######## rr_timeout_arbiter ########
rr_timeout_arbiter, met3 routing:
Drawn at 2 px/µm. Cells faint in the background.
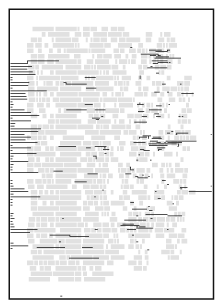
rr_timeout_arbiter, track usage over the die:
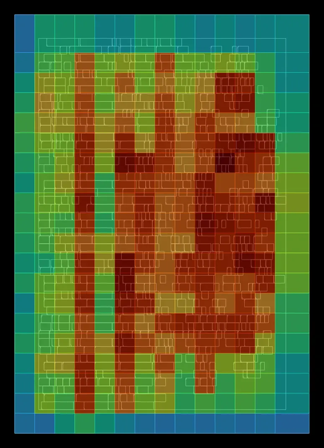
File: src/rtl/rr_timeout_arbiter_pkg.sv
// rr_timeout_arbiter_pkg: flit-type codes and index-width helper shared by the arbiter files
package rr_timeout_arbiter_pkg;
  localparam int FLIT_HEAD = 1;
  localparam int FLIT_BODY = 2;
  localparam int FLIT_TAIL = 3;
  localparam int HEAD_ID_DEF = FLIT_HEAD;
  function automatic int idx_w(input int n);
    return (n <= 2) ? 1 : $clog2(n);
  endfunction
endpackage

File: src/rtl/rr_timeout_arbiter_hold_timer.sv
// hold_timer: hold-cycle counter for the live grant, flags when its budget is used up
module hold_timer #(
  parameter int LEN_W = 12
) (
  input  logic             clk,
  input  logic             rst,
  input  logic             start,
  input  logic             hold,
  input  logic [LEN_W-1:0] limit,
  output logic [LEN_W-1:0] cnt,
  output logic             expired
);
  logic [LEN_W-1:0] cnt_q, cnt_d;
  always_comb cnt_d = start ? LEN_W'(1) : hold ? cnt_q + LEN_W'(cnt_q != '1) : '0;
  always_ff @(posedge clk) begin
    if (rst) cnt_q <= '0;
    else cnt_q <= cnt_d;
  end
  assign cnt = cnt_q;
  assign expired = cnt_q >= limit;
endmodule

File: src/rtl/rr_timeout_arbiter.sv
// rr_timeout_arbiter: N-port round-robin arbiter with per-port hold budgets latched from head flits
module rr_timeout_arbiter
  import rr_timeout_arbiter_pkg::*;
#(
  parameter int NUM_PORTS = 5,
  parameter int LEN_W = 12,
  parameter int FID_W = 3,
  parameter int HEAD_ID = HEAD_ID_DEF,
  parameter int REGRANT = 1,
  localparam int IW = idx_w(NUM_PORTS)
) (
  input  logic                       clk,
  input  logic                       rst,
  input  logic [NUM_PORTS-1:0]       req,
  input  logic [NUM_PORTS*FID_W-1:0] flit_id,
  input  logic [NUM_PORTS*LEN_W-1:0] length,
  output logic [NUM_PORTS-1:0]       grant,
  output logic                       grant_valid,
  output logic [IW-1:0]              grant_id,
  output logic                       timeout
);
  logic [NUM_PORTS-1:0] grant_q, grant_d;
  logic [IW-1:0] id_q, id_d, ptr_q, ptr_d, base, win;
  logic valid_q, valid_d, to_q, to_d;
  logic [LEN_W-1:0] limit_q [NUM_PORTS];
  logic [LEN_W-1:0] limit_d [NUM_PORTS];
  logic [LEN_W-1:0] cnt;
  logic busy, expired, hold, skip, found, start;
  hold_timer #(.LEN_W(LEN_W)) u_timer (
    .clk(clk), .rst(rst), .start(start), .hold(hold),
    .limit(limit_q[id_q]), .cnt(cnt), .expired(expired)
  );
  // cnt is non-zero exactly while a grant is live (starts at 1, saturates)
  assign busy = |cnt;
  assign hold = busy && req[id_q] && !expired;
  assign skip = busy && req[id_q] && expired && REGRANT == 0;
  assign base = busy ? id_q : ptr_q;
  assign start = found && !hold;
  always_comb begin
    found = 1'b0;
    win = '0;
    for (int k = 1; k <= NUM_PORTS; k++)
      if (!found && req[(int'(base) + k) % NUM_PORTS] && !(skip && (int'(base) + k) % NUM_PORTS == int'(id_q))) begin
        found = 1'b1;
        win = IW'((int'(base) + k) % NUM_PORTS);
      end
    id_d = hold ? id_q : win;
    valid_d = hold || found;
    grant_d = NUM_PORTS'(valid_d) << id_d;
    to_d = busy && req[id_q] && expired;
    ptr_d = start ? win : ptr_q;
    for (int i = 0; i < NUM_PORTS; i++)
      limit_d[i] = flit_id[i*FID_W +: FID_W] == FID_W'(HEAD_ID) ? length[i*LEN_W +: LEN_W] : limit_q[i];
  end
  always_ff @(posedge clk) begin
    if (rst) begin
      grant_q <= '0;
      id_q <= '0;
      valid_q <= 1'b0;
      to_q <= 1'b0;
      ptr_q <= IW'(NUM_PORTS - 1);
    end else begin
      grant_q <= grant_d;
      id_q <= id_d;
      valid_q <= valid_d;
      to_q <= to_d;
      ptr_q <= ptr_d;
    end
    for (int i = 0; i < NUM_PORTS; i++) limit_q[i] <= rst ? '0 : limit_d[i];
  end
  assign grant = grant_q;
  assign grant_valid = valid_q;
  assign grant_id = id_q;
  assign timeout = to_q;
endmodule

File: config.mk
export PLATFORM = sky130hd
export DESIGN_NAME = rr_timeout_arbiter
export DESIGN_NICKNAME = d
export VERILOG_FILES = /design/src/rtl/rr_timeout_arbiter_pkg.sv /design/src/rtl/rr_timeout_arbiter_hold_timer.sv /design/src/rtl/rr_timeout_arbiter.sv
export SDC_FILE = /design/constraint.sdc
export NUM_CORES = 1
export LEC_CHECK = 0
export CORE_ASPECT_RATIO = 1.5
export CORE_MARGIN = 8
export CORE_UTILIZATION = 55
export CTS_CLUSTER_SIZE = 8
export DETAILED_ROUTE_END_ITERATION = 7
export GPL_TIMING_DRIVEN = 1
export HOLD_SLACK_MARGIN = 0.03
export PLACE_DENSITY = 0.81
export SYNTH_ARGS = -nofsm -noshare
export SYNTH_HDL_FRONTEND = slang
export SYNTH_SLANG_ARGS = --single-unit
File: constraint.sdc
create_clock -name clk -period 7.46 [get_ports clk]
set_input_delay 2.238 -clock clk [delete_from_list [all_inputs] [get_ports clk]]
set_output_delay 2.238 -clock clk [all_outputs]
set_load 0.01 [all_outputs]
==> ci_impl_report.md <==
### Yosys + OpenROAD results

| Metric | Value |
|---|---|
| Status | completed |
| Setup tns final | 0 ns |
| Mapped Area | 6020 µm² |
| XORs/XNORs by Area | 0.0276 |
| Mean post-synth cell area | 9.82 µm² |
| Synth top area cells | edfxtp_1 30%, dfxtp_1 8.3%, ha_1 6.9% |
| Register bit total from synthesis | 85 |
| N_taps | 147 |
| Async set-reset flop share out of synthesis | 0 |
| Max layer used | met4 |
| Mux cell area share | 0.0804 |
| Area share of fa/ha/maj cells after synthesis | 0.0686 |
| Final hold vios | 0 |
| DRC | 0 |
| Slew Limit Fails | 0 |
| FMAX | 148 MHz |
| # rows | 47 |
| Via density | 6.19 |
| CP Buf/Inv Count | 4 |
| Wire length per cell | 20.7 µm |
| Cell count in the Yosys report | 613 |
| Syn Inst Count | 613 |
| Synth Seq Share | 0.382 |
| Reg2Reg Depth | 24 |
| Biggest register | limit_q |
| Total grt overflow | 0 |
| Share of layout cells above drive strength 1 | 0.0810 |
| Finished Core Util | 0.669 |
| Yosys warns | 0 |
| Routed met3 length | 821 µm |
| Clk buf depth | 2 |
| CP Launch Type | flop |
| Setup bufs post-CTS | 0 |
| Clk_skew | 0.00543 ns |
| Area leader share | 0.299 |
| Worst min path class | reg -> reg |
| Slew headroom | 0.472 |
| Distinct lib cells | 79 |
| Flop Count | 85 |
| Critical Path, Cell by Cell | nor4_1 > buf_4 > a31oi_1 > nor2_2 > inv_2 > ha_1 > xnor2_1 > nand4_1 > nand2_1 > inv_1 > ha_1 > nor2_1 > nand3_1 > nand2_1 > xnor2_1 > inv_1 > ha_1 > o21a_1 > o32a_1 > or4_4 > and4_1 > or4b_4 > a21oi_1 > nor4b_1 |
| Max Cap Violations | 0 |
| Most numerous cell in the Yosys netlist | nor2b_1 |
| Setup violations, final | 0 |
| Reg2Reg Capture Point | grant[3] |
| Hold_sp | ptr_q[1] |
| Starting DRC count in detailed routing | 350 |
| Biggest Area Class | combinational gates |
| Buffers, non-clock | 97 |
| Core Region | 10900 µm² |
| Worst Hold End | ptr_q[1] |
| YS chip area | 6020 µm² |
| Non-clock buffers, area share | 0.131 |
| CP Max Fanout | 23 |
| Crit Reg-Reg Startpoint | u_timer.cnt[2] |
| Global-route wire length before repair | 27.3 mm |
About 'met3 routing' of rr_timeout_arbiter:
longest straight run: 17.7 µm
wire length on this layer: 821 µm
share of all routed wire: 4.7%

About 'track usage over the die' of rr_timeout_arbiter:
Total Routing Usage GR: 0.242
Top Usage Layer GRT: met2
global-route track usage on met2: 0.455

==> stage by stage <==
stage               cells  hold WS (ns)  setup slack (ns)  cell area [µm²]
global placement      822         0.495              1.16             6990
detailed placement    822         0.512             0.870             6990
floorplan             613         0.454              1.49             6020
CTS                   838         0.520             0.855             7280
global route          838         0.552             0.295             7280
finish                838         0.527             0.724             7280

######## csa_stream_accumulator ########
csa_stream_accumulator, signal wires by layer:
Drawn at 2 px/µm.
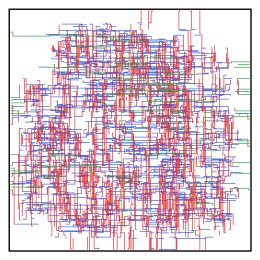
**config.mk**
```make
export PLATFORM = sky130hd
export DESIGN_NAME = csa_stream_accumulator
export DESIGN_NICKNAME = d
export VERILOG_FILES = /design/src/rtl/csa_stream_accumulator.sv
export SDC_FILE = /design/constraint.sdc
export NUM_CORES = 1
export LEC_CHECK = 0
export CAP_MARGIN = 20
export CORE_MARGIN = 4
export CORE_UTILIZATION = 52
export DETAILED_ROUTE_END_ITERATION = 8
export PLACE_DENSITY = 0.75
export SYNTH_ARGS = -nofsm -noshare
export SYNTH_HDL_FRONTEND = slang
export SYNTH_SLANG_ARGS = --single-unit
```
**constraint.sdc**
```tcl
create_clock -name clk -period 2.54 [get_ports clk]
set_input_delay 0.508 -clock clk [delete_from_list [all_inputs] [get_ports clk]]
set_output_delay 0.508 -clock clk [all_outputs]
set_load 0.05 [all_outputs]
```
**src/rtl/csa_stream_accumulator.sv**
```systemverilog
// Carry-save stream accumulator: one 3:2 compressor row folds one operand per cycle into S/C,
// then a single carry-propagate add per frame resolves the result onto a valid/ready output.
module csa_stream_accumulator #(
    parameter int WIDTH    = 32,
    parameter int IN_WIDTH = 16,
    parameter bit SIGNED   = 1'b1,
    parameter int CNT_W    = 8
) (
    input  logic                clk,
    input  logic                rst,
    input  logic                in_valid,
    output logic                in_ready,
    input  logic [IN_WIDTH-1:0] in_data,
    input  logic                in_first,
    input  logic                in_last,
    output logic                out_valid,
    input  logic                out_ready,
    output logic [WIDTH-1:0]    out_data,
    output logic [CNT_W-1:0]    out_count
);

    // Handshake: a transfer happens on a rising edge where valid & ready are both high; the
    // source holds payload while valid is high and unaccepted; ready never depends on valid.
    typedef enum logic [1:0] {IDLE, ACC, RESOLVE, OUT} state_t;

    state_t state, state_next;

    logic [WIDTH-1:0] s_q, c_q, result_q;
    logic [WIDTH-1:0] x, a, b, maj;
    logic [CNT_W-1:0] count_q, out_count_q, cnt_base;
    logic             accept, fresh;

    generate
        if (IN_WIDTH == WIDTH) begin : g_ext_none
            assign x = in_data;
        end else if (SIGNED) begin : g_ext_signed
            assign x = {{(WIDTH-IN_WIDTH){in_data[IN_WIDTH-1]}}, in_data};
        end else begin : g_ext_zero
            assign x = {{(WIDTH-IN_WIDTH){1'b0}}, in_data};
        end
    endgenerate

    assign accept   = in_valid && in_ready;
    // Any beat taken in IDLE, or one flagged first, starts from an empty accumulator.
    assign fresh    = (state == IDLE) || in_first;
    assign a        = fresh ? '0 : s_q;
    assign b        = fresh ? '0 : c_q;
    assign cnt_base = fresh ? '0 : count_q;
    assign maj      = (a & b) | (a & x) | (b & x);

    always_ff @(posedge clk) begin
        if (rst) state <= IDLE;
        else     state <= state_next;
    end

    always_comb begin
        state_next = state;
        case (state)
            IDLE, ACC: begin
                if (accept) state_next = in_last ? RESOLVE : ACC;
            end
            RESOLVE:   state_next = OUT;
            OUT: begin
                if (out_ready) state_next = IDLE;
            end
            default:   state_next = IDLE;
        endcase
    end

    always_comb begin
        in_ready  = 1'b0;
        out_valid = 1'b0;
        case (state)
            IDLE, ACC: in_ready  = 1'b1;
            OUT:       out_valid = 1'b1;
            default: begin
                in_ready  = 1'b0;
                out_valid = 1'b0;
            end
        endcase
    end

    always_ff @(posedge clk) begin
        if (rst) begin
            s_q         <= '0;
            c_q         <= '0;
            count_q     <= '0;
            result_q    <= '0;
            out_count_q <= '0;
        end else begin
            if (accept) begin
                s_q     <= a ^ b ^ x;
                c_q     <= {maj[WIDTH-2:0], 1'b0};
                count_q <= (&cnt_base) ? cnt_base : cnt_base + CNT_W'(1);
            end
            if (state == RESOLVE) begin
                result_q    <= s_q + c_q;
                out_count_q <= count_q;
            end
        end
    end

    assign out_data  = result_q;
    assign out_count = out_count_q;

endmodule
```
==> ci_impl_report.md <==
### Yosys + OpenROAD results

| Metric | Value |
|---|---|
| IR drop worst, VDD | 0.426 mV |
| Floorplan Nets | 893 |
| Clk buf depth | 2 |
| Dpl hpwl | 11.4 mm |
| Critical Path, Cell by Cell | ha_4 > fa_2 > a21oi_2 > nor2b_1 > a311o_2 > a211o_1 > o211a_1 > or3_1 > a32o_1 |
| Synth top area cells | dfxtp_1 35%, nand2_1 9.9%, fa_1 9.5% |
| Setup bufs post-CTS | 2 |
| Design Area, Final | 8200 µm² |
| OpenROAD warnings | 29 |
| Cts bufs inserted | 17 |
| Global-route track usage on met2 | 0.371 |
| CTS HTree Levels | 4 |
| Biggest Area Class | combinational gates |
| Clk_skew | 0.00916 ns |
| # fillers | 976 |
| Post-synth EDFFs | 0 |
| Mean post-synth cell area | 8.10 µm² |
| Seq. pwr | 1.93 mW |
| Final hold vios | 0 |
| Cell accounting for the most synthesized area | dfxtp_1 |
| Pwr dens | 611 nW/µm² |
| Finished Core Util | 0.674 |
| Clock Power Share | 0.452 |
| Max layer used | met4 |
| Comb power | 0.812 mW |
| Flop share of the area | 0.276 |
| Clk_buf instances | 19 |
| CP Launch Type | flop |
| Critical path class | reg -> reg |
| Setup tns final | -0.183 ns |
| Chip width | 120 µm |
| Flop Count | 113 |
| Status | complete, but fails checks |
| Distinct lib cells | 55 |
| Slowest CP cell | a311o_2 |
| # diodes | 0 |
| Crit Reg-Reg Startpoint | s_q[1] |
| DRC | 0 |
| Worst Hold End | out_data[12] |
| Hold depth | 2 |
| Gate Area | 4140 µm² |
| Total grt overflow | 0 |
| Final Power | 5.01 mW |
| Global-route wire length before repair | 27.6 mm |
| Setup ws final | -0.148 ns |
| Violated checks | negative setup slack |
| Latency at later pin | 0.42 ns |
| Mux cell area share | 0 |
| Comb pwr share | 0.162 |
| Largest net degree at the start of global routing | 86 |
| Cell count in the Yosys report | 808 |
| Setup violations, final | 2 |
| FMAX | 372 MHz |
| Die Ht | 120 µm |
| Slew headroom | 0.634 |
| Crit path to | out_data[23] |
| Area fraction in and, or, nand and nor cells | 0.222 |
| Vias in the first global route | 5793 |
| MI comb cells | 636 |
| Post-place setup slack | -0.185 ns |
| Core Region | 12200 µm² |
## Picture notes: 'signal wires by layer' of csa_stream_accumulator
legend:
  met2:
    colour: red
    wire_length: 7770 µm
  met1:
    colour: blue
    wire_length: 7510 µm
  met4:
    colour: orange
    wire_length: 327 µm
  met3:
    colour: green
    wire_length: 778 µm
final WL: 16.4 mm
Total Routing Usage GR: 0.236
wire length per cell: 15.4 µm
total number of vias: 6017

[Yosys cell counts, types with 4 or more instances]
cell type	n
xor2_1	12
dfxtp_1	113
a21oi_1	91
a21o_1	10
nor3_1	9
nor2_1	64
o21ai_0	38
ha_1	32
nand3_1	12
o21a_1	4
a211oi_1	40
xnor2_1	10
fa_1	31
o211ai_1	4
a31oi_1	9
nor4_1	5
clkbuf_1	45
and2_1	31
inv_1	9
nor2b_1	4
and3_1	6
nand2_1	173
nand4_1	8
[sequential cells by signal (all words and copies together), names as in the netlist]
register	flops
count_q	8
out_count	8
s_q	32
state	2
out_data	32
c_q	31

######## redmule_z_buffer_sched ########
redmule_z_buffer_sched, track usage over the die:
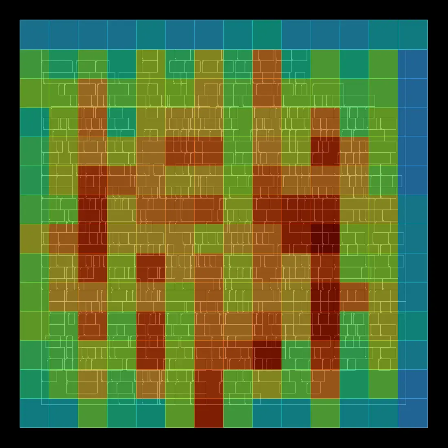
redmule_z_buffer_sched, met3 routing:
Drawn at 3 px/µm. Cells faint in the background.
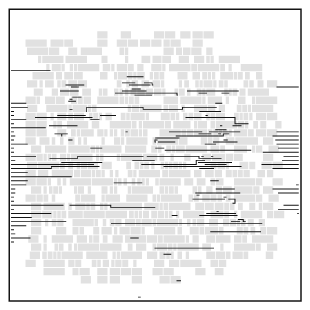
redmule_z_buffer_sched, signal wires by layer:
Drawn at 3 px/µm.
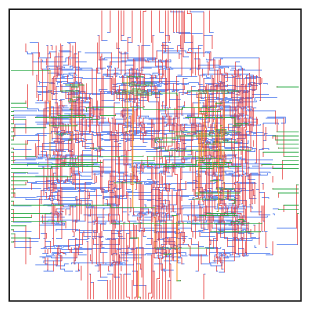
--- config.mk ---
export PLATFORM = sky130hd
export DESIGN_NAME = redmule_z_buffer_sched
export DESIGN_NICKNAME = d
export VERILOG_FILES = /design/src/rtl/redmule_z_buffer_sched.sv
export SDC_FILE = /design/constraint.sdc
export NUM_CORES = 1
export LEC_CHECK = 0
export CAP_MARGIN = 20
export CORE_MARGIN = 5
export CORE_UTILIZATION = 50
export CTS_CLUSTER_SIZE = 12
export DETAILED_ROUTE_END_ITERATION = 10
export GPL_TIMING_DRIVEN = 0
export PLACE_DENSITY = 0.84
export SYNTH_ARGS = -nofsm -noshare
export SYNTH_HDL_FRONTEND = slang
export SYNTH_SLANG_ARGS = --single-unit
--- constraint.sdc ---
create_clock -name clk_i -period 3.8 [get_ports clk_i]
set_input_delay 0.38 -clock clk_i [delete_from_list [all_inputs] [get_ports clk_i]]
set_output_delay 0.38 -clock clk_i [all_outputs]
set_load 0.02 [all_outputs]
--- src/rtl/redmule_z_buffer_sched.sv ---
// Tile-level sequencer for the RedMulE Z/Y accumulation buffer: walks each tile through
// Y preload, Y push, Z row collection and Z drain, and gates the buffer controls accordingly.
module redmule_z_buffer_sched #(
    parameter int unsigned W   = 12,
    parameter int unsigned D   = 18,
    parameter int unsigned TCW = 16
) (
    input  logic                 clk_i,
    input  logic                 rst_i,
    input  logic                 clear_i,
    input  logic                 start_i,
    input  logic [TCW-1:0]       cfg_n_tiles_i,
    input  logic                 cfg_y_bias_i,
    input  logic [$clog2(W):0]   cfg_y_width_i,
    input  logic [$clog2(D):0]   cfg_y_height_i,
    input  logic [$clog2(W):0]   cfg_z_width_i,
    input  logic [$clog2(D):0]   cfg_z_height_i,
    input  logic                 y_stream_valid_i,
    output logic                 y_stream_ready_o,
    input  logic                 z_stream_ready_i,
    output logic                 z_stream_valid_o,
    input  logic                 engine_push_req_i,
    input  logic                 engine_fill_i,
    input  logic                 flg_y_ready_i,
    input  logic                 flg_loaded_i,
    input  logic                 flg_y_pushed_i,
    input  logic                 flg_z_valid_i,
    input  logic                 flg_empty_i,
    output logic                 ctrl_fill_o,
    output logic                 ctrl_y_valid_o,
    output logic                 ctrl_y_push_enable_o,
    output logic                 ctrl_ready_o,
    output logic                 ctrl_first_load_o,
    output logic [$clog2(W):0]   ctrl_y_width_o,
    output logic [$clog2(D):0]   ctrl_y_height_o,
    output logic [$clog2(W):0]   ctrl_z_width_o,
    output logic [$clog2(D):0]   ctrl_z_height_o,
    output logic                 z_buf_clear_o,
    output logic [TCW-1:0]       tile_cnt_o,
    output logic                 busy_o,
    output logic                 done_o,
    output logic                 err_o
);

    localparam int unsigned WW = $clog2(W) + 1;
    localparam int unsigned HW = $clog2(D) + 1;

    localparam logic [2:0] ST_IDLE    = 3'd0;
    localparam logic [2:0] ST_LOAD    = 3'd1;
    localparam logic [2:0] ST_PUSH    = 3'd2;
    localparam logic [2:0] ST_COMPUTE = 3'd3;
    localparam logic [2:0] ST_STORE   = 3'd4;

    logic [2:0]     state;
    logic [TCW-1:0] tile_cnt;
    logic [TCW-1:0] tile_next;
    logic [HW-1:0]  fill_cnt;
    logic           first_load;
    logic           err_q;
    logic           done_q;
    logic [TCW-1:0] n_tiles_q;
    logic           y_bias_q;
    logic [WW-1:0]  y_width_q;
    logic [HW-1:0]  y_height_q;
    logic [WW-1:0]  z_width_q;
    logic [HW-1:0]  z_height_q;
    logic           run;
    logic           start_ok;

    assign run       = !rst_i;
    assign start_ok  = (state == ST_IDLE) && start_i;
    assign tile_next = tile_cnt + TCW'(1);

    always_ff @(posedge clk_i) begin
        if (rst_i || clear_i) begin
            state      <= ST_IDLE;
            tile_cnt   <= '0;
            fill_cnt   <= '0;
            first_load <= 1'b0;
            err_q      <= 1'b0;
            done_q     <= 1'b0;
            n_tiles_q  <= '0;
            y_bias_q   <= 1'b0;
            y_width_q  <= '0;
            y_height_q <= '0;
            z_width_q  <= '0;
            z_height_q <= '0;
        end else begin
            done_q <= 1'b0;
            case (state)
                ST_IDLE: begin
                    if (start_i) begin
                        n_tiles_q  <= cfg_n_tiles_i;
                        y_bias_q   <= cfg_y_bias_i;
                        y_width_q  <= cfg_y_width_i;
                        y_height_q <= cfg_y_height_i;
                        z_width_q  <= cfg_z_width_i;
                        z_height_q <= cfg_z_height_i;
                        tile_cnt   <= '0;
                        fill_cnt   <= '0;
                        err_q      <= 1'b0;
                        if (cfg_n_tiles_i == '0) begin
                            done_q <= 1'b1;
                        end else begin
                            first_load <= 1'b1;
                            state      <= cfg_y_bias_i ? ST_LOAD : ST_COMPUTE;
                        end
                    end
                end
                ST_LOAD: begin
                    if (flg_loaded_i) state <= ST_PUSH;
                end
                ST_PUSH: begin
                    if (flg_y_pushed_i) begin
                        state      <= ST_COMPUTE;
                        first_load <= 1'b0;
                    end
                end
                ST_COMPUTE: begin
                    if (engine_fill_i) begin
                        if (fill_cnt == z_height_q - HW'(1)) begin
                            fill_cnt   <= '0;
                            first_load <= 1'b0;
                            state      <= ST_STORE;
                        end else begin
                            fill_cnt <= fill_cnt + HW'(1);
                        end
                    end
                end
                ST_STORE: begin
                    if (flg_empty_i) begin
                        tile_cnt <= tile_next;
                        if (tile_next == n_tiles_q) begin
                            state  <= ST_IDLE;
                            done_q <= 1'b1;
                        end else begin
                            state <= y_bias_q ? ST_LOAD : ST_COMPUTE;
                        end
                    end
                end
                default: state <= ST_IDLE;
            endcase
            // A stray fill is flagged after the start handling so it wins over the start-time clear.
            if (engine_fill_i && (state != ST_COMPUTE)) err_q <= 1'b1;
        end
    end

    always_comb begin
        y_stream_ready_o     = 1'b0;
        z_stream_valid_o     = 1'b0;
        ctrl_fill_o          = 1'b0;
        ctrl_y_valid_o       = 1'b0;
        ctrl_y_push_enable_o = 1'b0;
        ctrl_ready_o         = 1'b0;
        ctrl_first_load_o    = 1'b0;
        if (run) begin
            case (state)
                ST_LOAD: begin
                    ctrl_y_valid_o    = y_stream_valid_i;
                    y_stream_ready_o  = flg_y_ready_i;
                    ctrl_first_load_o = first_load;
                end
                ST_PUSH: begin
                    ctrl_y_push_enable_o = engine_push_req_i;
                    ctrl_first_load_o    = first_load;
                end
                ST_COMPUTE: ctrl_fill_o = engine_fill_i;
                ST_STORE: begin
                    ctrl_ready_o     = z_stream_ready_i;
                    z_stream_valid_o = flg_z_valid_i;
                end
                default: ;
            endcase
        end
    end

    assign z_buf_clear_o   = clear_i | (run & start_ok);
    assign busy_o          = run & (state != ST_IDLE);
    assign done_o          = run & done_q;
    assign err_o           = run & err_q;
    assign tile_cnt_o      = run ? tile_cnt : '0;
    assign ctrl_y_width_o  = busy_o ? y_width_q  : '0;
    assign ctrl_y_height_o = busy_o ? y_height_q : '0;
    assign ctrl_z_width_o  = busy_o ? z_width_q  : '0;
    assign ctrl_z_height_o = busy_o ? z_height_q : '0;

endmodule

==> ci_impl_report.md <==
### Yosys + OpenROAD results

| Metric | Value |
|---|---|
| Yosys warns | 0 |
| Cts bufs inserted | 9 |
| Comb area share | 0.446 |
| Max layer used | met4 |
| Clock-pin slew on the worst setup and hold paths | 0.07 ns |
| Core Region | 7290 µm² |
| Largest net degree at the start of global routing | 13 |
| Hold_sp | y_width_q[4] |
| GR met1 Demand/Resource | 0.267 |
| Dpl hpwl | 8.59 mm |
| # fillers | 618 |
| Port Buffers | 100 |
| Slew Limit Fails | 0 |
| Hold depth | 2 |
| Slew headroom | 0.468 |
| Register area | 1340 µm² |
| Top Usage Layer GRT | met2 |
| Worst Hold End | y_width_q[4] |
| Setup tns final | 0 ns |
| Placed cells | 700 |
| Global-route wire length before repair | 18.6 mm |
| Clk_skew | 0.00978 ns |
| Clk_buf instances | 11 |
| Flop share of the area | 0.264 |
| Comb pwr share | 0.186 |
| CP delay by family, top | buffers and inverters |
| DRC | 0 |
| Dpl cell area | 4880 µm² |
| Total number of vias | 4032 |
| Max incr delay on CP | 0.57 ns |
| Reg2Reg Depth | 8 |
| Non-clock buffers, area share | 0.223 |
| Top post-synthesis cells by count | 99 x nand2_1, 67 x dfxtp_1, 60 x a21oi_1 |
| Total grt overflow | 0 |
| Reg2Reg Capture Point | state[1] |
| OpenROAD warnings | 26 |
| Routed met3 length | 1.03 mm |
| Starting density of the core | 0.516 |
| Final period utilization | 0.796 |
| Register bit total from synthesis | 67 |
| Design Area, Final | 5090 µm² |
| Cell Count, Final, Fillers Out | 716 |
| Seq. pwr | 0.741 mW |
| Buffers, non-clock | 133 |
| Sw Share | 0.289 |
| Most numerous cell in the Yosys netlist | nand2_1 |
| Crit end category | output port |
| Reg-to-reg setup timing slack | 1.31 ns |
| Pwr dens | 326 nW/µm² |
| N_taps | 99 |
| IO Count | 101 |
| Distinct lib cells | 55 |
| Clock-cell share | 0.0401 |
| Starting DRC count in detailed routing | 290 |
| Synth Seq Share | 0.357 |
| Syn Inst Count | 501 |
| CTS HTree Levels | 3 |
| Post-synth EDFFs | 0 |
| Flop Count | 67 |
| Fin crit period | 3.02 ns |
| Status | completed |
| Slowest CP cell | clkdlybuf4s50_1 |
| TritonCTS clock tree | yes |
| Area leader share | 0.357 |
| Pwr top | sequential cells |
| CTS Root Cell | clkbuf_8 |
## Picture notes: 'track usage over the die' of redmule_z_buffer_sched
met3 Use GR: 0.0820
Total Routing Usage GR: 0.236
Finished Core Util: 0.698
wire length per cell: 15.8 µm

## Picture notes: 'met3 routing' of redmule_z_buffer_sched
share of all routed wire: 9.1%
main direction: horizontal
longest straight run: 50.1 µm
wire length on this layer: 1030 µm

## Picture notes: 'signal wires by layer' of redmule_z_buffer_sched
legend:
  met3:
    colour: green
    wire_length: 1030 µm
  met4:
    colour: orange
    wire_length: 296 µm
  met1:
    colour: blue
    wire_length: 4450 µm
  met2:
    colour: red
    wire_length: 5540 µm

-- registers in the layout, indices dropped and copies added (netlist names) --
signal      cells
done_q          1
y_width_q       5
state           3
first_load      1
n_tiles_q      16
z_width_q       5
y_height_q      6
err_q           1
tile_cnt       16
fill_cnt        6
z_height_q      6
y_bias_q        1
-- logic make-up after synthesis --
kind of cell,share of synthesized area
and+or+nand+nor,0.345
AOI/OAI and AO/OA,0.167
xor gates and xnor gates,0.0792
buffers and inverters,0.0396
DFF,0.357
muxes,0.00266
adders and majority gates,0.00998

######## sqrt_range_reconst_pipe_flat ########
sqrt_range_reconst_pipe_flat, clock wires, drivers and flops:
Drawn at 4 px/µm.
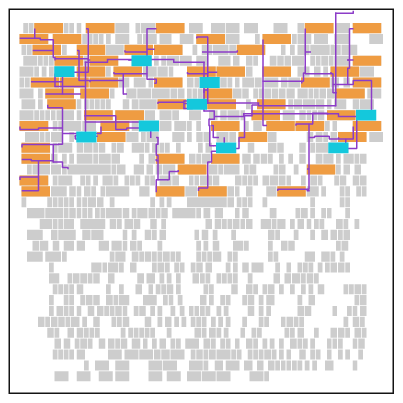
sqrt_range_reconst_pipe_flat, met3 routing:
Drawn at 3 px/µm. Cells faint in the background.
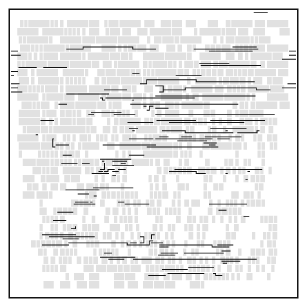
sqrt_range_reconst_pipe_flat, signal wires by layer:
Drawn at 3 px/µm.
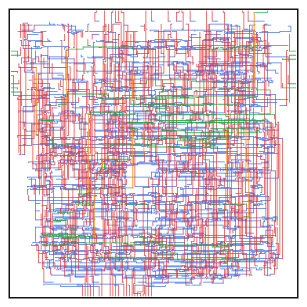
`src/rtl/sqrt_range_reconst_pipe_if.sv`:
```
// Handshake/data bundle for the sqrt range-reconstruction stage.
// master: exponent/mantissa producer side; slave: reconstruction stage.
interface sqrt_range_reconst_pipe_if #(
  parameter int Y_W   = 22,
  parameter int EXP_W = 6,
  parameter int OUT_W = 17
);
  logic             iExpValid;
  logic [EXP_W-1:0] iExp_f;
  logic             iYValid;
  logic [Y_W-1:0]   iY_f;
  logic             oValid;
  logic [OUT_W-1:0] oF;
  logic             oSat;
  logic             oAlignErr;

  modport master (
    output iExpValid, iExp_f, iYValid, iY_f,
    input  oValid, oF, oSat, oAlignErr
  );

  modport slave (
    input  iExpValid, iExp_f, iYValid, iY_f,
    output oValid, oF, oSat, oAlignErr
  );
endinterface

```
`src/rtl/sqrt_range_reconst_pipe.sv`:
```
// Range reconstruction for the sqrt datapath: exp/2 shift, round, saturate.
// Ports: iClk, iRst (sync, active high), bus (slave: exp/mantissa in, result out).
module sqrt_range_reconst_pipe #(
  parameter int Y_W       = 22,
  parameter int EXP_W     = 6,
  parameter int EXP_BIAS  = 6,
  parameter int EXP_DLY   = 3,
  parameter int FRAC_DROP = 7,
  parameter int ROUND     = 1
) (
  input logic iClk,
  input logic iRst,
  sqrt_range_reconst_pipe_if.slave bus
);
  localparam int WW    = Y_W + 2;
  localparam int OUT_W = WW - FRAC_DROP;
  localparam int KW    = OUT_W + 1;
  localparam int LKW   = 2 * WW - FRAC_DROP + 1;

  logic [EXP_DLY-1:0] dlyVld;
  logic [EXP_W-1:0]   dlyExp [EXP_DLY];
  logic               dVld;
  logic [EXP_W-1:0]   dExp;
  logic               accept;

  assign dVld   = dlyVld[EXP_DLY-1];
  assign dExp   = dlyExp[EXP_DLY-1];
  assign accept = bus.iYValid & dVld;

  always_ff @(posedge iClk) begin
    if (iRst) begin
      dlyVld <= '0;
      for (int i = 0; i < EXP_DLY; i++)
        dlyExp[i] <= '0;
    end else begin
      dlyVld[0] <= bus.iExpValid;
      dlyExp[0] <= bus.iExp_f;
      for (int i = 1; i < EXP_DLY; i++) begin
        dlyVld[i] <= dlyVld[i-1];
        dlyExp[i] <= dlyExp[i-1];
      end
    end
  end

  logic [EXP_W:0]    biasV, expV, sMag, sInc;
  logic [EXP_W:0]    lAmt, rAmt;
  logic              shl;
  logic [WW-1:0]     word, rWord;
  logic [2*WW-1:0]   lWide;
  logic [LKW-1:0]    lKeep;
  logic [KW-1:0]     rKeep, shKeep;
  logic              shOvf;

  // Kept bits are word[WW-1:FRAC_DROP-1]: output field plus round bit.
  always_comb begin
    biasV = (EXP_W+1)'(EXP_BIAS);
    expV  = {1'b0, dExp};
    shl   = biasV >= expV;
    sMag  = shl ? biasV - expV : expV - biasV;
    sInc  = sMag + (EXP_W+1)'(1);
    lAmt  = sInc >> 1;
    rAmt  = sMag >> 1;
    word  = {2'b00, bus.iY_f};
    lWide = {{WW{1'b0}}, word} << lAmt;
    lKeep = LKW'(lWide >> (FRAC_DROP - 1));
    rWord = word >> rAmt;
    rKeep = KW'(rWord >> (FRAC_DROP - 1));
    if (shl) begin
      shKeep = lKeep[KW-1:0];
      if (int'(lAmt) >= WW)
        shOvf = bus.iY_f != '0;
      else
        shOvf = |lKeep[LKW-1:KW];
    end else begin
      shKeep = rKeep;
      shOvf  = 1'b0;
    end
  end

  logic          s1Vld;
  logic [KW-1:0] s1Keep;
  logic          s1Ovf;

  always_ff @(posedge iClk) begin
    if (iRst) begin
      s1Vld  <= 1'b0;
      s1Keep <= '0;
      s1Ovf  <= 1'b0;
    end else begin
      s1Vld <= accept;
      if (accept) begin
        s1Keep <= shKeep;
        s1Ovf  <= shOvf;
      end
    end
  end

  logic [OUT_W-1:0] q;
  logic             rnd;
  logic [OUT_W:0]   sum;
  logic             sat;

  always_comb begin
    q   = s1Keep[KW-1:1];
    rnd = (ROUND != 0) ? s1Keep[0] : 1'b0;
    sum = {1'b0, q} + {{OUT_W{1'b0}}, rnd};
    sat = s1Ovf | sum[OUT_W];
  end

  always_ff @(posedge iClk) begin
    if (iRst) begin
      bus.oValid    <= 1'b0;
      bus.oF        <= '0;
      bus.oSat      <= 1'b0;
      bus.oAlignErr <= 1'b0;
    end else begin
      bus.oValid <= s1Vld;
      if (s1Vld) begin
        bus.oF   <= sat ? '1 : sum[OUT_W-1:0];
        bus.oSat <= sat;
      end
      if (bus.iYValid != dVld)
        bus.oAlignErr <= 1'b1;
    end
  end
endmodule
```
`src/flat_wrapper.sv`:
```
// flat-port wrapper written by rule: the top's interface ports become plain ports
module sqrt_range_reconst_pipe_flat 
#(
  parameter int Y_W       = 22,
  parameter int EXP_W     = 6,
  parameter int EXP_BIAS  = 6,
  parameter int EXP_DLY   = 3,
  parameter int FRAC_DROP = 7,
  parameter int ROUND     = 1
)
  (iClk, iRst, bus_iExpValid, bus_iExp_f, bus_iYValid, bus_iY_f, bus_oValid, bus_oF, bus_oSat, bus_oAlignErr);
  sqrt_range_reconst_pipe_if #(.Y_W(Y_W), .EXP_W(EXP_W)) bus_i ();
  input logic iClk;
  input logic iRst;
  input wire logic [$bits(bus_i.iExpValid)-1:0] bus_iExpValid;
  input wire logic [$bits(bus_i.iExp_f)-1:0] bus_iExp_f;
  input wire logic [$bits(bus_i.iYValid)-1:0] bus_iYValid;
  input wire logic [$bits(bus_i.iY_f)-1:0] bus_iY_f;
  output wire logic [$bits(bus_i.oValid)-1:0] bus_oValid;
  output wire logic [$bits(bus_i.oF)-1:0] bus_oF;
  output wire logic [$bits(bus_i.oSat)-1:0] bus_oSat;
  output wire logic [$bits(bus_i.oAlignErr)-1:0] bus_oAlignErr;
  assign bus_i.iExpValid = bus_iExpValid;
  assign bus_i.iExp_f = bus_iExp_f;
  assign bus_i.iYValid = bus_iYValid;
  assign bus_i.iY_f = bus_iY_f;
  assign bus_oValid = bus_i.oValid;
  assign bus_oF = bus_i.oF;
  assign bus_oSat = bus_i.oSat;
  assign bus_oAlignErr = bus_i.oAlignErr;
  sqrt_range_reconst_pipe #(.Y_W(Y_W), .EXP_W(EXP_W), .EXP_BIAS(EXP_BIAS), .EXP_DLY(EXP_DLY), .FRAC_DROP(FRAC_DROP), .ROUND(ROUND)) u_core (.iClk(iClk), .iRst(iRst), .bus(bus_i));
endmodule
```
`config.mk`:
```
export PLATFORM = sky130hd
export DESIGN_NAME = sqrt_range_reconst_pipe_flat
export DESIGN_NICKNAME = d
export VERILOG_FILES = /design/src/rtl/sqrt_range_reconst_pipe_if.sv /design/src/rtl/sqrt_range_reconst_pipe.sv /design/src/flat_wrapper.sv
export SDC_FILE = /design/constraint.sdc
export NUM_CORES = 1
export LEC_CHECK = 0
export ABC_AREA = 1
export CAP_MARGIN = 20
export CORE_MARGIN = 2
export CORE_UTILIZATION = 58
export DETAILED_ROUTE_END_ITERATION = 10
export PLACE_DENSITY = 0.83
export SYNTH_ARGS = -nofsm -noshare
export SYNTH_HDL_FRONTEND = slang
export SYNTH_SLANG_ARGS = --single-unit
```
`constraint.sdc`:
```
create_clock -name iClk -period 4.5 [get_ports iClk]
set_clock_uncertainty 0.05 [all_clocks]
set_input_delay 0.45 -clock iClk [delete_from_list [all_inputs] [get_ports iClk]]
set_output_delay 0.45 -clock iClk [all_outputs]
set_load 0.01 [all_outputs]
```
==> ci_impl_report.md <==
### Yosys + OpenROAD results

| Metric | Value |
|---|---|
| Starting density of the core | 0.596 |
| RSZ-0062 raised after global routing | false |
| Clk_buf instances | 10 |
| CP most frequent cell | nand2_1 |
| YS chip area | 4870 µm² |
| Setup violations, final | 0 |
| Cts bufs inserted | 9 |
| Initial antenna violation count | 0 |
| Status | completed |
| Max incr delay on CP | 0.58 ns |
| Post-DRT Antenna Nets | 0 |
| Inverters | 99 |
| Most frequent logic cell in the layout | nand2_1 |
| IO Count | 52 |
| Area leader share | 0.251 |
| # rows | 33 |
| Flop Count | 61 |
| Max Cap Violations | 0 |
| FMAX | 276 MHz |
| XORs/XNORs by Area | 0.0429 |
| Largest net degree at the start of global routing | 43 |
| Seq. pwr | 0.564 mW |
| Top Usage Layer GRT | met2 |
| Reg-to-reg setup timing slack | 0.88 ns |
## Picture notes: 'clock wires, drivers and flops' of sqrt_range_reconst_pipe_flat
legend:
  flip-flops:
    colour: orange
    count: 61
  cells driving clock nets:
    colour: cyan
    count: 9
  clock wires:
    colour: purple
    length: 743 µm
routed clock nets: 10

## Picture notes: 'met3 routing' of sqrt_range_reconst_pipe_flat
main direction: horizontal
share of all routed wire: 7.4%
longest straight run: 40.9 µm
wire length on this layer: 1090 µm
nets with wire on the layer: 96

## Picture notes: 'signal wires by layer' of sqrt_range_reconst_pipe_flat
legend:
  met4:
    colour: orange
    wire_length: 280 µm
  met2:
    colour: red
    wire_length: 7000 µm
  met1:
    colour: blue
    wire_length: 6300 µm
  met3:
    colour: green
    wire_length: 1090 µm
wire length per cell: 15.5 µm
Total Routing Usage GR: 0.333
final WL: 14.7 mm

metrics by stage:
stage          hold WS (ns)  power (mW)
2_1_floorplan         0.338       0.971
3_3_place_gp          0.338        1.11
3_5_place_dp          0.345        1.11
4_1_cts               0.359        1.61
5_1_grt               0.374        1.72
6_report              0.356        1.62
final timing paths:
check / start / end / depth (start not counted)
setup / recovery: u_core.dlyExp[0][12] / u_core.s1Ovf / 16
hold / removal: u_core.dlyVld[0] / u_core.dlyVld[1] / 2
setup reg to reg: u_core.dlyExp[0][12] / u_core.s1Ovf / 16
hold reg to reg: u_core.dlyVld[0] / u_core.dlyVld[1] / 2

######## seg_dynamic_scan ########
<file path="config.mk">
export PLATFORM = sky130hd
export DESIGN_NAME = seg_dynamic_scan
export DESIGN_NICKNAME = d
export VERILOG_FILES = /design/src/rtl/seg_dynamic_scan.sv
export SDC_FILE = /design/constraint.sdc
export NUM_CORES = 1
export LEC_CHECK = 0
export ABC_AREA = 0
export CORE_MARGIN = 3
export CORE_UTILIZATION = 50
export CTS_CLUSTER_SIZE = 24
export DETAILED_ROUTE_END_ITERATION = 12
export GPL_TIMING_DRIVEN = 0
export PLACE_DENSITY = 0.76
export SYNTH_ARGS = -nofsm -noshare
export SYNTH_HDL_FRONTEND = slang
export SYNTH_SLANG_ARGS = --single-unit
</file>
<file path="constraint.sdc">
create_clock -name sys_clk -period 2.31 [get_ports sys_clk]
set_input_delay 0.462 -clock sys_clk [delete_from_list [all_inputs] [get_ports sys_clk]]
set_output_delay 0.462 -clock sys_clk [all_outputs]
set_load 0.005 [all_outputs]
</file>
<file path="src/rtl/seg_dynamic_scan.sv">
// -----------------------------------------------------------------------------
// seg_dynamic_scan
//   Turns a 20-bit unsigned value into six time-multiplexed 7-segment digit
//   codes. These codes feed the 74HC595 serialiser directly.
//
//   The value is converted to BCD by a sequential double-dabble engine. The
//   engine runs one pass continuously: IDLE -> SHIFT x20 -> LOAD. At the end
//   of each pass it copies the result into the display registers in one
//   clock, so the display always sees a coherent set of digits.
//
//   Display rules:
//     - Leading zeros are blanked. A lit decimal point keeps itself and every
//       digit to its right visible, so 5 with point[2] shows "0.05".
//     - A minus sign takes the first blank position above the number.
//     - Digits are scanned one at a time, each for CNT_MAX+1 clocks.
//
// Ports
//   sys_clk    in   1   system clock
//   sys_rst_n  in   1   asynchronous reset, active-low
//   data       in   20  unsigned value to display
//   point      in   6   decimal point enable per digit, bit0 = rightmost
//   sign       in   1   1 = show minus sign
//   seg_en     in   1   1 = display on, 0 = all digits dark
//   sel        out  6   one-hot digit select, active-high, bit0 = rightmost
//   seg        out  8   segment code, active-low, [7]=dp, [6:0]=g..a
// -----------------------------------------------------------------------------
module seg_dynamic_scan #(
   parameter logic [15:0] CNT_MAX = 16'd49_999
) (
   input  logic        sys_clk,
   input  logic        sys_rst_n,
   input  logic [19:0] data,
   input  logic [5:0]  point,
   input  logic        sign,
   input  logic        seg_en,
   output logic [5:0]  sel,
   output logic [7:0]  seg
);

   typedef enum logic [1:0] {IDLE, SHIFT, LOAD} state_t;

   // conversion engine
   state_t      state_q, state_d;
   logic [4:0]  step_q, step_d;
   logic [19:0] bin_q, bin_d;
   logic [23:0] bcd_q, bcd_d;
   logic        smp_sign_q, smp_sign_d;
   logic [5:0]  smp_point_q, smp_point_d;

   // display registers
   logic [23:0] disp_bcd_q, disp_bcd_d;
   logic        disp_sign_q, disp_sign_d;
   logic [5:0]  disp_point_q, disp_point_d;

   // scanner
   logic [15:0] cnt_q, cnt_d;
   logic [2:0]  idx_q, idx_d;
   logic [5:0]  sel_q, sel_d;
   logic [7:0]  seg_q, seg_d;

   logic [19:0] mag;
   logic [23:0] bcd_adj;
   logic [5:0]  shown;
   logic [5:0]  minus;
   logic        above;
   logic [3:0]  nib;
   logic [7:0]  code;

   // Active-low segment pattern for one BCD digit. The decimal point is off.
   function automatic logic [7:0] digit_code(input logic [3:0] v);
      case (v)
         4'd0:    digit_code = 8'hC0;
         4'd1:    digit_code = 8'hF9;
         4'd2:    digit_code = 8'hA4;
         4'd3:    digit_code = 8'hB0;
         4'd4:    digit_code = 8'h99;
         4'd5:    digit_code = 8'h92;
         4'd6:    digit_code = 8'h82;
         4'd7:    digit_code = 8'hF8;
         4'd8:    digit_code = 8'h80;
         4'd9:    digit_code = 8'h90;
         default: digit_code = 8'hFF;
      endcase
   endfunction

   // ---------------------------------------------------------------------------
   // Conversion engine next state
   // ---------------------------------------------------------------------------
   always_comb begin
      // NOTE: every signal gets a default first, so no path can leave it
      // unassigned and infer a latch.
      state_d      = state_q;
      step_d       = step_q;
      bin_d        = bin_q;
      bcd_d        = bcd_q;
      smp_sign_d   = smp_sign_q;
      smp_point_d  = smp_point_q;
      disp_bcd_d   = disp_bcd_q;
      disp_sign_d  = disp_sign_q;
      disp_point_d = disp_point_q;

      // Saturate the magnitude. With a sign, the top digit must stay free for
      // the '-', so the limit is five digits instead of six.
      if (sign) mag = (data > 20'd99_999)  ? 20'd99_999  : data;
      else      mag = (data > 20'd999_999) ? 20'd999_999 : data;

      // Double-dabble correction: add 3 to any nibble >= 5 before the shift.
      // NOTE: blocking '=' is correct inside always_comb. Each statement
      // builds on the previous one, which is exactly what this loop needs.
      bcd_adj = bcd_q;
      for (int n = 0; n < 6; n++) begin
         if (bcd_q[4*n +: 4] >= 4'd5) bcd_adj[4*n +: 4] = bcd_q[4*n +: 4] + 4'd3;
      end

      case (state_q)
         IDLE: begin
            bin_d       = mag;
            bcd_d       = '0;
            smp_sign_d  = sign;
            smp_point_d = point;
            step_d      = '0;
            state_d     = SHIFT;
         end
         SHIFT: begin
            // The top BCD bit is always 0 before the last shift, because the
            // result never exceeds 999999. Dropping it loses nothing.
            {bcd_d, bin_d} = {bcd_adj[22:0], bin_q, 1'b0};
            step_d         = step_q + 5'd1;
            if (step_q == 5'd19) state_d = LOAD;
         end
         LOAD: begin
            disp_bcd_d   = bcd_q;
            disp_sign_d  = smp_sign_q;
            disp_point_d = smp_point_q;
            state_d      = IDLE;
         end
         default: state_d = IDLE;
      endcase
   end

   // ---------------------------------------------------------------------------
   // Digit code for the current scan index
   // ---------------------------------------------------------------------------
   always_comb begin
      // A digit is shown if it or any digit above it is non-zero, or if it
      // has a decimal point at or above it. Digit 0 is always shown.
      shown = '0;
      above = 1'b0;
      for (int k = 5; k >= 0; k--) begin
         above    = above | (disp_bcd_q[4*k +: 4] != 4'd0) | disp_point_q[k];
         shown[k] = above | (k == 0);
      end

      // Shown digits form a contiguous block from digit 0 upward. The minus
      // sign therefore goes on the one blank digit that sits directly on top
      // of that block.
      minus = '0;
      for (int k = 1; k < 6; k++) begin
         minus[k] = disp_sign_q & ~shown[k] & shown[k-1];
      end

      nib = disp_bcd_q[{idx_q, 2'b00} +: 4];
      if (shown[idx_q])      code = digit_code(nib);
      else if (minus[idx_q]) code = 8'hBF;
      else                   code = 8'hFF;
      if (disp_point_q[idx_q]) code[7] = 1'b0;
   end

   // ---------------------------------------------------------------------------
   // Scanner next state
   // ---------------------------------------------------------------------------
   always_comb begin
      cnt_d = (cnt_q == CNT_MAX) ? 16'd0 : cnt_q + 16'd1;
      idx_d = idx_q;
      sel_d = sel_q;
      seg_d = seg_q;
      // sel and seg load together at the end of each dwell, so they always
      // describe the same digit.
      if (cnt_q == CNT_MAX) begin
         idx_d = (idx_q == 3'd5) ? 3'd0 : idx_q + 3'd1;
         sel_d = 6'b000001 << idx_q;
         seg_d = code;
      end
      // Blanking only affects the outputs. The counter, the index and the
      // conversion keep running while the display is dark.
      if (!seg_en) begin
         sel_d = '0;
         seg_d = 8'hFF;
      end
   end

   // ---------------------------------------------------------------------------
   // State registers
   // ---------------------------------------------------------------------------
   always_ff @(posedge sys_clk or negedge sys_rst_n) begin
      if (!sys_rst_n) begin
         state_q      <= IDLE;
         step_q       <= '0;
         bin_q        <= '0;
         bcd_q        <= '0;
         smp_sign_q   <= 1'b0;
         smp_point_q  <= '0;
         disp_bcd_q   <= '0;
         disp_sign_q  <= 1'b0;
         disp_point_q <= '0;
         cnt_q        <= '0;
         idx_q        <= '0;
         sel_q        <= '0;
         seg_q        <= 8'hFF;
      end else begin
         // NOTE: non-blocking '<=' for all state. Every flop samples its
         // value from before the edge, whatever order these lines are in.
         state_q      <= state_d;
         step_q       <= step_d;
         bin_q        <= bin_d;
         bcd_q        <= bcd_d;
         smp_sign_q   <= smp_sign_d;
         smp_point_q  <= smp_point_d;
         disp_bcd_q   <= disp_bcd_d;
         disp_sign_q  <= disp_sign_d;
         disp_point_q <= disp_point_d;
         cnt_q        <= cnt_d;
         idx_q        <= idx_d;
         sel_q        <= sel_d;
         seg_q        <= seg_d;
      end
   end

   assign sel = sel_q;
   assign seg = seg_q;

endmodule

</file>
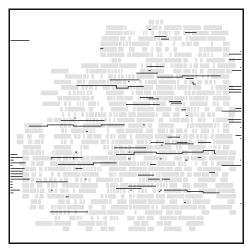
seg_dynamic_scan: met3 routing
Drawn at 2 px/µm. Cells faint in the background.
longest straight run: 21.6 µm
main direction: horizontal
wire length on this layer: 654 µm
nets with wire on the layer: 72

==> ci_impl_report.md <==
### Yosys + OpenROAD results

| Metric | Value |
|---|---|
| Reg-to-reg setup timing slack | 0.01 ns |
| Pwr top | sequential cells |
| Mapped Area | 6070 µm² |
| Area share of fa/ha/maj cells after synthesis | 0.0412 |
| Area fraction in and, or, nand and nor cells | 0.157 |
| Initial antenna violation count | 0 |
| Clk buf depth | 2 |
| Max incr delay on CP | 0.44 ns |
| Async set-reset flop share out of synthesis | 1.00 |
| Share of layout cells above drive strength 1 | 0.147 |
| Pwr dens | 788 nW/µm² |
| Non-clock buffers, area share | 0.0905 |
| MI comb cells | 445 |
| Met2 Wirelength | 7.12 mm |
| Clk_buf instances | 24 |
| Vias in the first global route | 4894 |
| Total number of vias | 4922 |
| Crit Reg-Reg Startpoint | idx_q[0] |
| Inverters | 22 |
| Routed met3 length | 654 µm |
| Global-route track usage on met2 | 0.361 |
| Global-route wire length before repair | 23.6 mm |
| Largest net degree at the start of global routing | 94 |
| Crit path arrival time | 2.64 ns |
| Area leader share | 0.470 |
| Register bit total from synthesis | 122 |
| Comb power | 0.836 mW |
| CTS HTree Levels | 4 |
| Synth top area cells | dfrtp_1 47%, mux2_2 6.9%, nand2_1 5.4% |
| Sequential share of power | 0.431 |
| Most numerous cell in the Yosys netlist | dfrtp_1 |
| Setup violations, final | 0 |
| Setup ws final | 0.0118 ns |
| Internal power | 4.38 mW |
| Critical path class | reg -> reg |
| Final WL | 14.3 mm |
| Slew Limit Fails | 0 |
| Comb area share | 0.385 |
| WL met1 | 6.15 mm |
| Via density | 5.84 |
| YS chip area | 6070 µm² |
| CTS Root Cell | clkbuf_16 |
| Status | completed |
| Setup tns final | 0 ns |
| Design Area, Final | 7410 µm² |
| First drt pass iteration count | 5 |
| GR met1 Demand/Resource | 0.281 |
| Port Buffers | 43 |
| Mean post-synth cell area | 9.89 µm² |
| Post-place setup slack | -0.447 ns |
| Register area | 3060 µm² |
| Reg2Reg Capture Point | seg[6] |
| DRC | 0 |
| Dpl hpwl | 9.80 mm |
| Seq. pwr | 2.51 mW |
| # fillers | 925 |
| # rows | 39 |
| Most frequent cells in the layout | 113 x dfrtp_1, 87 x nand2_1, 61 x o21ai_0, 47 x nor2_1, 42 x clkdlybuf4s50_1 |
| Setup bufs post-CTS | 4 |
| Finished Core Util | 0.635 |
| Top post-synthesis cells by count | 114 x dfrtp_1, 87 x nand2_1, 62 x o21ai_0 |
| Clock-pin slew on the worst setup and hold paths | 0.05 ns |
| FMAX | 435 MHz |
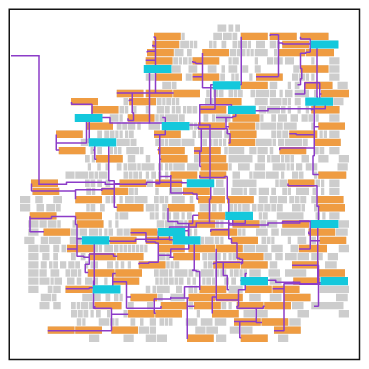
seg_dynamic_scan: clock wires, drivers and flops
Drawn at 3 px/µm.
legend:
  clock wires:
    colour: purple
    length: 1540 µm
  flip-flops:
    colour: orange
    count: 122
  cells driving clock nets:
    colour: cyan
    count: 17
flops lie: widely spread
routed clock nets: 18

flip-flops by register name (all words and copies together), names as in the netlist, 2 cells and up:
register      cells
bcd_q            24
disp_bcd_q       24
bin_q            20
cnt_q            16
seg               8
disp_point_q      6
sel               6
smp_point_q       6
step_q            5
idx_q             3
state_q           2
critical path, delay by kind of cell (launching register included):
family	cells	cell delay, ns
and+or+nand+nor	3	0.59
muxes	1	0.30
AOI/OAI and AO/OA	2	0.56
DFF	1	0.44
buffers and inverters	2	0.34

######## upsample ########
--- config.mk ---
export PLATFORM = sky130hd
export DESIGN_NAME = upsample
export DESIGN_NICKNAME = d
export VERILOG_FILES = /design/src/rtl/upsample.sv
export SDC_FILE = /design/constraint.sdc
export NUM_CORES = 1
export LEC_CHECK = 0
export CAP_MARGIN = 15
export CORE_MARGIN = 2
export CORE_UTILIZATION = 55
export CTS_CLUSTER_DIAMETER = 30
export DETAILED_ROUTE_END_ITERATION = 7
export PLACE_DENSITY = 0.83
export SLEW_MARGIN = 15
export SYNTH_ARGS = -nofsm -noshare
export SYNTH_HDL_FRONTEND = slang
export SYNTH_SLANG_ARGS = --single-unit
export TNS_END_PERCENT = 30
--- constraint.sdc ---
create_clock -name clk -period 2.9 [get_ports clk]
set_input_delay 0.58 -clock clk [delete_from_list [all_inputs] [get_ports clk]]
set_output_delay 0.58 -clock clk [all_outputs]
set_load 0.02 [all_outputs]
--- src/rtl/upsample.sv ---
// upsample: interpolator emitting UPSAMPLE_FACTOR beats per sample (hold or zero-insert),
// with a one-entry pending buffer so back-to-back samples stream without bubbles.
module upsample #(
  parameter int DATA_WIDTH      = 12,
  parameter int UPSAMPLE_FACTOR = 400,
  parameter int ZERO_STUFF      = 0
) (
  input  logic                  clk,
  input  logic                  rst,
  output logic                  upsample_ready_in,
  input  logic                  upsample_valid_in,
  input  logic [DATA_WIDTH-1:0] upsample_data_in,
  input  logic                  upsample_ready_out,
  output logic                  upsample_valid_out,
  output logic [DATA_WIDTH-1:0] upsample_data_out,
  output logic                  upsample_last_out
);
  localparam int COUNTER_WIDTH = UPSAMPLE_FACTOR > 1 ? $clog2(UPSAMPLE_FACTOR) : 1;
  localparam logic [COUNTER_WIDTH-1:0] LAST = COUNTER_WIDTH'(UPSAMPLE_FACTOR - 1);
  logic [DATA_WIDTH-1:0] hold, pend_data, ld_data;
  logic [COUNTER_WIDTH-1:0] count, count_inc;
  logic pend_v, ih, oh, fb, ld;
  assign upsample_ready_in = !pend_v;
  assign ih = upsample_valid_in && !pend_v;
  assign oh = upsample_valid_out && upsample_ready_out;
  assign fb = oh && count == LAST;
  assign count_inc = count + COUNTER_WIDTH'(1);
  // A pending sample always wins over a new input at the burst boundary; ih is 0 then anyway.
  assign ld = (!upsample_valid_out && ih) || (fb && (pend_v || ih));
  assign ld_data = (fb && pend_v) ? pend_data : upsample_data_in;
  always_ff @(posedge clk or posedge rst) begin
    if (rst) begin
      upsample_valid_out <= 1'b0;
      upsample_data_out  <= '0;
      upsample_last_out  <= 1'b0;
      hold               <= '0;
      count              <= '0;
      pend_data          <= '0;
      pend_v             <= 1'b0;
    end else begin
      if (ld) begin
        upsample_valid_out <= 1'b1;
        hold               <= ld_data;
        upsample_data_out  <= ld_data;
        count              <= '0;
        upsample_last_out  <= UPSAMPLE_FACTOR == 1;
      end else if (fb) begin
        upsample_valid_out <= 1'b0;
        upsample_last_out  <= 1'b0;
      end else if (oh) begin
        count             <= count_inc;
        upsample_data_out <= ZERO_STUFF != 0 ? '0 : hold;
        upsample_last_out <= count_inc == LAST;
      end
      if (fb && pend_v) begin
        pend_v <= 1'b0;
      end else if (ih && upsample_valid_out && !fb) begin
        pend_v    <= 1'b1;
        pend_data <= upsample_data_in;
      end
    end
  end
endmodule

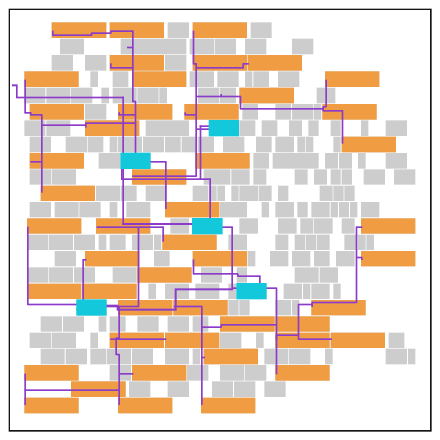
upsample: clock wires, drivers and flops
Drawn at 6 px/µm.
legend:
  clock wires:
    colour: purple
    length: 548 µm
  flip-flops:
    colour: orange
    count: 48
  cells driving clock nets:
    colour: cyan
    count: 5
routed clock nets: 6
Clock Power Share: 0.318
Latency at later pin: 0.30 ns
Clock group: 0.475 mW
clk_skew: 0.00408 ns

==> ci_impl_report.md <==
### Yosys + OpenROAD results

| Metric | Value |
|---|---|
| Status | completed |
| CP Launch Point | count[0] |
| Final WL | 4.18 mm |
| Biggest regs | hold: 12 flops, pend_data: 12 flops, upsample_data_out: 12 flops |
| Critical Path Stages | 7 |
| CTS Root Cell | clkbuf_8 |
| Biggest Area Class | flip-flops and latches |
| Total grt overflow | 0 |
| Top post-synthesis cells by count | 48 x dfrtp_1, 24 x mux2i_1, 19 x nand2_1 |
| CTS Hold Bufs | 0 |
| Pwr top | sequential cells |
| Area share of fa/ha/maj cells after synthesis | 0.0104 |
| Chip width | 70.0 µm |
| Setup bufs post-CTS | 0 |
| Comb area share | 0.383 |
| TritonCTS clock tree | yes |
| Top FF cell, synth | dfrtp_1 |
| Hold depth | 1 |
| Mean post-synth cell area | 11.6 µm² |
| Async set-reset flop share out of synthesis | 1.00 |
| Critical Path, Cell by Cell | ha_1 > and4_1 > and3_1 > o22a_1 > buf_4 > nand2_1 > a21boi_2 |
| DRC | 0 |
| Global-route track usage on met2 | 0.324 |
| Critical path class | reg -> reg |
| Dpl hpwl | 2.97 mm |
| Core Region | 4260 µm² |
| Syn Inst Count | 207 |
| Chip area | 4900 µm² |
| FMAX | 446 MHz |
| # fillers | 347 |
| MI comb cells | 141 |
| Reg2Reg Capture Point | upsample_data_out[5] |
| Flop Count | 48 |
| Hold WS | 0.487 ns |
| Post-DRT Antenna Nets | 0 |
| Total Routing Usage GR | 0.190 |
| Crit path arrival time | 2.43 ns |
| Reg-to-reg setup timing slack | 0.66 ns |
| Crit Reg-Reg Startpoint | count[0] |
| Area growth, synth to finish | 19.0% |
| Cell Count, Final, Fillers Out | 290 |
| Buffers, non-clock | 37 |
| Sw Share | 0.277 |
| OpenROAD warnings | 27 |
| YS chip area | 2400 µm² |
| Vias in the first global route | 1579 |
[cells in the final DEF, fill, tap and decap left out, drive strengths merged, types with 5 or more instances in the layout]
| cell type | n |
|---|---|
| a21boi | 12 |
| buf | 7 |
| clkbuf | 5 |
| clkdlybuf4s50 | 30 |
| dfrtp | 48 |
| mux2 | 12 |
| mux2i | 24 |
| nand2 | 19 |
| nand3 | 7 |
| nor2 | 11 |
| o21a | 12 |
| xor2 | 6 |

######## switch_debounce_select ########
$ cat config.mk
export PLATFORM = sky130hd
export DESIGN_NAME = switch_debounce_select
export DESIGN_NICKNAME = d
export VERILOG_FILES = /design/src/rtl/switch_debounce_select_pkg.sv /design/src/rtl/switch_debounce_select_debounce_filter.sv /design/src/rtl/switch_debounce_select.sv
export SDC_FILE = /design/constraint.sdc
export NUM_CORES = 1
export LEC_CHECK = 0
export CAP_MARGIN = 20
export CORE_MARGIN = 2
export CORE_UTILIZATION = 61
export CTS_BUF_LIST = sky130_fd_sc_hd__clkbuf_8
export DETAILED_ROUTE_END_ITERATION = 12
export PLACE_DENSITY = 0.81
export RECOVER_POWER = 25
export SYNTH_ARGS = -nofsm -noshare
export SYNTH_HDL_FRONTEND = slang
export SYNTH_HIERARCHICAL = 1
export SYNTH_SLANG_ARGS = --single-unit
export TNS_END_PERCENT = 100
$ cat constraint.sdc
create_clock -name i_Clk -period 2.5 [get_ports i_Clk]
set_input_delay 0.5 -clock i_Clk [delete_from_list [all_inputs] [get_ports i_Clk]]
set_output_delay 0.5 -clock i_Clk [all_outputs]
set_load 0.03 [all_outputs]
$ cat src/rtl/switch_debounce_select_pkg.sv
// Shared constants for the switch conditioning path: clock rate, debounce time
// and the select encoding reused by the downstream mux.
package switch_debounce_select_pkg;

  localparam int unsigned CLK_FREQ_HZ = 25_000_000;
  localparam int unsigned DEBOUNCE_MS = 10;

  // Stable cycles needed before a new switch level is accepted.
  localparam int unsigned DEBOUNCE_LIMIT_DEFAULT = (CLK_FREQ_HZ / 1000) * DEBOUNCE_MS;

  localparam int unsigned SEL_W = 2;
  typedef logic [SEL_W-1:0] sel_t;

  localparam sel_t SEL_0 = 2'b00;
  localparam sel_t SEL_1 = 2'b01;
  localparam sel_t SEL_2 = 2'b10;
  localparam sel_t SEL_3 = 2'b11;

endpackage

$ cat src/rtl/switch_debounce_select_debounce_filter.sv
// Single-channel switch conditioner: 2-flop synchroniser, stability counter,
// accepted level register and registered rise/fall strobes.
module switch_debounce_select_debounce_filter
  import switch_debounce_select_pkg::*;
#(
  parameter int unsigned DEBOUNCE_LIMIT = DEBOUNCE_LIMIT_DEFAULT
) (
  input  logic i_Clk,
  input  logic i_Rst_L,
  input  logic i_Raw,
  output logic o_Stable,
  output logic o_Rise,
  output logic o_Fall,
  output logic o_Accept_c
);

  localparam int unsigned COUNT_W = (DEBOUNCE_LIMIT > 1) ? $clog2(DEBOUNCE_LIMIT) : 1;
  localparam logic [COUNT_W-1:0] COUNT_MAX = COUNT_W'(DEBOUNCE_LIMIT - 1);

  logic               r_sync1;
  logic               r_sync2;
  logic               r_stable;
  logic [COUNT_W-1:0] r_count;
  logic               r_rise;
  logic               r_fall;
  logic               w_accept;

  // Synchronised level has differed from the accepted one for the full window.
  always_comb begin
    w_accept = 1'b0;
    if ((r_sync2 != r_stable) && (r_count == COUNT_MAX)) begin
      w_accept = 1'b1;
    end
  end

  always_ff @(posedge i_Clk or negedge i_Rst_L) begin
    if (!i_Rst_L) begin
      r_sync1  <= 1'b0;
      r_sync2  <= 1'b0;
      r_stable <= 1'b0;
      r_count  <= '0;
      r_rise   <= 1'b0;
      r_fall   <= 1'b0;
    end else begin
      r_sync1 <= i_Raw;
      r_sync2 <= r_sync1;
      r_rise  <= w_accept & r_sync2;
      r_fall  <= w_accept & ~r_sync2;
      // Any return to the accepted level restarts qualification from zero.
      if (r_sync2 == r_stable) begin
        r_count <= '0;
      end else if (w_accept) begin
        r_stable <= r_sync2;
        r_count  <= '0;
      end else begin
        r_count <= r_count + COUNT_W'(1);
      end
    end
  end

  assign o_Stable   = r_stable;
  assign o_Rise     = r_rise;
  assign o_Fall     = r_fall;
  assign o_Accept_c = w_accept;

endmodule

$ cat src/rtl/switch_debounce_select.sv
// Two-switch conditioning stage: debounced select bus, per-switch edge strobes
// and a single select-change strobe for downstream consumers.
module switch_debounce_select
  import switch_debounce_select_pkg::*;
#(
  parameter int unsigned DEBOUNCE_LIMIT = DEBOUNCE_LIMIT_DEFAULT
) (
  input  logic       i_Clk,
  input  logic       i_Rst_L,
  input  logic       i_Switch_1,
  input  logic       i_Switch_2,
  output logic [1:0] o_Select,
  output logic       o_Sw1_Rise,
  output logic       o_Sw1_Fall,
  output logic       o_Sw2_Rise,
  output logic       o_Sw2_Fall,
  output logic       o_Sel_Change
);

  if (DEBOUNCE_LIMIT < 2) begin : g_bad_limit
    $error("switch_debounce_select: DEBOUNCE_LIMIT must be at least 2");
  end

  logic w_stable_1;
  logic w_stable_2;
  logic w_accept_1;
  logic w_accept_2;
  logic r_sel_change;

  switch_debounce_select_debounce_filter #(
    .DEBOUNCE_LIMIT(DEBOUNCE_LIMIT)
  ) u_filter_1 (
    .i_Clk      (i_Clk),
    .i_Rst_L    (i_Rst_L),
    .i_Raw      (i_Switch_1),
    .o_Stable   (w_stable_1),
    .o_Rise     (o_Sw1_Rise),
    .o_Fall     (o_Sw1_Fall),
    .o_Accept_c (w_accept_1)
  );

  switch_debounce_select_debounce_filter #(
    .DEBOUNCE_LIMIT(DEBOUNCE_LIMIT)
  ) u_filter_2 (
    .i_Clk      (i_Clk),
    .i_Rst_L    (i_Rst_L),
    .i_Raw      (i_Switch_2),
    .o_Stable   (w_stable_2),
    .o_Rise     (o_Sw2_Rise),
    .o_Fall     (o_Sw2_Fall),
    .o_Accept_c (w_accept_2)
  );

  // Registered alongside the channel strobes so all pulses share one edge.
  always_ff @(posedge i_Clk or negedge i_Rst_L) begin
    if (!i_Rst_L) begin
      r_sel_change <= 1'b0;
    end else begin
      r_sel_change <= w_accept_1 | w_accept_2;
    end
  end

  assign o_Select     = {w_stable_2, w_stable_1};
  assign o_Sel_Change = r_sel_change;

endmodule

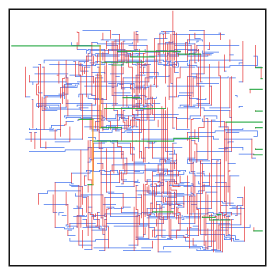
switch_debounce_select: signal wires by layer
Drawn at 4 px/µm.
legend:
  met1:
    colour: blue
    wire_length: 1790 µm
  met3:
    colour: green
    wire_length: 156 µm
  met2:
    colour: red
    wire_length: 1930 µm
  met4:
    colour: orange
    wire_length: 36.7 µm

==> ci_impl_report.md <==
### Yosys + OpenROAD results

| Metric | Value |
|---|---|
| Setup violations, final | 0 |
| Sw Share | 0.217 |
| Final Wtd Congestion | 0.907 |
| # rows | 21 |
| IR drop worst, VDD | 0.376 mV |
| Setup tns final | 0 ns |
| Post-synthesis compound-gate area fraction | 0.0368 |
| Area fraction in and, or, nand and nor cells | 0.239 |
| Reg-to-reg setup timing slack | 0.21 ns |
| Clock Power Share | 0.335 |
| Biggest regs | u_filter_1/r_count: 18 flops, u_filter_2/r_count: 18 flops |
| Area share of fa/ha/maj cells after synthesis | 0.0115 |
| Top Usage Layer GRT | met2 |
| DRC | 0 |
| Mapped Area | 2180 µm² |
| Non-clock buffers, area share | 0.0440 |
| Starting DRC count in detailed routing | 127 |
| Top FF cell, synth | dfrtp_1 |
| Post-synth EDFFs | 0 |
| Setup ws final | 0.213 ns |
| Cell Count, Final, Fillers Out | 274 |
| Slew Limit Fails | 0 |
| Critical Path, Cell by Cell | or4_1 > or4_4 > o21ai_4 > nor2_1 |
| OpenROAD warnings | 26 |
| Distinct lib cells | 24 |
| FMAX | 437 MHz |
| Vias in the first global route | 1591 |
| RSZ-0062 raised after global routing | false |
| Share of layout cells above drive strength 1 | 0.0746 |
| Final hold vios | 0 |
| Layout net count | 233 |
| Sequential share of power | 0.629 |
| Initial antenna violation count | 0 |
| Synth Seq Share | 0.541 |
| Top logic family | simple AND/OR/NAND/NOR gates |
| Post-DRT Antenna Nets | 0 |
| Port Buffers | 10 |
| Flop Count | 47 |
| Crit path arrival time | 2.45 ns |
| Setup bufs post-CTS | 0 |
| Comb pwr share | 0.037 |
| Gate Area | 917 µm² |
| Largest net degree at the start of global routing | 21 |
| Crit Reg-Reg Startpoint | u_filter_1/r_count[10] |
| Global-route wire length before repair | 7.05 mm |
| XORs/XNORs by Area | 0.121 |
| Status | completed |
| Register area | 1180 µm² |
| YS chip area | 2180 µm² |
| CP Launch Type | flop |
| Comb area share | 0.384 |
| Clk_skew | 0.00793 ns |
| Dpl cell area | 2310 µm² |
| Crit path to | u_filter_1/r_count[10] |
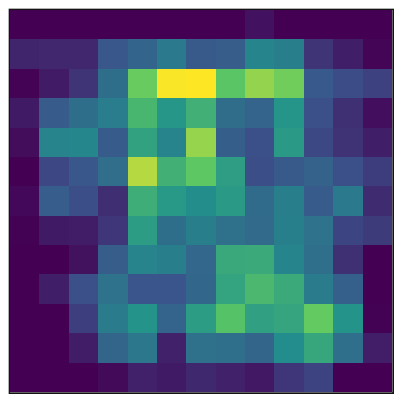
switch_debounce_select: routed metal per tile
Drawn at 6 px/µm. 13 x 13 tiles, from dark purple (low) to yellow (high), scaled to the fullest tile. Values are wire area over tile area, all layers added.
tiles over half the peak: 20%
nearly empty tiles: 18%
fullest tile: 0.52
final WL: 3.91 mm
total number of vias: 1564
Total Routing Usage GR: 0.225
wire length per cell: 14.3 µm

==> synthesized netlist by cell type, types with 4 or more instances <==
cell type	n
nand3_1	12
buf_4	4
dfrtp_1	47
nand2_1	10
nor4_1	8
nor3_1	6
xnor2_1	22
inv_1	14
or4_1	6
xor2_1	8
nor2_1	40
nand4_1	10
a21oi_1	4
==> layer usage <==
layer,share of wire,up-vias
li1,-,743
met1,0.46,779
met2,0.49,37
met3,0.040,5
met4,0.0092,0
met5,0,-

######## pll_drp_sequencer ########
pll_drp_sequencer, signal wires by layer:
Drawn at 3 px/µm.
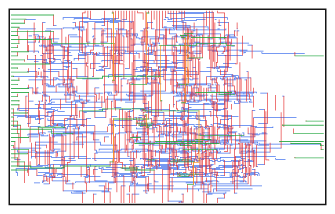
pll_drp_sequencer, clock wires, drivers and flops:
Drawn at 4 px/µm.
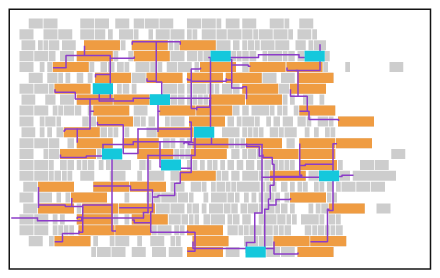
File: src/rtl/pll_drp_sequencer.sv
`default_nettype none
// ============================================================================
// Module   : pll_drp_sequencer
// Purpose  : PLL reconfiguration sequencer. A start request puts the PLL in
//            reset and walks N_STEPS table entries, performing a DRP
//            read-modify-write on each. The PLL reset is then released and
//            the sequencer waits for LOCKED before pulsing SRDY.
// Ports    : DCLK/RST        clock, async active-high reset
//            SEN/SSEL        start request and configuration-set select
//            SRDY/BUSY/ERR   done pulse, busy level, sticky timeout flag
//            TBL_IDX         {set, step} index into the external table
//            TBL_ADDR/MASK/DATA  table entry for TBL_IDX (combinational)
//            DADDR/DEN/DWE/DI/DO/DRDY  DRP port
//            LOCKED/RST_PLL  PLL lock indicator and PLL reset
// Revision : 1.0  initial release
// ============================================================================
module pll_drp_sequencer #(
   parameter int N_STEPS = 23,
   parameter int STEP_W  = 5,
   parameter int CFG_W   = 1,
   parameter int TIMEOUT = 255
) (
   input  logic                     DCLK,
   input  logic                     RST,
   input  logic                     SEN,
   input  logic [CFG_W-1:0]         SSEL,
   output logic                     SRDY,
   output logic                     BUSY,
   output logic                     ERR,
   output logic [CFG_W+STEP_W-1:0]  TBL_IDX,
   input  logic [6:0]               TBL_ADDR,
   input  logic [15:0]              TBL_MASK,
   input  logic [15:0]              TBL_DATA,
   output logic [6:0]               DADDR,
   output logic                     DEN,
   output logic                     DWE,
   output logic [15:0]              DI,
   input  logic [15:0]              DO,
   input  logic                     DRDY,
   input  logic                     LOCKED,
   output logic                     RST_PLL
);

   localparam int                c_tmo_w     = $clog2(TIMEOUT + 1);
   localparam logic [c_tmo_w-1:0] c_tmo_last = c_tmo_w'(TIMEOUT - 1);
   localparam logic [STEP_W-1:0] c_last_step = STEP_W'(N_STEPS - 1);

   typedef enum logic [3:0] {
      ST_WAIT_LOCK = 4'd0,
      ST_IDLE      = 4'd1,
      ST_RD_REQ    = 4'd2,
      ST_RD_WAIT   = 4'd3,
      ST_WR_REQ    = 4'd4,
      ST_WR_WAIT   = 4'd5,
      ST_RELEASE   = 4'd6,
      ST_LOCK_WAIT = 4'd7
   } state_t;

   state_t              state_q,    state_d;
   logic [STEP_W-1:0]   step_q,     step_d;
   logic [CFG_W-1:0]    ssel_q,     ssel_d;
   logic [15:0]         wdata_q,    wdata_d;
   logic [c_tmo_w-1:0]  tmo_q,      tmo_d;
   logic                seen_low_q, seen_low_d;
   logic [6:0]          daddr_q,    daddr_d;
   logic                den_q,      den_d;
   logic                dwe_q,      dwe_d;
   logic [15:0]         di_q,       di_d;
   logic                srdy_q,     srdy_d;
   logic                busy_q,     busy_d;
   logic                err_q,      err_d;
   logic                rst_pll_q,  rst_pll_d;
   logic                w_timed;

   // An undriven or unknown DRDY must never look like a ready DRP.
   logic w_drdy;
   assign w_drdy = (DRDY === 1'b1);

   always_comb begin
      state_d    = state_q;
      step_d     = step_q;
      ssel_d     = ssel_q;
      wdata_d    = wdata_q;
      tmo_d      = '0;
      seen_low_d = seen_low_q;
      daddr_d    = daddr_q;
      den_d      = 1'b0;
      dwe_d      = dwe_q;
      di_d       = di_q;
      srdy_d     = 1'b0;
      busy_d     = busy_q;
      err_d      = err_q;
      rst_pll_d  = rst_pll_q;
      w_timed    = 1'b0;

      case (state_q)
         ST_WAIT_LOCK: begin
            rst_pll_d = 1'b0;
            if (LOCKED) state_d = ST_IDLE;
         end
         ST_IDLE: begin
            if (SEN) begin
               ssel_d    = SSEL;
               step_d    = '0;
               err_d     = 1'b0;
               rst_pll_d = 1'b1;
               busy_d    = 1'b1;
               state_d   = ST_RD_REQ;
            end
         end
         ST_RD_REQ: begin
            w_timed = 1'b1;
            if (w_drdy) begin
               den_d      = 1'b1;
               dwe_d      = 1'b0;
               daddr_d    = TBL_ADDR;
               seen_low_d = 1'b0;
               state_d    = ST_RD_WAIT;
            end
         end
         ST_RD_WAIT: begin
            w_timed = 1'b1;
            // Completion needs DRDY to have dropped at least once since DEN.
            if (!w_drdy) begin
               seen_low_d = 1'b1;
            end else if (seen_low_q) begin
               wdata_d = (DO & TBL_MASK) | (TBL_DATA & ~TBL_MASK);
               state_d = ST_WR_REQ;
            end
         end
         ST_WR_REQ: begin
            w_timed = 1'b1;
            if (w_drdy) begin
               den_d      = 1'b1;
               dwe_d      = 1'b1;
               daddr_d    = TBL_ADDR;
               di_d       = wdata_q;
               seen_low_d = 1'b0;
               state_d    = ST_WR_WAIT;
            end
         end
         ST_WR_WAIT: begin
            w_timed = 1'b1;
            if (!w_drdy) begin
               seen_low_d = 1'b1;
            end else if (seen_low_q) begin
               if (step_q == c_last_step) begin
                  state_d = ST_RELEASE;
               end else begin
                  step_d  = step_q + STEP_W'(1);
                  state_d = ST_RD_REQ;
               end
            end
         end
         ST_RELEASE: begin
            rst_pll_d = 1'b0;
            state_d   = ST_LOCK_WAIT;
         end
         ST_LOCK_WAIT: begin
            w_timed = 1'b1;
            if (LOCKED) begin
               srdy_d  = 1'b1;
               busy_d  = 1'b0;
               state_d = ST_IDLE;
            end
         end
         default: begin
            state_d = ST_WAIT_LOCK;
         end
      endcase

      // The counter restarts whenever the state changes, so it measures the
      // time spent in the current wait state only. Progress wins over abort.
      if (w_timed && (state_d == state_q)) begin
         if (tmo_q == c_tmo_last) begin
            err_d     = 1'b1;
            rst_pll_d = 1'b0;
            den_d     = 1'b0;
            busy_d    = 1'b0;
            srdy_d    = 1'b0;
            state_d   = ST_IDLE;
         end else begin
            tmo_d = tmo_q + c_tmo_w'(1);
         end
      end
   end

   always_ff @(posedge DCLK or posedge RST) begin
      if (RST) begin
         state_q    <= ST_WAIT_LOCK;
         step_q     <= '0;
         ssel_q     <= '0;
         wdata_q    <= '0;
         tmo_q      <= '0;
         seen_low_q <= 1'b0;
         daddr_q    <= '0;
         den_q      <= 1'b0;
         dwe_q      <= 1'b0;
         di_q       <= '0;
         srdy_q     <= 1'b0;
         busy_q     <= 1'b0;
         err_q      <= 1'b0;
         rst_pll_q  <= 1'b1;
      end else begin
         state_q    <= state_d;
         step_q     <= step_d;
         ssel_q     <= ssel_d;
         wdata_q    <= wdata_d;
         tmo_q      <= tmo_d;
         seen_low_q <= seen_low_d;
         daddr_q    <= daddr_d;
         den_q      <= den_d;
         dwe_q      <= dwe_d;
         di_q       <= di_d;
         srdy_q     <= srdy_d;
         busy_q     <= busy_d;
         err_q      <= err_d;
         rst_pll_q  <= rst_pll_d;
      end
   end

   assign TBL_IDX = {ssel_q, step_q};
   assign DADDR   = daddr_q;
   assign DEN     = den_q;
   assign DWE     = dwe_q;
   assign DI      = di_q;
   assign SRDY    = srdy_q;
   assign BUSY    = busy_q;
   assign ERR     = err_q;
   assign RST_PLL = rst_pll_q;

endmodule
`default_nettype wire

File: config.mk
export PLATFORM = sky130hd
export DESIGN_NAME = pll_drp_sequencer
export DESIGN_NICKNAME = d
export VERILOG_FILES = /design/src/rtl/pll_drp_sequencer.sv
export SDC_FILE = /design/constraint.sdc
export NUM_CORES = 1
export LEC_CHECK = 0
export ABC_AREA = 1
export ABC_CLOCK_PERIOD_IN_PS = 3800
export CORE_ASPECT_RATIO = 0.6
export CORE_MARGIN = 2
export CORE_UTILIZATION = 50
export CTS_CLUSTER_DIAMETER = 60
export DETAILED_ROUTE_END_ITERATION = 16
export PLACE_DENSITY = 0.95
export SKIP_LAST_GASP = 1
export SYNTH_ARGS = -nofsm -noshare
export SYNTH_HDL_FRONTEND = slang
export SYNTH_SLANG_ARGS = --single-unit
File: constraint.sdc
create_clock -name DCLK -period 3.8 [get_ports DCLK]
set_input_delay 0.76 -clock DCLK [delete_from_list [all_inputs] [get_ports DCLK]]
set_output_delay 0.76 -clock DCLK [all_outputs]
set_load 0.02 [all_outputs]
==> ci_impl_report.md <==
### Yosys + OpenROAD results

| Metric | Value |
|---|---|
| Cell accounting for the most synthesized area | dfrtp_1 |
| Final Power | 2.35 mW |
| Fin crit period | 2.62 ns |
| Core Region | 6000 µm² |
| Mean post-synth cell area | 8.33 µm² |
| Layout net count | 533 |
| Async set-reset flop share out of synthesis | 1.00 |
| Design Area, Final | 4290 µm² |
| FMAX | 382 MHz |
| DRC | 0 |
| Share of layout cells above drive strength 1 | 0.0825 |
| Syn Inst Count | 367 |
| Finished Core Util | 0.715 |
| Die Ht | 64.6 µm |
| XORs/XNORs by Area | 0.00859 |
| Clock sinks | 64 |
| Status | completed |
| Clk buf depth | 2 |
| Most frequent cells in the layout | 100 x nand2_1, 95 x clkdlybuf4s50_1, 63 x dfrtp_1, 52 x inv_1, 34 x o21ai_0 |
| CP delay by family, top | buffers and inverters |
| RSZ-0062 raised after global routing | false |
| Chip area | 6780 µm² |
| Comb pwr share | 0.334 |
| Crit path to | wdata_q[7] |
| Area fraction in and, or, nand and nor cells | 0.239 |
| Total Routing Usage GR | 0.233 |
| Vias in the first global route | 2718 |
| YS chip area | 3060 µm² |
| Critical Path Stages | 7 |
| Post-DRT Antenna Nets | 0 |
| Most frequent logic cell in the layout | nand2_1 |
| Reg-to-reg setup timing slack | 1.64 ns |
| Global-route wire length before repair | 12.3 mm |
| Area growth, synth to finish | 40.4% |
| Final Wtd Congestion | 0.954 |
| Worst-Margin Slew | 0.784 ns |
| Dpl hpwl | 5.53 mm |
| Critical Path, Cell by Cell | clkdlybuf4s50_1 > nand2_1 > inv_1 > nand3_1 > inv_1 > o211ai_1 > o21ai_0 |
## Picture notes: 'signal wires by layer' of pll_drp_sequencer
legend:
  met1:
    colour: blue
    wire_length: 3270 µm
  met2:
    colour: red
    wire_length: 3350 µm
  met3:
    colour: green
    wire_length: 618 µm
  met4:
    colour: orange
    wire_length: 147 µm

## Picture notes: 'clock wires, drivers and flops' of pll_drp_sequencer
legend:
  clock wires:
    colour: purple
    length: 813 µm
  cells driving clock nets:
    colour: cyan
    count: 9
  flip-flops:
    colour: orange
    count: 64
routed clock nets: 10

[power by group through the flow]
stage,Combinational (mW),Clock [mW],Sequential (mW)
5_1_grt,0.861,0.622,1.00
4_1_cts,0.787,0.595,0.976
6_report,0.786,0.589,0.976
2_1_floorplan,0.329,0,1.08
3_5_place_dp,0.781,0,0.984
3_3_place_gp,0.746,0,0.978
[layout make-up]
type | count | area share
repair buffers | 98 | 0.227
well taps | 84 | 0.0245
inverters | 56 | 0.0490
multi-input cells | 239 | 0.280
flip-flops and latches | 64 | 0.373
clock inverters | 5 | 0.0131
clock buffers | 11 | 0.0329

######## hazard_ctrl ########
<file path="config.mk">
export PLATFORM = sky130hd
export DESIGN_NAME = hazard_ctrl
export DESIGN_NICKNAME = d
export VERILOG_FILES = /design/src/rtl/hazard_ctrl_pkg.sv /design/src/rtl/hazard_ctrl_mdu_busy_timer.sv /design/src/rtl/hazard_ctrl.sv
export SDC_FILE = /design/constraint.sdc
export NUM_CORES = 1
export LEC_CHECK = 0
export ABC_CLOCK_PERIOD_IN_PS = 2700
export CAP_MARGIN = 5
export CORE_MARGIN = 3
export CORE_UTILIZATION = 47
export DETAILED_ROUTE_END_ITERATION = 7
export GPL_TIMING_DRIVEN = 0
export PLACE_DENSITY_LB_ADDON = 0.08
export SLEW_MARGIN = 20
export SYNTH_ARGS = -nofsm -noshare
export SYNTH_HDL_FRONTEND = slang
export SYNTH_SLANG_ARGS = --single-unit
</file>
<file path="constraint.sdc">
create_clock -name clk -period 2.7 [get_ports clk]
set_input_delay 0.54 -clock clk [delete_from_list [all_inputs] [get_ports clk]]
set_output_delay 0.54 -clock clk [all_outputs]
set_load 0.02 [all_outputs]
</file>
<file path="src/rtl/hazard_ctrl_pkg.sv">
// Shared types and helpers for the pipeline hazard controller.
// Register addresses are zero-extended to a fixed width before entering the helper.
package hazard_ctrl_pkg;

    localparam int REG_ADDR_MAX = 32;
    localparam int TIMER_W      = 4;

    typedef logic [REG_ADDR_MAX-1:0] reg_addr_t;

    localparam reg_addr_t REG_ZERO = '0;

    localparam logic [0:0] S_IDLE = 1'b0;
    localparam logic [0:0] S_BUSY = 1'b1;

    typedef enum logic [0:0] {
        IDLE = S_IDLE,
        BUSY = S_BUSY
    } mdu_state_e;

    // A load into $zero never creates a real dependency.
    function automatic logic fn_load_use(
        input logic      ex_mem_read,
        input reg_addr_t ex_rt,
        input reg_addr_t id_rs,
        input reg_addr_t id_rt,
        input logic      id_uses_rt
    );
        return ex_mem_read && (ex_rt != REG_ZERO) &&
               ((ex_rt == id_rs) || (id_uses_rt && (ex_rt == id_rt)));
    endfunction

endpackage

</file>
<file path="src/rtl/hazard_ctrl_mdu_busy_timer.sv">
// Tracks the in-flight multiply/divide operation; busy is high while the
// result is not yet available and a new issue restarts the countdown.
module mdu_busy_timer
    import hazard_ctrl_pkg::*;
#(
    parameter int MDU_LATENCY = 4
) (
    input  logic clk,
    input  logic reset,
    input  logic start,
    output logic busy
);

    localparam logic [TIMER_W-1:0] RELOAD = TIMER_W'(MDU_LATENCY - 1);

    mdu_state_e         state;
    logic [TIMER_W-1:0] timer;

    always_ff @(posedge clk) begin
        if (reset) begin
            state <= IDLE;
            timer <= '0;
        end else begin
            case (state)
                IDLE: begin
                    if (start) begin
                        state <= BUSY;
                        timer <= RELOAD;
                    end
                end
                BUSY: begin
                    // A back-to-back issue takes priority over expiry.
                    if (start) begin
                        timer <= RELOAD;
                    end else if (timer == TIMER_W'(1)) begin
                        state <= IDLE;
                        timer <= '0;
                    end else begin
                        timer <= timer - 1'b1;
                    end
                end
                default: begin
                    state <= IDLE;
                    timer <= '0;
                end
            endcase
        end
    end

    assign busy = (state == BUSY);

endmodule

</file>
<file path="src/rtl/hazard_ctrl.sv">
// Stall/flush controller: drives PC and pipeline-register enables from
// load-use and MDU hazards, flushes IF/ID on taken branches, counts events.
module hazard_ctrl
    import hazard_ctrl_pkg::*;
#(
    parameter int MDU_LATENCY = 4,
    parameter int REG_W       = 5,
    parameter int CNT_W       = 16
) (
    input  logic             clk,
    input  logic             reset,
    input  logic [REG_W-1:0] id_rs,
    input  logic [REG_W-1:0] id_rt,
    input  logic             id_uses_rt,
    input  logic             id_mdu_use,
    input  logic             ex_mem_read,
    input  logic [REG_W-1:0] ex_rt,
    input  logic             beq_taken,
    input  logic             mdu_start,
    output logic             pc_write,
    output logic             if_id_write,
    output logic             if_id_flush,
    output logic             id_ex_bubble,
    output logic             mdu_busy,
    output logic [CNT_W-1:0] stall_cycles,
    output logic [CNT_W-1:0] flush_cycles
);

    logic load_hz;
    logic mdu_hz;
    logic stall;

    mdu_busy_timer #(
        .MDU_LATENCY(MDU_LATENCY)
    ) u_timer (
        .clk  (clk),
        .reset(reset),
        .start(mdu_start),
        .busy (mdu_busy)
    );

    assign load_hz = fn_load_use(ex_mem_read, reg_addr_t'(ex_rt), reg_addr_t'(id_rs),
                                 reg_addr_t'(id_rt), id_uses_rt);
    assign mdu_hz  = id_mdu_use && mdu_busy;
    assign stall   = load_hz || mdu_hz;

    // A stall suppresses the flush: branch operands may be stale and re-resolve.
    always_comb begin
        pc_write     = 1'b0;
        if_id_write  = 1'b0;
        if_id_flush  = 1'b0;
        id_ex_bubble = 1'b0;
        if (!reset) begin
            if (stall) begin
                id_ex_bubble = 1'b1;
            end else begin
                pc_write    = 1'b1;
                if_id_write = 1'b1;
                if_id_flush = beq_taken;
            end
        end
    end

    always_ff @(posedge clk) begin
        if (reset) begin
            stall_cycles <= '0;
            flush_cycles <= '0;
        end else begin
            if (stall && (stall_cycles != '1)) begin
                stall_cycles <= stall_cycles + 1'b1;
            end
            if (if_id_flush && (flush_cycles != '1)) begin
                flush_cycles <= flush_cycles + 1'b1;
            end
        end
    end

endmodule

</file>
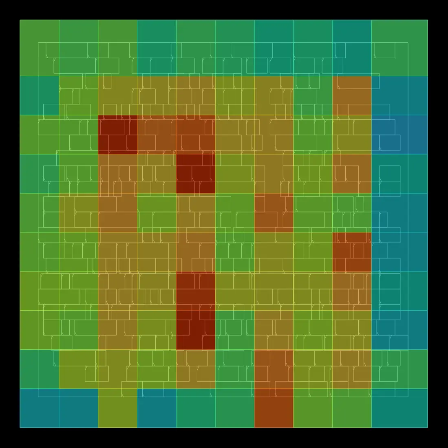
hazard_ctrl: track usage over the die
global-route track usage on met2: 0.340
GR met1 Demand/Resource: 0.303
Top Usage Layer GRT: met2

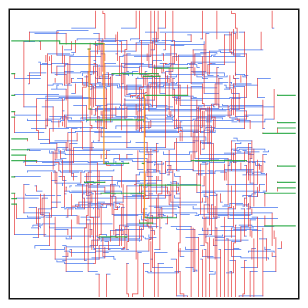
hazard_ctrl: signal wires by layer
Drawn at 4 px/µm.
legend:
  met1:
    colour: blue
    wire_length: 2600 µm
  met2:
    colour: red
    wire_length: 2450 µm
  met4:
    colour: orange
    wire_length: 75.5 µm
  met3:
    colour: green
    wire_length: 217 µm
final WL: 5.35 mm
total number of vias: 2045
Total Routing Usage GR: 0.217
wire length per cell: 14.7 µm

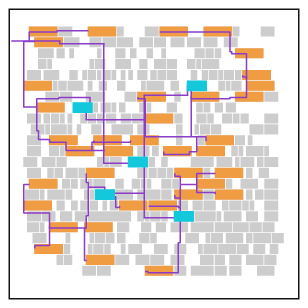
hazard_ctrl: clock wires, drivers and flops
Drawn at 4 px/µm.
legend:
  cells driving clock nets:
    colour: cyan
    count: 5
  clock wires:
    colour: purple
    length: 495 µm
  flip-flops:
    colour: orange
    count: 37
routed clock nets: 6
flops lie: widely spread

==> ci_impl_report.md <==
### Yosys + OpenROAD results

| Metric | Value |
|---|---|
| Seq. pwr | 0.561 mW |
| Clk buf depth | 2 |
| Setup ws final | 0.0561 ns |
| Share of layout cells above drive strength 1 | 0.131 |
| Cell Count, Final, Fillers Out | 363 |
| Total grt overflow | 0 |
| Reg2Reg Depth | 8 |
| Slowest CP cell | or4_4 |
| Setup violations, final | 0 |
| Internal power | 0.936 mW |
| CP Launch Type | primary input |
| Setup tns final | 0 ns |
| Status | completed |
| Mapped Area | 2050 µm² |
| Comb power | 0.176 mW |
| Final hold vios | 0 |
| Hold_sp | flush_cycles[15] |
| Top FF cell, synth | dfxtp_1 |
| Starting density of the core | 0.501 |
| Clock Power Share | 0.407 |
| Register bit total from synthesis | 37 |
| Crit path to | id_ex_bubble |
| Synth Seq Share | 0.362 |
| Crit path arrival time | 2.10 ns |
| Layout net count | 338 |
| RSZ-0062 raised after global routing | false |
| Async set-reset flop share out of synthesis | 0 |
| Sequential share of power | 0.452 |
| Final Wtd Congestion | 0.819 |
| N_taps | 50 |
| Latency at later pin | 0.30 ns |
| Routed met3 length | 216 µm |
| Mean post-synth cell area | 8.49 µm² |
| IO Count | 59 |
| Comb pwr share | 0.142 |
| Placed cells | 349 |
| Dpl cell area | 2690 µm² |
| Syn Inst Count | 241 |
| CP Buf/Inv Count | 3 |
| Comb area share | 0.431 |
| Critical Path, Cell by Cell | dlygate4sd2_1 > or4_4 > o21ai_4 > o21ai_4 > buf_8 > and2_1 > buf_2 |
| Synth top area cells | dfxtp_1 36%, a21oi_1 4.9%, or4_1 4.8% |
| Most frequent cells in the layout | 41 x clkdlybuf4s50_1, 37 x dfxtp_1, 24 x nand2_1, 20 x a21oi_1, 14 x nor2_1 |
| Clock-cell share | 0.0416 |
| Chip width | 72.0 µm |
registers in the layout, summed over array words and instances, names as in the netlist:
signal,flops
stall_cycles,16
flush_cycles,16
u_timer.busy,1
u_timer.timer,4
kinds of logic (layout without fill, tap and decap cells):
kind of cell | count (synthesis) | count (layout) | synth area share
xor gates and xnor gates | 17 | 17 | 0.0727
muxes | 6 | 6 | 0.0324
adders and majority gates | 4 | 4 | 0.0245
AOI/OAI and AO/OA | 49 | 49 | 0.164
buffers and inverters | 18 | 90 | 0.0422
DFF | 37 | 37 | 0.362
and+or+nand+nor | 110 | 110 | 0.303

######## vgac ########
vgac, register map, names as in the netlist:
Drawn at 4 px/µm. Other sequential cells in the stronger grey, the rest of the logic in the fainter grey.
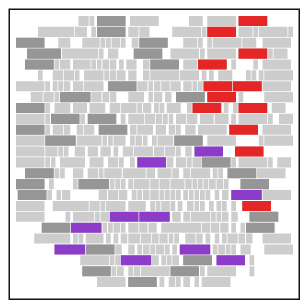
vgac, signal wires by layer:
Drawn at 4 px/µm.
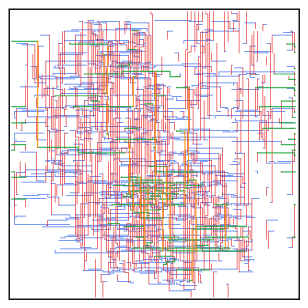
vgac, track usage over the die:
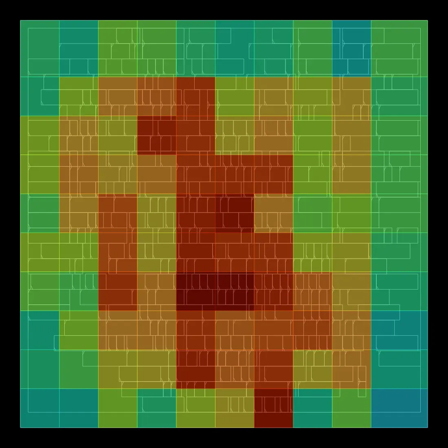
[src/rtl/vgac_pkg.sv]
// Shared VGA timing constants (640x480 @ 60 Hz defaults) and the counter type.
package vgac_pkg;

  localparam int DEF_H_SYNC   = 96;
  localparam int DEF_H_BACK   = 48;
  localparam int DEF_H_ACTIVE = 640;
  localparam int DEF_H_FRONT  = 16;
  localparam int DEF_V_SYNC   = 2;
  localparam int DEF_V_BACK   = 33;
  localparam int DEF_V_ACTIVE = 480;
  localparam int DEF_V_FRONT  = 10;

  localparam int H_TOTAL = DEF_H_SYNC + DEF_H_BACK + DEF_H_ACTIVE + DEF_H_FRONT;
  localparam int V_TOTAL = DEF_V_SYNC + DEF_V_BACK + DEF_V_ACTIVE + DEF_V_FRONT;
  localparam int H_START = DEF_H_SYNC + DEF_H_BACK;
  localparam int V_START = DEF_V_SYNC + DEF_V_BACK;

  typedef logic [9:0] cnt_t;

endpackage

[src/rtl/vgac_timing.sv]
// Free-running horizontal/vertical position counters for the VGA raster.
module vgac_timing
  import vgac_pkg::*;
#(
  parameter int H_TOT = H_TOTAL,
  parameter int V_TOT = V_TOTAL
) (
  input  logic vga_clk,
  input  logic clrn,
  output cnt_t h_cnt,
  output cnt_t v_cnt
);

  localparam cnt_t H_LAST = cnt_t'(H_TOT - 1);
  localparam cnt_t V_LAST = cnt_t'(V_TOT - 1);

  cnt_t h_cnt_reg;
  cnt_t v_cnt_reg;

  // Reset wins unconditionally so a mid-frame reset drops the current line at once.
  always_ff @(posedge vga_clk) begin
    if (clrn) begin
      h_cnt_reg <= '0;
      v_cnt_reg <= '0;
    end else if (h_cnt_reg == H_LAST) begin
      h_cnt_reg <= '0;
      v_cnt_reg <= (v_cnt_reg == V_LAST) ? cnt_t'(0) : v_cnt_reg + cnt_t'(1);
    end else begin
      h_cnt_reg <= h_cnt_reg + cnt_t'(1);
    end
  end

  assign h_cnt = h_cnt_reg;
  assign v_cnt = v_cnt_reg;

endmodule

[src/rtl/vgac.sv]
// VGA controller: registered syncs, pixel addresses and read strobe, plus colour gated by the read strobe.
module vgac
  import vgac_pkg::*;
#(
  parameter int H_SYNC   = DEF_H_SYNC,
  parameter int H_BACK   = DEF_H_BACK,
  parameter int H_ACTIVE = DEF_H_ACTIVE,
  parameter int H_FRONT  = DEF_H_FRONT,
  parameter int V_SYNC   = DEF_V_SYNC,
  parameter int V_BACK   = DEF_V_BACK,
  parameter int V_ACTIVE = DEF_V_ACTIVE,
  parameter int V_FRONT  = DEF_V_FRONT
) (
  input  logic        vga_clk,
  input  logic        clrn,
  input  logic [11:0] d_in,
  output logic [9:0]  row_addr,
  output logic [9:0]  col_addr,
  output logic        rdn,
  output logic [3:0]  r,
  output logic [3:0]  g,
  output logic [3:0]  b,
  output logic        hs,
  output logic        vs
);

  localparam int   H_TOT   = H_SYNC + H_BACK + H_ACTIVE + H_FRONT;
  localparam int   V_TOT   = V_SYNC + V_BACK + V_ACTIVE + V_FRONT;
  localparam cnt_t H_FIRST = cnt_t'(H_SYNC + H_BACK);
  localparam cnt_t H_LAST  = cnt_t'(H_SYNC + H_BACK + H_ACTIVE - 1);
  localparam cnt_t V_FIRST = cnt_t'(V_SYNC + V_BACK);
  localparam cnt_t V_LAST  = cnt_t'(V_SYNC + V_BACK + V_ACTIVE - 1);

  cnt_t h_cnt;
  cnt_t v_cnt;

  vgac_timing #(
    .H_TOT (H_TOT),
    .V_TOT (V_TOT)
  ) u_timing (
    .vga_clk (vga_clk),
    .clrn    (clrn),
    .h_cnt   (h_cnt),
    .v_cnt   (v_cnt)
  );

  logic visible_next;
  logic hs_reg, vs_reg, rdn_reg;
  cnt_t row_reg, col_reg;
  logic [3:0] rgb_reg [3];

  assign visible_next = (h_cnt >= H_FIRST) && (h_cnt <= H_LAST) &&
                        (v_cnt >= V_FIRST) && (v_cnt <= V_LAST);

  always_ff @(posedge vga_clk) begin
    if (clrn) begin
      hs_reg  <= 1'b0;
      vs_reg  <= 1'b0;
      rdn_reg <= 1'b1;
      row_reg <= '0;
      col_reg <= '0;
    end else begin
      hs_reg  <= (h_cnt >= cnt_t'(H_SYNC));
      vs_reg  <= (v_cnt >= cnt_t'(V_SYNC));
      rdn_reg <= ~visible_next;
      row_reg <= v_cnt - V_FIRST;
      col_reg <= h_cnt - H_FIRST;
    end
  end

  // Colour follows the already-registered strobe, giving the pixel RAM one clock to answer.
  for (genvar gi = 0; gi < 3; gi++) begin : g_colour
    always_ff @(posedge vga_clk) begin
      if (clrn || rdn_reg) begin
        rgb_reg[gi] <= 4'h0;
      end else begin
        rgb_reg[gi] <= d_in[gi*4 +: 4];
      end
    end
  end

  assign hs       = hs_reg;
  assign vs       = vs_reg;
  assign rdn      = rdn_reg;
  assign row_addr = row_reg;
  assign col_addr = col_reg;
  assign r        = rgb_reg[0];
  assign g        = rgb_reg[1];
  assign b        = rgb_reg[2];

endmodule

[config.mk]
export PLATFORM = sky130hd
export DESIGN_NAME = vgac
export DESIGN_NICKNAME = d
export VERILOG_FILES = /design/src/rtl/vgac_pkg.sv /design/src/rtl/vgac_timing.sv /design/src/rtl/vgac.sv
export SDC_FILE = /design/constraint.sdc
export NUM_CORES = 1
export LEC_CHECK = 0
export ABC_AREA = 1
export ABC_CLOCK_PERIOD_IN_PS = 1330
export CAP_MARGIN = 20
export CORE_UTILIZATION = 47
export CTS_BUF_LIST = sky130_fd_sc_hd__clkbuf_8
export CTS_CLUSTER_DIAMETER = 50
export DETAILED_ROUTE_END_ITERATION = 8
export PLACE_DENSITY = 0.78
export SYNTH_ARGS = -nofsm -noshare
export SYNTH_HDL_FRONTEND = slang
export SYNTH_SLANG_ARGS = --single-unit
[constraint.sdc]
create_clock -name vga_clk -period 1.33 [get_ports vga_clk]
set_input_delay 0.266 -clock vga_clk [delete_from_list [all_inputs] [get_ports vga_clk]]
set_output_delay 0.266 -clock vga_clk [all_outputs]
set_load 0.05 [all_outputs]
==> ci_impl_report.md <==
### Yosys + OpenROAD results

| Metric | Value |
|---|---|
| Wire length per cell | 14.8 µm |
| Clock-cell share | 0.0264 |
| # resized after CTS | 11 |
| Mean post-synth cell area | 7.47 µm² |
| Clock group | 1.00 mW |
| WL met1 | 2.56 mm |
| Final Power | 3.08 mW |
| Floorplan Nets | 332 |
| Top FF cell, synth | dfxtp_1 |
| Final WL | 6.85 mm |
| Non-clock buffers, area share | 0.302 |
| IR drop worst, VDD | 0.626 mV |
| Post-synthesis compound-gate area fraction | 0.0710 |
| Cell Count, Final, Fillers Out | 464 |
| Synth Seq Share | 0.477 |
| FMAX | 689 MHz |
| Global-route wire length before repair | 9.49 mm |
| TritonCTS clock tree | yes |
| Chip area | 5200 µm² |
| Clk_skew | 0.0108 ns |
| Setup ws final | -0.122 ns |
| Most frequent logic cell in the layout | nand2_1 |
| CP Launch Point | u_timing.h_cnt[0] |
| Comb power | 0.369 mW |
| Critical path class | reg -> reg |
| Setup violations, final | 11 |
| Area fraction in and, or, nand and nor cells | 0.296 |
| Clock-pin slew on the worst setup and hold paths | 0.10 ns |
| CP Launch Type | flop |
| Status | complete, but fails checks |
| Comb pwr share | 0.120 |
| CTS HTree Levels | 2 |
| Syn Inst Count | 309 |
| Largest register FFs | 12 |
| Placed cells | 450 |
| DRC | 0 |
| Reg-to-reg setup timing slack | -0.12 ns |
| Total number of vias | 2437 |
| Dpl hpwl | 4.26 mm |
| Post-synth EDFFs | 0 |
| Register bit total from synthesis | 55 |
| OpenROAD warnings | 34 |
| Top Usage Layer GRT | met2 |
| Yosys warns | 0 |
| Met2 Wirelength | 3.56 mm |
| CTS Hold Bufs | 0 |
| Fin crit period | 1.45 ns |
| Violated checks | negative setup slack |
| Max layer used | met4 |
| CP Buf/Inv Count | 1 |
| Gate Area | 1170 µm² |
| Starting DRC count in detailed routing | 218 |
| Post-place setup slack | -0.133 ns |
| Core Region | 4720 µm² |
| Internal power | 2.33 mW |
| Total grt overflow | 0 |
| Slew Limit Fails | 0 |
| Sequential share of power | 0.555 |
| CP Max Fanout | 3 |
Notes on 'register map, names as in the netlist' of vgac above:
legend:
  rgb_reg:
    colour: red
    flops: 12
  u_timing.v_cnt:
    colour: purple
    flops: 10
not coloured: 33
Finished Core Util: 0.802
Seq. pwr: 1.71 mW
register area: 1120 µm²
flop share of the area: 0.295

Notes on 'signal wires by layer' of vgac above:
legend:
  met1:
    colour: blue
    wire_length: 2560 µm
  met3:
    colour: green
    wire_length: 463 µm
  met2:
    colour: red
    wire_length: 3560 µm
  met4:
    colour: orange
    wire_length: 269 µm

Notes on 'track usage over the die' of vgac above:
met3 Use GR: 0.0569
global-route track usage on met2: 0.431
GR met1 Demand/Resource: 0.261
Total Routing Usage GR: 0.236

==> worst min-delay path by stage <==
| stage | start | depth (start not counted) | to |
|---|---|---|---|
| after global placement | u_timing.v_cnt[0] | 1 | row_addr[0] |
| after detailed placement | u_timing.v_cnt[0] | 1 | row_addr[0] |
| after global routing | u_timing.v_cnt[0] | 1 | row_addr[0] |
| after floorplan | clrn | 1 | col_addr[7] |
| after CTS | d_in[0] | 3 | rgb_reg[0][0] |
| final | u_timing.v_cnt[0] | 1 | row_addr[0] |

######## uart_xcvr ########
uart_xcvr, clock wires, drivers and flops:
Drawn at 3 px/µm.
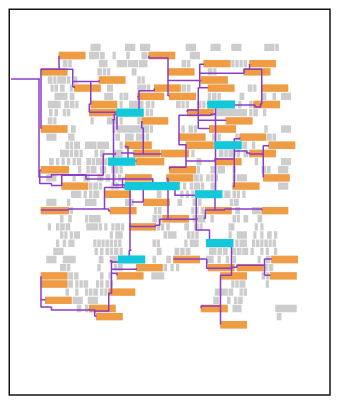
uart_xcvr, register map, names as in the netlist:
Drawn at 2 px/µm. Other sequential cells in the stronger grey, the rest of the logic in the fainter grey.
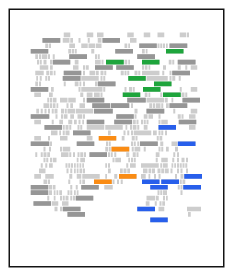
==> config.mk <==
export PLATFORM = sky130hd
export DESIGN_NAME = uart_xcvr
export DESIGN_NICKNAME = d
export VERILOG_FILES = /design/src/rtl/uart_pkg.sv /design/src/rtl/uart_bit_timer.sv /design/src/rtl/uart_xcvr.sv
export SDC_FILE = /design/constraint.sdc
export NUM_CORES = 1
export LEC_CHECK = 0
export ABC_AREA = 1
export CAP_MARGIN = 20
export CORE_ASPECT_RATIO = 1.25
export CORE_MARGIN = 10
export CORE_UTILIZATION = 35
export DETAILED_ROUTE_END_ITERATION = 16
export GPL_ROUTABILITY_DRIVEN = 1
export PLACE_DENSITY = 0.53
export SLEW_MARGIN = 10
export SYNTH_ARGS = -nofsm -noshare
export SYNTH_HDL_FRONTEND = slang
export SYNTH_SLANG_ARGS = --single-unit
==> constraint.sdc <==
create_clock -name clk -period 2.15 [get_ports clk]
set_input_delay 0.43 -clock clk [delete_from_list [all_inputs] [get_ports clk]]
set_output_delay 0.43 -clock clk [all_outputs]
set_load 0.02 [all_outputs]
==> src/rtl/uart_pkg.sv <==
// Shared definitions for the configurable UART transceiver: parity modes,
// per-direction FSM state encodings and small elaboration/parity helpers.
package uart_pkg;

  localparam int PAR_NONE = 32'sd0;
  localparam int PAR_ODD  = 32'sd1;
  localparam int PAR_EVEN = 32'sd2;

  typedef enum logic [2:0] {
    TX_IDLE   = 3'd0,
    TX_START  = 3'd1,
    TX_DATA   = 3'd2,
    TX_PARITY = 3'd3,
    TX_STOP   = 3'd4
  } tx_state_e;

  typedef enum logic [2:0] {
    RX_IDLE   = 3'd0,
    RX_START  = 3'd1,
    RX_DATA   = 3'd2,
    RX_PARITY = 3'd3,
    RX_STOP   = 3'd4
  } rx_state_e;

  // Bit period in clocks, truncated.
  function automatic int div_calc(input int clk_freq, input int baud);
    return clk_freq / baud;
  endfunction

  // Parity bit for a word zero-extended to 16 bits (zero bits do not change XOR).
  function automatic logic par_calc(input logic [15:0] data, input int mode);
    logic p;
    p = ^data;
    if (mode == PAR_ODD) begin
      return ~p;
    end else if (mode == PAR_EVEN) begin
      return p;
    end else begin
      return 1'b0;
    end
  endfunction

endpackage

==> src/rtl/uart_bit_timer.sv <==
// Bit-period down-counter. A load selects either a full bit period or the
// half period used to land on the middle of a start bit; tick is high while
// the counter sits at zero with the timer enabled.
module uart_bit_timer
  import uart_pkg::*;
#(
  parameter int DIV        = 10,
  parameter int HALF_START = DIV / 2
) (
  input  logic clk,
  input  logic rst_n,
  input  logic load,
  input  logic half,
  input  logic en,
  output logic tick
);

  localparam int CW = (DIV > 1) ? $clog2(DIV) : 1;
  localparam logic [CW-1:0] FULL_VAL = CW'(DIV - 1);
  localparam logic [CW-1:0] HALF_VAL = CW'(HALF_START - 1);

  logic [CW-1:0] cnt_r;

  // Reload on request, otherwise count down while enabled and rest at zero.
  always_ff @(posedge clk or negedge rst_n) begin
    if (!rst_n) begin
      cnt_r <= {CW{1'b0}};
    end else if (load) begin
      cnt_r <= half ? HALF_VAL : FULL_VAL;
    end else if (en && (cnt_r != {CW{1'b0}})) begin
      cnt_r <= cnt_r - CW'(1);
    end
  end

  assign tick = en && (cnt_r == {CW{1'b0}});

endmodule

==> src/rtl/uart_xcvr.sv <==
// Full-duplex UART transceiver with configurable data width, bit period,
// parity mode and stop-bit count. TX takes words over a valid/ready
// handshake; RX reports each frame with a one-cycle pulse plus error flags.
module uart_xcvr
  import uart_pkg::*;
#(
  parameter int CLK_FREQ  = 50_000_000,
  parameter int BAUD      = 115200,
  parameter int DATA_W    = 8,
  parameter int PARITY    = 0,
  parameter int STOP_BITS = 1
) (
  input  logic              clk,
  input  logic              rst_n,
  input  logic [DATA_W-1:0] tx_data,
  input  logic              tx_vld,
  output logic              tx_rdy,
  output logic              tx,
  input  logic              rx,
  output logic [DATA_W-1:0] rx_data,
  output logic              rx_vld,
  output logic              rx_perr,
  output logic              rx_ferr
);

  localparam int DIV = div_calc(CLK_FREQ, BAUD);
  localparam int BCW = $clog2(DATA_W + 1);
  localparam logic [BCW-1:0] LAST_BIT  = BCW'(DATA_W - 1);
  localparam logic [BCW-1:0] LAST_STOP = BCW'(STOP_BITS - 1);
  localparam logic HAS_PAR = (PARITY != PAR_NONE);

  // ---------------------------------------------------------------- TX
  tx_state_e         tx_state_r;
  logic [DATA_W-1:0] tx_shift_r;
  logic [BCW-1:0]    tx_cnt_r;
  logic              tx_par_r;
  logic              tx_r;
  logic              tx_rdy_r;
  logic              tx_go_s;
  logic              tx_tick_s;

  assign tx_go_s = (tx_state_r == TX_IDLE) && tx_vld && tx_rdy_r;

  uart_bit_timer #(.DIV(DIV), .HALF_START(DIV / 2)) u_tx_timer (
    .clk   (clk),
    .rst_n (rst_n),
    .load  (tx_go_s || tx_tick_s),
    .half  (1'b0),
    .en    (tx_state_r != TX_IDLE),
    .tick  (tx_tick_s)
  );

  // TX frame sequencer: each state holds its line level until the bit timer ticks.
  always_ff @(posedge clk or negedge rst_n) begin
    if (!rst_n) begin
      tx_state_r <= TX_IDLE;
      tx_shift_r <= {DATA_W{1'b0}};
      tx_cnt_r   <= {BCW{1'b0}};
      tx_par_r   <= 1'b0;
      tx_r       <= 1'b1;
      tx_rdy_r   <= 1'b1;
    end else begin
      case (tx_state_r)
        TX_IDLE: begin
          if (tx_go_s) begin
            tx_shift_r <= tx_data;
            tx_par_r   <= par_calc(16'(tx_data), PARITY);
            tx_r       <= 1'b0;
            tx_rdy_r   <= 1'b0;
            tx_state_r <= TX_START;
          end
        end
        TX_START: begin
          if (tx_tick_s) begin
            tx_r       <= tx_shift_r[0];
            tx_shift_r <= {1'b0, tx_shift_r[DATA_W-1:1]};
            tx_cnt_r   <= {BCW{1'b0}};
            tx_state_r <= TX_DATA;
          end
        end
        TX_DATA: begin
          if (tx_tick_s) begin
            if (tx_cnt_r == LAST_BIT) begin
              tx_cnt_r <= {BCW{1'b0}};
              if (HAS_PAR) begin
                tx_r       <= tx_par_r;
                tx_state_r <= TX_PARITY;
              end else begin
                tx_r       <= 1'b1;
                tx_state_r <= TX_STOP;
              end
            end else begin
              tx_r       <= tx_shift_r[0];
              tx_shift_r <= {1'b0, tx_shift_r[DATA_W-1:1]};
              tx_cnt_r   <= tx_cnt_r + BCW'(1);
            end
          end
        end
        TX_PARITY: begin
          if (tx_tick_s) begin
            tx_r       <= 1'b1;
            tx_cnt_r   <= {BCW{1'b0}};
            tx_state_r <= TX_STOP;
          end
        end
        TX_STOP: begin
          if (tx_tick_s) begin
            if (tx_cnt_r == LAST_STOP) begin
              tx_rdy_r   <= 1'b1;
              tx_state_r <= TX_IDLE;
            end else begin
              tx_cnt_r <= tx_cnt_r + BCW'(1);
            end
          end
        end
        default: begin
          tx_r       <= 1'b1;
          tx_rdy_r   <= 1'b1;
          tx_state_r <= TX_IDLE;
        end
      endcase
    end
  end

  assign tx     = tx_r;
  assign tx_rdy = tx_rdy_r;

  // ---------------------------------------------------------------- RX
  logic [1:0]        rx_sync_r;
  logic              rx_prev_r;
  logic              rx_line_s;
  logic              rx_fall_s;
  rx_state_e         rx_state_r;
  logic [DATA_W-1:0] rx_shift_r;
  logic [BCW-1:0]    rx_cnt_r;
  logic              rx_par_r;
  logic              rx_hold_r;
  logic [DATA_W-1:0] rx_data_r;
  logic              rx_vld_r;
  logic              rx_perr_r;
  logic              rx_ferr_r;
  logic              rx_go_s;
  logic              rx_tick_s;

  // Two-flop synchronizer plus one delayed copy for falling-edge detection.
  always_ff @(posedge clk or negedge rst_n) begin
    if (!rst_n) begin
      rx_sync_r <= 2'b11;
      rx_prev_r <= 1'b1;
    end else begin
      rx_sync_r <= {rx_sync_r[0], rx};
      rx_prev_r <= rx_sync_r[1];
    end
  end

  assign rx_line_s = rx_sync_r[1];
  assign rx_fall_s = rx_prev_r && !rx_line_s;
  assign rx_go_s   = (rx_state_r == RX_IDLE) && !rx_hold_r && rx_fall_s;

  uart_bit_timer #(.DIV(DIV), .HALF_START(DIV / 2)) u_rx_timer (
    .clk   (clk),
    .rst_n (rst_n),
    .load  (rx_go_s || rx_tick_s),
    .half  (rx_state_r == RX_IDLE),
    .en    (rx_state_r != RX_IDLE),
    .tick  (rx_tick_s)
  );

  // RX frame sequencer: samples mid-bit, publishes word and flags at the stop sample.
  always_ff @(posedge clk or negedge rst_n) begin
    if (!rst_n) begin
      rx_state_r <= RX_IDLE;
      rx_shift_r <= {DATA_W{1'b0}};
      rx_cnt_r   <= {BCW{1'b0}};
      rx_par_r   <= 1'b0;
      rx_hold_r  <= 1'b0;
      rx_data_r  <= {DATA_W{1'b0}};
      rx_vld_r   <= 1'b0;
      rx_perr_r  <= 1'b0;
      rx_ferr_r  <= 1'b0;
    end else begin
      rx_vld_r <= 1'b0;
      case (rx_state_r)
        RX_IDLE: begin
          // After a framing error the line must return high before re-arming.
          if (rx_hold_r) begin
            if (rx_line_s) begin
              rx_hold_r <= 1'b0;
            end
          end else if (rx_go_s) begin
            rx_state_r <= RX_START;
          end
        end
        RX_START: begin
          if (rx_tick_s) begin
            if (rx_line_s) begin
              rx_state_r <= RX_IDLE;
            end else begin
              rx_cnt_r   <= {BCW{1'b0}};
              rx_state_r <= RX_DATA;
            end
          end
        end
        RX_DATA: begin
          if (rx_tick_s) begin
            rx_shift_r <= {rx_line_s, rx_shift_r[DATA_W-1:1]};
            if (rx_cnt_r == LAST_BIT) begin
              rx_state_r <= HAS_PAR ? RX_PARITY : RX_STOP;
            end else begin
              rx_cnt_r <= rx_cnt_r + BCW'(1);
            end
          end
        end
        RX_PARITY: begin
          if (rx_tick_s) begin
            rx_par_r   <= rx_line_s;
            rx_state_r <= RX_STOP;
          end
        end
        RX_STOP: begin
          if (rx_tick_s) begin
            rx_vld_r   <= 1'b1;
            rx_data_r  <= rx_shift_r;
            rx_perr_r  <= HAS_PAR && (rx_par_r != par_calc(16'(rx_shift_r), PARITY));
            rx_ferr_r  <= !rx_line_s;
            rx_hold_r  <= !rx_line_s;
            rx_state_r <= RX_IDLE;
          end
        end
        default: begin
          rx_state_r <= RX_IDLE;
        end
      endcase
    end
  end

  assign rx_data = rx_data_r;
  assign rx_vld  = rx_vld_r;
  assign rx_perr = rx_perr_r;
  assign rx_ferr = rx_ferr_r;

endmodule

==> ci_impl_report.md <==
### Yosys + OpenROAD results

| Metric | Value |
|---|---|
| IR drop worst, VDD | 0.612 mV |
| Synth Seq Share | 0.492 |
| Final Power | 3.69 mW |
| Critical path class | reg -> out |
| Vias in the first global route | 2521 |
| Area leader share | 0.452 |
| CTS HTree Levels | 3 |
| Floorplan Nets | 426 |
| Clk_buf instances | 9 |
| Register bit total from synthesis | 64 |
| Setup ws final | 0.251 ns |
| Clock-pin slew on the worst setup and hold paths | 0.06 ns |
| Cell Count, Final, Fillers Out | 566 |
| Design Area, Final | 3960 µm² |
| Setup bufs post-CTS | 0 |
| Max Cap Violations | 0 |
| Port Buffers | 23 |
| Final period utilization | 0.883 |
| Post-place setup slack | 0.381 ns |
| Register area | 1610 µm² |
| Sequential share of power | 0.378 |
| Internal power | 2.56 mW |
| Most numerous cell in the Yosys netlist | nand2_1 |
| Worst min path class | in -> async |
| Hold WS | 0.110 ns |
| Pwr top | clock |
| Comb pwr share | 0.191 |
| Status | completed |
| Core Region | 9130 µm² |
| CTS Root Cell | clkbuf_16 |
| Clock Power Share | 0.430 |
| Biggest regs | u_rx_timer.cnt_r: 9 flops, u_tx_timer.cnt_r: 9 flops |
| Psw | 1.13 mW |
| Yosys warns | 0 |
| Largest net degree at the start of global routing | 65 |
| Clock group | 1.59 mW |
| Final WL | 6.41 mm |
| Comb power | 0.706 mW |
| Top FF cell, synth | dfrtp_1 |
| Gate Area | 1410 µm² |
| Reg2Reg Depth | 9 |
| Comb area share | 0.357 |
| Flop Count | 64 |
| # resized after CTS | 0 |
| Crit path to | tx_rdy |
| Critical Path Stages | 1 |
| Crit path arrival time | 1.47 ns |
| Placed cells | 550 |
| TritonCTS clock tree | yes |
| Post-synth EDFFs | 0 |
| Starting density of the core | 0.358 |
| Wire length per cell | 11.3 µm |
| Clk buf depth | 2 |
| Crit Reg-Reg Startpoint | u_rx_timer.cnt_r[0] |
| Final hold vios | 0 |
| OpenROAD warnings | 27 |
| Cell accounting for the most synthesized area | dfrtp_1 |
| CP Max Fanout | 3 |
Notes on 'clock wires, drivers and flops' of uart_xcvr above:
legend:
  clock wires:
    colour: purple
    length: 905 µm
  flip-flops:
    colour: orange
    count: 64
  cells driving clock nets:
    colour: cyan
    count: 9
routed clock nets: 10

Notes on 'register map, names as in the netlist' of uart_xcvr above:
legend:
  rx_cnt_r:
    colour: orange
    flops: 4
    where: centre
  rx_shift_r:
    colour: green
    flops: 8
  u_rx_timer.cnt_r:
    colour: blue
    flops: 9
flop share of the area: 0.406
Seq. pwr: 1.40 mW

## cells by family after synthesis
kind of cell             count (synthesis)  share of synthesized area
other                                    1                    0.00115
adder cells (fa/ha/maj)                  5                     0.0191
XOR/XNOR                                 4                     0.0107
AND/OR/NAND/NOR                        209                      0.288
AND-OR/OR-AND                           65                      0.113
buffers and inverters                   61                     0.0762
flip-flops                              64                      0.492
## per-layer routing
metal | up-vias | routed length [µm] | track usage
li1 | 1349 | - | -
met1 | 1197 | 3000 | 0.120
met2 | 26 | 3120 | 0.167
met3 | 12 | 172 | 0.0211
met4 | 0 | 118 | 0.0463
met5 | - | 0 | 0

######## seg7_scan_driver ########
seg7_scan_driver, register map, names as in the netlist:
Drawn at 2 px/µm. Other sequential cells in the stronger grey, the rest of the logic in the fainter grey.
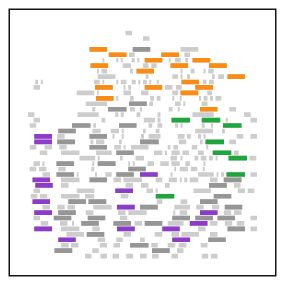
seg7_scan_driver, clock wires, drivers and flops:
Drawn at 3 px/µm.
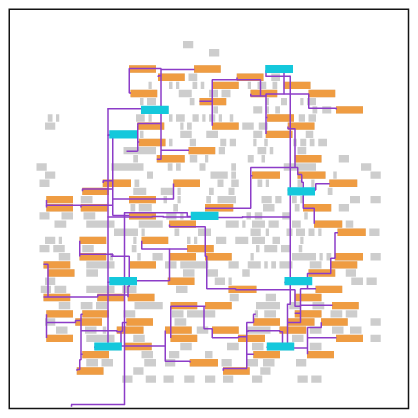
`src/rtl/seg7_pkg.sv`:
```
// Shared 7-segment definitions: active-low segment patterns {g,f,e,d,c,b,a},
// hex decode helper and the scan FSM state type.
package seg7_pkg;

  localparam logic [6:0] SEG_0   = 7'h40;
  localparam logic [6:0] SEG_1   = 7'h79;
  localparam logic [6:0] SEG_2   = 7'h24;
  localparam logic [6:0] SEG_3   = 7'h30;
  localparam logic [6:0] SEG_4   = 7'h19;
  localparam logic [6:0] SEG_5   = 7'h12;
  localparam logic [6:0] SEG_6   = 7'h02;
  localparam logic [6:0] SEG_7   = 7'h78;
  localparam logic [6:0] SEG_8   = 7'h00;
  localparam logic [6:0] SEG_9   = 7'h10;
  localparam logic [6:0] SEG_A   = 7'h08;
  localparam logic [6:0] SEG_B   = 7'h03;
  localparam logic [6:0] SEG_C   = 7'h46;
  localparam logic [6:0] SEG_D   = 7'h21;
  localparam logic [6:0] SEG_E   = 7'h06;
  localparam logic [6:0] SEG_F   = 7'h0E;
  localparam logic [6:0] SEG_OFF = 7'h7F;

  typedef enum logic {
    ST_BLANK = 1'b0,
    ST_DRIVE = 1'b1
  } scan_state_e;

  function automatic logic [6:0] hex_to_seg(input logic [3:0] nibble);
    logic [6:0] seg;
    case (nibble)
      4'h0:    seg = SEG_0;
      4'h1:    seg = SEG_1;
      4'h2:    seg = SEG_2;
      4'h3:    seg = SEG_3;
      4'h4:    seg = SEG_4;
      4'h5:    seg = SEG_5;
      4'h6:    seg = SEG_6;
      4'h7:    seg = SEG_7;
      4'h8:    seg = SEG_8;
      4'h9:    seg = SEG_9;
      4'hA:    seg = SEG_A;
      4'hB:    seg = SEG_B;
      4'hC:    seg = SEG_C;
      4'hD:    seg = SEG_D;
      4'hE:    seg = SEG_E;
      default: seg = SEG_F;
    endcase
    return seg;
  endfunction

endpackage

```
`src/rtl/seg7_decode.sv`:
```
// Combinational digit decoder: nibble + dp + dark -> active-low cathode {dp,g..a}.
module seg7_decode
  import seg7_pkg::*;
(
  input  logic [3:0] nibble,
  input  logic       dp,
  input  logic       dark,
  output logic [7:0] cathode
);

  always_comb begin
    cathode = {~dp, (dark ? SEG_OFF : hex_to_seg(nibble))};
  end

endmodule

```
`src/rtl/seg7_scan_driver.sv`:
```
// Multiplexed common-anode 7-segment scanner with dead time between digits,
// leading-zero suppression and frame-boundary (tear-free) data update.
module seg7_scan_driver
  import seg7_pkg::*;
#(
  parameter int unsigned N_DIGITS     = 4,
  parameter int unsigned REFRESH_DIV  = 100000,
  parameter int unsigned BLANK_CYCLES = 1000,
  parameter int unsigned LZ_SUPPRESS  = 0
) (
  input  logic                  clk,
  input  logic                  rst,
  input  logic [4*N_DIGITS-1:0] value,
  input  logic [N_DIGITS-1:0]   dp,
  input  logic [N_DIGITS-1:0]   blank,
  input  logic                  load,
  output logic [N_DIGITS-1:0]   anode,
  output logic [7:0]            cathode,
  output logic                  frame_done
);

  localparam int unsigned TMAX = (REFRESH_DIV > BLANK_CYCLES) ? REFRESH_DIV : BLANK_CYCLES;
  localparam int unsigned TW   = $clog2(TMAX);
  localparam int unsigned IW   = (N_DIGITS > 1) ? $clog2(N_DIGITS) : 1;

  localparam logic [TW-1:0] DRIVE_LAST = TW'(REFRESH_DIV - 1);
  localparam logic [TW-1:0] BLANK_LAST = TW'(BLANK_CYCLES - 1);
  localparam logic [IW-1:0] IDX_LAST   = IW'(N_DIGITS - 1);

  scan_state_e           state_q, state_d;
  logic [IW-1:0]         idx_q, idx_d;
  logic [TW-1:0]         timer_q, timer_d;
  logic [4*N_DIGITS-1:0] pend_value_q, pend_value_d;
  logic [N_DIGITS-1:0]   pend_dp_q, pend_dp_d;
  logic [N_DIGITS-1:0]   pend_blank_q, pend_blank_d;
  logic [4*N_DIGITS-1:0] act_value_q, act_value_d;
  logic [N_DIGITS-1:0]   act_dp_q, act_dp_d;
  logic [N_DIGITS-1:0]   act_blank_q, act_blank_d;
  logic [N_DIGITS-1:0]   anode_q, anode_d;
  logic [7:0]            cathode_q, cathode_d;
  logic                  frame_done_q, frame_done_d;

  logic       blank_end;
  logic       boundary;
  logic [3:0] dec_nibble;
  logic       dec_dp;
  logic       dec_dark;
  logic       lz_dark;
  logic [7:0] dec_cathode;

  // Pending/active path kept apart from the FSM block so the decoder can look
  // at the data that becomes active on the same edge the digit is driven.
  always_comb begin
    blank_end = (state_q == ST_BLANK) && (timer_q == BLANK_LAST);
    boundary  = blank_end && (idx_q == '0);

    pend_value_d = pend_value_q;
    pend_dp_d    = pend_dp_q;
    pend_blank_d = pend_blank_q;
    if (load) begin
      pend_value_d = value;
      pend_dp_d    = dp;
      pend_blank_d = blank;
    end

    act_value_d = act_value_q;
    act_dp_d    = act_dp_q;
    act_blank_d = act_blank_q;
    if (boundary) begin
      act_value_d = pend_value_d;
      act_dp_d    = pend_dp_d;
      act_blank_d = pend_blank_d;
    end
  end

  always_comb begin
    dec_nibble = act_value_d[4*idx_q +: 4];
    lz_dark    = (LZ_SUPPRESS != 0) && (idx_q != '0) &&
                 ((act_value_d >> {idx_q, 2'b00}) == '0);
    dec_dark   = act_blank_d[idx_q] | lz_dark;
    dec_dp     = act_dp_d[idx_q] & ~act_blank_d[idx_q];
  end

  seg7_decode u_decode (
    .nibble  (dec_nibble),
    .dp      (dec_dp),
    .dark    (dec_dark),
    .cathode (dec_cathode)
  );

  // Outputs only move on the edge of a state change, so a digit's anode and
  // cathode switch together and the dead time separates adjacent anodes.
  always_comb begin
    state_d      = state_q;
    idx_d        = idx_q;
    timer_d      = timer_q;
    anode_d      = anode_q;
    cathode_d    = cathode_q;
    frame_done_d = 1'b0;

    case (state_q)
      ST_BLANK: begin
        if (blank_end) begin
          state_d   = ST_DRIVE;
          timer_d   = '0;
          anode_d   = ~(N_DIGITS'(1) << idx_q);
          cathode_d = dec_cathode;
        end else begin
          timer_d = timer_q + 1'b1;
        end
      end
      ST_DRIVE: begin
        if (timer_q == DRIVE_LAST) begin
          state_d      = ST_BLANK;
          timer_d      = '0;
          anode_d      = '1;
          cathode_d    = '1;
          idx_d        = (idx_q == IDX_LAST) ? '0 : idx_q + 1'b1;
          frame_done_d = (idx_q == IDX_LAST);
        end else begin
          timer_d = timer_q + 1'b1;
        end
      end
      default: begin
        state_d   = ST_BLANK;
        timer_d   = '0;
        anode_d   = '1;
        cathode_d = '1;
      end
    endcase
  end

  always_ff @(posedge clk or posedge rst) begin
    if (rst) begin
      state_q      <= ST_BLANK;
      idx_q        <= '0;
      timer_q      <= '0;
      pend_value_q <= '0;
      pend_dp_q    <= '0;
      pend_blank_q <= '0;
      act_value_q  <= '0;
      act_dp_q     <= '0;
      act_blank_q  <= '0;
      anode_q      <= '1;
      cathode_q    <= '1;
      frame_done_q <= 1'b0;
    end else begin
      state_q      <= state_d;
      idx_q        <= idx_d;
      timer_q      <= timer_d;
      pend_value_q <= pend_value_d;
      pend_dp_q    <= pend_dp_d;
      pend_blank_q <= pend_blank_d;
      act_value_q  <= act_value_d;
      act_dp_q     <= act_dp_d;
      act_blank_q  <= act_blank_d;
      anode_q      <= anode_d;
      cathode_q    <= cathode_d;
      frame_done_q <= frame_done_d;
    end
  end

  assign anode      = anode_q;
  assign cathode    = cathode_q;
  assign frame_done = frame_done_q;

endmodule
```
`config.mk`:
```
export PLATFORM = sky130hd
export DESIGN_NAME = seg7_scan_driver
export DESIGN_NICKNAME = d
export VERILOG_FILES = /design/src/rtl/seg7_pkg.sv /design/src/rtl/seg7_decode.sv /design/src/rtl/seg7_scan_driver.sv
export SDC_FILE = /design/constraint.sdc
export NUM_CORES = 1
export LEC_CHECK = 0
export ABC_AREA = 0
export CAP_MARGIN = 0
export CELL_PAD_IN_SITES_DETAIL_PLACEMENT = 1
export CELL_PAD_IN_SITES_GLOBAL_PLACEMENT = 2
export CORE_MARGIN = 8
export CORE_UTILIZATION = 29
export CTS_BUF_LIST = sky130_fd_sc_hd__clkbuf_16
export CTS_CLUSTER_DIAMETER = 60
export DETAILED_ROUTE_END_ITERATION = 8
export PLACE_DENSITY = 0.63
export RECOVER_POWER = 25
export SYNTH_ARGS = -nofsm -noshare
export SYNTH_HDL_FRONTEND = slang
export SYNTH_SLANG_ARGS = --single-unit
```
`constraint.sdc`:
```
create_clock -name clk -period 9.3 [get_ports clk]
set_clock_uncertainty 0.05 [all_clocks]
set_input_delay 1.86 -clock clk [delete_from_list [all_inputs] [get_ports clk]]
set_output_delay 1.86 -clock clk [all_outputs]
set_load 0.005 [all_outputs]
```
==> ci_impl_report.md <==
### Yosys + OpenROAD results

| Metric | Value |
|---|---|
| Hold_sp | pend_dp_q[3] |
| Synth top area cells | dfrtp_1 44%, mux2_2 13%, dfstp_2 8.0% |
| Wire length per cell | 16.4 µm |
| Chip width | 133 µm |
| GR met1 Demand/Resource | 0.139 |
| DRC | 0 |
| Vias in the first global route | 2681 |
| Flop Count | 81 |
| CP Buf/Inv Count | 3 |
| Max Cap Violations | 1 |
| Slew Limit Fails | 82 |
| Sw Share | 0.207 |
| Syn Inst Count | 300 |
| Dpl hpwl | 5.86 mm |
| TritonCTS clock tree | yes |
| Synth Seq Share | 0.518 |
| Share of layout cells above drive strength 1 | 0.215 |
| Floorplan Nets | 338 |
| Pwr top | clock |
| OpenROAD warnings | 34 |
| CTS HTree Levels | 3 |
| Worst min path class | reg -> reg |
| Setup bufs post-CTS | 0 |
| Register bit total from synthesis | 81 |
| Critical Path Stages | 3 |
| Top post-synthesis cells by count | 69 x dfrtp_1, 45 x mux2_2, 24 x nor2_1 |
| Internal power | 0.657 mW |
| Reg2Reg Capture Point | cathode[0] |
| CP Launch Type | primary input |
| Worst-Margin Slew | 4.45 ns |
| CP Launch Point | rst |
| Dpl cell area | 4470 µm² |
| Crit path to | act_value_q[14] |
| YS chip area | 3940 µm² |
| Initial antenna violation count | 0 |
| Hold depth | 1 |
| Area leader share | 0.438 |
| Clock group | 0.398 mW |
| Global-route wire length before repair | 14.6 mm |
| Core Region | 13200 µm² |
| Critical Path, Cell by Cell | clkdlybuf4s50_1 > clkinvlp_2 > clkbuf_1 |
| Chip area | 17600 µm² |
| Crit Reg-Reg Startpoint | timer_q[12] |
| Via density | 4.68 |
| Violated checks | max-capacitance violations, max-slew violations |
| # rows | 42 |
| Comb area share | 0.367 |
| Area growth, synth to finish | 21.6% |
| Met2 Wirelength | 3.81 mm |
| Largest net degree at the start of global routing | 82 |
| Setup violations, final | 0 |
| Clock sinks | 81 |
| WL met1 | 4.21 mm |
| Clock-pin slew on the worst setup and hold paths | 0.06 ns |
| Slowest CP cell | clkbuf_1 |
| Status | complete, but fails checks |
| Layout net count | 377 |
| CTS Hold Bufs | 0 |
Notes on 'register map, names as in the netlist' of seg7_scan_driver above:
legend:
  cathode:
    colour: green
    flops: 8
    where: middle right
  timer_q:
    colour: orange
    flops: 17
  pend_value_q:
    colour: purple
    flops: 16
not coloured: 40
register area: 2040 µm²
Finished Core Util: 0.362
flop share of the area: 0.426
Seq. pwr: 0.372 mW

Notes on 'clock wires, drivers and flops' of seg7_scan_driver above:
legend:
  flip-flops:
    colour: orange
    count: 81
  clock wires:
    colour: purple
    length: 1240 µm
  cells driving clock nets:
    colour: cyan
    count: 9
routed clock nets: 10

-- flip-flops by register name, indices dropped and copies added (netlist names), 8 cells and up --
signal	flops
timer_q	17
act_value_q	16
pend_value_q	16
cathode	8
-- logic make-up (layout without fill, tap and decap cells) --
family	after synthesis	in the layout	synth area share
adder cells (fa/ha/maj)	11	11	0.0349
AND/OR/NAND/NOR	76	76	0.106
XOR/XNOR	16	16	0.0356
multiplexers	68	68	0.233
flip-flops	81	81	0.518
buffers and inverters	24	68	0.0340
AND-OR/OR-AND	24	24	0.0387

######## puf_eval_ctrl ########
`config.mk`:
```
export PLATFORM = sky130hd
export DESIGN_NAME = puf_eval_ctrl
export DESIGN_NICKNAME = d
export VERILOG_FILES = /design/src/rtl/puf_eval_ctrl.sv
export SDC_FILE = /design/constraint.sdc
export NUM_CORES = 1
export LEC_CHECK = 0
export ABC_CLOCK_PERIOD_IN_PS = 2500
export CAP_MARGIN = 0
export CORE_MARGIN = 5
export CORE_UTILIZATION = 47
export CTS_BUF_LIST = sky130_fd_sc_hd__clkbuf_16
export CTS_CLUSTER_DIAMETER = 40
export DETAILED_ROUTE_END_ITERATION = 12
export PLACE_DENSITY = 0.8
export SYNTH_ARGS = -nofsm -noshare
export SYNTH_HDL_FRONTEND = slang
export SYNTH_SLANG_ARGS = --single-unit
export TNS_END_PERCENT = 10
```
`constraint.sdc`:
```
create_clock -name clk -period 2.5 [get_ports clk]
set_input_delay 0.75 -clock clk [delete_from_list [all_inputs] [get_ports clk]]
set_output_delay 0.75 -clock clk [all_outputs]
set_load 0.1 [all_outputs]
```
`src/rtl/puf_eval_ctrl.sv`:
```
// rtl/puf_eval_ctrl.sv - PUF evaluation sequencer with per-bit majority vote
//
// Runs N_EVAL evaluations of a PUF array for one latched challenge/operand
// set. Each evaluation is:
//   CLEAR  (RST_CYCLES)
//   ARM    (2)
//   FIRE   (SETTLE_CYCLES)
//   SAMPLE (1)
// Every response bit is then majority-voted, and any bit whose votes
// disagreed is flagged.
//
// Ports:
//   clk           clock, rising edge
//   reset         asynchronous active-low reset
//   start         measurement request, honoured only in IDLE
//   abort         cancels a measurement in progress
//   challenge_in  challenge to latch on accept
//   a_in, b_in    operand words to latch on accept
//   CHALLENGE     latched challenge driven to the PUF array
//   a, b          latched operand words driven to the PUF array
//   trigger       PUF launch strobe
//   puf_reset     active-high reset to the PUF arbiters
//   RESPONSE      raw PUF array response
//   busy          high whenever not IDLE
//   done          one-cycle pulse on measurement completion
//   response_out  majority-voted response
//   unstable      per-bit flag: votes were not unanimous
module puf_eval_ctrl #(
  parameter int RST_CYCLES    = 4,
  parameter int SETTLE_CYCLES = 16,
  parameter int N_EVAL        = 7
) (
  input  logic         clk,
  input  logic         reset,
  input  logic         start,
  input  logic         abort,
  input  logic [127:0] challenge_in,
  input  logic [15:0]  a_in,
  input  logic [15:0]  b_in,
  output logic [127:0] CHALLENGE,
  output logic [15:0]  a,
  output logic [15:0]  b,
  output logic         trigger,
  output logic         puf_reset,
  input  logic [15:0]  RESPONSE,
  output logic         busy,
  output logic         done,
  output logic [15:0]  response_out,
  output logic [15:0]  unstable
);

  typedef enum logic [2:0] {
    S_IDLE,
    S_CLEAR,
    S_ARM,
    S_FIRE,
    S_SAMPLE,
    S_DONE
  } state_t;

  localparam logic [7:0] RST_LAST    = 8'(RST_CYCLES - 1);
  localparam logic [7:0] SETTLE_LAST = 8'(SETTLE_CYCLES - 1);
  localparam logic [3:0] NEV         = 4'(N_EVAL);
  localparam logic [3:0] HALF        = 4'(N_EVAL / 2);

  state_t           state;
  logic [7:0]       phase_cnt;
  logic [3:0]       eval_cnt;
  logic [15:0][3:0] votes;

  // Vote totals including the sample being taken this cycle.
  // This lets the final vote and the DONE outputs be produced on the
  // same edge.
  logic [15:0][3:0] votes_nxt;
  logic [15:0]      maj_nxt;
  logic [15:0]      unst_nxt;

  always_comb begin
    votes_nxt = votes;
    maj_nxt   = '0;
    unst_nxt  = '0;
    for (int i = 0; i < 16; i++) begin
      votes_nxt[i] = votes[i] + {3'b000, RESPONSE[i]};
      maj_nxt[i]   = (votes_nxt[i] > HALF);
      unst_nxt[i]  = (votes_nxt[i] != 4'd0) && (votes_nxt[i] != NEV);
    end
  end

  always_ff @(posedge clk or negedge reset) begin
    if (!reset) begin
      state        <= S_IDLE;
      phase_cnt    <= '0;
      eval_cnt     <= '0;
      votes        <= '0;
      CHALLENGE    <= '0;
      a            <= '0;
      b            <= '0;
      trigger      <= 1'b0;
      puf_reset    <= 1'b1;
      busy         <= 1'b0;
      done         <= 1'b0;
      response_out <= '0;
      unstable     <= '0;
    end else begin
      done <= 1'b0;
      if (abort && state != S_IDLE) begin
        // Abort wins over every transition.
        // Partial votes are simply abandoned; the next accept clears them.
        state     <= S_IDLE;
        phase_cnt <= '0;
        trigger   <= 1'b0;
        puf_reset <= 1'b1;
        busy      <= 1'b0;
      end else begin
        case (state)
          S_IDLE: begin
            trigger   <= 1'b0;
            puf_reset <= 1'b1;
            if (start) begin
              CHALLENGE <= challenge_in;
              a         <= a_in;
              b         <= b_in;
              votes     <= '0;
              eval_cnt  <= '0;
              phase_cnt <= '0;
              busy      <= 1'b1;
              state     <= S_CLEAR;
            end
          end

          S_CLEAR: begin
            if (phase_cnt == RST_LAST) begin
              phase_cnt <= '0;
              puf_reset <= 1'b0;
              state     <= S_ARM;
            end else begin
              phase_cnt <= phase_cnt + 8'd1;
            end
          end

          S_ARM: begin
            if (phase_cnt == 8'd1) begin
              phase_cnt <= '0;
              trigger   <= 1'b1;
              state     <= S_FIRE;
            end else begin
              phase_cnt <= phase_cnt + 8'd1;
            end
          end

          S_FIRE: begin
            if (phase_cnt == SETTLE_LAST) begin
              phase_cnt <= '0;
              state     <= S_SAMPLE;
            end else begin
              phase_cnt <= phase_cnt + 8'd1;
            end
          end

          S_SAMPLE: begin
            // Trigger stays high through this cycle.
            // The PUF response is captured on the edge that leaves it.
            votes     <= votes_nxt;
            eval_cnt  <= eval_cnt + 4'd1;
            trigger   <= 1'b0;
            puf_reset <= 1'b1;
            if ((eval_cnt + 4'd1) < NEV) begin
              state <= S_CLEAR;
            end else begin
              response_out <= maj_nxt;
              unstable     <= unst_nxt;
              done         <= 1'b1;
              state        <= S_DONE;
            end
          end

          S_DONE: begin
            busy  <= 1'b0;
            state <= S_IDLE;
          end

          default: begin
            trigger   <= 1'b0;
            puf_reset <= 1'b1;
            busy      <= 1'b0;
            state     <= S_IDLE;
          end
        endcase
      end
    end
  end

endmodule

```
==> ci_impl_report.md <==
### Yosys + OpenROAD results

| Metric | Value |
|---|---|
| Via density | 5.05 |
| Starting DRC count in detailed routing | 725 |
| Final hold vios | 0 |
| Top FF cell, synth | dfrtp_1 |
| CP Max Fanout | 3 |
| Total Routing Usage GR | 0.226 |
| MI comb cells | 966 |
| TritonCTS clock tree | yes |
| Placed cells | 1998 |
| Cts bufs inserted | 40 |
| Syn Inst Count | 1331 |
| Cell Count, Final, Fillers Out | 2073 |
| CTS HTree Levels | 2 |
| Met2 Wirelength | 16.8 mm |
| Initial antenna violation count | 2 |
| Worst-Margin Slew | 0.644 ns |
| XORs/XNORs by Area | 0.0253 |
| Layout net count | 1926 |
| # fillers | 1945 |
| Inverters | 20 |
| Chip area | 29100 µm² |
| Distinct lib cells | 45 |
| Clock-pin slew on the worst setup and hold paths | 0.06 ns |
| Design Area, Final | 17100 µm² |
| Post-synthesis compound-gate area fraction | 0.0577 |
| Reg2Reg Depth | 6 |
| IO Count | 376 |
| Hold WS | 0.135 ns |
| DRC | 0 |
| CTS Root Cell | clkbuf_16 |
| Crit path to | puf_reset |
| OpenROAD warnings | 31 |
| Floorplan Nets | 1547 |
| Biggest register | CHALLENGE |
| Chip width | 171 µm |
| Largest register FFs | 128 |
| Clk_buf instances | 41 |
| Status | completed |
| Critical path required time | 1.75 ns |
| Most frequent logic cell in the layout | nand2_1 |
| CP Launch Type | flop |
| Flop Count | 275 |
| Setup tns final | 0 ns |
| Area growth, synth to finish | 40.8% |
| Synth Seq Share | 0.567 |
| Setup violations, final | 0 |
| Critical Path, Cell by Cell | buf_4 |
| Critical Path Stages | 1 |
| Mapped Area | 12100 µm² |
==> synthesized netlist by cell type (all sizes together) (4+ instances only) <==
master	instances	area [µm²]
a21oi	7	35.0
buf	50	384
xor2	33	289
nor2	59	226
a31oi	35	219
nand2	587	2200
clkbuf	20	75.1
a21o	4	30.0
or3	16	100
inv	20	75.1
nand3	80	495
o21ai	68	340
ha	36	450
nor3b	5	42.5
dfrtp	274	6860
nor3	4	20.0
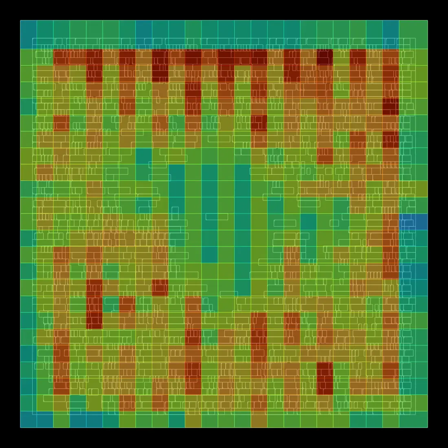
puf_eval_ctrl: track usage over the die
global-route track usage on met2: 0.387
GR met1 Demand/Resource: 0.279
met3 Use GR: 0.0545
wire length per cell: 16.4 µm
Top Usage Layer GRT: met2

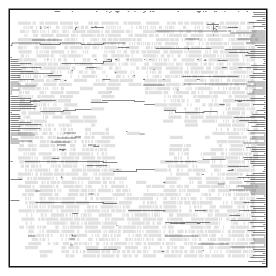
puf_eval_ctrl: met3 routing
Drawn at 1.5 px/µm. Cells faint in the background.
wire length on this layer: 2530 µm
longest straight run: 52.2 µm
main direction: horizontal

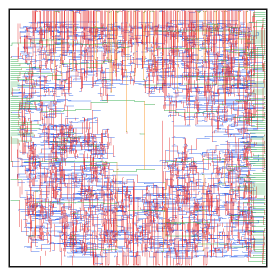
puf_eval_ctrl: signal wires by layer
Drawn at 1.5 px/µm.
legend:
  met2:
    colour: red
    wire_length: 16800 µm
  met1:
    colour: blue
    wire_length: 13400 µm
  met3:
    colour: green
    wire_length: 2530 µm
  met4:
    colour: orange
    wire_length: 1340 µm


######## ex_stage_ctrl ########
ex_stage_ctrl, met3 routing:
Drawn at 2 px/µm. Cells faint in the background.
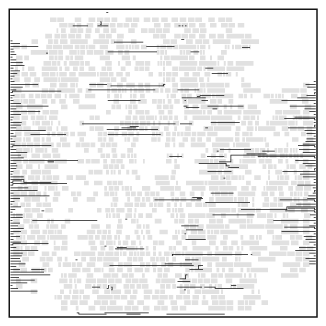
ex_stage_ctrl, register map, names as in the netlist:
Drawn at 2 px/µm. Other sequential cells in the stronger grey, the rest of the logic in the fainter grey.
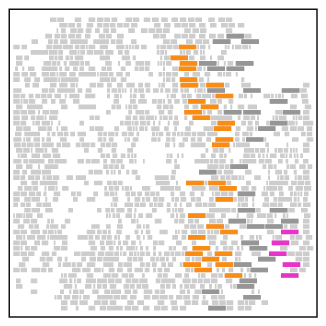
ex_stage_ctrl, track usage over the die:
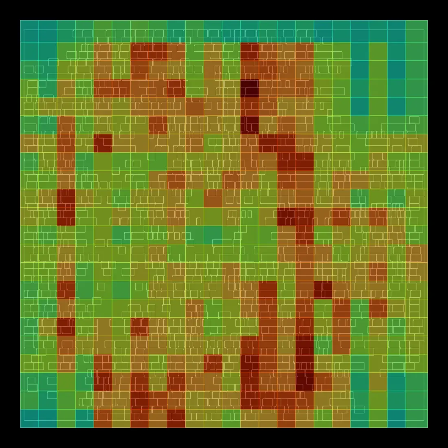
**config.mk**
```make
export PLATFORM = sky130hd
export DESIGN_NAME = ex_stage_ctrl
export DESIGN_NICKNAME = d
export VERILOG_FILES = /design/src/rtl/rv32i_pkg.sv /design/src/rtl/ex_branch_unit.sv /design/src/rtl/ex_stage_ctrl.sv
export SDC_FILE = /design/constraint.sdc
export NUM_CORES = 1
export LEC_CHECK = 0
export CAP_MARGIN = 20
export CELL_PAD_IN_SITES_DETAIL_PLACEMENT = 0
export CELL_PAD_IN_SITES_GLOBAL_PLACEMENT = 1
export CORE_MARGIN = 1
export CORE_UTILIZATION = 30
export CTS_BUF_LIST = sky130_fd_sc_hd__clkbuf_4 sky130_fd_sc_hd__clkbuf_8
export CTS_CLUSTER_DIAMETER = 80
export CTS_CLUSTER_SIZE = 30
export DETAILED_ROUTE_END_ITERATION = 10
export PLACE_DENSITY = 0.86
export SLEW_MARGIN = 30
export SYNTH_ARGS = -nofsm -noshare
export SYNTH_HDL_FRONTEND = slang
export SYNTH_SLANG_ARGS = --single-unit
export TNS_END_PERCENT = 30
```
**constraint.sdc**
```tcl
create_clock -name clk_i -period 3.6 [get_ports clk_i]
set_clock_uncertainty 0.2 [all_clocks]
set_input_delay 0.72 -clock clk_i [delete_from_list [all_inputs] [get_ports clk_i]]
set_output_delay 0.72 -clock clk_i [all_outputs]
set_load 0.01 [all_outputs]
```
**src/rtl/rv32i_pkg.sv**
```systemverilog
// Shared RV32I execute-stage constants: opcodes, ALU op codes, funct3 codes, flag indices.
package rv32i_pkg;

  localparam logic [6:0] OPC_OP     = 7'b0110011;
  localparam logic [6:0] OPC_OPIMM  = 7'b0010011;
  localparam logic [6:0] OPC_LUI    = 7'b0110111;
  localparam logic [6:0] OPC_AUIPC  = 7'b0010111;
  localparam logic [6:0] OPC_JAL    = 7'b1101111;
  localparam logic [6:0] OPC_JALR   = 7'b1100111;
  localparam logic [6:0] OPC_BRANCH = 7'b1100011;

  localparam logic [2:0] ALU_ADD = 3'b000;
  localparam logic [2:0] ALU_SUB = 3'b001;
  localparam logic [2:0] ALU_AND = 3'b010;  // or when alu_sign=1
  localparam logic [2:0] ALU_XOR = 3'b011;
  localparam logic [2:0] ALU_SRA = 3'b100;
  localparam logic [2:0] ALU_SLA = 3'b101;
  localparam logic [2:0] ALU_SRL = 3'b110;
  localparam logic [2:0] ALU_SLL = 3'b111;

  localparam logic [2:0] F3_ADD  = 3'b000;
  localparam logic [2:0] F3_SLL  = 3'b001;
  localparam logic [2:0] F3_SLT  = 3'b010;
  localparam logic [2:0] F3_SLTU = 3'b011;
  localparam logic [2:0] F3_XOR  = 3'b100;
  localparam logic [2:0] F3_SR   = 3'b101;
  localparam logic [2:0] F3_OR   = 3'b110;
  localparam logic [2:0] F3_AND  = 3'b111;

  localparam logic [2:0] F3_BEQ  = 3'b000;
  localparam logic [2:0] F3_BNE  = 3'b001;
  localparam logic [2:0] F3_BLT  = 3'b100;
  localparam logic [2:0] F3_BGE  = 3'b101;
  localparam logic [2:0] F3_BLTU = 3'b110;
  localparam logic [2:0] F3_BGEU = 3'b111;

  localparam int FLAG_N = 0;
  localparam int FLAG_Z = 1;
  localparam int FLAG_V = 2;

endpackage

```
**src/rtl/ex_branch_unit.sv**
```systemverilog
// Branch condition evaluation from ALU flags (rs1-rs2) and a local unsigned compare.
module ex_branch_unit
  import rv32i_pkg::*;
(
  input  logic [2:0] funct3,
  input  logic [2:0] flags,
  input  logic       ltu,
  output logic       taken,
  output logic       illegal
);

  logic lt;

  assign lt = flags[FLAG_N] ^ flags[FLAG_V];

  always_comb begin
    taken   = 1'b0;
    illegal = 1'b0;
    case (funct3)
      F3_BEQ:  taken = flags[FLAG_Z];
      F3_BNE:  taken = ~flags[FLAG_Z];
      F3_BLT:  taken = lt;
      F3_BGE:  taken = ~lt;
      F3_BLTU: taken = ltu;
      F3_BGEU: taken = ~ltu;
      default: illegal = 1'b1;
    endcase
  end

endmodule

```
**src/rtl/ex_stage_ctrl.sv**
```systemverilog
// RV32I execute-stage controller: drives the external ALU, resolves SLT/branches,
// and holds the outcome in a one-deep EX/MEM register with valid/ready handshake.
module ex_stage_ctrl
  import rv32i_pkg::*;
#(
  parameter int XLEN         = 32,
  parameter int RESET_PC_OFS = 4
) (
  input  logic            clk_i,
  input  logic            rst_i,
  input  logic            in_valid_i,
  output logic            in_ready_o,
  input  logic            flush_i,
  input  logic [6:0]      opcode_i,
  input  logic [2:0]      funct3_i,
  input  logic            funct7_5_i,
  input  logic [XLEN-1:0] rs1_data_i,
  input  logic [XLEN-1:0] rs2_data_i,
  input  logic [XLEN-1:0] imm_i,
  input  logic [XLEN-1:0] pc_i,
  input  logic [4:0]      rd_i,
  output logic [XLEN-1:0] alu_src_a_o,
  output logic [XLEN-1:0] alu_src_b_o,
  output logic            alu_sign_o,
  output logic [2:0]      alu_control_o,
  input  logic [XLEN-1:0] alu_result_i,
  input  logic [2:0]      alu_flags_i,
  output logic            out_valid_o,
  input  logic            out_ready_i,
  output logic [XLEN-1:0] ex_result_o,
  output logic [4:0]      ex_rd_o,
  output logic            ex_wen_o,
  output logic            br_taken_o,
  output logic [XLEN-1:0] br_target_o,
  output logic            illegal_o
);

  logic            is_imm;
  logic            sub_sel;
  logic            sra_sel;
  logic            ltu;
  logic            slt;
  logic            accept;
  logic            br_taken;
  logic            br_illegal;
  logic [XLEN-1:0] link;
  logic [XLEN-1:0] pc_imm;
  logic [XLEN-1:0] nxt_result;
  logic [XLEN-1:0] nxt_target;
  logic            nxt_wen;
  logic            nxt_taken;
  logic            nxt_illegal;

  assign is_imm  = (opcode_i == OPC_OPIMM);
  assign sub_sel = ~is_imm & funct7_5_i;
  // srai is distinguished by imm[10] (instr[30] folded into the immediate)
  assign sra_sel = is_imm ? imm_i[10] : funct7_5_i;
  assign ltu     = (rs1_data_i < alu_src_b_o);
  assign slt     = alu_flags_i[FLAG_N] ^ alu_flags_i[FLAG_V];
  assign link    = pc_i + XLEN'(RESET_PC_OFS);
  assign pc_imm  = pc_i + imm_i;

  ex_branch_unit u_branch (
    .funct3  (funct3_i),
    .flags   (alu_flags_i),
    .ltu     (ltu),
    .taken   (br_taken),
    .illegal (br_illegal)
  );

  always_comb begin
    alu_src_a_o   = rs1_data_i;
    alu_src_b_o   = rs2_data_i;
    alu_control_o = ALU_ADD;
    alu_sign_o    = 1'b0;
    case (opcode_i)
      OPC_OP, OPC_OPIMM: begin
        alu_src_b_o = is_imm ? imm_i : rs2_data_i;
        case (funct3_i)
          F3_ADD: begin
            alu_control_o = sub_sel ? ALU_SUB : ALU_ADD;
            alu_sign_o    = sub_sel;
          end
          F3_SLL: begin
            alu_control_o = ALU_SLL;
            alu_sign_o    = is_imm;
          end
          F3_SLT, F3_SLTU: begin
            alu_control_o = ALU_SUB;
            alu_sign_o    = 1'b1;
          end
          F3_XOR: begin
            alu_control_o = ALU_XOR;
            alu_sign_o    = is_imm;
          end
          F3_SR: begin
            alu_control_o = sra_sel ? ALU_SRA : ALU_SRL;
            alu_sign_o    = is_imm;
          end
          F3_OR: begin
            alu_control_o = ALU_AND;
            alu_sign_o    = 1'b1;
          end
          default: alu_control_o = ALU_AND;
        endcase
      end
      OPC_LUI: begin
        alu_src_a_o = '0;
        alu_src_b_o = imm_i;
      end
      OPC_AUIPC, OPC_JAL: begin
        alu_src_a_o = pc_i;
        alu_src_b_o = imm_i;
      end
      OPC_JALR: alu_src_b_o = imm_i;
      OPC_BRANCH: begin
        alu_control_o = ALU_SUB;
        alu_sign_o    = 1'b1;
      end
      default: ;
    endcase
  end

  always_comb begin
    nxt_result  = '0;
    nxt_target  = '0;
    nxt_wen     = 1'b0;
    nxt_taken   = 1'b0;
    nxt_illegal = 1'b0;
    case (opcode_i)
      OPC_OP, OPC_OPIMM: begin
        nxt_wen = 1'b1;
        if (funct3_i == F3_SLT)
          nxt_result = {{(XLEN-1){1'b0}}, slt};
        else if (funct3_i == F3_SLTU)
          nxt_result = {{(XLEN-1){1'b0}}, ltu};
        else
          nxt_result = alu_result_i;
      end
      OPC_LUI, OPC_AUIPC: begin
        nxt_wen    = 1'b1;
        nxt_result = alu_result_i;
      end
      OPC_JAL: begin
        nxt_wen    = 1'b1;
        nxt_result = link;
        nxt_taken  = 1'b1;
        nxt_target = pc_imm;
      end
      OPC_JALR: begin
        nxt_wen    = 1'b1;
        nxt_result = link;
        nxt_taken  = 1'b1;
        nxt_target = {alu_result_i[XLEN-1:1], 1'b0};
      end
      OPC_BRANCH: begin
        nxt_illegal = br_illegal;
        nxt_taken   = br_taken & ~br_illegal;
        nxt_target  = nxt_taken ? pc_imm : '0;
      end
      default: nxt_illegal = 1'b1;
    endcase
    if (rd_i == 5'd0)
      nxt_wen = 1'b0;
  end

  assign in_ready_o = ~flush_i & (~out_valid_o | out_ready_i);
  assign accept     = in_valid_i & in_ready_o;

  always_ff @(posedge clk_i or posedge rst_i) begin
    if (rst_i) begin
      out_valid_o <= 1'b0;
      ex_result_o <= '0;
      ex_rd_o     <= '0;
      ex_wen_o    <= 1'b0;
      br_taken_o  <= 1'b0;
      br_target_o <= '0;
      illegal_o   <= 1'b0;
    end else if (flush_i) begin
      out_valid_o <= 1'b0;
    end else if (accept) begin
      out_valid_o <= 1'b1;
      ex_result_o <= nxt_result;
      ex_rd_o     <= rd_i;
      ex_wen_o    <= nxt_wen;
      br_taken_o  <= nxt_taken;
      br_target_o <= nxt_target;
      illegal_o   <= nxt_illegal;
    end else if (out_ready_i) begin
      out_valid_o <= 1'b0;
    end
  end

endmodule
```
==> ci_impl_report.md <==
### Yosys + OpenROAD results

| Metric | Value |
|---|---|
| Status | complete, but fails checks |
| Violated checks | negative setup slack |
| Area leader share | 0.267 |
| Most numerous cell in the Yosys netlist | nand2_1 |
| Area growth, synth to finish | 84.6% |
| Setup violations, final | 40 |
| Dpl cell area | 11900 µm² |
| Buffers, non-clock | 532 |
| CP Buf/Inv Count | 6 |
| Crit path arrival time | 4.65 ns |
| YS chip area | 6850 µm² |
| Most frequent logic cell in the layout | clkdlybuf4s50_1 |
| CTS HTree Levels | 3 |
| Floorplan Nets | 1065 |
| Cts bufs inserted | 9 |
| Slew Limit Fails | 0 |
| Post-synthesis compound-gate area fraction | 0.274 |
| Setup ws final | -0.989 ns |
| Dpl hpwl | 25.6 mm |
| Slowest CP cell | or4_4 |
| Crit end category | flop |
| Setup tns final | -31.76 ns |
| CP delay by family, top | simple AND/OR/NAND/NOR gates |
| CP Launch Point | opcode_i[6] |
| Initial antenna violation count | 1 |
| Vias in the first global route | 8406 |
| Post-synth EDFFs | 0 |
| Total number of vias | 8275 |
| Layout net count | 1571 |
| Clock-cell share | 0.0173 |
Notes on 'met3 routing' of ex_stage_ctrl above:
nets with wire on the layer: 224
main direction: horizontal

Notes on 'register map, names as in the netlist' of ex_stage_ctrl above:
legend:
  ex_rd_o:
    colour: magenta
    flops: 5
    where: lower right
  br_target_o:
    colour: orange
    flops: 32
not coloured: 36
Finished Core Util: 0.573
flop share of the area: 0.144
register area: 1830 µm²
Seq. pwr: 0.859 mW

Notes on 'track usage over the die' of ex_stage_ctrl above:
wire length per cell: 19.4 µm
Total Routing Usage GR: 0.261

-- layer usage --
layer | track usage | vias to the layer above | share of wire | routed length, µm
met5 | 0 | - | 0 | 0
li1 | - | 4060 | - | -
met1 | 0.362 | 3868 | 0.47 | 14600
met3 | 0.0439 | 33 | 0.063 | 1980
met4 | 0.0702 | 0 | 0.018 | 554
met2 | 0.415 | 314 | 0.45 | 14200
-- where the power goes --
group	internal [mW]	switching [mW]
combinational	0.715	0.595
clock	0.405	0.307
sequential	0.845	0.0140
total	1.96	0.916

######## uart_boot_loader ########
uart_boot_loader, signal wires by layer:
Drawn at 2 px/µm.
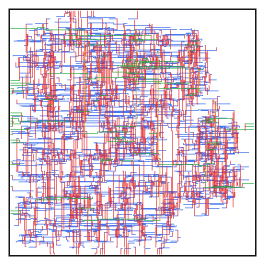
==> src/rtl/uart_boot_loader_pkg.sv <==
`default_nettype none
// ============================================================================
// Module   : uart_boot_loader_pkg
// Purpose  : Shared state encoding and constants for the UART boot loader.
// Revision : 1.0 - initial release
// ============================================================================
package uart_boot_loader_pkg;

  typedef enum logic [2:0] {
    IDLE   = 3'd0,
    LEN_LO = 3'd1,
    LEN_HI = 3'd2,
    DATA   = 3'd3,
    WRITE  = 3'd4,
    CSUM   = 3'd5,
    DONE   = 3'd6,
    ERROR  = 3'd7
  } boot_state_t;

  localparam logic [7:0] BOOT_MAGIC           = 8'hA5;
  localparam int         BOOT_DEFAULT_TIMEOUT = 1_000_000;

endpackage
`default_nettype wire

==> src/rtl/uart_boot_loader_timeout.sv <==
`default_nettype none
// ============================================================================
// Module   : boot_timeout
// Purpose  : Inter-byte watchdog; down-counter reloaded by clr_i, expires at 0.
// Revision : 1.0 - initial release
// ============================================================================
module boot_timeout #(
  parameter int TIMEOUT_CYCLES = 1_000_000
) (
  input  logic clk,
  input  logic rst,
  input  logic clr_i,
  input  logic en_i,
  output logic expired_o
);

  localparam int CNT_W = $clog2(TIMEOUT_CYCLES + 1);

  logic [CNT_W-1:0] cnt_q;

  always_ff @(posedge clk) begin
    if (rst || clr_i) begin
      cnt_q <= CNT_W'(TIMEOUT_CYCLES);
    end else if (en_i && (cnt_q != '0)) begin
      cnt_q <= cnt_q - CNT_W'(1);
    end
  end

  assign expired_o = (cnt_q == '0);

endmodule
`default_nettype wire

==> src/rtl/uart_boot_loader.sv <==
`default_nettype none
// ============================================================================
// Module   : uart_boot_loader
// Purpose  : Parses MAGIC/LEN/payload frames from the UART, writes LE words to
//            imem with the core held in reset, then releases the core.
//            Optional trailing XOR checksum byte: UART_BOOT_CHECKSUM_EN.
// Revision : 1.0 - initial release
// ============================================================================
module uart_boot_loader
  import uart_boot_loader_pkg::*;
#(
  parameter int         ADDR_W         = 10,
  parameter int         BASE_ADDR      = 0,
  parameter int         TIMEOUT_CYCLES = BOOT_DEFAULT_TIMEOUT,
  parameter logic [7:0] MAGIC          = BOOT_MAGIC
) (
  input  logic              clk,
  input  logic              rst,
  input  logic [7:0]        rx_data,
  input  logic              rx_valid,
  output logic              imem_we,
  output logic [ADDR_W-1:0] imem_addr,
  output logic [31:0]       imem_wdata,
  output logic              cpu_rst_hold,
  output logic              load_done,
  output logic              load_err
);

  localparam logic [16:0] MAX_LEN = 17'(1) << ADDR_W;

  boot_state_t       state_q, state_d;
  logic [15:0]       len_q, len_d;
  logic [15:0]       word_idx_q, word_idx_d;
  logic [1:0]        byte_idx_q, byte_idx_d;
  logic [31:0]       word_q, word_d;
  logic              we_q, we_d;
  logic [ADDR_W-1:0] addr_q, addr_d;
  logic [31:0]       wdata_q, wdata_d;
  logic              hold_q, done_q, err_q;
`ifdef UART_BOOT_CHECKSUM_EN
  logic [7:0]        csum_q, csum_d;
`endif

  logic        w_tmo_clr, w_tmo_en, w_tmo_expired;
  logic [15:0] w_len_full;
  logic        w_last_word;

  assign w_len_full  = {rx_data, len_q[7:0]};
  assign w_last_word = (({1'b0, word_idx_q} + 17'd1) == {1'b0, len_q});

  boot_timeout #(
    .TIMEOUT_CYCLES(TIMEOUT_CYCLES)
  ) u_timeout (
    .clk      (clk),
    .rst      (rst),
    .clr_i    (w_tmo_clr),
    .en_i     (w_tmo_en),
    .expired_o(w_tmo_expired)
  );

  always_comb begin
    state_d    = state_q;
    len_d      = len_q;
    word_idx_d = word_idx_q;
    byte_idx_d = byte_idx_q;
    word_d     = word_q;
    we_d       = 1'b0;
    addr_d     = addr_q;
    wdata_d    = wdata_q;
    w_tmo_clr  = 1'b1;
    w_tmo_en   = 1'b0;
`ifdef UART_BOOT_CHECKSUM_EN
    csum_d     = csum_q;
`endif

    case (state_q)
      IDLE, ERROR: begin
        if (rx_valid && (rx_data == MAGIC)) begin
          state_d = LEN_LO;
`ifdef UART_BOOT_CHECKSUM_EN
          csum_d  = 8'h00;
`endif
        end
      end

      LEN_LO: begin
        w_tmo_clr = rx_valid;
        w_tmo_en  = 1'b1;
        if (rx_valid) begin
          len_d[7:0] = rx_data;
          state_d    = LEN_HI;
        end else if (w_tmo_expired) begin
          state_d = ERROR;
        end
      end

      LEN_HI: begin
        w_tmo_clr = rx_valid;
        w_tmo_en  = 1'b1;
        if (rx_valid) begin
          len_d[15:8] = rx_data;
          if ({1'b0, w_len_full} > MAX_LEN) begin
            state_d = ERROR;
          end else if (w_len_full == 16'd0) begin
`ifdef UART_BOOT_CHECKSUM_EN
            state_d = CSUM;
`else
            state_d = DONE;
`endif
          end else begin
            word_idx_d = 16'd0;
            byte_idx_d = 2'd0;
            state_d    = DATA;
          end
        end else if (w_tmo_expired) begin
          state_d = ERROR;
        end
      end

      DATA: begin
        w_tmo_clr = rx_valid;
        w_tmo_en  = 1'b1;
        if (rx_valid) begin
          word_d[{byte_idx_q, 3'b000} +: 8] = rx_data;
          byte_idx_d = byte_idx_q + 2'd1;
`ifdef UART_BOOT_CHECKSUM_EN
          csum_d = csum_q ^ rx_data;
`endif
          if (byte_idx_q == 2'd3) begin
            we_d    = 1'b1;
            addr_d  = ADDR_W'(BASE_ADDR) + word_idx_q[ADDR_W-1:0];
            wdata_d = word_d;
            state_d = WRITE;
          end
        end else if (w_tmo_expired) begin
          state_d = ERROR;
        end
      end

      // Timer holds here; a byte landing in this cycle starts the next word.
      WRITE: begin
        w_tmo_clr  = rx_valid;
        word_idx_d = word_idx_q + 16'd1;
        if (w_last_word) begin
`ifdef UART_BOOT_CHECKSUM_EN
          state_d = CSUM;
          if (rx_valid) begin
            state_d = (rx_data == csum_q) ? DONE : ERROR;
          end
`else
          state_d = DONE;
`endif
        end else begin
          state_d    = DATA;
          byte_idx_d = 2'd0;
          if (rx_valid) begin
            word_d[7:0] = rx_data;
            byte_idx_d  = 2'd1;
`ifdef UART_BOOT_CHECKSUM_EN
            csum_d      = csum_q ^ rx_data;
`endif
          end
        end
      end

`ifdef UART_BOOT_CHECKSUM_EN
      CSUM: begin
        w_tmo_clr = rx_valid;
        w_tmo_en  = 1'b1;
        if (rx_valid) begin
          state_d = (rx_data == csum_q) ? DONE : ERROR;
        end else if (w_tmo_expired) begin
          state_d = ERROR;
        end
      end
`endif

      DONE: begin
        state_d = DONE;
      end

      default: begin
        state_d = IDLE;
      end
    endcase
  end

  always_ff @(posedge clk) begin
    if (rst) begin
      state_q    <= IDLE;
      len_q      <= '0;
      word_idx_q <= '0;
      byte_idx_q <= '0;
      word_q     <= '0;
      we_q       <= 1'b0;
      addr_q     <= '0;
      wdata_q    <= '0;
      hold_q     <= 1'b1;
      done_q     <= 1'b0;
      err_q      <= 1'b0;
`ifdef UART_BOOT_CHECKSUM_EN
      csum_q     <= '0;
`endif
    end else begin
      state_q    <= state_d;
      len_q      <= len_d;
      word_idx_q <= word_idx_d;
      byte_idx_q <= byte_idx_d;
      word_q     <= word_d;
      we_q       <= we_d;
      addr_q     <= addr_d;
      wdata_q    <= wdata_d;
      hold_q     <= (state_d != DONE);
      done_q     <= (state_d == DONE);
      err_q      <= (state_d == ERROR);
`ifdef UART_BOOT_CHECKSUM_EN
      csum_q     <= csum_d;
`endif
    end
  end

  assign imem_we      = we_q;
  assign imem_addr    = addr_q;
  assign imem_wdata   = wdata_q;
  assign cpu_rst_hold = hold_q;
  assign load_done    = done_q;
  assign load_err     = err_q;

endmodule
`default_nettype wire

==> config.mk <==
export PLATFORM = sky130hd
export DESIGN_NAME = uart_boot_loader
export DESIGN_NICKNAME = d
export VERILOG_FILES = /design/src/rtl/uart_boot_loader_pkg.sv /design/src/rtl/uart_boot_loader_timeout.sv /design/src/rtl/uart_boot_loader.sv
export SDC_FILE = /design/constraint.sdc
export NUM_CORES = 1
export LEC_CHECK = 0
export CAP_MARGIN = 20
export CORE_MARGIN = 1
export CORE_UTILIZATION = 46
export CTS_BUF_LIST = sky130_fd_sc_hd__clkbuf_16
export DETAILED_ROUTE_END_ITERATION = 8
export PLACE_DENSITY = 0.66
export SLEW_MARGIN = 15
export SYNTH_ARGS = -nofsm -noshare
export SYNTH_HDL_FRONTEND = slang
export SYNTH_HIERARCHICAL = 1
export SYNTH_SLANG_ARGS = --single-unit
==> constraint.sdc <==
create_clock -name clk -period 3.2 [get_ports clk]
set_input_delay 0.64 -clock clk [delete_from_list [all_inputs] [get_ports clk]]
set_output_delay 0.64 -clock clk [all_outputs]
set_load 0.02 [all_outputs]
==> ci_impl_report.md <==
### Yosys + OpenROAD results

| Metric | Value |
|---|---|
| Core Region | 14000 µm² |
| Floorplan Nets | 842 |
| Worst Hold End | imem_addr[7] |
| Flop share of the area | 0.339 |
| Largest net degree at the start of global routing | 85 |
| YS chip area | 6680 µm² |
| Most frequent logic cell in the layout | dfxtp_1 |
| Met3 Use GR | 0.0548 |
| Status | completed |
| Dpl hpwl | 11.2 mm |
| Crit path to | byte_idx_q[1] |
| Worst-Margin Slew | 0.898 ns |
| Most numerous cell in the Yosys netlist | dfxtp_1 |
| Top post-synthesis cells by count | 135 x dfxtp_1, 117 x nor2_1, 80 x a21oi_1 |
| Register bit total from synthesis | 135 |
| Cell count in the Yosys report | 822 |
| Reg-to-reg setup timing slack | 0.24 ns |
| Gate Area | 3670 µm² |
| Cell Count, Final, Fillers Out | 1051 |
About 'signal wires by layer' of uart_boot_loader:
legend:
  met1:
    colour: blue
    wire_length: 8070 µm
  met3:
    colour: green
    wire_length: 867 µm
  met4:
    colour: orange
    wire_length: 263 µm
  met2:
    colour: red
    wire_length: 7620 µm
Total Routing Usage GR: 0.238
wire length per cell: 16.0 µm
total number of vias: 6018
final WL: 16.8 mm

## cells by family after synthesis
| logic type | synth area share |
|---|---|
| simple gates | 0.262 |
| buf+inv | 0.0462 |
| flops | 0.404 |
| compound gates | 0.204 |
| mux | 0.0271 |
| fa+ha+maj | 0.0169 |
| xor+xnor | 0.0393 |
## flip-flops by register name (all words and copies together) (netlist names)
name,cells
byte_idx_q,2
imem_wdata,32
word_q,32
imem_addr,10
load_err,1
u_timeout/cnt_q,20
state_q,3
imem_we,1
load_done,1
cpu_rst_hold,1
word_idx_q,16
len_q,16

######## div_result_fifo_flat ########
div_result_fifo_flat, clock wires, drivers and flops:
Drawn at 4 px/µm.
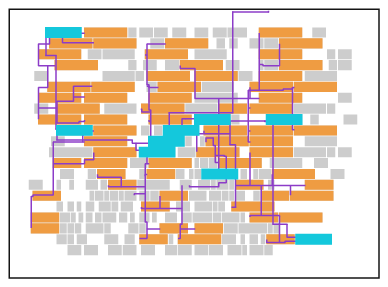
div_result_fifo_flat, signal wires by layer:
Drawn at 3 px/µm.
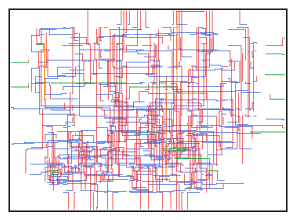
## config.mk

```make
export PLATFORM = sky130hd
export DESIGN_NAME = div_result_fifo_flat
export DESIGN_NICKNAME = d
export VERILOG_FILES = /design/src/rtl/div_result_fifo_if.sv /design/src/rtl/div_result_fifo.sv /design/src/flat_wrapper.sv
export SDC_FILE = /design/constraint.sdc
export NUM_CORES = 1
export LEC_CHECK = 0
export CORE_ASPECT_RATIO = 0.7
export CORE_MARGIN = 4
export CORE_UTILIZATION = 55
export CTS_BUF_LIST = sky130_fd_sc_hd__clkbuf_16
export DETAILED_ROUTE_END_ITERATION = 10
export GPL_ROUTABILITY_DRIVEN = 1
export PLACE_DENSITY = 0.89
export SLEW_MARGIN = 20
export SYNTH_ARGS = -nofsm -noshare
export SYNTH_HDL_FRONTEND = slang
export SYNTH_SLANG_ARGS = --single-unit
```

## constraint.sdc

```tcl
create_clock -name clk -period 5.4 [get_ports clk]
set_input_delay 0.54 -clock clk [delete_from_list [all_inputs] [get_ports clk]]
set_output_delay 0.54 -clock clk [all_outputs]
set_load 0.02 [all_outputs]
```

## src/rtl/div_result_fifo_if.sv

```systemverilog
`default_nettype none
// +----------------------------------------------------------------------+
// | div_result_fifo_if : divider-result FIFO producer/consumer bundle    |
// | rev 1.0                                                              |
// +----------------------------------------------------------------------+
interface div_result_fifo_if #(
  parameter int WIDTH = 10,
  parameter int DEPTH = 4
);
  logic [WIDTH-1:0]         q_in;
  logic                     dvz_in;
  logic                     ovf_in;
  logic                     valid_in;
  logic                     rd_en;
  logic [WIDTH-1:0]         q_out;
  logic                     dvz_out;
  logic                     ovf_out;
  logic                     out_valid;
  logic                     full;
  logic                     empty;
  logic [$clog2(DEPTH):0]   count;
  logic                     drop;
  logic [7:0]               err_count;

  modport master (
    output q_in, dvz_in, ovf_in, valid_in, rd_en,
    input  q_out, dvz_out, ovf_out, out_valid, full, empty, count, drop, err_count
  );

  modport slave (
    input  q_in, dvz_in, ovf_in, valid_in, rd_en,
    output q_out, dvz_out, ovf_out, out_valid, full, empty, count, drop, err_count
  );
endinterface
`default_nettype wire

```

## src/rtl/div_result_fifo.sv

```systemverilog
`default_nettype none
// +----------------------------------------------------------------------+
// | div_result_fifo : show-ahead FIFO buffering divider results + flags  |
// | rev 1.0                                                              |
// +----------------------------------------------------------------------+
module div_result_fifo #(
  parameter int WIDTH = 10,
  parameter int DEPTH = 4
) (
  input wire               clk,
  input wire               sclr,
  div_result_fifo_if.slave bus
);
  localparam int c_addr_w  = (DEPTH > 1) ? $clog2(DEPTH) : 1;
  localparam int c_cnt_w   = $clog2(DEPTH) + 1;
  localparam int c_entry_w = WIDTH + 2;

  logic [c_entry_w-1:0] mem_q [DEPTH];
  logic [c_addr_w-1:0]  wr_ptr_q, wr_ptr_d;
  logic [c_addr_w-1:0]  rd_ptr_q, rd_ptr_d;
  logic [c_cnt_w-1:0]   count_q, count_d;
  logic                 drop_q, drop_d;
  logic [7:0]           err_count_q, err_count_d;

  logic                 full;
  logic                 empty;
  logic                 wr_accept;
  logic                 rd_accept;
  logic [c_entry_w-1:0] head;

  assign full  = (count_q == c_cnt_w'(DEPTH));
  assign empty = (count_q == '0);

  // A pop frees a slot on the same edge, so a full FIFO still accepts a write.
  assign wr_accept = bus.valid_in & (~full | bus.rd_en);
  assign rd_accept = bus.rd_en & ~empty;

  always_comb begin
    wr_ptr_d    = wr_ptr_q;
    rd_ptr_d    = rd_ptr_q;
    count_d     = count_q;
    err_count_d = err_count_q;
    drop_d      = bus.valid_in & full & ~bus.rd_en;

    if (wr_accept) wr_ptr_d = wr_ptr_q + c_addr_w'(1);
    if (rd_accept) rd_ptr_d = rd_ptr_q + c_addr_w'(1);

    case ({wr_accept, rd_accept})
      2'b10:   count_d = count_q + c_cnt_w'(1);
      2'b01:   count_d = count_q - c_cnt_w'(1);
      default: count_d = count_q;
    endcase

    if (wr_accept && (bus.dvz_in || bus.ovf_in) && (err_count_q != 8'hFF))
      err_count_d = err_count_q + 8'd1;
  end

  always_ff @(posedge clk) begin
    if (sclr) begin
      wr_ptr_q    <= '0;
      rd_ptr_q    <= '0;
      count_q     <= '0;
      drop_q      <= 1'b0;
      err_count_q <= '0;
    end else begin
      wr_ptr_q    <= wr_ptr_d;
      rd_ptr_q    <= rd_ptr_d;
      count_q     <= count_d;
      drop_q      <= drop_d;
      err_count_q <= err_count_d;
    end
  end

  // Storage has no reset; stale contents are masked while empty.
  always_ff @(posedge clk) begin
    if (!sclr && wr_accept)
      mem_q[wr_ptr_q] <= {bus.q_in, bus.dvz_in, bus.ovf_in};
  end

  assign head = mem_q[rd_ptr_q];

  assign bus.q_out     = empty ? '0   : head[c_entry_w-1:2];
  assign bus.dvz_out   = empty ? 1'b0 : head[1];
  assign bus.ovf_out   = empty ? 1'b0 : head[0];
  assign bus.out_valid = ~empty;
  assign bus.full      = full;
  assign bus.empty     = empty;
  assign bus.count     = count_q;
  assign bus.drop      = drop_q;
  assign bus.err_count = err_count_q;
endmodule
`default_nettype wire

```

## src/flat_wrapper.sv

```systemverilog
// flat-port wrapper written by rule: the top's interface ports become plain ports
module div_result_fifo_flat 
#(
  parameter int WIDTH = 10,
  parameter int DEPTH = 4
)
  (clk, sclr, bus_q_in, bus_dvz_in, bus_ovf_in, bus_valid_in, bus_rd_en, bus_q_out, bus_dvz_out, bus_ovf_out, bus_out_valid, bus_full, bus_empty, bus_count, bus_drop, bus_err_count);
  div_result_fifo_if #(.WIDTH(WIDTH), .DEPTH(DEPTH)) bus_i ();
  input wire clk;
  input wire sclr;
  input wire logic [$bits(bus_i.q_in)-1:0] bus_q_in;
  input wire logic [$bits(bus_i.dvz_in)-1:0] bus_dvz_in;
  input wire logic [$bits(bus_i.ovf_in)-1:0] bus_ovf_in;
  input wire logic [$bits(bus_i.valid_in)-1:0] bus_valid_in;
  input wire logic [$bits(bus_i.rd_en)-1:0] bus_rd_en;
  output wire logic [$bits(bus_i.q_out)-1:0] bus_q_out;
  output wire logic [$bits(bus_i.dvz_out)-1:0] bus_dvz_out;
  output wire logic [$bits(bus_i.ovf_out)-1:0] bus_ovf_out;
  output wire logic [$bits(bus_i.out_valid)-1:0] bus_out_valid;
  output wire logic [$bits(bus_i.full)-1:0] bus_full;
  output wire logic [$bits(bus_i.empty)-1:0] bus_empty;
  output wire logic [$bits(bus_i.count)-1:0] bus_count;
  output wire logic [$bits(bus_i.drop)-1:0] bus_drop;
  output wire logic [$bits(bus_i.err_count)-1:0] bus_err_count;
  assign bus_i.q_in = bus_q_in;
  assign bus_i.dvz_in = bus_dvz_in;
  assign bus_i.ovf_in = bus_ovf_in;
  assign bus_i.valid_in = bus_valid_in;
  assign bus_i.rd_en = bus_rd_en;
  assign bus_q_out = bus_i.q_out;
  assign bus_dvz_out = bus_i.dvz_out;
  assign bus_ovf_out = bus_i.ovf_out;
  assign bus_out_valid = bus_i.out_valid;
  assign bus_full = bus_i.full;
  assign bus_empty = bus_i.empty;
  assign bus_count = bus_i.count;
  assign bus_drop = bus_i.drop;
  assign bus_err_count = bus_i.err_count;
  div_result_fifo #(.WIDTH(WIDTH), .DEPTH(DEPTH)) u_core (.clk(clk), .sclr(sclr), .bus(bus_i));
endmodule
```

==> ci_impl_report.md <==
### Yosys + OpenROAD results

| Metric | Value |
|---|---|
| Max layer used | met4 |
| # diodes | 0 |
| Mux cell area share | 0.103 |
| Final Wtd Congestion | 0.802 |
| Hold WS | 0.515 ns |
| CTS HTree Levels | 3 |
| Slowest CP cell | dfxtp_1 |
| Via density | 5.41 |
| Chip area | 6150 µm² |
| Sw Share | 0.281 |
| Register bit total from synthesis | 66 |
| Yosys warns | 0 |
| Synth top area cells | edfxtp_1 53%, dfxtp_1 13%, mux4_2 9.9% |
| Vias in the first global route | 1629 |
| Syn Inst Count | 181 |
| Top logic family | simple AND/OR/NAND/NOR gates |
| Final WL | 5.09 mm |
| Total grt overflow | 0 |
| Comb power | 0.466 mW |
| MI comb cells | 102 |
| Pleak | 1.16 nW |
| YS chip area | 2720 µm² |
| Final hold vios | 0 |
| Final period utilization | 0.555 |
| Mapped Area | 2720 µm² |
| Cell Count, Final, Fillers Out | 302 |
| Largest net degree at the start of global routing | 19 |
| Clock group | 0.603 mW |
| Slew headroom | 0.480 |
| Crit path to | bus_q_out[0] |
| Psw | 0.477 mW |
| CTS Root Cell | clkbuf_16 |
| CP Buf/Inv Count | 1 |
| Biggest Area Class | flip-flops and latches |
| Distinct lib cells | 38 |
| Status | completed |
| Critical Path, Cell by Cell | mux4_2 > and2_1 > clkdlybuf4s50_1 |
| CTS Hold Bufs | 0 |
| Area fraction in and, or, nand and nor cells | 0.124 |
| CP Max Fanout | 12 |
| Wire length per cell | 16.8 µm |
| Cell accounting for the most synthesized area | edfxtp_1 |
| Most frequent cells in the layout | 48 x edfxtp_1, 42 x clkdlybuf4s50_1, 18 x dfxtp_1, 17 x and2_1, 13 x nor2_1 |
| Hold depth | 2 |
| Buffers, non-clock | 42 |
| Port Buffers | 42 |
| Met3 Use GR | 0.0451 |
| Post-place setup slack | 2.39 ns |
| Met2 Wirelength | 2.59 mm |
| Setup violations, final | 0 |
| Internal power | 1.22 mW |
| Reg2Reg Capture Point | u_core.bus.count[2] |
| Pwr top | sequential cells |
## Picture notes: 'clock wires, drivers and flops' of div_result_fifo_flat
legend:
  flip-flops:
    colour: orange
    count: 66
  clock wires:
    colour: purple
    length: 695 µm
  cells driving clock nets:
    colour: cyan
    count: 9
flops lie: widely spread
routed clock nets: 10

## Picture notes: 'signal wires by layer' of div_result_fifo_flat
legend:
  met4:
    colour: orange
    wire_length: 116 µm
  met2:
    colour: red
    wire_length: 2590 µm
  met1:
    colour: blue
    wire_length: 2190 µm
  met3:
    colour: green
    wire_length: 193 µm

-- synth_stat cells (2+ instances only) --
cell type and number:
edfxtp_1 48, dfxtp_1 18, and2_1 17, nor2_1 13, mux4_2 12, a21oi_1 9
inv_1 7, ha_1 6, nand3_1 6, nand2_1 5, clkbuf_1 3, o21ai_0 3
o31ai_1 3, or3_2 3, xor2_1 3, or4_1 2, xnor2_1 2
-- flip-flops by register name (all words and copies together) (netlist names), named ones only --
signal,count
u_core.mem_q,48
u_core.wr_ptr_q,2
u_core.rd_ptr_q,2
u_core.bus.drop,1
u_core.bus.count,3
u_core.bus.err_count,8

######## riscv_membus_arb ########
riscv_membus_arb, met3 routing:
Drawn at 2 px/µm. Cells faint in the background.
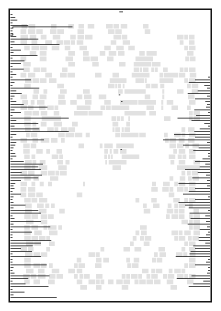
riscv_membus_arb, clock wires, drivers and flops:
Drawn at 2 px/µm.
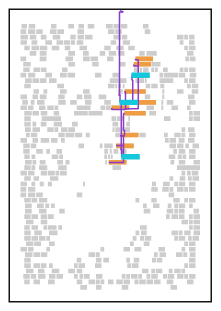
[src/rtl/biu_constants_pkg.sv]
// Shared BIU command encodings and arbiter owner IDs.
// Pure definitions, no logic or latency.
// No flow control; consumers apply their own handshakes.
package biu_constants_pkg;

   // Access size carried alongside every BIU command.
   typedef enum logic [1:0] {
      BIU_SIZE_BYTE  = 2'd0,
      BIU_SIZE_HWORD = 2'd1,
      BIU_SIZE_WORD  = 2'd2,
      BIU_SIZE_DWORD = 2'd3
   } biu_size_t;

   // Owner of an in-flight transaction, stored in the arbiter's owner FIFO.
   typedef enum logic {
      ARB_OWNER_IMEM = 1'b0,
      ARB_OWNER_DMEM = 1'b1
   } arb_owner_t;

endpackage

[src/rtl/riscv_arb_owner_fifo.sv]
// 1-bit owner-ID FIFO tracking issue order of outstanding BIU transactions.
// Head visible combinationally; push/pop take effect on the next rising edge.
// Push is dropped when full unless a pop happens in the same cycle; pop is ignored when empty.
module riscv_arb_owner_fifo #(
   parameter  int DEPTH = 2,
   localparam int CW    = $clog2(DEPTH + 1)
) (
   input  logic          clk,
   input  logic          rst,
   input  logic          push,
   input  logic          wdata,
   input  logic          pop,
   output logic          rdata,
   output logic          full,
   output logic          empty,
   output logic [CW-1:0] count
);

   localparam int            PW       = (DEPTH > 1) ? $clog2(DEPTH) : 1;
   localparam logic [PW-1:0] LAST_PTR = PW'(DEPTH - 1);
   localparam logic [CW-1:0] FULL_CNT = CW'(DEPTH);

   logic [DEPTH-1:0] mem;
   logic [PW-1:0]    wr_ptr;
   logic [PW-1:0]    rd_ptr;
   logic             do_push;
   logic             do_pop;

   assign empty   = (count == '0);
   assign full    = (count == FULL_CNT);
   assign do_pop  = pop & ~empty;
   assign do_push = push & (~full | do_pop);
   assign rdata   = mem[rd_ptr];

   // Pointer and occupancy bookkeeping; pointers wrap at DEPTH.
   always_ff @(posedge clk or posedge rst) begin
      if (rst) begin
         wr_ptr <= '0;
         rd_ptr <= '0;
         count  <= '0;
      end else begin
         if (do_push) wr_ptr <= (wr_ptr == LAST_PTR) ? '0 : wr_ptr + 1'b1;
         if (do_pop)  rd_ptr <= (rd_ptr == LAST_PTR) ? '0 : rd_ptr + 1'b1;
         case ({do_push, do_pop})
            2'b10:   count <= count + 1'b1;
            2'b01:   count <= count - 1'b1;
            default: count <= count;
         endcase
      end
   end

   // Storage needs no reset: entries are only read once written.
   always_ff @(posedge clk) begin
      if (do_push) mem[wr_ptr] <= wdata;
   end

endmodule

[src/rtl/riscv_membus_arb.sv]
// Arbitrates fetch and data-memory commands onto one BIU port, routing responses back in order.
// Zero latency: req->gnt and biu_ack/err->x_ack/err are combinational.
// Stalls both requesters when biu_rdy=0 or MAX_OUT transactions are outstanding with no response this cycle.
module riscv_membus_arb
   import biu_constants_pkg::*;
#(
   parameter int XLEN         = 32,
   parameter int MAX_OUT      = 2,
   parameter int STARVE_LIMIT = 4
) (
   input  logic            clk,
   input  logic            rst,
   input  logic            imem_req,
   input  logic [XLEN-1:0] imem_adr,
   input  biu_size_t       imem_size,
   output logic            imem_gnt,
   output logic            imem_ack,
   output logic            imem_err,
   output logic [XLEN-1:0] imem_q,
   input  logic            dmem_req,
   input  logic [XLEN-1:0] dmem_adr,
   input  logic [XLEN-1:0] dmem_d,
   input  logic            dmem_we,
   input  biu_size_t       dmem_size,
   output logic            dmem_gnt,
   output logic            dmem_ack,
   output logic            dmem_err,
   output logic [XLEN-1:0] dmem_q,
   output logic            biu_req,
   output logic [XLEN-1:0] biu_adr,
   output logic [XLEN-1:0] biu_d,
   output logic            biu_we,
   output biu_size_t       biu_size,
   input  logic            biu_rdy,
   input  logic            biu_ack,
   input  logic            biu_err,
   input  logic [XLEN-1:0] biu_q
);

   localparam int            CW       = $clog2(MAX_OUT + 1);
   localparam int            SW       = $clog2(STARVE_LIMIT + 1);
   localparam logic [CW-1:0] FULL_CNT = CW'(MAX_OUT);
   localparam logic [SW-1:0] LIMIT    = SW'(STARVE_LIMIT);

   logic            resp;
   logic            can_issue;
   logic            sel_imem;
   logic            accept;
   logic            pop;
   logic            fifo_rdata;
   logic            fifo_full;
   logic            fifo_empty;
   logic [CW-1:0]   fifo_count;
   arb_owner_t      head_owner;
   arb_owner_t      push_owner;
   logic [SW-1:0]   starve_cnt;
   logic            issued_since_rst;

   assign resp       = biu_ack | biu_err;
   // A response retiring this cycle frees a slot for a same-cycle issue.
   assign can_issue  = (fifo_count != FULL_CNT) | resp;
   // dmem has priority unless imem has been passed over STARVE_LIMIT times in a row.
   assign sel_imem   = imem_req & (~dmem_req | (starve_cnt == LIMIT));
   // rst gating keeps the upstream view quiet while the requesters still hold req.
   assign biu_req    = (imem_req | dmem_req) & can_issue & ~rst;
   assign accept     = biu_req & biu_rdy;
   assign imem_gnt   = accept & sel_imem;
   assign dmem_gnt   = accept & ~sel_imem;
   // Responses with no recorded owner (e.g. leftovers from before reset) are dropped.
   assign pop        = resp & ~fifo_empty;
   assign head_owner = arb_owner_t'(fifo_rdata);
   assign push_owner = sel_imem ? ARB_OWNER_IMEM : ARB_OWNER_DMEM;

   riscv_arb_owner_fifo #(
      .DEPTH (MAX_OUT)
   ) u_owner_fifo (
      .clk   (clk),
      .rst   (rst),
      .push  (accept),
      .wdata (push_owner),
      .pop   (pop),
      .rdata (fifo_rdata),
      .full  (fifo_full),
      .empty (fifo_empty),
      .count (fifo_count)
   );

   // Forward the selected requester's command; fetches never write.
   always_comb begin
      biu_adr  = dmem_adr;
      biu_d    = dmem_d;
      biu_we   = dmem_we;
      biu_size = dmem_size;
      if (sel_imem) begin
         biu_adr  = imem_adr;
         biu_d    = '0;
         biu_we   = 1'b0;
         biu_size = imem_size;
      end
   end

   // Steer the response to the owner at the FIFO head; the other side sees nothing.
   always_comb begin
      imem_ack = 1'b0;
      imem_err = 1'b0;
      imem_q   = '0;
      dmem_ack = 1'b0;
      dmem_err = 1'b0;
      dmem_q   = '0;
      if (pop) begin
         if (head_owner == ARB_OWNER_IMEM) begin
            imem_ack = biu_ack;
            imem_err = biu_err;
            imem_q   = biu_q;
         end else begin
            dmem_ack = biu_ack;
            dmem_err = biu_err;
            dmem_q   = biu_q;
         end
      end
   end

   // Count consecutive dmem wins while imem waits, saturating at the limit.
   always_ff @(posedge clk or posedge rst) begin
      if (rst) begin
         starve_cnt <= '0;
      end else if (imem_gnt || !imem_req) begin
         starve_cnt <= '0;
      end else if (dmem_gnt && starve_cnt != LIMIT) begin
         starve_cnt <= starve_cnt + 1'b1;
      end
   end

   // Once something has issued since reset, an orphan response is a real protocol error.
   always_ff @(posedge clk or posedge rst) begin
      if (rst)         issued_since_rst <= 1'b0;
      else if (accept) issued_since_rst <= 1'b1;
   end

   a_no_orphan_resp: assert property (@(posedge clk) disable iff (rst)
      !(resp && fifo_empty && issued_since_rst));

   a_no_push_when_full: assert property (@(posedge clk) disable iff (rst)
      !(accept && fifo_full && !pop));

endmodule

[config.mk]
export PLATFORM = sky130hd
export DESIGN_NAME = riscv_membus_arb
export DESIGN_NICKNAME = d
export VERILOG_FILES = /design/src/rtl/biu_constants_pkg.sv /design/src/rtl/riscv_arb_owner_fifo.sv /design/src/rtl/riscv_membus_arb.sv
export SDC_FILE = /design/constraint.sdc
export NUM_CORES = 1
export LEC_CHECK = 0
export CELL_PAD_IN_SITES_DETAIL_PLACEMENT = 0
export CELL_PAD_IN_SITES_GLOBAL_PLACEMENT = 1
export CORE_ASPECT_RATIO = 1.5
export CORE_MARGIN = 5
export CORE_UTILIZATION = 13
export CTS_CLUSTER_DIAMETER = 200
export DETAILED_ROUTE_END_ITERATION = 12
export PLACE_DENSITY_LB_ADDON = 0.1
export SYNTH_ARGS = -nofsm -noshare
export SYNTH_HDL_FRONTEND = slang
export SYNTH_SLANG_ARGS = --single-unit
[constraint.sdc]
create_clock -name clk -period 2.9 [get_ports clk]
set_input_delay 0.58 -clock clk [delete_from_list [all_inputs] [get_ports clk]]
set_output_delay 0.58 -clock clk [all_outputs]
set_load 0.01 [all_outputs]
==> ci_impl_report.md <==
### Yosys + OpenROAD results

| Metric | Value |
|---|---|
| Global-route wire length before repair | 15.0 mm |
| Status | completed |
| Biggest Area Class | buffers |
| CP Max Fanout | 15 |
| Post-synth EDFFs | 2 |
| Post-DRT Antenna Nets | 0 |
| Mapped Area | 1590 µm² |
| Setup tns final | 0 ns |
| DRC | 0 |
| Final hold vios | 0 |
| Placed cells | 627 |
| First drt pass iteration count | 4 |
| Total number of vias | 2474 |
| Mux cell area share | 0.254 |
| Worst Hold End | u_owner_fifo.wr_ptr |
| Register bit total from synthesis | 9 |
| Cts bufs inserted | 3 |
| Clock-pin slew on the worst setup and hold paths | 0.04 ns |
| Register area | 235 µm² |
| Comb area share | 0.273 |
| Hold depth | 1 |
| Mean post-synth cell area | 7.99 µm² |
| Yosys warns | 0 |
| Crit Reg-Reg Startpoint | u_owner_fifo.count[0] |
| Die Ht | 145 µm |
| Max layer used | met4 |
| Syn Inst Count | 199 |
## Picture notes: 'met3 routing' of riscv_membus_arb
main direction: horizontal
nets with wire on the layer: 185
final WL: 10.3 mm
met3 Use GR: 0.0432

## Picture notes: 'clock wires, drivers and flops' of riscv_membus_arb
legend:
  cells driving clock nets:
    colour: cyan
    count: 3
  flip-flops:
    colour: orange
    count: 9
  clock wires:
    colour: purple
    length: 197 µm
routed clock nets: 4
clk_skew: 0.00138 ns
Clock group: 0.246 mW
Clock Power Share: 0.134
Latency at later pin: 0.24 ns

==> per-stage QoR <==
stage          hold slack, ns  setup WS, ns
2_1_floorplan           0.383         0.722
5_1_grt                 0.526      0.000113
4_1_cts                 0.495       -0.0354
6_report                0.493        0.0436
3_5_place_dp            0.485        -0.199
3_3_place_gp            0.485        -0.190
==> power groups by stage <==
stage	clock network (mW)	registers (mW)	logic (mW)
2_1_floorplan	0	0.199	0.547
3_3_place_gp	0	0.204	1.43
3_5_place_dp	0	0.205	1.42
4_1_cts	0.251	0.206	1.42
5_1_grt	0.259	0.212	1.50
6_report	0.246	0.206	1.39

######## vcb_mod_updown_counter ########
vcb_mod_updown_counter, track usage over the die:
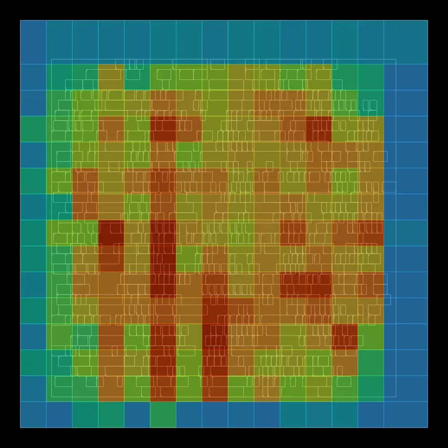
vcb_mod_updown_counter, routed metal per tile:
Drawn at 3 px/µm. 22 x 22 tiles, from dark purple (low) to yellow (high), scaled to the fullest tile. Values are wire area over tile area, all layers added.
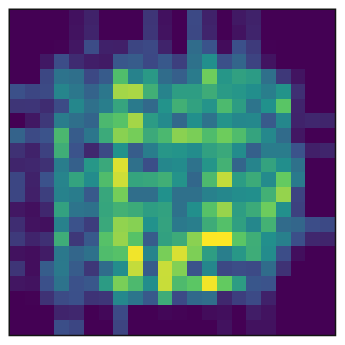
vcb_mod_updown_counter, signal wires by layer:
Drawn at 2 px/µm.
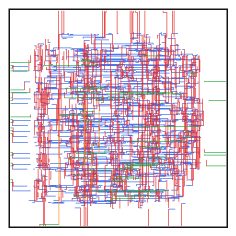
[src/rtl/vcb_mod_updown_counter.sv]
// -----------------------------------------------------------------------------
// vcb_mod_updown_counter
//
// Loadable modulo up/down counter. Its lower and upper bounds can be changed at
// runtime. At a bound the counter either wraps or saturates. TC and CEO are
// provided for cascading. Three registered one-cycle status pulses are also
// provided.
//
// Parameters
//   WIDTH   counter and bound width in bits
//   LO_RST  lower bound loaded on reset (LO_RST <= HI_RST < 2**WIDTH)
//   HI_RST  upper bound loaded on reset
//
// Ports
//   clk      in   rising-edge clock
//   clr      in   asynchronous active-high reset
//   ce       in   count enable
//   up       in   direction (1 = up, 0 = down)
//   L        in   synchronous load of di (clamped into the current bounds)
//   di       in   load value
//   cfg_we   in   write new bounds (rejected when cfg_lo > cfg_hi)
//   cfg_lo   in   new lower bound
//   cfg_hi   in   new upper bound
//   sat      in   1 = saturate at the bound, 0 = wrap
//   Q        out  count value (registered)
//   TC       out  terminal count for the current direction (combinational)
//   CEO      out  cascade enable out = ce & TC & ~sat (combinational)
//   wrap     out  registered pulse: a wrap happened on the previous edge
//   clamped  out  registered pulse: the previous load was clamped
//   cfg_err  out  registered pulse: the previous bounds write was rejected
// -----------------------------------------------------------------------------
module vcb_mod_updown_counter #(
    parameter int WIDTH  = 10,
    parameter int LO_RST = 1,
    parameter int HI_RST = 999
) (
    input  logic             clk,
    input  logic             clr,
    input  logic             ce,
    input  logic             up,
    input  logic             L,
    input  logic [WIDTH-1:0] di,
    input  logic             cfg_we,
    input  logic [WIDTH-1:0] cfg_lo,
    input  logic [WIDTH-1:0] cfg_hi,
    input  logic             sat,
    output logic [WIDTH-1:0] Q,
    output logic             TC,
    output logic             CEO,
    output logic             wrap,
    output logic             clamped,
    output logic             cfg_err
);

    localparam logic [WIDTH-1:0] LO_RST_C = LO_RST[WIDTH-1:0];
    localparam logic [WIDTH-1:0] HI_RST_C = HI_RST[WIDTH-1:0];
    localparam logic [WIDTH-1:0] ONE_C    = {{(WIDTH-1){1'b0}}, 1'b1};

    logic [WIDTH-1:0] q_r;
    logic [WIDTH-1:0] lo_r;
    logic [WIDTH-1:0] hi_r;
    logic             wrap_r;
    logic             clamped_r;
    logic             cfg_err_r;

    logic [WIDTH-1:0] q_nxt_s;
    logic [WIDTH-1:0] lo_nxt_s;
    logic [WIDTH-1:0] hi_nxt_s;
    logic             wrap_nxt_s;
    logic             clamped_nxt_s;
    logic             cfg_err_nxt_s;
    logic             at_hi_s;
    logic             at_lo_s;
    logic             tc_s;

    // Clamp a load value into [lo, hi]. The caller guarantees lo <= hi.
    function automatic logic [WIDTH-1:0] clamp_f(
        input logic [WIDTH-1:0] v,
        input logic [WIDTH-1:0] lo,
        input logic [WIDTH-1:0] hi
    );
        if (v < lo) begin
            return lo;
        end else if (v > hi) begin
            return hi;
        end else begin
            return v;
        end
    endfunction

    assign at_hi_s = (q_r == hi_r);
    assign at_lo_s = (q_r == lo_r);

    // Terminal count and cascade enable, taken from the current Q and direction.
    always_comb begin
        tc_s = 1'b0;
        if (up) begin
            tc_s = at_hi_s;
        end else begin
            tc_s = at_lo_s;
        end
    end

    assign TC      = tc_s;
    assign CEO     = ce & tc_s & ~sat;
    assign Q       = q_r;
    assign wrap    = wrap_r;
    assign clamped = clamped_r;
    assign cfg_err = cfg_err_r;

    // Next-state selection, highest priority first: bounds write, load, count.
    always_comb begin
        q_nxt_s       = q_r;
        lo_nxt_s      = lo_r;
        hi_nxt_s      = hi_r;
        wrap_nxt_s    = 1'b0;
        clamped_nxt_s = 1'b0;
        cfg_err_nxt_s = 1'b0;
        if (cfg_we) begin
            if (cfg_lo <= cfg_hi) begin
                lo_nxt_s = cfg_lo;
                hi_nxt_s = cfg_hi;
                q_nxt_s  = cfg_lo;
            end else begin
                // Reject an inverted range so the lo <= Q <= hi invariant holds.
                cfg_err_nxt_s = 1'b1;
            end
        end else if (L) begin
            q_nxt_s       = clamp_f(di, lo_r, hi_r);
            clamped_nxt_s = (di < lo_r) || (di > hi_r);
        end else if (ce) begin
            if (up) begin
                if (at_hi_s) begin
                    if (sat) begin
                        q_nxt_s = q_r;
                    end else begin
                        q_nxt_s    = lo_r;
                        wrap_nxt_s = 1'b1;
                    end
                end else begin
                    q_nxt_s = q_r + ONE_C;
                end
            end else begin
                if (at_lo_s) begin
                    if (sat) begin
                        q_nxt_s = q_r;
                    end else begin
                        q_nxt_s    = hi_r;
                        wrap_nxt_s = 1'b1;
                    end
                end else begin
                    q_nxt_s = q_r - ONE_C;
                end
            end
        end else begin
            q_nxt_s = q_r;
        end
    end

    // State and status registers, with asynchronous clear to the reset bounds.
    always_ff @(posedge clk or posedge clr) begin
        if (clr) begin
            q_r       <= LO_RST_C;
            lo_r      <= LO_RST_C;
            hi_r      <= HI_RST_C;
            wrap_r    <= 1'b0;
            clamped_r <= 1'b0;
            cfg_err_r <= 1'b0;
        end else begin
            q_r       <= q_nxt_s;
            lo_r      <= lo_nxt_s;
            hi_r      <= hi_nxt_s;
            wrap_r    <= wrap_nxt_s;
            clamped_r <= clamped_nxt_s;
            cfg_err_r <= cfg_err_nxt_s;
        end
    end

endmodule

[config.mk]
export PLATFORM = sky130hd
export DESIGN_NAME = vcb_mod_updown_counter
export DESIGN_NICKNAME = d
export VERILOG_FILES = /design/src/rtl/vcb_mod_updown_counter.sv
export SDC_FILE = /design/constraint.sdc
export NUM_CORES = 1
export LEC_CHECK = 0
export ABC_AREA = 1
export CORE_MARGIN = 8
export CORE_UTILIZATION = 43
export CTS_BUF_LIST = sky130_fd_sc_hd__clkbuf_8
export DETAILED_ROUTE_END_ITERATION = 12
export PLACE_DENSITY = 0.65
export RECOVER_POWER = 25
export SLEW_MARGIN = 20
export SYNTH_ARGS = -nofsm -noshare
export SYNTH_HDL_FRONTEND = slang
export SYNTH_SLANG_ARGS = --single-unit
[constraint.sdc]
create_clock -name clk -period 2.4 [get_ports clk]
set_input_delay 0.48 -clock clk [delete_from_list [all_inputs] [get_ports clk]]
set_output_delay 0.48 -clock clk [all_outputs]
set_load 0.01 [all_outputs]
==> ci_impl_report.md <==
### Yosys + OpenROAD results

| Metric | Value |
|---|---|
| Met2 Wirelength | 5.48 mm |
| Worst min path class | reg -> reg |
| Global-route wire length before repair | 19.6 mm |
| CTS HTree Levels | 2 |
| Final hold vios | 0 |
| Top logic family | simple AND/OR/NAND/NOR gates |
| Vias in the first global route | 3991 |
| CP delay by family, top | simple AND/OR/NAND/NOR gates |
| Starting DRC count in detailed routing | 293 |
| Fin crit period | 2.35 ns |
| Slew headroom | 0.433 |
| Hold WS | 0.515 ns |
| Clock Power Share | 0.134 |
| Post-DRT Antenna Nets | 0 |
| Critical path class | reg -> out |
| Seq. pwr | 0.822 mW |
| Cell Count, Final, Fillers Out | 806 |
| Cell count in the Yosys report | 587 |
| Sequential share of power | 0.276 |
| # diodes | 0 |
| IR drop worst, VDD | 0.301 mV |
| Pwr top | combinational cells |
| CTS Root Cell | clkbuf_8 |
| Status | completed |
| Area fraction in and, or, nand and nor cells | 0.458 |
| Layout net count | 768 |
| CP Buf/Inv Count | 2 |
| Mux cell area share | 0 |
| RSZ-0062 raised after global routing | true |
| Floorplan Nets | 655 |
| # resized after CTS | 6 |
| Slew Limit Fails | 0 |
| Final Power | 2.98 mW |
| WL met1 | 5.51 mm |
| Cts bufs inserted | 5 |
| Post-synthesis compound-gate area fraction | 0.0728 |
| Dpl cell area | 4770 µm² |
| Register bit total from synthesis | 33 |
| OpenROAD warnings | 28 |
| Post-place setup slack | -0.154 ns |
| Area leader share | 0.191 |
| Core Region | 8220 µm² |
| XORs/XNORs by Area | 0.0335 |
| Clock-pin slew on the worst setup and hold paths | 0.07 ns |
| Top Usage Layer GRT | met2 |
| Clk buf depth | 2 |
| Clk_skew | 0.00761 ns |
| Max layer used | met4 |
| Worst-Margin Slew | 0.851 ns |
| Dpl hpwl | 9.88 mm |
| Final Wtd Congestion | 0.918 |
| Placed cells | 797 |
| Mapped Area | 3660 µm² |
| Synth top area cells | nand2_1 19%, dfrtp_1 16%, ha_1 11% |
| Top post-synthesis cells by count | 186 x nand2_1, 89 x nor2_1, 57 x nand3_1 |
| Port Buffers | 51 |
| Cell accounting for the most synthesized area | nand2_1 |
| IO Count | 52 |
Notes on 'track usage over the die' of vcb_mod_updown_counter above:
Total Routing Usage GR: 0.208
global-route track usage on met2: 0.344
GR met1 Demand/Resource: 0.285
met3 Use GR: 0.0232

Notes on 'routed metal per tile' of vcb_mod_updown_counter above:
nearly empty tiles: 22%
densest ninth of the die: centre
tiles over half the peak: 25%
fullest tile: 0.52
total number of vias: 4074
final WL: 11.8 mm
wire length per cell: 14.6 µm

Notes on 'signal wires by layer' of vcb_mod_updown_counter above:
legend:
  met2:
    colour: red
    wire_length: 5480 µm
  met4:
    colour: orange
    wire_length: 144 µm
  met3:
    colour: green
    wire_length: 668 µm
  met1:
    colour: blue
    wire_length: 5510 µm

-- layout make-up --
cell class	count	area share
repair buffers	127	0.224
inverters	64	0.0503
clock inverters	3	0.00282
flip-flops and latches	33	0.172
well taps	105	0.0269
clock buffers	5	0.0141
multi-input cells	469	0.510
-- path summary, 6_finish.rpt --
kind                            to  slack (ns)  cells after the start
setup / recovery               CEO        0.05                     10
max in group asynchronous  lo_r[3]        0.99                      3
min in group asynchronous  clamped        0.88                      3
hold / removal             hi_r[1]        0.52                      2
hold reg to reg            hi_r[1]        0.52                      2
setup reg to reg              Q[7]        0.23                     15

######## seq_det_param_flat ########
File: src/rtl/seq_det_param_if.sv
// Bundles the serial-bit stream, pattern load and match status of seq_det_param.
// master drives the stream and configuration, slave is the detector.
interface seq_det_param_if #(
  parameter int N     = 4,
  parameter int CNT_W = 8
);
  logic             x;
  logic             x_valid;
  logic             load;
  logic [N-1:0]     pattern;
  logic             overlap;
  logic             y;
  logic             armed;
  logic [CNT_W-1:0] match_cnt;
  logic             cnt_sat;

  modport master (
    output x, x_valid, load, pattern, overlap,
    input  y, armed, match_cnt, cnt_sat
  );

  modport slave (
    input  x, x_valid, load, pattern, overlap,
    output y, armed, match_cnt, cnt_sat
  );
endinterface

File: src/rtl/seq_det_param.sv
// Parametrised serial pattern detector with overlap control and saturating match counter.
// Optional idle-gap restart is enabled by defining SEQ_DET_GAP_RESET_EN.
module seq_det_param #(
  parameter int           N           = 4,
  parameter int           CNT_W       = 8,
  parameter logic [N-1:0] RST_PATTERN = {N{1'b1}},
  parameter int           GAP_MAX     = 15
) (
  input logic             clk,
  input logic             reset,
  seq_det_param_if.slave  bus
);

  localparam int FW = $clog2(N + 1);
  localparam logic [FW-1:0] FULL = FW'(N);

  typedef enum logic {FILL, ARMED} state_t;

  if (N < 2 || N > 32 || GAP_MAX < 1) begin : g_bad_param
    $error("seq_det_param: illegal parameter value");
  end

  state_t           state, state_d;
  logic [N-1:0]     history, history_d, history_n;
  logic [N-1:0]     pat_reg, pat_d;
  logic [FW-1:0]    fill, fill_d, fill_n;
  logic             y_q, y_d;
  logic [CNT_W-1:0] match_cnt, cnt_d;
  logic             cnt_sat, sat_d;
  logic             hit;

`ifdef SEQ_DET_GAP_RESET_EN
  localparam int IW = $clog2(GAP_MAX + 1);
  localparam logic [IW-1:0] GAP_LIM = IW'(GAP_MAX);
  logic [IW-1:0] idle, idle_d;
`endif

  always_comb begin
    history_n = {history[N-2:0], bus.x};
    fill_n    = (fill == FULL) ? FULL : fill + 1'b1;
    hit       = bus.x_valid && (fill_n == FULL) && (history_n == pat_reg);

    state_d   = state;
    history_d = history;
    fill_d    = fill;
    pat_d     = pat_reg;
    y_d       = 1'b0;
    cnt_d     = match_cnt;
`ifdef SEQ_DET_GAP_RESET_EN
    idle_d    = '0;
`endif

    if (bus.load) begin
      pat_d     = bus.pattern;
      history_d = '0;
      fill_d    = '0;
      state_d   = FILL;
    end else if (bus.x_valid) begin
      history_d = history_n;
      y_d       = hit;
      // Non-overlapping mode discards the matched bits and restarts the window
      if (hit && !bus.overlap) begin
        fill_d  = '0;
        state_d = FILL;
      end else begin
        fill_d  = fill_n;
        state_d = (fill_n == FULL) ? ARMED : FILL;
      end
      if (hit && !(&match_cnt)) begin
        cnt_d = match_cnt + 1'b1;
      end
    end else begin
`ifdef SEQ_DET_GAP_RESET_EN
      idle_d = (idle == GAP_LIM) ? idle : idle + 1'b1;
      if (idle_d == GAP_LIM) begin
        history_d = '0;
        fill_d    = '0;
        state_d   = FILL;
      end
`endif
    end

    sat_d = &cnt_d;
  end

  always_ff @(posedge clk) begin
    if (reset) begin
      state     <= FILL;
      history   <= '0;
      fill      <= '0;
      pat_reg   <= RST_PATTERN;
      y_q       <= 1'b0;
      match_cnt <= '0;
      cnt_sat   <= 1'b0;
    end else begin
      state     <= state_d;
      history   <= history_d;
      fill      <= fill_d;
      pat_reg   <= pat_d;
      y_q       <= y_d;
      match_cnt <= cnt_d;
      cnt_sat   <= sat_d;
    end
  end

`ifdef SEQ_DET_GAP_RESET_EN
  always_ff @(posedge clk) begin
    if (reset) begin
      idle <= '0;
    end else begin
      idle <= idle_d;
    end
  end
`endif

  assign bus.y         = y_q;
  assign bus.armed     = (state == ARMED);
  assign bus.match_cnt = match_cnt;
  assign bus.cnt_sat   = cnt_sat;

endmodule

File: src/flat_wrapper.sv
// flat-port wrapper written by rule: the top's interface ports become plain ports
module seq_det_param_flat 
#(
  parameter int           N           = 4,
  parameter int           CNT_W       = 8,
  parameter logic [N-1:0] RST_PATTERN = {N{1'b1}},
  parameter int           GAP_MAX     = 15
)
  (clk, reset, bus_x, bus_x_valid, bus_load, bus_pattern, bus_overlap, bus_y, bus_armed, bus_match_cnt, bus_cnt_sat);
  seq_det_param_if #(.N(N), .CNT_W(CNT_W)) bus_i ();
  input logic clk;
  input logic reset;
  input wire logic [$bits(bus_i.x)-1:0] bus_x;
  input wire logic [$bits(bus_i.x_valid)-1:0] bus_x_valid;
  input wire logic [$bits(bus_i.load)-1:0] bus_load;
  input wire logic [$bits(bus_i.pattern)-1:0] bus_pattern;
  input wire logic [$bits(bus_i.overlap)-1:0] bus_overlap;
  output wire logic [$bits(bus_i.y)-1:0] bus_y;
  output wire logic [$bits(bus_i.armed)-1:0] bus_armed;
  output wire logic [$bits(bus_i.match_cnt)-1:0] bus_match_cnt;
  output wire logic [$bits(bus_i.cnt_sat)-1:0] bus_cnt_sat;
  assign bus_i.x = bus_x;
  assign bus_i.x_valid = bus_x_valid;
  assign bus_i.load = bus_load;
  assign bus_i.pattern = bus_pattern;
  assign bus_i.overlap = bus_overlap;
  assign bus_y = bus_i.y;
  assign bus_armed = bus_i.armed;
  assign bus_match_cnt = bus_i.match_cnt;
  assign bus_cnt_sat = bus_i.cnt_sat;
  seq_det_param #(.N(N), .CNT_W(CNT_W), .RST_PATTERN(RST_PATTERN), .GAP_MAX(GAP_MAX)) u_core (.clk(clk), .reset(reset), .bus(bus_i));
endmodule
File: config.mk
export PLATFORM = sky130hd
export DESIGN_NAME = seq_det_param_flat
export DESIGN_NICKNAME = d
export VERILOG_FILES = /design/src/rtl/seq_det_param_if.sv /design/src/rtl/seq_det_param.sv /design/src/flat_wrapper.sv
export SDC_FILE = /design/constraint.sdc
export NUM_CORES = 1
export LEC_CHECK = 0
export ABC_AREA = 1
export CAP_MARGIN = 40
export CORE_MARGIN = 5
export CORE_UTILIZATION = 45
export DETAILED_ROUTE_END_ITERATION = 7
export DONT_BUFFER_PORTS = 1
export PLACE_DENSITY_LB_ADDON = 0.3
export SETUP_SLACK_MARGIN = 0.1
export SYNTH_ARGS = -nofsm -noshare
export SYNTH_HDL_FRONTEND = slang
export SYNTH_SLANG_ARGS = --single-unit
File: constraint.sdc
create_clock -name clk -period 5.25 [get_ports clk]
set_input_delay 1.05 -clock clk [delete_from_list [all_inputs] [get_ports clk]]
set_output_delay 1.05 -clock clk [all_outputs]
set_load 0.02 [all_outputs]
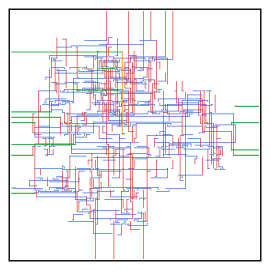
seq_det_param_flat: signal wires by layer
Drawn at 4 px/µm.
legend:
  met2:
    colour: red
    wire_length: 1050 µm
  met1:
    colour: blue
    wire_length: 1240 µm
  met3:
    colour: green
    wire_length: 122 µm
  met4:
    colour: orange
    wire_length: 20.4 µm
final WL: 2.44 mm
Total Routing Usage GR: 0.130
total number of vias: 1081

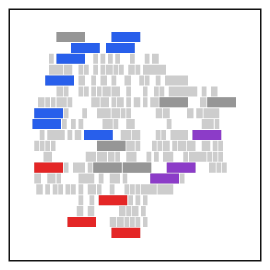
seq_det_param_flat: register map, names as in the netlist
Drawn at 4 px/µm. Other sequential cells in the stronger grey, the rest of the logic in the fainter grey.
legend:
  u_core.fill:
    colour: purple
    flops: 3
  u_core.bus.match_cnt:
    colour: blue
    flops: 8
  u_core.pat_reg:
    colour: red
    flops: 4

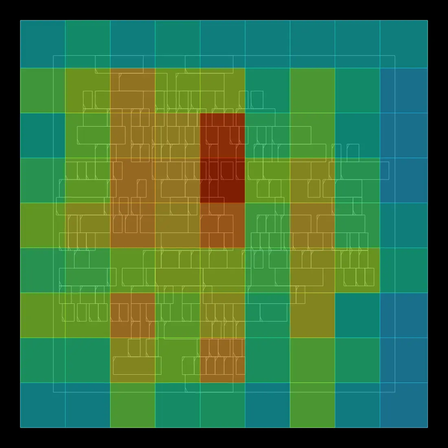
seq_det_param_flat: track usage over the die
Top Usage Layer GRT: met2
met3 Use GR: 0.0324

==> ci_impl_report.md <==
### Yosys + OpenROAD results

| Metric | Value |
|---|---|
| Status | completed |
| # resized after CTS | 0 |
| Area growth, synth to finish | 4.13% |
| Comb pwr share | 0.094 |
| Pwr dens | 209 nW/µm² |
| Gate Area | 688 µm² |
| Biggest Area Class | combinational gates |
| Clk_buf instances | 3 |
| Sequential share of power | 0.614 |
| Hold_sp | u_core.pat_reg[2] |
| # diodes | 0 |
| Cell Count, Final, Fillers Out | 214 |
| Initial antenna violation count | 0 |
| Latency at later pin | 0.31 ns |
| Starting density of the core | 0.458 |
| Register bit total from synthesis | 21 |
| Area leader share | 0.339 |
| Pleak | 0.596 nW |
| Floorplan Nets | 196 |
| Largest net degree at the start of global routing | 14 |
-- through the flow --
step	instance area [µm²]	worst slack, ns	power (mW)
floorplan	1240	3.19	0.194
global placement	1260	3.02	0.195
detailed placement	1260	3.01	0.195
CTS	1290	3.33	0.273
global route	1290	3.11	0.286
finish	1290	3.32	0.271
-- tightest hold or removal path: stages, from the launching register on --
cell and delay (ns):
dfxtp_1 0.32, inv_1 0.06, o21ai_0 0.07
-- layer usage --
metal,vias to the layer above,wire [µm],GRT usage
met5,-,0,0
met4,0,20,0.0398
met3,2,121,0.0324
met2,17,1050,0.205
met1,478,1240,0.173
li1,584,-,-

######## wb_io_decoder_flat ########
wb_io_decoder_flat, signal wires by layer:
Drawn at 2 px/µm.
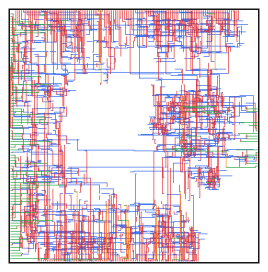
## src/rtl/wb_io_decoder_pkg.sv

```systemverilog
// ---------------------------------------------------------------------------
// wb_io_pkg
// Shared types and constants for the Wishbone IO address decoder:
//   - bus geometry (address, data and byte-select widths)
//   - width of the slave index field taken from the address
//   - decoder state encoding
//   - fixed slot numbers of the IO devices behind the decoder
// ---------------------------------------------------------------------------
package wb_io_pkg;

    localparam int NS_MAX = 8;
    localparam int IDX_W  = 3;
    localparam int ADDR_W = 30;
    localparam int DATA_W = 32;
    localparam int SEL_W  = 4;

    typedef enum logic [1:0] {
        IDLE = 2'd0,
        BUSY = 2'd1,
        ERR  = 2'd2
    } state_t;

    localparam logic [IDX_W-1:0] SLOT_SEVENSEG = 3'd0;
    localparam logic [IDX_W-1:0] SLOT_LED      = 3'd1;
    localparam logic [IDX_W-1:0] SLOT_SW       = 3'd2;
    localparam logic [IDX_W-1:0] SLOT_TIMER    = 3'd3;

endpackage

```

## src/rtl/wb_io_decoder_if.sv

```systemverilog
// ---------------------------------------------------------------------------
// wb_io_decoder_if
// Pipelined Wishbone B4 master-side bus between the CPU and the IO decoder.
//   cyc, stb, we   : cycle, strobe, write enable (master -> decoder)
//   addr           : word address                (master -> decoder)
//   wdata, sel     : write data, byte selects    (master -> decoder)
//   stall, ack     : flow control / completion   (decoder -> master)
//   err            : one-cycle bus error pulse   (decoder -> master)
//   rdata          : read data                   (decoder -> master)
// Modport master is used by the CPU side, modport slave by the decoder.
// ---------------------------------------------------------------------------
interface wb_io_decoder_if;
    import wb_io_pkg::*;

    logic              cyc;
    logic              stb;
    logic              we;
    logic [ADDR_W-1:0] addr;
    logic [DATA_W-1:0] wdata;
    logic [SEL_W-1:0]  sel;
    logic              stall;
    logic              ack;
    logic              err;
    logic [DATA_W-1:0] rdata;

    modport master (
        output cyc, stb, we, addr, wdata, sel,
        input  stall, ack, err, rdata
    );

    modport slave (
        input  cyc, stb, we, addr, wdata, sel,
        output stall, ack, err, rdata
    );

endinterface

```

## src/rtl/wb_io_decoder.sv

```systemverilog
// ---------------------------------------------------------------------------
// wb_io_decoder
// Pipelined Wishbone B4 1-master / NS-slave address decoder for the IO
// devices. Requests are forwarded combinationally to the slave selected by
// addr[SEL_LSB+:3]; acks and read data come back from the slave that owns
// the outstanding requests. Requests to a different slave are stalled until
// all outstanding ones have returned, which keeps responses in order.
// Unmapped slots and a slave that stays silent for TIMEOUT cycles produce a
// one-cycle bus error.
//
// Ports
//   i_clk, i_reset : clock, synchronous active-high reset
//   bus            : master-side Wishbone bus (slave modport)
//   s_cyc, s_stb   : per-slave cycle / strobe (strobe one-hot or zero)
//   s_we, s_addr,
//   s_wdata, s_sel : shared copies of the master request signals
//   s_ack, s_stall : per-slave ack / stall
//   s_rdata        : per-slave read data, slave k on bits [32k+:32]
// ---------------------------------------------------------------------------
module wb_io_decoder
    import wb_io_pkg::*;
#(
    parameter int NS      = 4,
    parameter int SEL_LSB = 8,
    parameter int MAX_OUT = 4,
    parameter int TIMEOUT = 64
) (
    input  logic                 i_clk,
    input  logic                 i_reset,
    wb_io_decoder_if.slave       bus,
    output logic [NS-1:0]        s_cyc,
    output logic [NS-1:0]        s_stb,
    output logic                 s_we,
    output logic [ADDR_W-1:0]    s_addr,
    output logic [DATA_W-1:0]    s_wdata,
    output logic [SEL_W-1:0]     s_sel,
    input  logic [NS-1:0]        s_ack,
    input  logic [NS-1:0]        s_stall,
    input  logic [NS*DATA_W-1:0] s_rdata
);

    localparam int CW = $clog2(MAX_OUT + 1);
    localparam int TW = $clog2(TIMEOUT);
    localparam logic [IDX_W:0]  NS_L      = IDX_W'(0) + (IDX_W+1)'(NS);
    localparam logic [CW-1:0]   OUT_FULL  = CW'(MAX_OUT);
    localparam logic [TW-1:0]   WD_LAST   = TW'(TIMEOUT - 1);

    state_t            state, state_next;
    logic [CW-1:0]     outstanding, outstanding_next, count_next;
    logic [TW-1:0]     watchdog, watchdog_next;
    logic [IDX_W-1:0]  cur_slave, cur_slave_next;

    logic [IDX_W-1:0]  idx;
    logic              mapped;
    logic              busy;
    logic              block;
    logic              req;
    logic              accept;
    logic              map_accept;
    logic              ack;
    logic              sel_stall;
    logic              sel_ack;
    logic [DATA_W-1:0] sel_rdata;

    assign idx    = bus.addr[SEL_LSB +: IDX_W];
    assign mapped = ({1'b0, idx} < NS_L);
    assign busy   = (outstanding != '0);
    assign req    = bus.cyc & bus.stb;

    // Pick the stall of the addressed slave and the ack/data of the slave
    // that owns the outstanding requests; out-of-range slots read as zero.
    always_comb begin
        sel_stall = 1'b0;
        sel_ack   = 1'b0;
        sel_rdata = '0;
        for (int k = 0; k < NS; k++) begin
            if (IDX_W'(k) == idx) begin
                sel_stall = s_stall[k];
            end
            if (IDX_W'(k) == cur_slave) begin
                sel_ack   = s_ack[k];
                sel_rdata = s_rdata[DATA_W*k +: DATA_W];
            end
        end
    end

    // A new request may only target the slave already owning outstanding
    // requests, so responses can never come back out of order.
    assign block = (busy && (idx != cur_slave)) || (outstanding == OUT_FULL)
                 || (state == ERR);

    assign bus.stall = i_reset | block | (mapped & sel_stall) | (!mapped & busy);

    assign accept     = req & !bus.stall;
    assign map_accept = accept & mapped;

    assign ack       = bus.cyc & !i_reset & (state == BUSY) & busy & sel_ack;
    assign bus.ack   = ack;
    assign bus.err   = !i_reset & (state == ERR);
    assign bus.rdata = i_reset ? '0 : sel_rdata;

    assign s_we    = !i_reset & bus.we;
    assign s_addr  = i_reset ? '0 : bus.addr;
    assign s_wdata = i_reset ? '0 : bus.wdata;
    assign s_sel   = i_reset ? '0 : bus.sel;

    // Slave cycle follows the owner of outstanding requests, otherwise the
    // addressed slot; it is dropped at once on reset and during an error.
    always_comb begin
        s_cyc = '0;
        s_stb = '0;
        for (int k = 0; k < NS; k++) begin
            if (bus.cyc && !i_reset && (state != ERR)) begin
                s_cyc[k] = busy ? (cur_slave == IDX_W'(k)) : (idx == IDX_W'(k));
            end
            s_stb[k] = req & !i_reset & mapped & !block & (idx == IDX_W'(k));
        end
    end

    // Outstanding count after this cycle's accept and ack.
    always_comb begin
        count_next = outstanding;
        if (map_accept && !ack) begin
            count_next = outstanding + CW'(1);
        end else if (!map_accept && ack) begin
            count_next = outstanding - CW'(1);
        end
    end

    // Next-state logic. Dropping cyc aborts everything without an error.
    // An ack or accept in the watchdog's last cycle still counts as progress.
    always_comb begin
        state_next       = state;
        outstanding_next = outstanding;
        watchdog_next    = watchdog;
        cur_slave_next   = cur_slave;
        if (map_accept) begin
            cur_slave_next = idx;
        end
        if (!bus.cyc) begin
            state_next       = IDLE;
            outstanding_next = '0;
            watchdog_next    = '0;
        end else begin
            case (state)
                IDLE: begin
                    outstanding_next = count_next;
                    watchdog_next    = '0;
                    if (accept) begin
                        state_next = mapped ? BUSY : ERR;
                    end
                end
                BUSY: begin
                    outstanding_next = count_next;
                    if (count_next == '0) begin
                        state_next    = IDLE;
                        watchdog_next = '0;
                    end else if (ack || accept) begin
                        watchdog_next = '0;
                    end else if (watchdog == WD_LAST) begin
                        state_next    = ERR;
                        watchdog_next = '0;
                    end else begin
                        watchdog_next = watchdog + TW'(1);
                    end
                end
                ERR: begin
                    state_next       = IDLE;
                    outstanding_next = '0;
                    watchdog_next    = '0;
                end
                default: begin
                    state_next       = IDLE;
                    outstanding_next = '0;
                    watchdog_next    = '0;
                end
            endcase
        end
    end

    // State, counters and current-slave register.
    always_ff @(posedge i_clk) begin
        if (i_reset) begin
            state       <= IDLE;
            outstanding <= '0;
            watchdog    <= '0;
            cur_slave   <= '0;
        end else begin
            state       <= state_next;
            outstanding <= outstanding_next;
            watchdog    <= watchdog_next;
            cur_slave   <= cur_slave_next;
        end
    end

endmodule
```

## src/flat_wrapper.sv

```systemverilog
// flat-port wrapper written by rule: the top's interface ports become plain ports
module wb_io_decoder_flat import wb_io_pkg::*;
#(
    parameter int NS      = 4,
    parameter int SEL_LSB = 8,
    parameter int MAX_OUT = 4,
    parameter int TIMEOUT = 64
)
  (i_clk, i_reset, s_cyc, s_stb, s_we, s_addr, s_wdata, s_sel, s_ack, s_stall, s_rdata, bus_cyc, bus_stb, bus_we, bus_addr, bus_wdata, bus_sel, bus_stall, bus_ack, bus_err, bus_rdata);
  wb_io_decoder_if bus_i ();
  input  logic i_clk;
  input  logic i_reset;
  output logic [NS-1:0] s_cyc;
  output logic [NS-1:0] s_stb;
  output logic s_we;
  output logic [ADDR_W-1:0] s_addr;
  output logic [DATA_W-1:0] s_wdata;
  output logic [SEL_W-1:0] s_sel;
  input  logic [NS-1:0] s_ack;
  input  logic [NS-1:0] s_stall;
  input  logic [NS*DATA_W-1:0] s_rdata;
  input wire logic [$bits(bus_i.cyc)-1:0] bus_cyc;
  input wire logic [$bits(bus_i.stb)-1:0] bus_stb;
  input wire logic [$bits(bus_i.we)-1:0] bus_we;
  input wire logic [$bits(bus_i.addr)-1:0] bus_addr;
  input wire logic [$bits(bus_i.wdata)-1:0] bus_wdata;
  input wire logic [$bits(bus_i.sel)-1:0] bus_sel;
  output wire logic [$bits(bus_i.stall)-1:0] bus_stall;
  output wire logic [$bits(bus_i.ack)-1:0] bus_ack;
  output wire logic [$bits(bus_i.err)-1:0] bus_err;
  output wire logic [$bits(bus_i.rdata)-1:0] bus_rdata;
  assign bus_i.cyc = bus_cyc;
  assign bus_i.stb = bus_stb;
  assign bus_i.we = bus_we;
  assign bus_i.addr = bus_addr;
  assign bus_i.wdata = bus_wdata;
  assign bus_i.sel = bus_sel;
  assign bus_stall = bus_i.stall;
  assign bus_ack = bus_i.ack;
  assign bus_err = bus_i.err;
  assign bus_rdata = bus_i.rdata;
  wb_io_decoder #(.NS(NS), .SEL_LSB(SEL_LSB), .MAX_OUT(MAX_OUT), .TIMEOUT(TIMEOUT)) u_core (.i_clk(i_clk), .i_reset(i_reset), .bus(bus_i), .s_cyc(s_cyc), .s_stb(s_stb), .s_we(s_we), .s_addr(s_addr), .s_wdata(s_wdata), .s_sel(s_sel), .s_ack(s_ack), .s_stall(s_stall), .s_rdata(s_rdata));
endmodule
```

## config.mk

```make
export PLATFORM = sky130hd
export DESIGN_NAME = wb_io_decoder_flat
export DESIGN_NICKNAME = d
export VERILOG_FILES = /design/src/rtl/wb_io_decoder_pkg.sv /design/src/rtl/wb_io_decoder_if.sv /design/src/rtl/wb_io_decoder.sv /design/src/flat_wrapper.sv
export SDC_FILE = /design/constraint.sdc
export NUM_CORES = 1
export LEC_CHECK = 0
export CORE_AREA = 2 2 122 124
export DETAILED_ROUTE_END_ITERATION = 8
export DIE_AREA = 0 0 124 126
export PLACE_DENSITY = 0.58
export SYNTH_ARGS = -nofsm -noshare
export SYNTH_HDL_FRONTEND = slang
export SYNTH_SLANG_ARGS = --single-unit
```

## constraint.sdc

```tcl
create_clock -name i_clk -period 3.13 [get_ports i_clk]
set_clock_uncertainty 0.2 [all_clocks]
set_input_delay 0.313 -clock i_clk [delete_from_list [all_inputs] [get_ports i_clk]]
set_output_delay 0.313 -clock i_clk [all_outputs]
set_load 0.01 [all_outputs]
```

==> ci_impl_report.md <==
### Yosys + OpenROAD results

| Metric | Value |
|---|---|
| Cell accounting for the most synthesized area | nor2b_1 |
| Design Area, Final | 5980 µm² |
| CP Max Fanout | 5 |
| Initial antenna violation count | 0 |
| Top FF cell, synth | dfxtp_1 |
| Inverters | 4 |
| Biggest regs | u_core.watchdog: 6 flops, u_core.cur_slave: 3 flops, u_core.outstanding: 3 flops |
| Critical path required time | 2.62 ns |
| Biggest Area Class | buffers |
| Die Ht | 126 µm |
| Chip area | 15600 µm² |
| Starting density of the core | 0.177 |
| Internal power | 0.801 mW |
| TritonCTS clock tree | yes |
| Critical Path, Cell by Cell | inv_1 > ha_1 > o41ai_4 > nand2_1 > nor3_2 > and3_1 > clkdlybuf4s50_1 |
| Hold WS | 0.232 ns |
| Most frequent logic cell in the layout | clkdlybuf4s50_1 |
| Comb pwr share | 0.584 |
| OpenROAD warnings | 27 |
| CP Launch Type | flop |
| Starting DRC count in detailed routing | 142 |
| IO Count | 317 |
| Fin crit period | 2.96 ns |
| Distinct lib cells | 52 |
| Floorplan Nets | 572 |
| YS chip area | 2530 µm² |
| Psw | 0.288 mW |
| Crit Reg-Reg Startpoint | u_core.outstanding[0] |
| CP Launch Point | u_core.outstanding[0] |
| Flop share of the area | 0.0471 |
| Crit end category | output port |
| Synth top area cells | nor2b_1 17%, mux2_2 14%, dfxtp_1 11% |
| Largest register FFs | 6 |
| Register area | 282 µm² |
| First drt pass iteration count | 4 |
| Largest net degree at the start of global routing | 63 |
| Area growth, synth to finish | 137% |
| RSZ-0062 raised after global routing | false |
| Setup violations, final | 0 |
| Register bit total from synthesis | 14 |
| CTS Root Cell | clkbuf_16 |
| Status | completed |
| Final period utilization | 0.947 |
| CTS Hold Bufs | 0 |
| Non-clock buffers, area share | 0.545 |
| # resized after CTS | 0 |
| Post-place setup slack | 0.226 ns |
About 'signal wires by layer' of wb_io_decoder_flat:
legend:
  met1:
    colour: blue
    wire_length: 5840 µm
  met4:
    colour: orange
    wire_length: 385 µm
  met3:
    colour: green
    wire_length: 913 µm
  met2:
    colour: red
    wire_length: 7320 µm
total number of vias: 3813
final WL: 14.5 mm

-- cell families (layout without fill, tap and decap cells) --
kind of cell	after synthesis	count (layout)	share of synthesized area
adders and majority gates	5	5	0.0238
xor gates and xnor gates	11	11	0.0381
AOI/OAI and AO/OA	84	84	0.212
DFF	14	14	0.111
buffers and inverters	34	338	0.0599
muxes	40	40	0.181
and+or+nand+nor	173	173	0.375
-- power by group through the flow --
stage	clock [mW]	sequential (mW)	combinational [mW]
after floorplan	0	0.184	0.198
after global placement	0	0.185	0.632
after detailed placement	0	0.185	0.635
after CTS	0.275	0.181	0.640
after global routing	0.281	0.182	0.680
final	0.271	0.182	0.636

######## key_repeat_flat ########
key_repeat_flat, signal wires by layer:
Drawn at 4 px/µm.
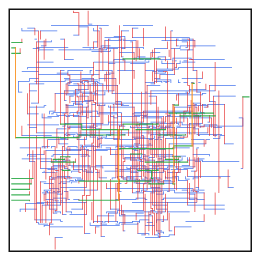
key_repeat_flat, clock wires, drivers and flops:
Drawn at 6 px/µm.
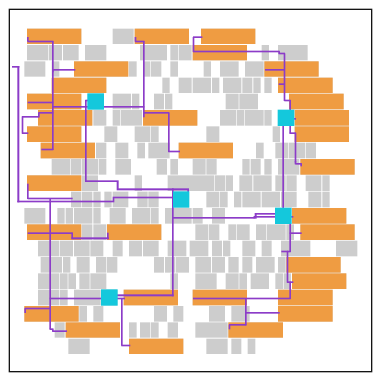
File: config.mk
export PLATFORM = sky130hd
export DESIGN_NAME = key_repeat_flat
export DESIGN_NICKNAME = d
export VERILOG_FILES = /design/src/rtl/key_repeat_if.sv /design/src/rtl/key_repeat.sv /design/src/flat_wrapper.sv
export SDC_FILE = /design/constraint.sdc
export NUM_CORES = 1
export LEC_CHECK = 0
export CAP_MARGIN = 20
export CORE_MARGIN = 2
export CORE_UTILIZATION = 56
export DETAILED_ROUTE_END_ITERATION = 12
export GPL_ROUTABILITY_DRIVEN = 0
export PLACE_DENSITY_LB_ADDON = 0.08
export SLEW_MARGIN = 25
export SYNTH_ARGS = -nofsm -noshare
export SYNTH_HDL_FRONTEND = slang
export SYNTH_SLANG_ARGS = --single-unit
File: constraint.sdc
create_clock -name clk -period 3.4 [get_ports clk]
set_clock_uncertainty 0.2 [all_clocks]
set_input_delay 0.68 -clock clk [delete_from_list [all_inputs] [get_ports clk]]
set_output_delay 0.68 -clock clk [all_outputs]
set_load 0.01 [all_outputs]
File: src/rtl/key_repeat_if.sv
// Key-level inputs from the PS/2 decoder and the step/enter strobes toward game logic.
interface key_repeat_if;
    logic       up;
    logic       down;
    logic       left;
    logic       right;
    logic       enter;
    logic       move_pulse;
    logic [1:0] dir;
    logic       held;
    logic       enter_pulse;

    modport master (
        output up, down, left, right, enter,
        input  move_pulse, dir, held, enter_pulse
    );

    modport slave (
        input  up, down, left, right, enter,
        output move_pulse, dir, held, enter_pulse
    );
endinterface

File: src/rtl/key_repeat.sv
// Direction-key auto-repeat: immediate step on press, then repeats after an initial delay.
// Enter produces a single rising-edge strobe with no repeat.
module key_repeat #(
    parameter int unsigned DELAY_CYC  = 25000000,
    parameter int unsigned REPEAT_CYC = 10000000
) (
    input logic         clk,
    input logic         rst,
    key_repeat_if.slave kr_if
);

    localparam logic [24:0] DelayLoad  = 25'(DELAY_CYC - 1);
    localparam logic [24:0] RepeatLoad = 25'(REPEAT_CYC - 1);

    typedef enum logic [1:0] {StIdle, StDelay, StRepeat} state_e;

    state_e      state_q;
    logic [24:0] cnt_q;
    logic        move_q;
    logic [1:0]  dir_q;
    logic        held_q;
    logic        enter_prev_q;
    logic        enter_pulse_q;

    logic        sel_valid;
    logic [1:0]  sel_key;

    always_comb begin
        sel_valid = kr_if.up | kr_if.down | kr_if.left | kr_if.right;
        if (kr_if.up) begin
            sel_key = 2'd0;
        end else if (kr_if.down) begin
            sel_key = 2'd1;
        end else if (kr_if.left) begin
            sel_key = 2'd2;
        end else begin
            sel_key = 2'd3;
        end
    end

    always_ff @(posedge clk or posedge rst) begin
        if (rst) begin
            state_q       <= StIdle;
            cnt_q         <= '0;
            move_q        <= 1'b0;
            dir_q         <= 2'd0;
            held_q        <= 1'b0;
            enter_prev_q  <= 1'b0;
            enter_pulse_q <= 1'b0;
        end else begin
            enter_prev_q  <= kr_if.enter;
            enter_pulse_q <= kr_if.enter & ~enter_prev_q;
            // FSM leaves IDLE exactly when some key is selected this cycle
            held_q        <= sel_valid;
            move_q        <= 1'b0;
            unique case (state_q)
                StDelay, StRepeat: begin
                    if (!sel_valid) begin
                        state_q <= StIdle;
                    end else if (sel_key != dir_q) begin
                        state_q <= StDelay;
                        cnt_q   <= DelayLoad;
                        move_q  <= 1'b1;
                        dir_q   <= sel_key;
                    end else if (cnt_q != '0) begin
                        cnt_q <= cnt_q - 25'd1;
                    end else begin
                        state_q <= StRepeat;
                        cnt_q   <= RepeatLoad;
                        move_q  <= 1'b1;
                    end
                end
                default: begin
                    state_q <= StIdle;
                    if (sel_valid) begin
                        state_q <= StDelay;
                        cnt_q   <= DelayLoad;
                        move_q  <= 1'b1;
                        dir_q   <= sel_key;
                    end
                end
            endcase
        end
    end

    assign kr_if.move_pulse  = move_q;
    assign kr_if.dir         = dir_q;
    assign kr_if.held        = held_q;
    assign kr_if.enter_pulse = enter_pulse_q;

endmodule

File: src/flat_wrapper.sv
// flat-port wrapper written by rule: the top's interface ports become plain ports
module key_repeat_flat 
#(
    parameter int unsigned DELAY_CYC  = 25000000,
    parameter int unsigned REPEAT_CYC = 10000000
)
  (clk, rst, kr_if_up, kr_if_down, kr_if_left, kr_if_right, kr_if_enter, kr_if_move_pulse, kr_if_dir, kr_if_held, kr_if_enter_pulse);
  key_repeat_if kr_if_i ();
  input logic clk;
  input logic rst;
  input wire logic [$bits(kr_if_i.up)-1:0] kr_if_up;
  input wire logic [$bits(kr_if_i.down)-1:0] kr_if_down;
  input wire logic [$bits(kr_if_i.left)-1:0] kr_if_left;
  input wire logic [$bits(kr_if_i.right)-1:0] kr_if_right;
  input wire logic [$bits(kr_if_i.enter)-1:0] kr_if_enter;
  output wire logic [$bits(kr_if_i.move_pulse)-1:0] kr_if_move_pulse;
  output wire logic [$bits(kr_if_i.dir)-1:0] kr_if_dir;
  output wire logic [$bits(kr_if_i.held)-1:0] kr_if_held;
  output wire logic [$bits(kr_if_i.enter_pulse)-1:0] kr_if_enter_pulse;
  assign kr_if_i.up = kr_if_up;
  assign kr_if_i.down = kr_if_down;
  assign kr_if_i.left = kr_if_left;
  assign kr_if_i.right = kr_if_right;
  assign kr_if_i.enter = kr_if_enter;
  assign kr_if_move_pulse = kr_if_i.move_pulse;
  assign kr_if_dir = kr_if_i.dir;
  assign kr_if_held = kr_if_i.held;
  assign kr_if_enter_pulse = kr_if_i.enter_pulse;
  key_repeat #(.DELAY_CYC(DELAY_CYC), .REPEAT_CYC(REPEAT_CYC)) u_core (.clk(clk), .rst(rst), .kr_if(kr_if_i));
endmodule
==> ci_impl_report.md <==
### Yosys + OpenROAD results

| Metric | Value |
|---|---|
| Status | completed |
| Area share of fa/ha/maj cells after synthesis | 0.00709 |
| Clock-cell share | 0.0350 |
| Global-route track usage on met2 | 0.371 |
| Cts bufs inserted | 5 |
| Crit end category | flop |
| # diodes | 0 |
| Largest net degree at the start of global routing | 34 |
| Met3 Use GR | 0.0909 |
| CTS HTree Levels | 2 |
| Critical path class | in -> reg |
| TritonCTS clock tree | yes |
| Yosys warns | 0 |
| Flop Count | 33 |
| Global-route wire length before repair | 6.31 mm |
| Critical path required time | 3.47 ns |
## Picture notes: 'signal wires by layer' of key_repeat_flat
legend:
  met4:
    colour: orange
    wire_length: 75.5 µm
  met1:
    colour: blue
    wire_length: 1770 µm
  met2:
    colour: red
    wire_length: 1750 µm
  met3:
    colour: green
    wire_length: 220 µm
wire length per cell: 15.0 µm
final WL: 3.82 mm
total number of vias: 1526
Total Routing Usage GR: 0.245

## Picture notes: 'clock wires, drivers and flops' of key_repeat_flat
legend:
  cells driving clock nets:
    colour: cyan
    count: 5
  flip-flops:
    colour: orange
    count: 33
  clock wires:
    colour: purple
    length: 409 µm
routed clock nets: 6
flops lie: widely spread
Latency at later pin: 0.35 ns
Clock Power Share: 0.336
Clock group: 0.251 mW

[report_power, final]
group	switching, mW	internal (mW)	leakage, nW	total [mW]
Sequential	0.00675	0.402	0.357	0.409
Combinational	0.0531	0.0341	0.362	0.0873
Clock	0.131	0.120	0.0413	0.251
[through the flow]
stage               area (µm²)   util  instances
floorplan                 1770      -        194
global placement          1930  0.639        246
detailed placement        1930  0.639        246
CTS                       2000  0.662        254
global route              2000  0.662        254
finish                    2000  0.662        254

######## booth_mul_seq ########
### src/rtl/booth_pkg.sv
// booth_pkg -- shared types and helpers for the radix-4 Booth sequential multiplier.
//   state_t : control FSM states (IDLE, RUN, DONE)
//   digit_t : radix-4 Booth digit {ZERO, POS1, POS2, NEG1, NEG2}
//   n_iter  : number of Booth digits retired for a given operand width
package booth_pkg;

    typedef enum logic [1:0] {
        IDLE,
        RUN,
        DONE
    } state_t;

    typedef enum logic [2:0] {
        ZERO,
        POS1,
        POS2,
        NEG1,
        NEG2
    } digit_t;

    // Operands are extended by two bits, so (WORD_LEN+2)/2 digits cover them.
    function automatic int unsigned n_iter(input int unsigned word_len);
        return word_len / 2 + 1;
    endfunction

endpackage

### src/rtl/booth_enc.sv
// booth_enc -- combinational radix-4 Booth recoder.
//   win_i   [2:0] : multiplier window {b[2i+1], b[2i], b[2i-1]}
//   digit_o       : recoded digit in {-2,-1,0,+1,+2}
module booth_enc
    import booth_pkg::*;
(
    input  logic [2:0] win_i,
    output digit_t     digit_o
);

    always_comb begin
        digit_o = ZERO;
        case (win_i)
            3'b001, 3'b010: digit_o = POS1;
            3'b011:         digit_o = POS2;
            3'b100:         digit_o = NEG2;
            3'b101, 3'b110: digit_o = NEG1;
            default:        digit_o = ZERO;
        endcase
    end

endmodule

### src/rtl/booth_mul_seq.sv
// booth_mul_seq -- sequential radix-4 Booth multiplier, one digit per RUN cycle.
//   i_clk, i_rst               : clock, synchronous active-high reset
//   i_valid / o_ready          : operand handshake (accepted only in IDLE)
//   i_multiplier, i_multiplicand [WORD_LEN-1:0], i_signed : operands and mode
//   o_valid / i_ready          : result handshake (result held under back-pressure)
//   o_result [2*WORD_LEN-1:0]  : full-precision product
// Optional build macro BOOTH_MUL_ACC_EN adds input i_acc: when captured as 1,
// the product is added onto the previously delivered result (mod 2^(2*WORD_LEN)).
module booth_mul_seq
    import booth_pkg::*;
#(
    parameter int WORD_LEN = 8
) (
    input  logic                    i_clk,
    input  logic                    i_rst,
    input  logic                    i_valid,
    output logic                    o_ready,
    input  logic [WORD_LEN-1:0]     i_multiplier,
    input  logic [WORD_LEN-1:0]     i_multiplicand,
    input  logic                    i_signed,
`ifdef BOOTH_MUL_ACC_EN
    input  logic                    i_acc,
`endif
    output logic                    o_valid,
    input  logic                    i_ready,
    output logic [2*WORD_LEN-1:0]   o_result
);

    if ((WORD_LEN < 4) || ((WORD_LEN % 2) != 0)) begin : g_bad_word_len
        $error("booth_mul_seq: WORD_LEN must be even and at least 4");
    end

    localparam int unsigned EW     = WORD_LEN + 2;       // extended operand width
    localparam int unsigned AW     = 2 * WORD_LEN + 4;   // accumulator width
    localparam int unsigned N_ITER = n_iter(WORD_LEN);
    localparam int unsigned CW     = $clog2(N_ITER + 1);

    state_t                  state_q;
    logic [CW-1:0]           cnt_q;
    logic [EW:0]             mplr_q;     // extended multiplier with implicit b[-1]=0 at bit 0
    logic [AW-1:0]           mcand_q;    // extended multiplicand, shifted left 2 per digit
    logic [AW-1:0]           acc_q;
    logic [2*WORD_LEN-1:0]   o_result_q;
    logic                    o_valid_q;
    logic                    o_ready_q;
`ifdef BOOTH_MUL_ACC_EN
    logic                    acc_mode_q;
`endif

    logic                    mplr_sx;
    logic                    mcand_sx;
    logic [EW:0]             mplr_ext;
    logic [AW-1:0]           mcand_ext;
    digit_t                  digit;
    logic [AW-1:0]           addend;
    logic [2*WORD_LEN-1:0]   acc_base;
    logic [2*WORD_LEN-1:0]   result_next;

    always_comb begin
        mplr_sx   = i_signed & i_multiplier[WORD_LEN-1];
        mcand_sx  = i_signed & i_multiplicand[WORD_LEN-1];
        mplr_ext  = {{2{mplr_sx}}, i_multiplier, 1'b0};
        mcand_ext = {{(AW - WORD_LEN){mcand_sx}}, i_multiplicand};
    end

    booth_enc u_enc (
        .win_i   (mplr_q[2:0]),
        .digit_o (digit)
    );

    // Partial product for the current digit; negation is modulo 2^AW, which
    // is exact because the true product always fits in the low 2*WORD_LEN bits.
    always_comb begin
        addend = '0;
        case (digit)
            POS1:    addend = mcand_q;
            POS2:    addend = mcand_q << 1;
            NEG1:    addend = -mcand_q;
            NEG2:    addend = -(mcand_q << 1);
            default: addend = '0;
        endcase
    end

    always_comb begin
`ifdef BOOTH_MUL_ACC_EN
        acc_base = acc_mode_q ? o_result_q : '0;
`else
        acc_base = '0;
`endif
        result_next = acc_q[2*WORD_LEN-1:0] + acc_base;
    end

    // RUN spends N_ITER cycles retiring digits and one more cycle registering
    // the result, giving o_valid N_ITER+1 cycles after the accepting edge.
    always_ff @(posedge i_clk) begin
        if (i_rst) begin
            state_q    <= IDLE;
            cnt_q      <= '0;
            mplr_q     <= '0;
            mcand_q    <= '0;
            acc_q      <= '0;
            o_result_q <= '0;
            o_valid_q  <= 1'b0;
            o_ready_q  <= 1'b1;
`ifdef BOOTH_MUL_ACC_EN
            acc_mode_q <= 1'b0;
`endif
        end else begin
            case (state_q)
                IDLE: begin
                    if (i_valid) begin
                        mplr_q     <= mplr_ext;
                        mcand_q    <= mcand_ext;
                        acc_q      <= '0;
                        cnt_q      <= '0;
`ifdef BOOTH_MUL_ACC_EN
                        acc_mode_q <= i_acc;
`endif
                        o_ready_q  <= 1'b0;
                        state_q    <= RUN;
                    end
                end
                RUN: begin
                    if (cnt_q != CW'(N_ITER)) begin
                        acc_q   <= acc_q + addend;
                        mcand_q <= mcand_q << 2;
                        mplr_q  <= mplr_q >> 2;
                        cnt_q   <= cnt_q + CW'(1);
                    end else begin
                        o_result_q <= result_next;
                        o_valid_q  <= 1'b1;
                        state_q    <= DONE;
                    end
                end
                DONE: begin
                    if (i_ready) begin
                        o_valid_q <= 1'b0;
                        o_ready_q <= 1'b1;
                        state_q   <= IDLE;
                    end
                end
                default: begin
                    o_valid_q <= 1'b0;
                    o_ready_q <= 1'b1;
                    state_q   <= IDLE;
                end
            endcase
        end
    end

    assign o_ready  = o_ready_q;
    assign o_valid  = o_valid_q;
    assign o_result = o_result_q;

endmodule

### config.mk
export PLATFORM = sky130hd
export DESIGN_NAME = booth_mul_seq
export DESIGN_NICKNAME = d
export VERILOG_FILES = /design/src/rtl/booth_pkg.sv /design/src/rtl/booth_enc.sv /design/src/rtl/booth_mul_seq.sv
export SDC_FILE = /design/constraint.sdc
export NUM_CORES = 1
export LEC_CHECK = 0
export ABC_AREA = 1
export CORE_ASPECT_RATIO = 0.5
export CORE_MARGIN = 2
export CORE_UTILIZATION = 32
export CTS_CLUSTER_DIAMETER = 80
export DETAILED_ROUTE_END_ITERATION = 8
export PLACE_DENSITY_LB_ADDON = 0.15
export SYNTH_ARGS = -nofsm -noshare
export SYNTH_HDL_FRONTEND = slang
export SYNTH_SLANG_ARGS = --single-unit
export TNS_END_PERCENT = 100
### constraint.sdc
create_clock -name i_clk -period 3.7 [get_ports i_clk]
set_input_delay 0.925 -clock i_clk [delete_from_list [all_inputs] [get_ports i_clk]]
set_output_delay 0.925 -clock i_clk [all_outputs]
set_load 0.05 [all_outputs]
==> ci_impl_report.md <==
### Yosys + OpenROAD results

| Metric | Value |
|---|---|
| Clock-cell share | 0.0649 |
| Share of layout cells above drive strength 1 | 0.0950 |
| Top FF cell, synth | dfxtp_1 |
| Critical Path, Cell by Cell | inv_2 > ha_1 > inv_2 > or2_4 > nor2_4 > nand3_2 > or3_4 > xnor2_2 > inv_1 > nand2_1 > nand3_1 > ha_1 > inv_1 > nor3_1 > nand3_1 > nand2_1 > a21oi_1 > o21ai_1 > a21oi_1 |
| Cts bufs inserted | 9 |
| Syn Inst Count | 571 |
| # resized after CTS | 0 |
| Post-place setup slack | 0.563 ns |
| Mapped Area | 3860 µm² |
| Vias in the first global route | 3477 |
| Worst min path class | reg -> reg |
| DRC | 0 |
| Synth top area cells | dfxtp_1 34%, nand2_1 15%, ha_1 5.8% |
| CTS HTree Levels | 3 |
| Core Region | 11800 µm² |
| Wire length per cell | 14.6 µm |
| Critical path required time | 3.90 ns |
| TritonCTS clock tree | yes |
| RSZ-0062 raised after global routing | false |
| Most frequent logic cell in the layout | nand2_1 |
| Comb area share | 0.488 |
| Status | completed |
| Mean post-synth cell area | 6.76 µm² |
| Met2 Wirelength | 4.36 mm |
| Area fraction in and, or, nand and nor cells | 0.299 |
| Finished Core Util | 0.395 |
| Flop Count | 65 |
| Crit path arrival time | 3.41 ns |
| Post-synth EDFFs | 0 |
| Starting DRC count in detailed routing | 290 |
| Starting density of the core | 0.327 |
| Critical Path Stages | 19 |
| CP Max Fanout | 5 |
| Area leader share | 0.337 |
| Gate Area | 2280 µm² |
| Setup bufs post-CTS | 0 |
| Hold_sp | o_ready |
| Max incr delay on CP | 0.36 ns |
| Mux cell area share | 0 |
| IR drop worst, VDD | 0.178 mV |
-- power breakdown --
group | switching [mW] | internal (mW) | total (mW)
registers | 0.0400 | 0.730 | 0.770
clock network | 0.351 | 0.527 | 0.878
logic | 0.214 | 0.122 | 0.336
total | 0.604 | 1.38 | 1.98
-- cell families (layout without fill, tap and decap cells) --
family / count (synthesis) / in the layout
DFF: 65 / 65
adders and majority gates: 19 / 19
buffers and inverters: 71 / 100
AOI/OAI and AO/OA: 135 / 135
and+or+nand+nor: 272 / 272
xor gates and xnor gates: 9 / 9
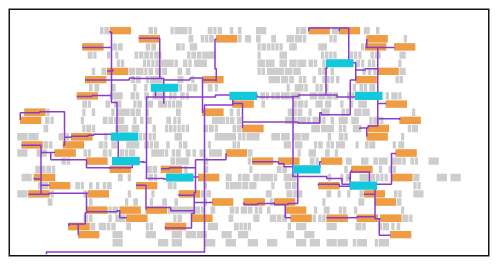
booth_mul_seq: clock wires, drivers and flops
Drawn at 3 px/µm.
legend:
  flip-flops:
    colour: orange
    count: 65
  clock wires:
    colour: purple
    length: 1060 µm
  cells driving clock nets:
    colour: cyan
    count: 9
flops lie: widely spread
routed clock nets: 10
Clock group: 0.878 mW
Clock Power Share: 0.443
clk_skew: 0.0106 ns

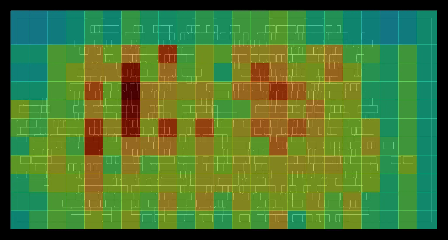
booth_mul_seq: track usage over the die
Top Usage Layer GRT: met1
met3 Use GR: 0.0409
global-route track usage on met2: 0.263


######## digit_serial_add_sub ########
digit_serial_add_sub, track usage over the die:
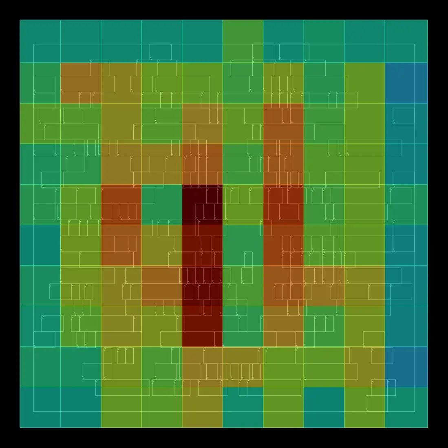
--- src/rtl/digit_serial_add_sub.sv ---
// Digit-serial N-bit add/subtract, D bits per cycle LSD first, with cout/ovf/zero flags.
// Latency: N/D cycles from the accepting edge to out_valid.
// Backpressure: result is held in DONE until out_ready; in_ready is low in RUN and DONE.
//
// Ports:
//   clk, rst             clock and asynchronous active-high reset
//   in_valid/in_ready    operand handshake for a, b, cin, op (op: 0 add, 1 subtract)
//   out_valid/out_ready  result handshake for sum, cout, ovf, zero
module digit_serial_add_sub #(
  parameter int N = 8,
  parameter int D = 2
) (
  input  logic         clk,
  input  logic         rst,
  input  logic         in_valid,
  output logic         in_ready,
  input  logic [N-1:0] a,
  input  logic [N-1:0] b,
  input  logic         cin,
  input  logic         op,
  output logic         out_valid,
  input  logic         out_ready,
  output logic [N-1:0] sum,
  output logic         cout,
  output logic         ovf,
  output logic         zero
);

  localparam int NDIG = N / D;
  localparam int CW   = (NDIG > 1) ? $clog2(NDIG) : 1;

  typedef enum logic [1:0] {IDLE, RUN, DONE} state_t;

  state_t         state, state_nxt;
  logic [N-1:0]   a_q, b_q;
  logic           carry_q;
  logic [CW-1:0]  cnt_q;

  logic [D-1:0]   a_dig, b_dig, dig_sum;
  logic           dig_cout;
  logic           carry_into_msb;
  logic [N-1:0]   sum_nxt;
  logic           last_dig;

  // Digit datapath: select digit cnt_q, add with the running carry, and
  // merge the result digit into the held sum.
  always_comb begin
    a_dig   = '0;
    b_dig   = '0;
    sum_nxt = sum;
    for (int k = 0; k < NDIG; k++) begin
      if (cnt_q == CW'(k)) begin
        a_dig = a_q[k*D +: D];
        b_dig = b_q[k*D +: D];
      end
    end
    {dig_cout, dig_sum} = {1'b0, a_dig} + {1'b0, b_dig} + {{D{1'b0}}, carry_q};
    // The carry into the digit MSB is recovered from its sum bit: s = a ^ b ^ c.
    carry_into_msb = dig_sum[D-1] ^ a_dig[D-1] ^ b_dig[D-1];
    for (int k = 0; k < NDIG; k++) begin
      if (cnt_q == CW'(k)) begin
        sum_nxt[k*D +: D] = dig_sum;
      end
    end
    last_dig = (cnt_q == CW'(NDIG - 1));
  end

  // FSM next state
  always_comb begin
    state_nxt = state;
    case (state)
      IDLE:    if (in_valid)  state_nxt = RUN;
      RUN:     if (last_dig)  state_nxt = DONE;
      DONE:    if (out_ready) state_nxt = IDLE;
      default: state_nxt = IDLE;
    endcase
  end

  assign in_ready  = (state == IDLE);
  assign out_valid = (state == DONE);

  always_ff @(posedge clk or posedge rst) begin
    if (rst) begin
      state <= IDLE;
    end else begin
      state <= state_nxt;
    end
  end

  always_ff @(posedge clk or posedge rst) begin
    if (rst) begin
      a_q     <= '0;
      b_q     <= '0;
      carry_q <= 1'b0;
      cnt_q   <= '0;
      sum     <= '0;
      cout    <= 1'b0;
      ovf     <= 1'b0;
      zero    <= 1'b0;
    end else begin
      case (state)
        IDLE: begin
          if (in_valid) begin
            a_q     <= a;
            // Subtraction is a + ~b + ~cin, so op=1 with cin=0 gives a - b.
            b_q     <= op ? ~b : b;
            carry_q <= cin ^ op;
            cnt_q   <= '0;
          end
        end
        RUN: begin
          sum     <= sum_nxt;
          carry_q <= dig_cout;
          cnt_q   <= cnt_q + CW'(1);
          if (last_dig) begin
            cout <= dig_cout;
            ovf  <= carry_into_msb ^ dig_cout;
            zero <= (sum_nxt == '0);
          end
        end
        default: ;
      endcase
    end
  end

endmodule

--- config.mk ---
export PLATFORM = sky130hd
export DESIGN_NAME = digit_serial_add_sub
export DESIGN_NICKNAME = d
export VERILOG_FILES = /design/src/rtl/digit_serial_add_sub.sv
export SDC_FILE = /design/constraint.sdc
export NUM_CORES = 1
export LEC_CHECK = 0
export ABC_AREA = 1
export CORE_MARGIN = 2
export CORE_UTILIZATION = 38
export CTS_CLUSTER_SIZE = 30
export DETAILED_ROUTE_END_ITERATION = 12
export PLACE_DENSITY_LB_ADDON = 0.05
export SYNTH_ARGS = -nofsm -noshare
export SYNTH_HDL_FRONTEND = slang
export SYNTH_SLANG_ARGS = --single-unit
--- constraint.sdc ---
create_clock -name clk -period 6.8 [get_ports clk]
set_input_delay 1.36 -clock clk [delete_from_list [all_inputs] [get_ports clk]]
set_output_delay 1.36 -clock clk [all_outputs]
set_load 0.02 [all_outputs]
==> ci_impl_report.md <==
### Yosys + OpenROAD results

| Metric | Value |
|---|---|
| First drt pass iteration count | 4 |
| Pwr dens | 552 nW/µm² |
| Area growth, synth to finish | 28.7% |
| Clock Power Share | 0.129 |
| Cts bufs inserted | 5 |
| Status | completed |
| Register area | 801 µm² |
| Post-place setup slack | 3.86 ns |
| Crit end category | flop |
| Core Region | 4060 µm² |
| Finished Core Util | 0.515 |
| Async set-reset flop share out of synthesis | 1.00 |
| Comb pwr share | 0.577 |
| Register bit total from synthesis | 32 |
| Post-synth EDFFs | 0 |
| Critical Path Stages | 16 |
| Port Buffers | 34 |
| Setup violations, final | 0 |
| Clk buf depth | 2 |
| Most frequent cells in the layout | 66 x nand2_1, 34 x clkdlybuf4s50_1, 32 x dfrtp_1, 30 x o21ai_0, 13 x inv_1 |
| TritonCTS clock tree | yes |
| IO Count | 35 |
| N_taps | 50 |
| Slew Limit Fails | 0 |
| Flop Count | 32 |
| Cell Count, Final, Fillers Out | 281 |
| Distinct lib cells | 22 |
| Final WL | 3.37 mm |
| Hold WS | 0.488 ns |
| Inverters | 15 |
| Met2 Wirelength | 1.59 mm |
| Gate Area | 732 µm² |
| Non-clock buffers, area share | 0.166 |
| Global-route track usage on met2 | 0.270 |
| Max layer used | met4 |
| Max incr delay on CP | 0.63 ns |
| Slew headroom | 0.667 |
| Starting DRC count in detailed routing | 61 |
| Comb area share | 0.350 |
| Setup tns final | 0 ns |
| Most numerous cell in the Yosys netlist | nand2_1 |
| IR drop worst, VDD | 0.192 mV |
| Reg2Reg Capture Point | ovf |
| Fin crit period | 3.00 ns |
| Mean post-synth cell area | 8.33 µm² |
| CTS Hold Bufs | 0 |
| Most frequent logic cell in the layout | nand2_1 |
Notes on 'track usage over the die' of digit_serial_add_sub above:
met3 Use GR: 0.0509
Total Routing Usage GR: 0.165

## kinds of logic (layout without fill, tap and decap cells)
logic type	after synthesis	in the layout	synth area share
compound gates	39	39	0.128
xor+xnor	10	10	0.0539
fa+ha+maj	6	6	0.0555
buf+inv	22	58	0.0562
flops	32	32	0.493
simple gates	86	86	0.213
## power by group through the flow
stage	Sequential [mW]	Combinational (mW)	Clock [mW]
after floorplan	0.359	0.455	0
after global placement	0.343	0.642	0
after detailed placement	0.342	0.666	0
after CTS	0.339	0.668	0.151
after global routing	0.352	0.764	0.164
final	0.339	0.666	0.148

######## cont_ld_down_flat ########
==> config.mk <==
export PLATFORM = sky130hd
export DESIGN_NAME = cont_ld_down_flat
export DESIGN_NICKNAME = d
export VERILOG_FILES = /design/src/rtl/cont_ld_down_if.sv /design/src/rtl/cont_ld_down.sv /design/src/flat_wrapper.sv
export SDC_FILE = /design/constraint.sdc
export NUM_CORES = 1
export LEC_CHECK = 0
export CELL_PAD_IN_SITES_DETAIL_PLACEMENT = 1
export CELL_PAD_IN_SITES_GLOBAL_PLACEMENT = 1
export CORE_ASPECT_RATIO = 1.1
export CORE_MARGIN = 3
export CORE_UTILIZATION = 24
export DETAILED_ROUTE_END_ITERATION = 10
export HOLD_SLACK_MARGIN = 0.06
export PLACE_DENSITY = 0.57
export SLEW_MARGIN = 20
export SYNTH_ARGS = -nofsm -noshare
export SYNTH_HDL_FRONTEND = slang
export SYNTH_SLANG_ARGS = --single-unit
==> constraint.sdc <==
create_clock -name Ck -period 1.9 [get_ports Ck]
set_input_delay 0.57 -clock Ck [delete_from_list [all_inputs] [get_ports Ck]]
set_output_delay 0.57 -clock Ck [all_outputs]
set_load 0.1 [all_outputs]
==> src/rtl/cont_ld_down_if.sv <==
// rtl/cont_ld_down_if.sv - control/status bundle for the loadable down-counter
// master drives tick, load and mode; slave returns count, borrow, done and busy.
interface cont_ld_down_if #(
  parameter int W = 4
);
  logic         CE;
  logic         L;
  logic [W-1:0] I;
  logic         Auto;
  logic [W-1:0] Q;
  logic         BO;
  logic         Done;
  logic         Busy;

  modport master (
    output CE, L, I, Auto,
    input  Q, BO, Done, Busy
  );

  modport slave (
    input  CE, L, I, Auto,
    output Q, BO, Done, Busy
  );
endinterface

==> src/rtl/cont_ld_down.sv <==
// rtl/cont_ld_down.sv - loadable down-counter/timer with borrow cascade and done pulse
// One-shot or auto-reload; BO mirrors the up-counter RC so stages chain CE<-BO.
module cont_ld_down #(
  parameter int W = 4
) (
  input  logic         Ck,
  input  logic         Clr,
  cont_ld_down_if.slave bus
);

  typedef enum logic [1:0] {
    IDLE = 2'd0,
    RUN  = 2'd1,
    DONE = 2'd2
  } state_t;

  localparam logic [W-1:0] ONE = {{(W-1){1'b0}}, 1'b1};

  state_t       state_q, state_d;
  logic [W-1:0] q_q, q_d;
  logic [W-1:0] r_q, r_d;
  logic         done_q, done_d;

  always_ff @(posedge Ck) begin
    if (Clr) begin
      state_q <= IDLE;
      q_q     <= '0;
      r_q     <= '0;
      done_q  <= 1'b0;
    end else begin
      state_q <= state_d;
      q_q     <= q_d;
      r_q     <= r_d;
      done_q  <= done_d;
    end
  end

  always_comb begin
    state_d = state_q;
    q_d     = q_q;
    r_d     = r_q;
    done_d  = 1'b0;
    if (bus.L) begin
      q_d     = bus.I;
      r_d     = bus.I;
      state_d = (bus.I != '0) ? RUN : IDLE;
    end else if (state_q == RUN && bus.CE) begin
      // Terminal check comes before any subtraction, so Q can never underflow.
      if (q_q == ONE) begin
        done_d = 1'b1;
        if (bus.Auto) begin
          q_d = r_q;
        end else begin
          q_d     = '0;
          state_d = DONE;
        end
      end else if (q_q != '0) begin
        q_d = q_q - ONE;
      end
    end
  end

  assign bus.Q    = q_q;
  assign bus.Done = done_q;
  assign bus.Busy = (state_q == RUN);
  assign bus.BO   = bus.Busy & bus.CE & (q_q == ONE) & ~bus.L & ~Clr;

endmodule
==> src/flat_wrapper.sv <==
// flat-port wrapper written by rule: the top's interface ports become plain ports
module cont_ld_down_flat 
#(
  parameter int W = 4
)
  (Ck, Clr, bus_CE, bus_L, bus_I, bus_Auto, bus_Q, bus_BO, bus_Done, bus_Busy);
  cont_ld_down_if #(.W(W)) bus_i ();
  input  logic Ck;
  input  logic Clr;
  input wire logic [$bits(bus_i.CE)-1:0] bus_CE;
  input wire logic [$bits(bus_i.L)-1:0] bus_L;
  input wire logic [$bits(bus_i.I)-1:0] bus_I;
  input wire logic [$bits(bus_i.Auto)-1:0] bus_Auto;
  output wire logic [$bits(bus_i.Q)-1:0] bus_Q;
  output wire logic [$bits(bus_i.BO)-1:0] bus_BO;
  output wire logic [$bits(bus_i.Done)-1:0] bus_Done;
  output wire logic [$bits(bus_i.Busy)-1:0] bus_Busy;
  assign bus_i.CE = bus_CE;
  assign bus_i.L = bus_L;
  assign bus_i.I = bus_I;
  assign bus_i.Auto = bus_Auto;
  assign bus_Q = bus_i.Q;
  assign bus_BO = bus_i.BO;
  assign bus_Done = bus_i.Done;
  assign bus_Busy = bus_i.Busy;
  cont_ld_down #(.W(W)) u_core (.Ck(Ck), .Clr(Clr), .bus(bus_i));
endmodule
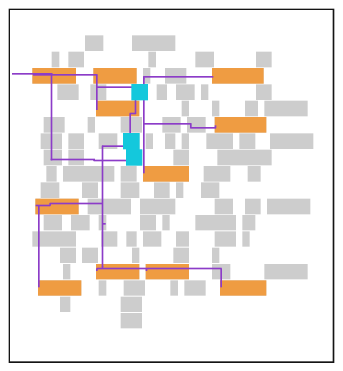
cont_ld_down_flat: clock wires, drivers and flops
Drawn at 6 px/µm.
legend:
  flip-flops:
    colour: orange
    count: 11
  cells driving clock nets:
    colour: cyan
    count: 3
  clock wires:
    colour: purple
    length: 185 µm
routed clock nets: 4

## report_power, final
group / total [mW] / switching [mW] / internal [mW]
clock network: 0.165 / 0.0836 / 0.0810
registers: 0.267 / 0.0193 / 0.248
logic: 0.283 / 0.157 / 0.126
total: 0.715 / 0.260 / 0.455
## worst max-delay path: cells and delay by family
kind,cells,cell delay [ns]
buffers and inverters,2,0.41
AND/OR/NAND/NOR,2,0.49
## state kept, by name (all words and copies together), names as in the netlist
| name | cells |
|---|---|
| u_core.bus.Q | 4 |
| u_core.r_q | 4 |
| u_core.state_q | 2 |
| u_core.bus.Done | 1 |
==> ci_impl_report.md <==
### Yosys + OpenROAD results

| Metric | Value |
|---|---|
| Met2 Wirelength | 863 µm |
| Register bit total from synthesis | 11 |
| CTS Root Cell | clkbuf_4 |
| Crit end category | output port |
| Finished Core Util | 0.438 |
| Chip width | 53.8 µm |
| WL met1 | 748 µm |
| Status | complete, but fails checks |
| Post-synth EDFFs | 0 |
| Most frequent logic cell in the layout | buf_4 |
| YS chip area | 603 µm² |
| Setup ws final | -0.150 ns |
| Reg2Reg Capture Point | u_core.bus.Q[2] |
| Hold_sp | u_core.r_q[2] |
| IO Count | 16 |
| Area fraction in and, or, nand and nor cells | 0.243 |
| Syn Inst Count | 68 |
| # fillers | 272 |
| Clock-pin slew on the worst setup and hold paths | 0.08 ns |
| Setup violations, final | 1 |
| Max Cap Violations | 0 |
| Register area | 230 µm² |
| Worst Hold End | u_core.r_q[2] |
| Crit path arrival time | 1.48 ns |
| Inverters | 4 |
| Pwr dens | 704 nW/µm² |
| # rows | 18 |
| OpenROAD warnings | 31 |
| GR met1 Demand/Resource | 0.169 |
| Critical path required time | 1.33 ns |
| CP Max Fanout | 2 |
| Buffers, non-clock | 27 |
| Slowest CP cell | nor4b_4 |
| Violated checks | negative setup slack |
| Top Usage Layer GRT | met2 |
| Clk buf depth | 2 |
| # diodes | 0 |
| Clock-cell share | 0.0259 |
| Cell accounting for the most synthesized area | dfxtp_1 |
| Latency at later pin | 0.26 ns |
| Yosys warns | 0 |
| Top FF cell, synth | dfxtp_1 |
| Mean post-synth cell area | 8.87 µm² |
| Area leader share | 0.365 |
| Max incr delay on CP | 0.35 ns |
| Final Wtd Congestion | 0.728 |
| Cts bufs inserted | 3 |
| Met3 Use GR | 0.0228 |
| Layout net count | 109 |
| # resized after CTS | 5 |
| Biggest Area Class | combinational gates |


==> notes/layouts.md <==
Pictures saved along the way, in no particular order.

Clock wires, drivers and flops.
picture 1
Drawn at 6 px/µm.
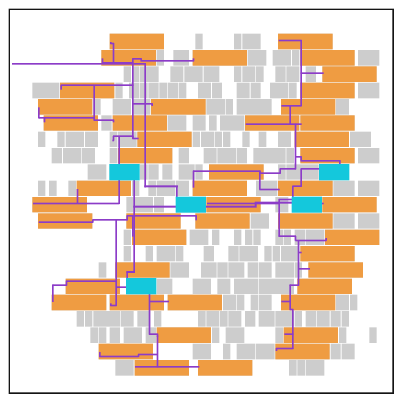
picture 2
Drawn at 6 px/µm.
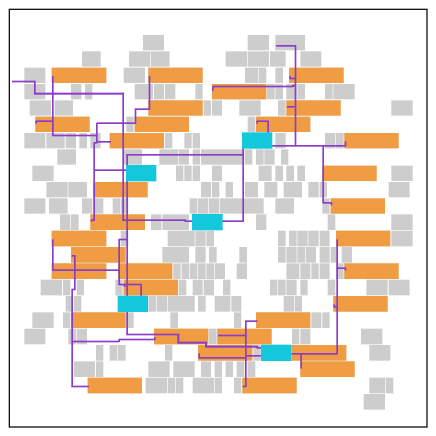
picture 3
Drawn at 3 px/µm.
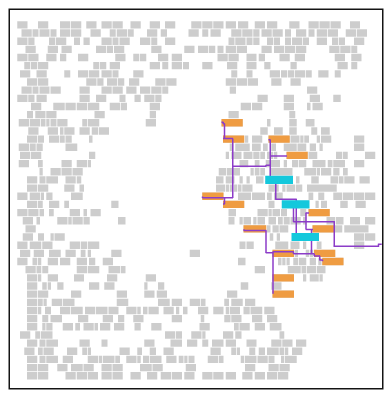
picture 4
Drawn at 3 px/µm.
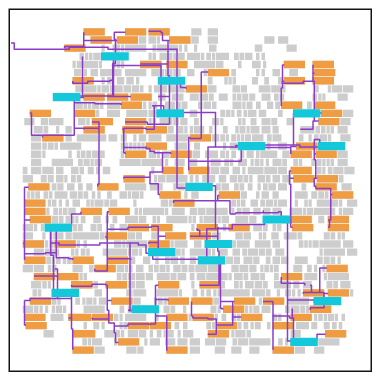
picture 5
Drawn at 6 px/µm.
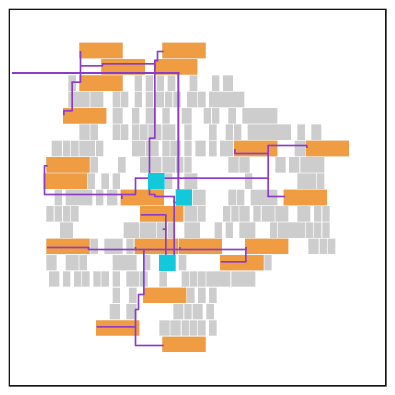
picture 6
Drawn at 4 px/µm.
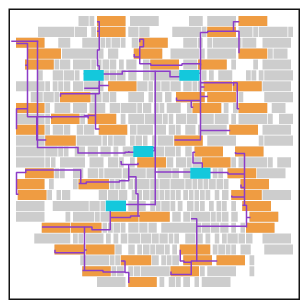
Picture 4 is csa_stream_accumulator.
Picture 5 is seq_det_param_flat.
Picture 6 is vgac.
Picture 3 is wb_io_decoder_flat.
Picture 1 is switch_debounce_select.
Picture 2 is digit_serial_add_sub.

Key to picture 3:
legend:
  cells driving clock nets:
    colour: cyan
    count: 3
  clock wires:
    colour: purple
    length: 227 µm
  flip-flops:
    colour: orange
    count: 14
routed clock nets: 4
flops lie: middle right


==> notes/layouts.md <==
Pictures saved along the way, in no particular order.

Met3 routing.
(a)
Drawn at 4 px/µm. Cells faint in the background.
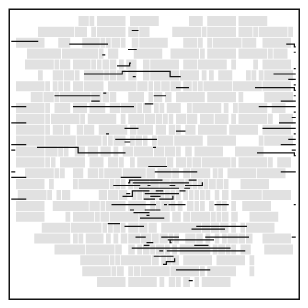
(b)
Drawn at 2 px/µm. Cells faint in the background.
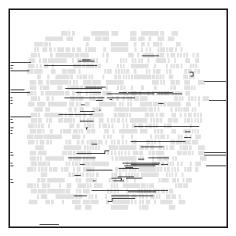
(c)
Drawn at 3 px/µm. Cells faint in the background.
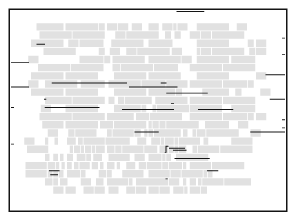
(d)
Drawn at 2 px/µm. Cells faint in the background.
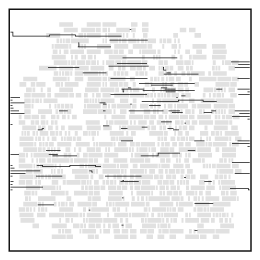
(e)
Drawn at 4 px/µm. Cells faint in the background.
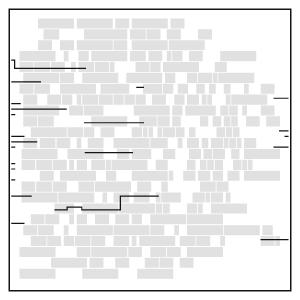
(f)
Drawn at 3 px/µm. Cells faint in the background.
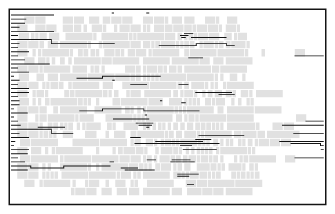
vgac is (a).
div_result_fifo_flat is (c).
pll_drp_sequencer is (f).
upsample is (e).
vcb_mod_updown_counter is (b).
csa_stream_accumulator is (d).
The one with the largest die is (d).

Key to (f):
longest straight run: 28.1 µm
share of all routed wire: 8.4%
main direction: horizontal

Power is estimated from default activity; no workload was simulated.
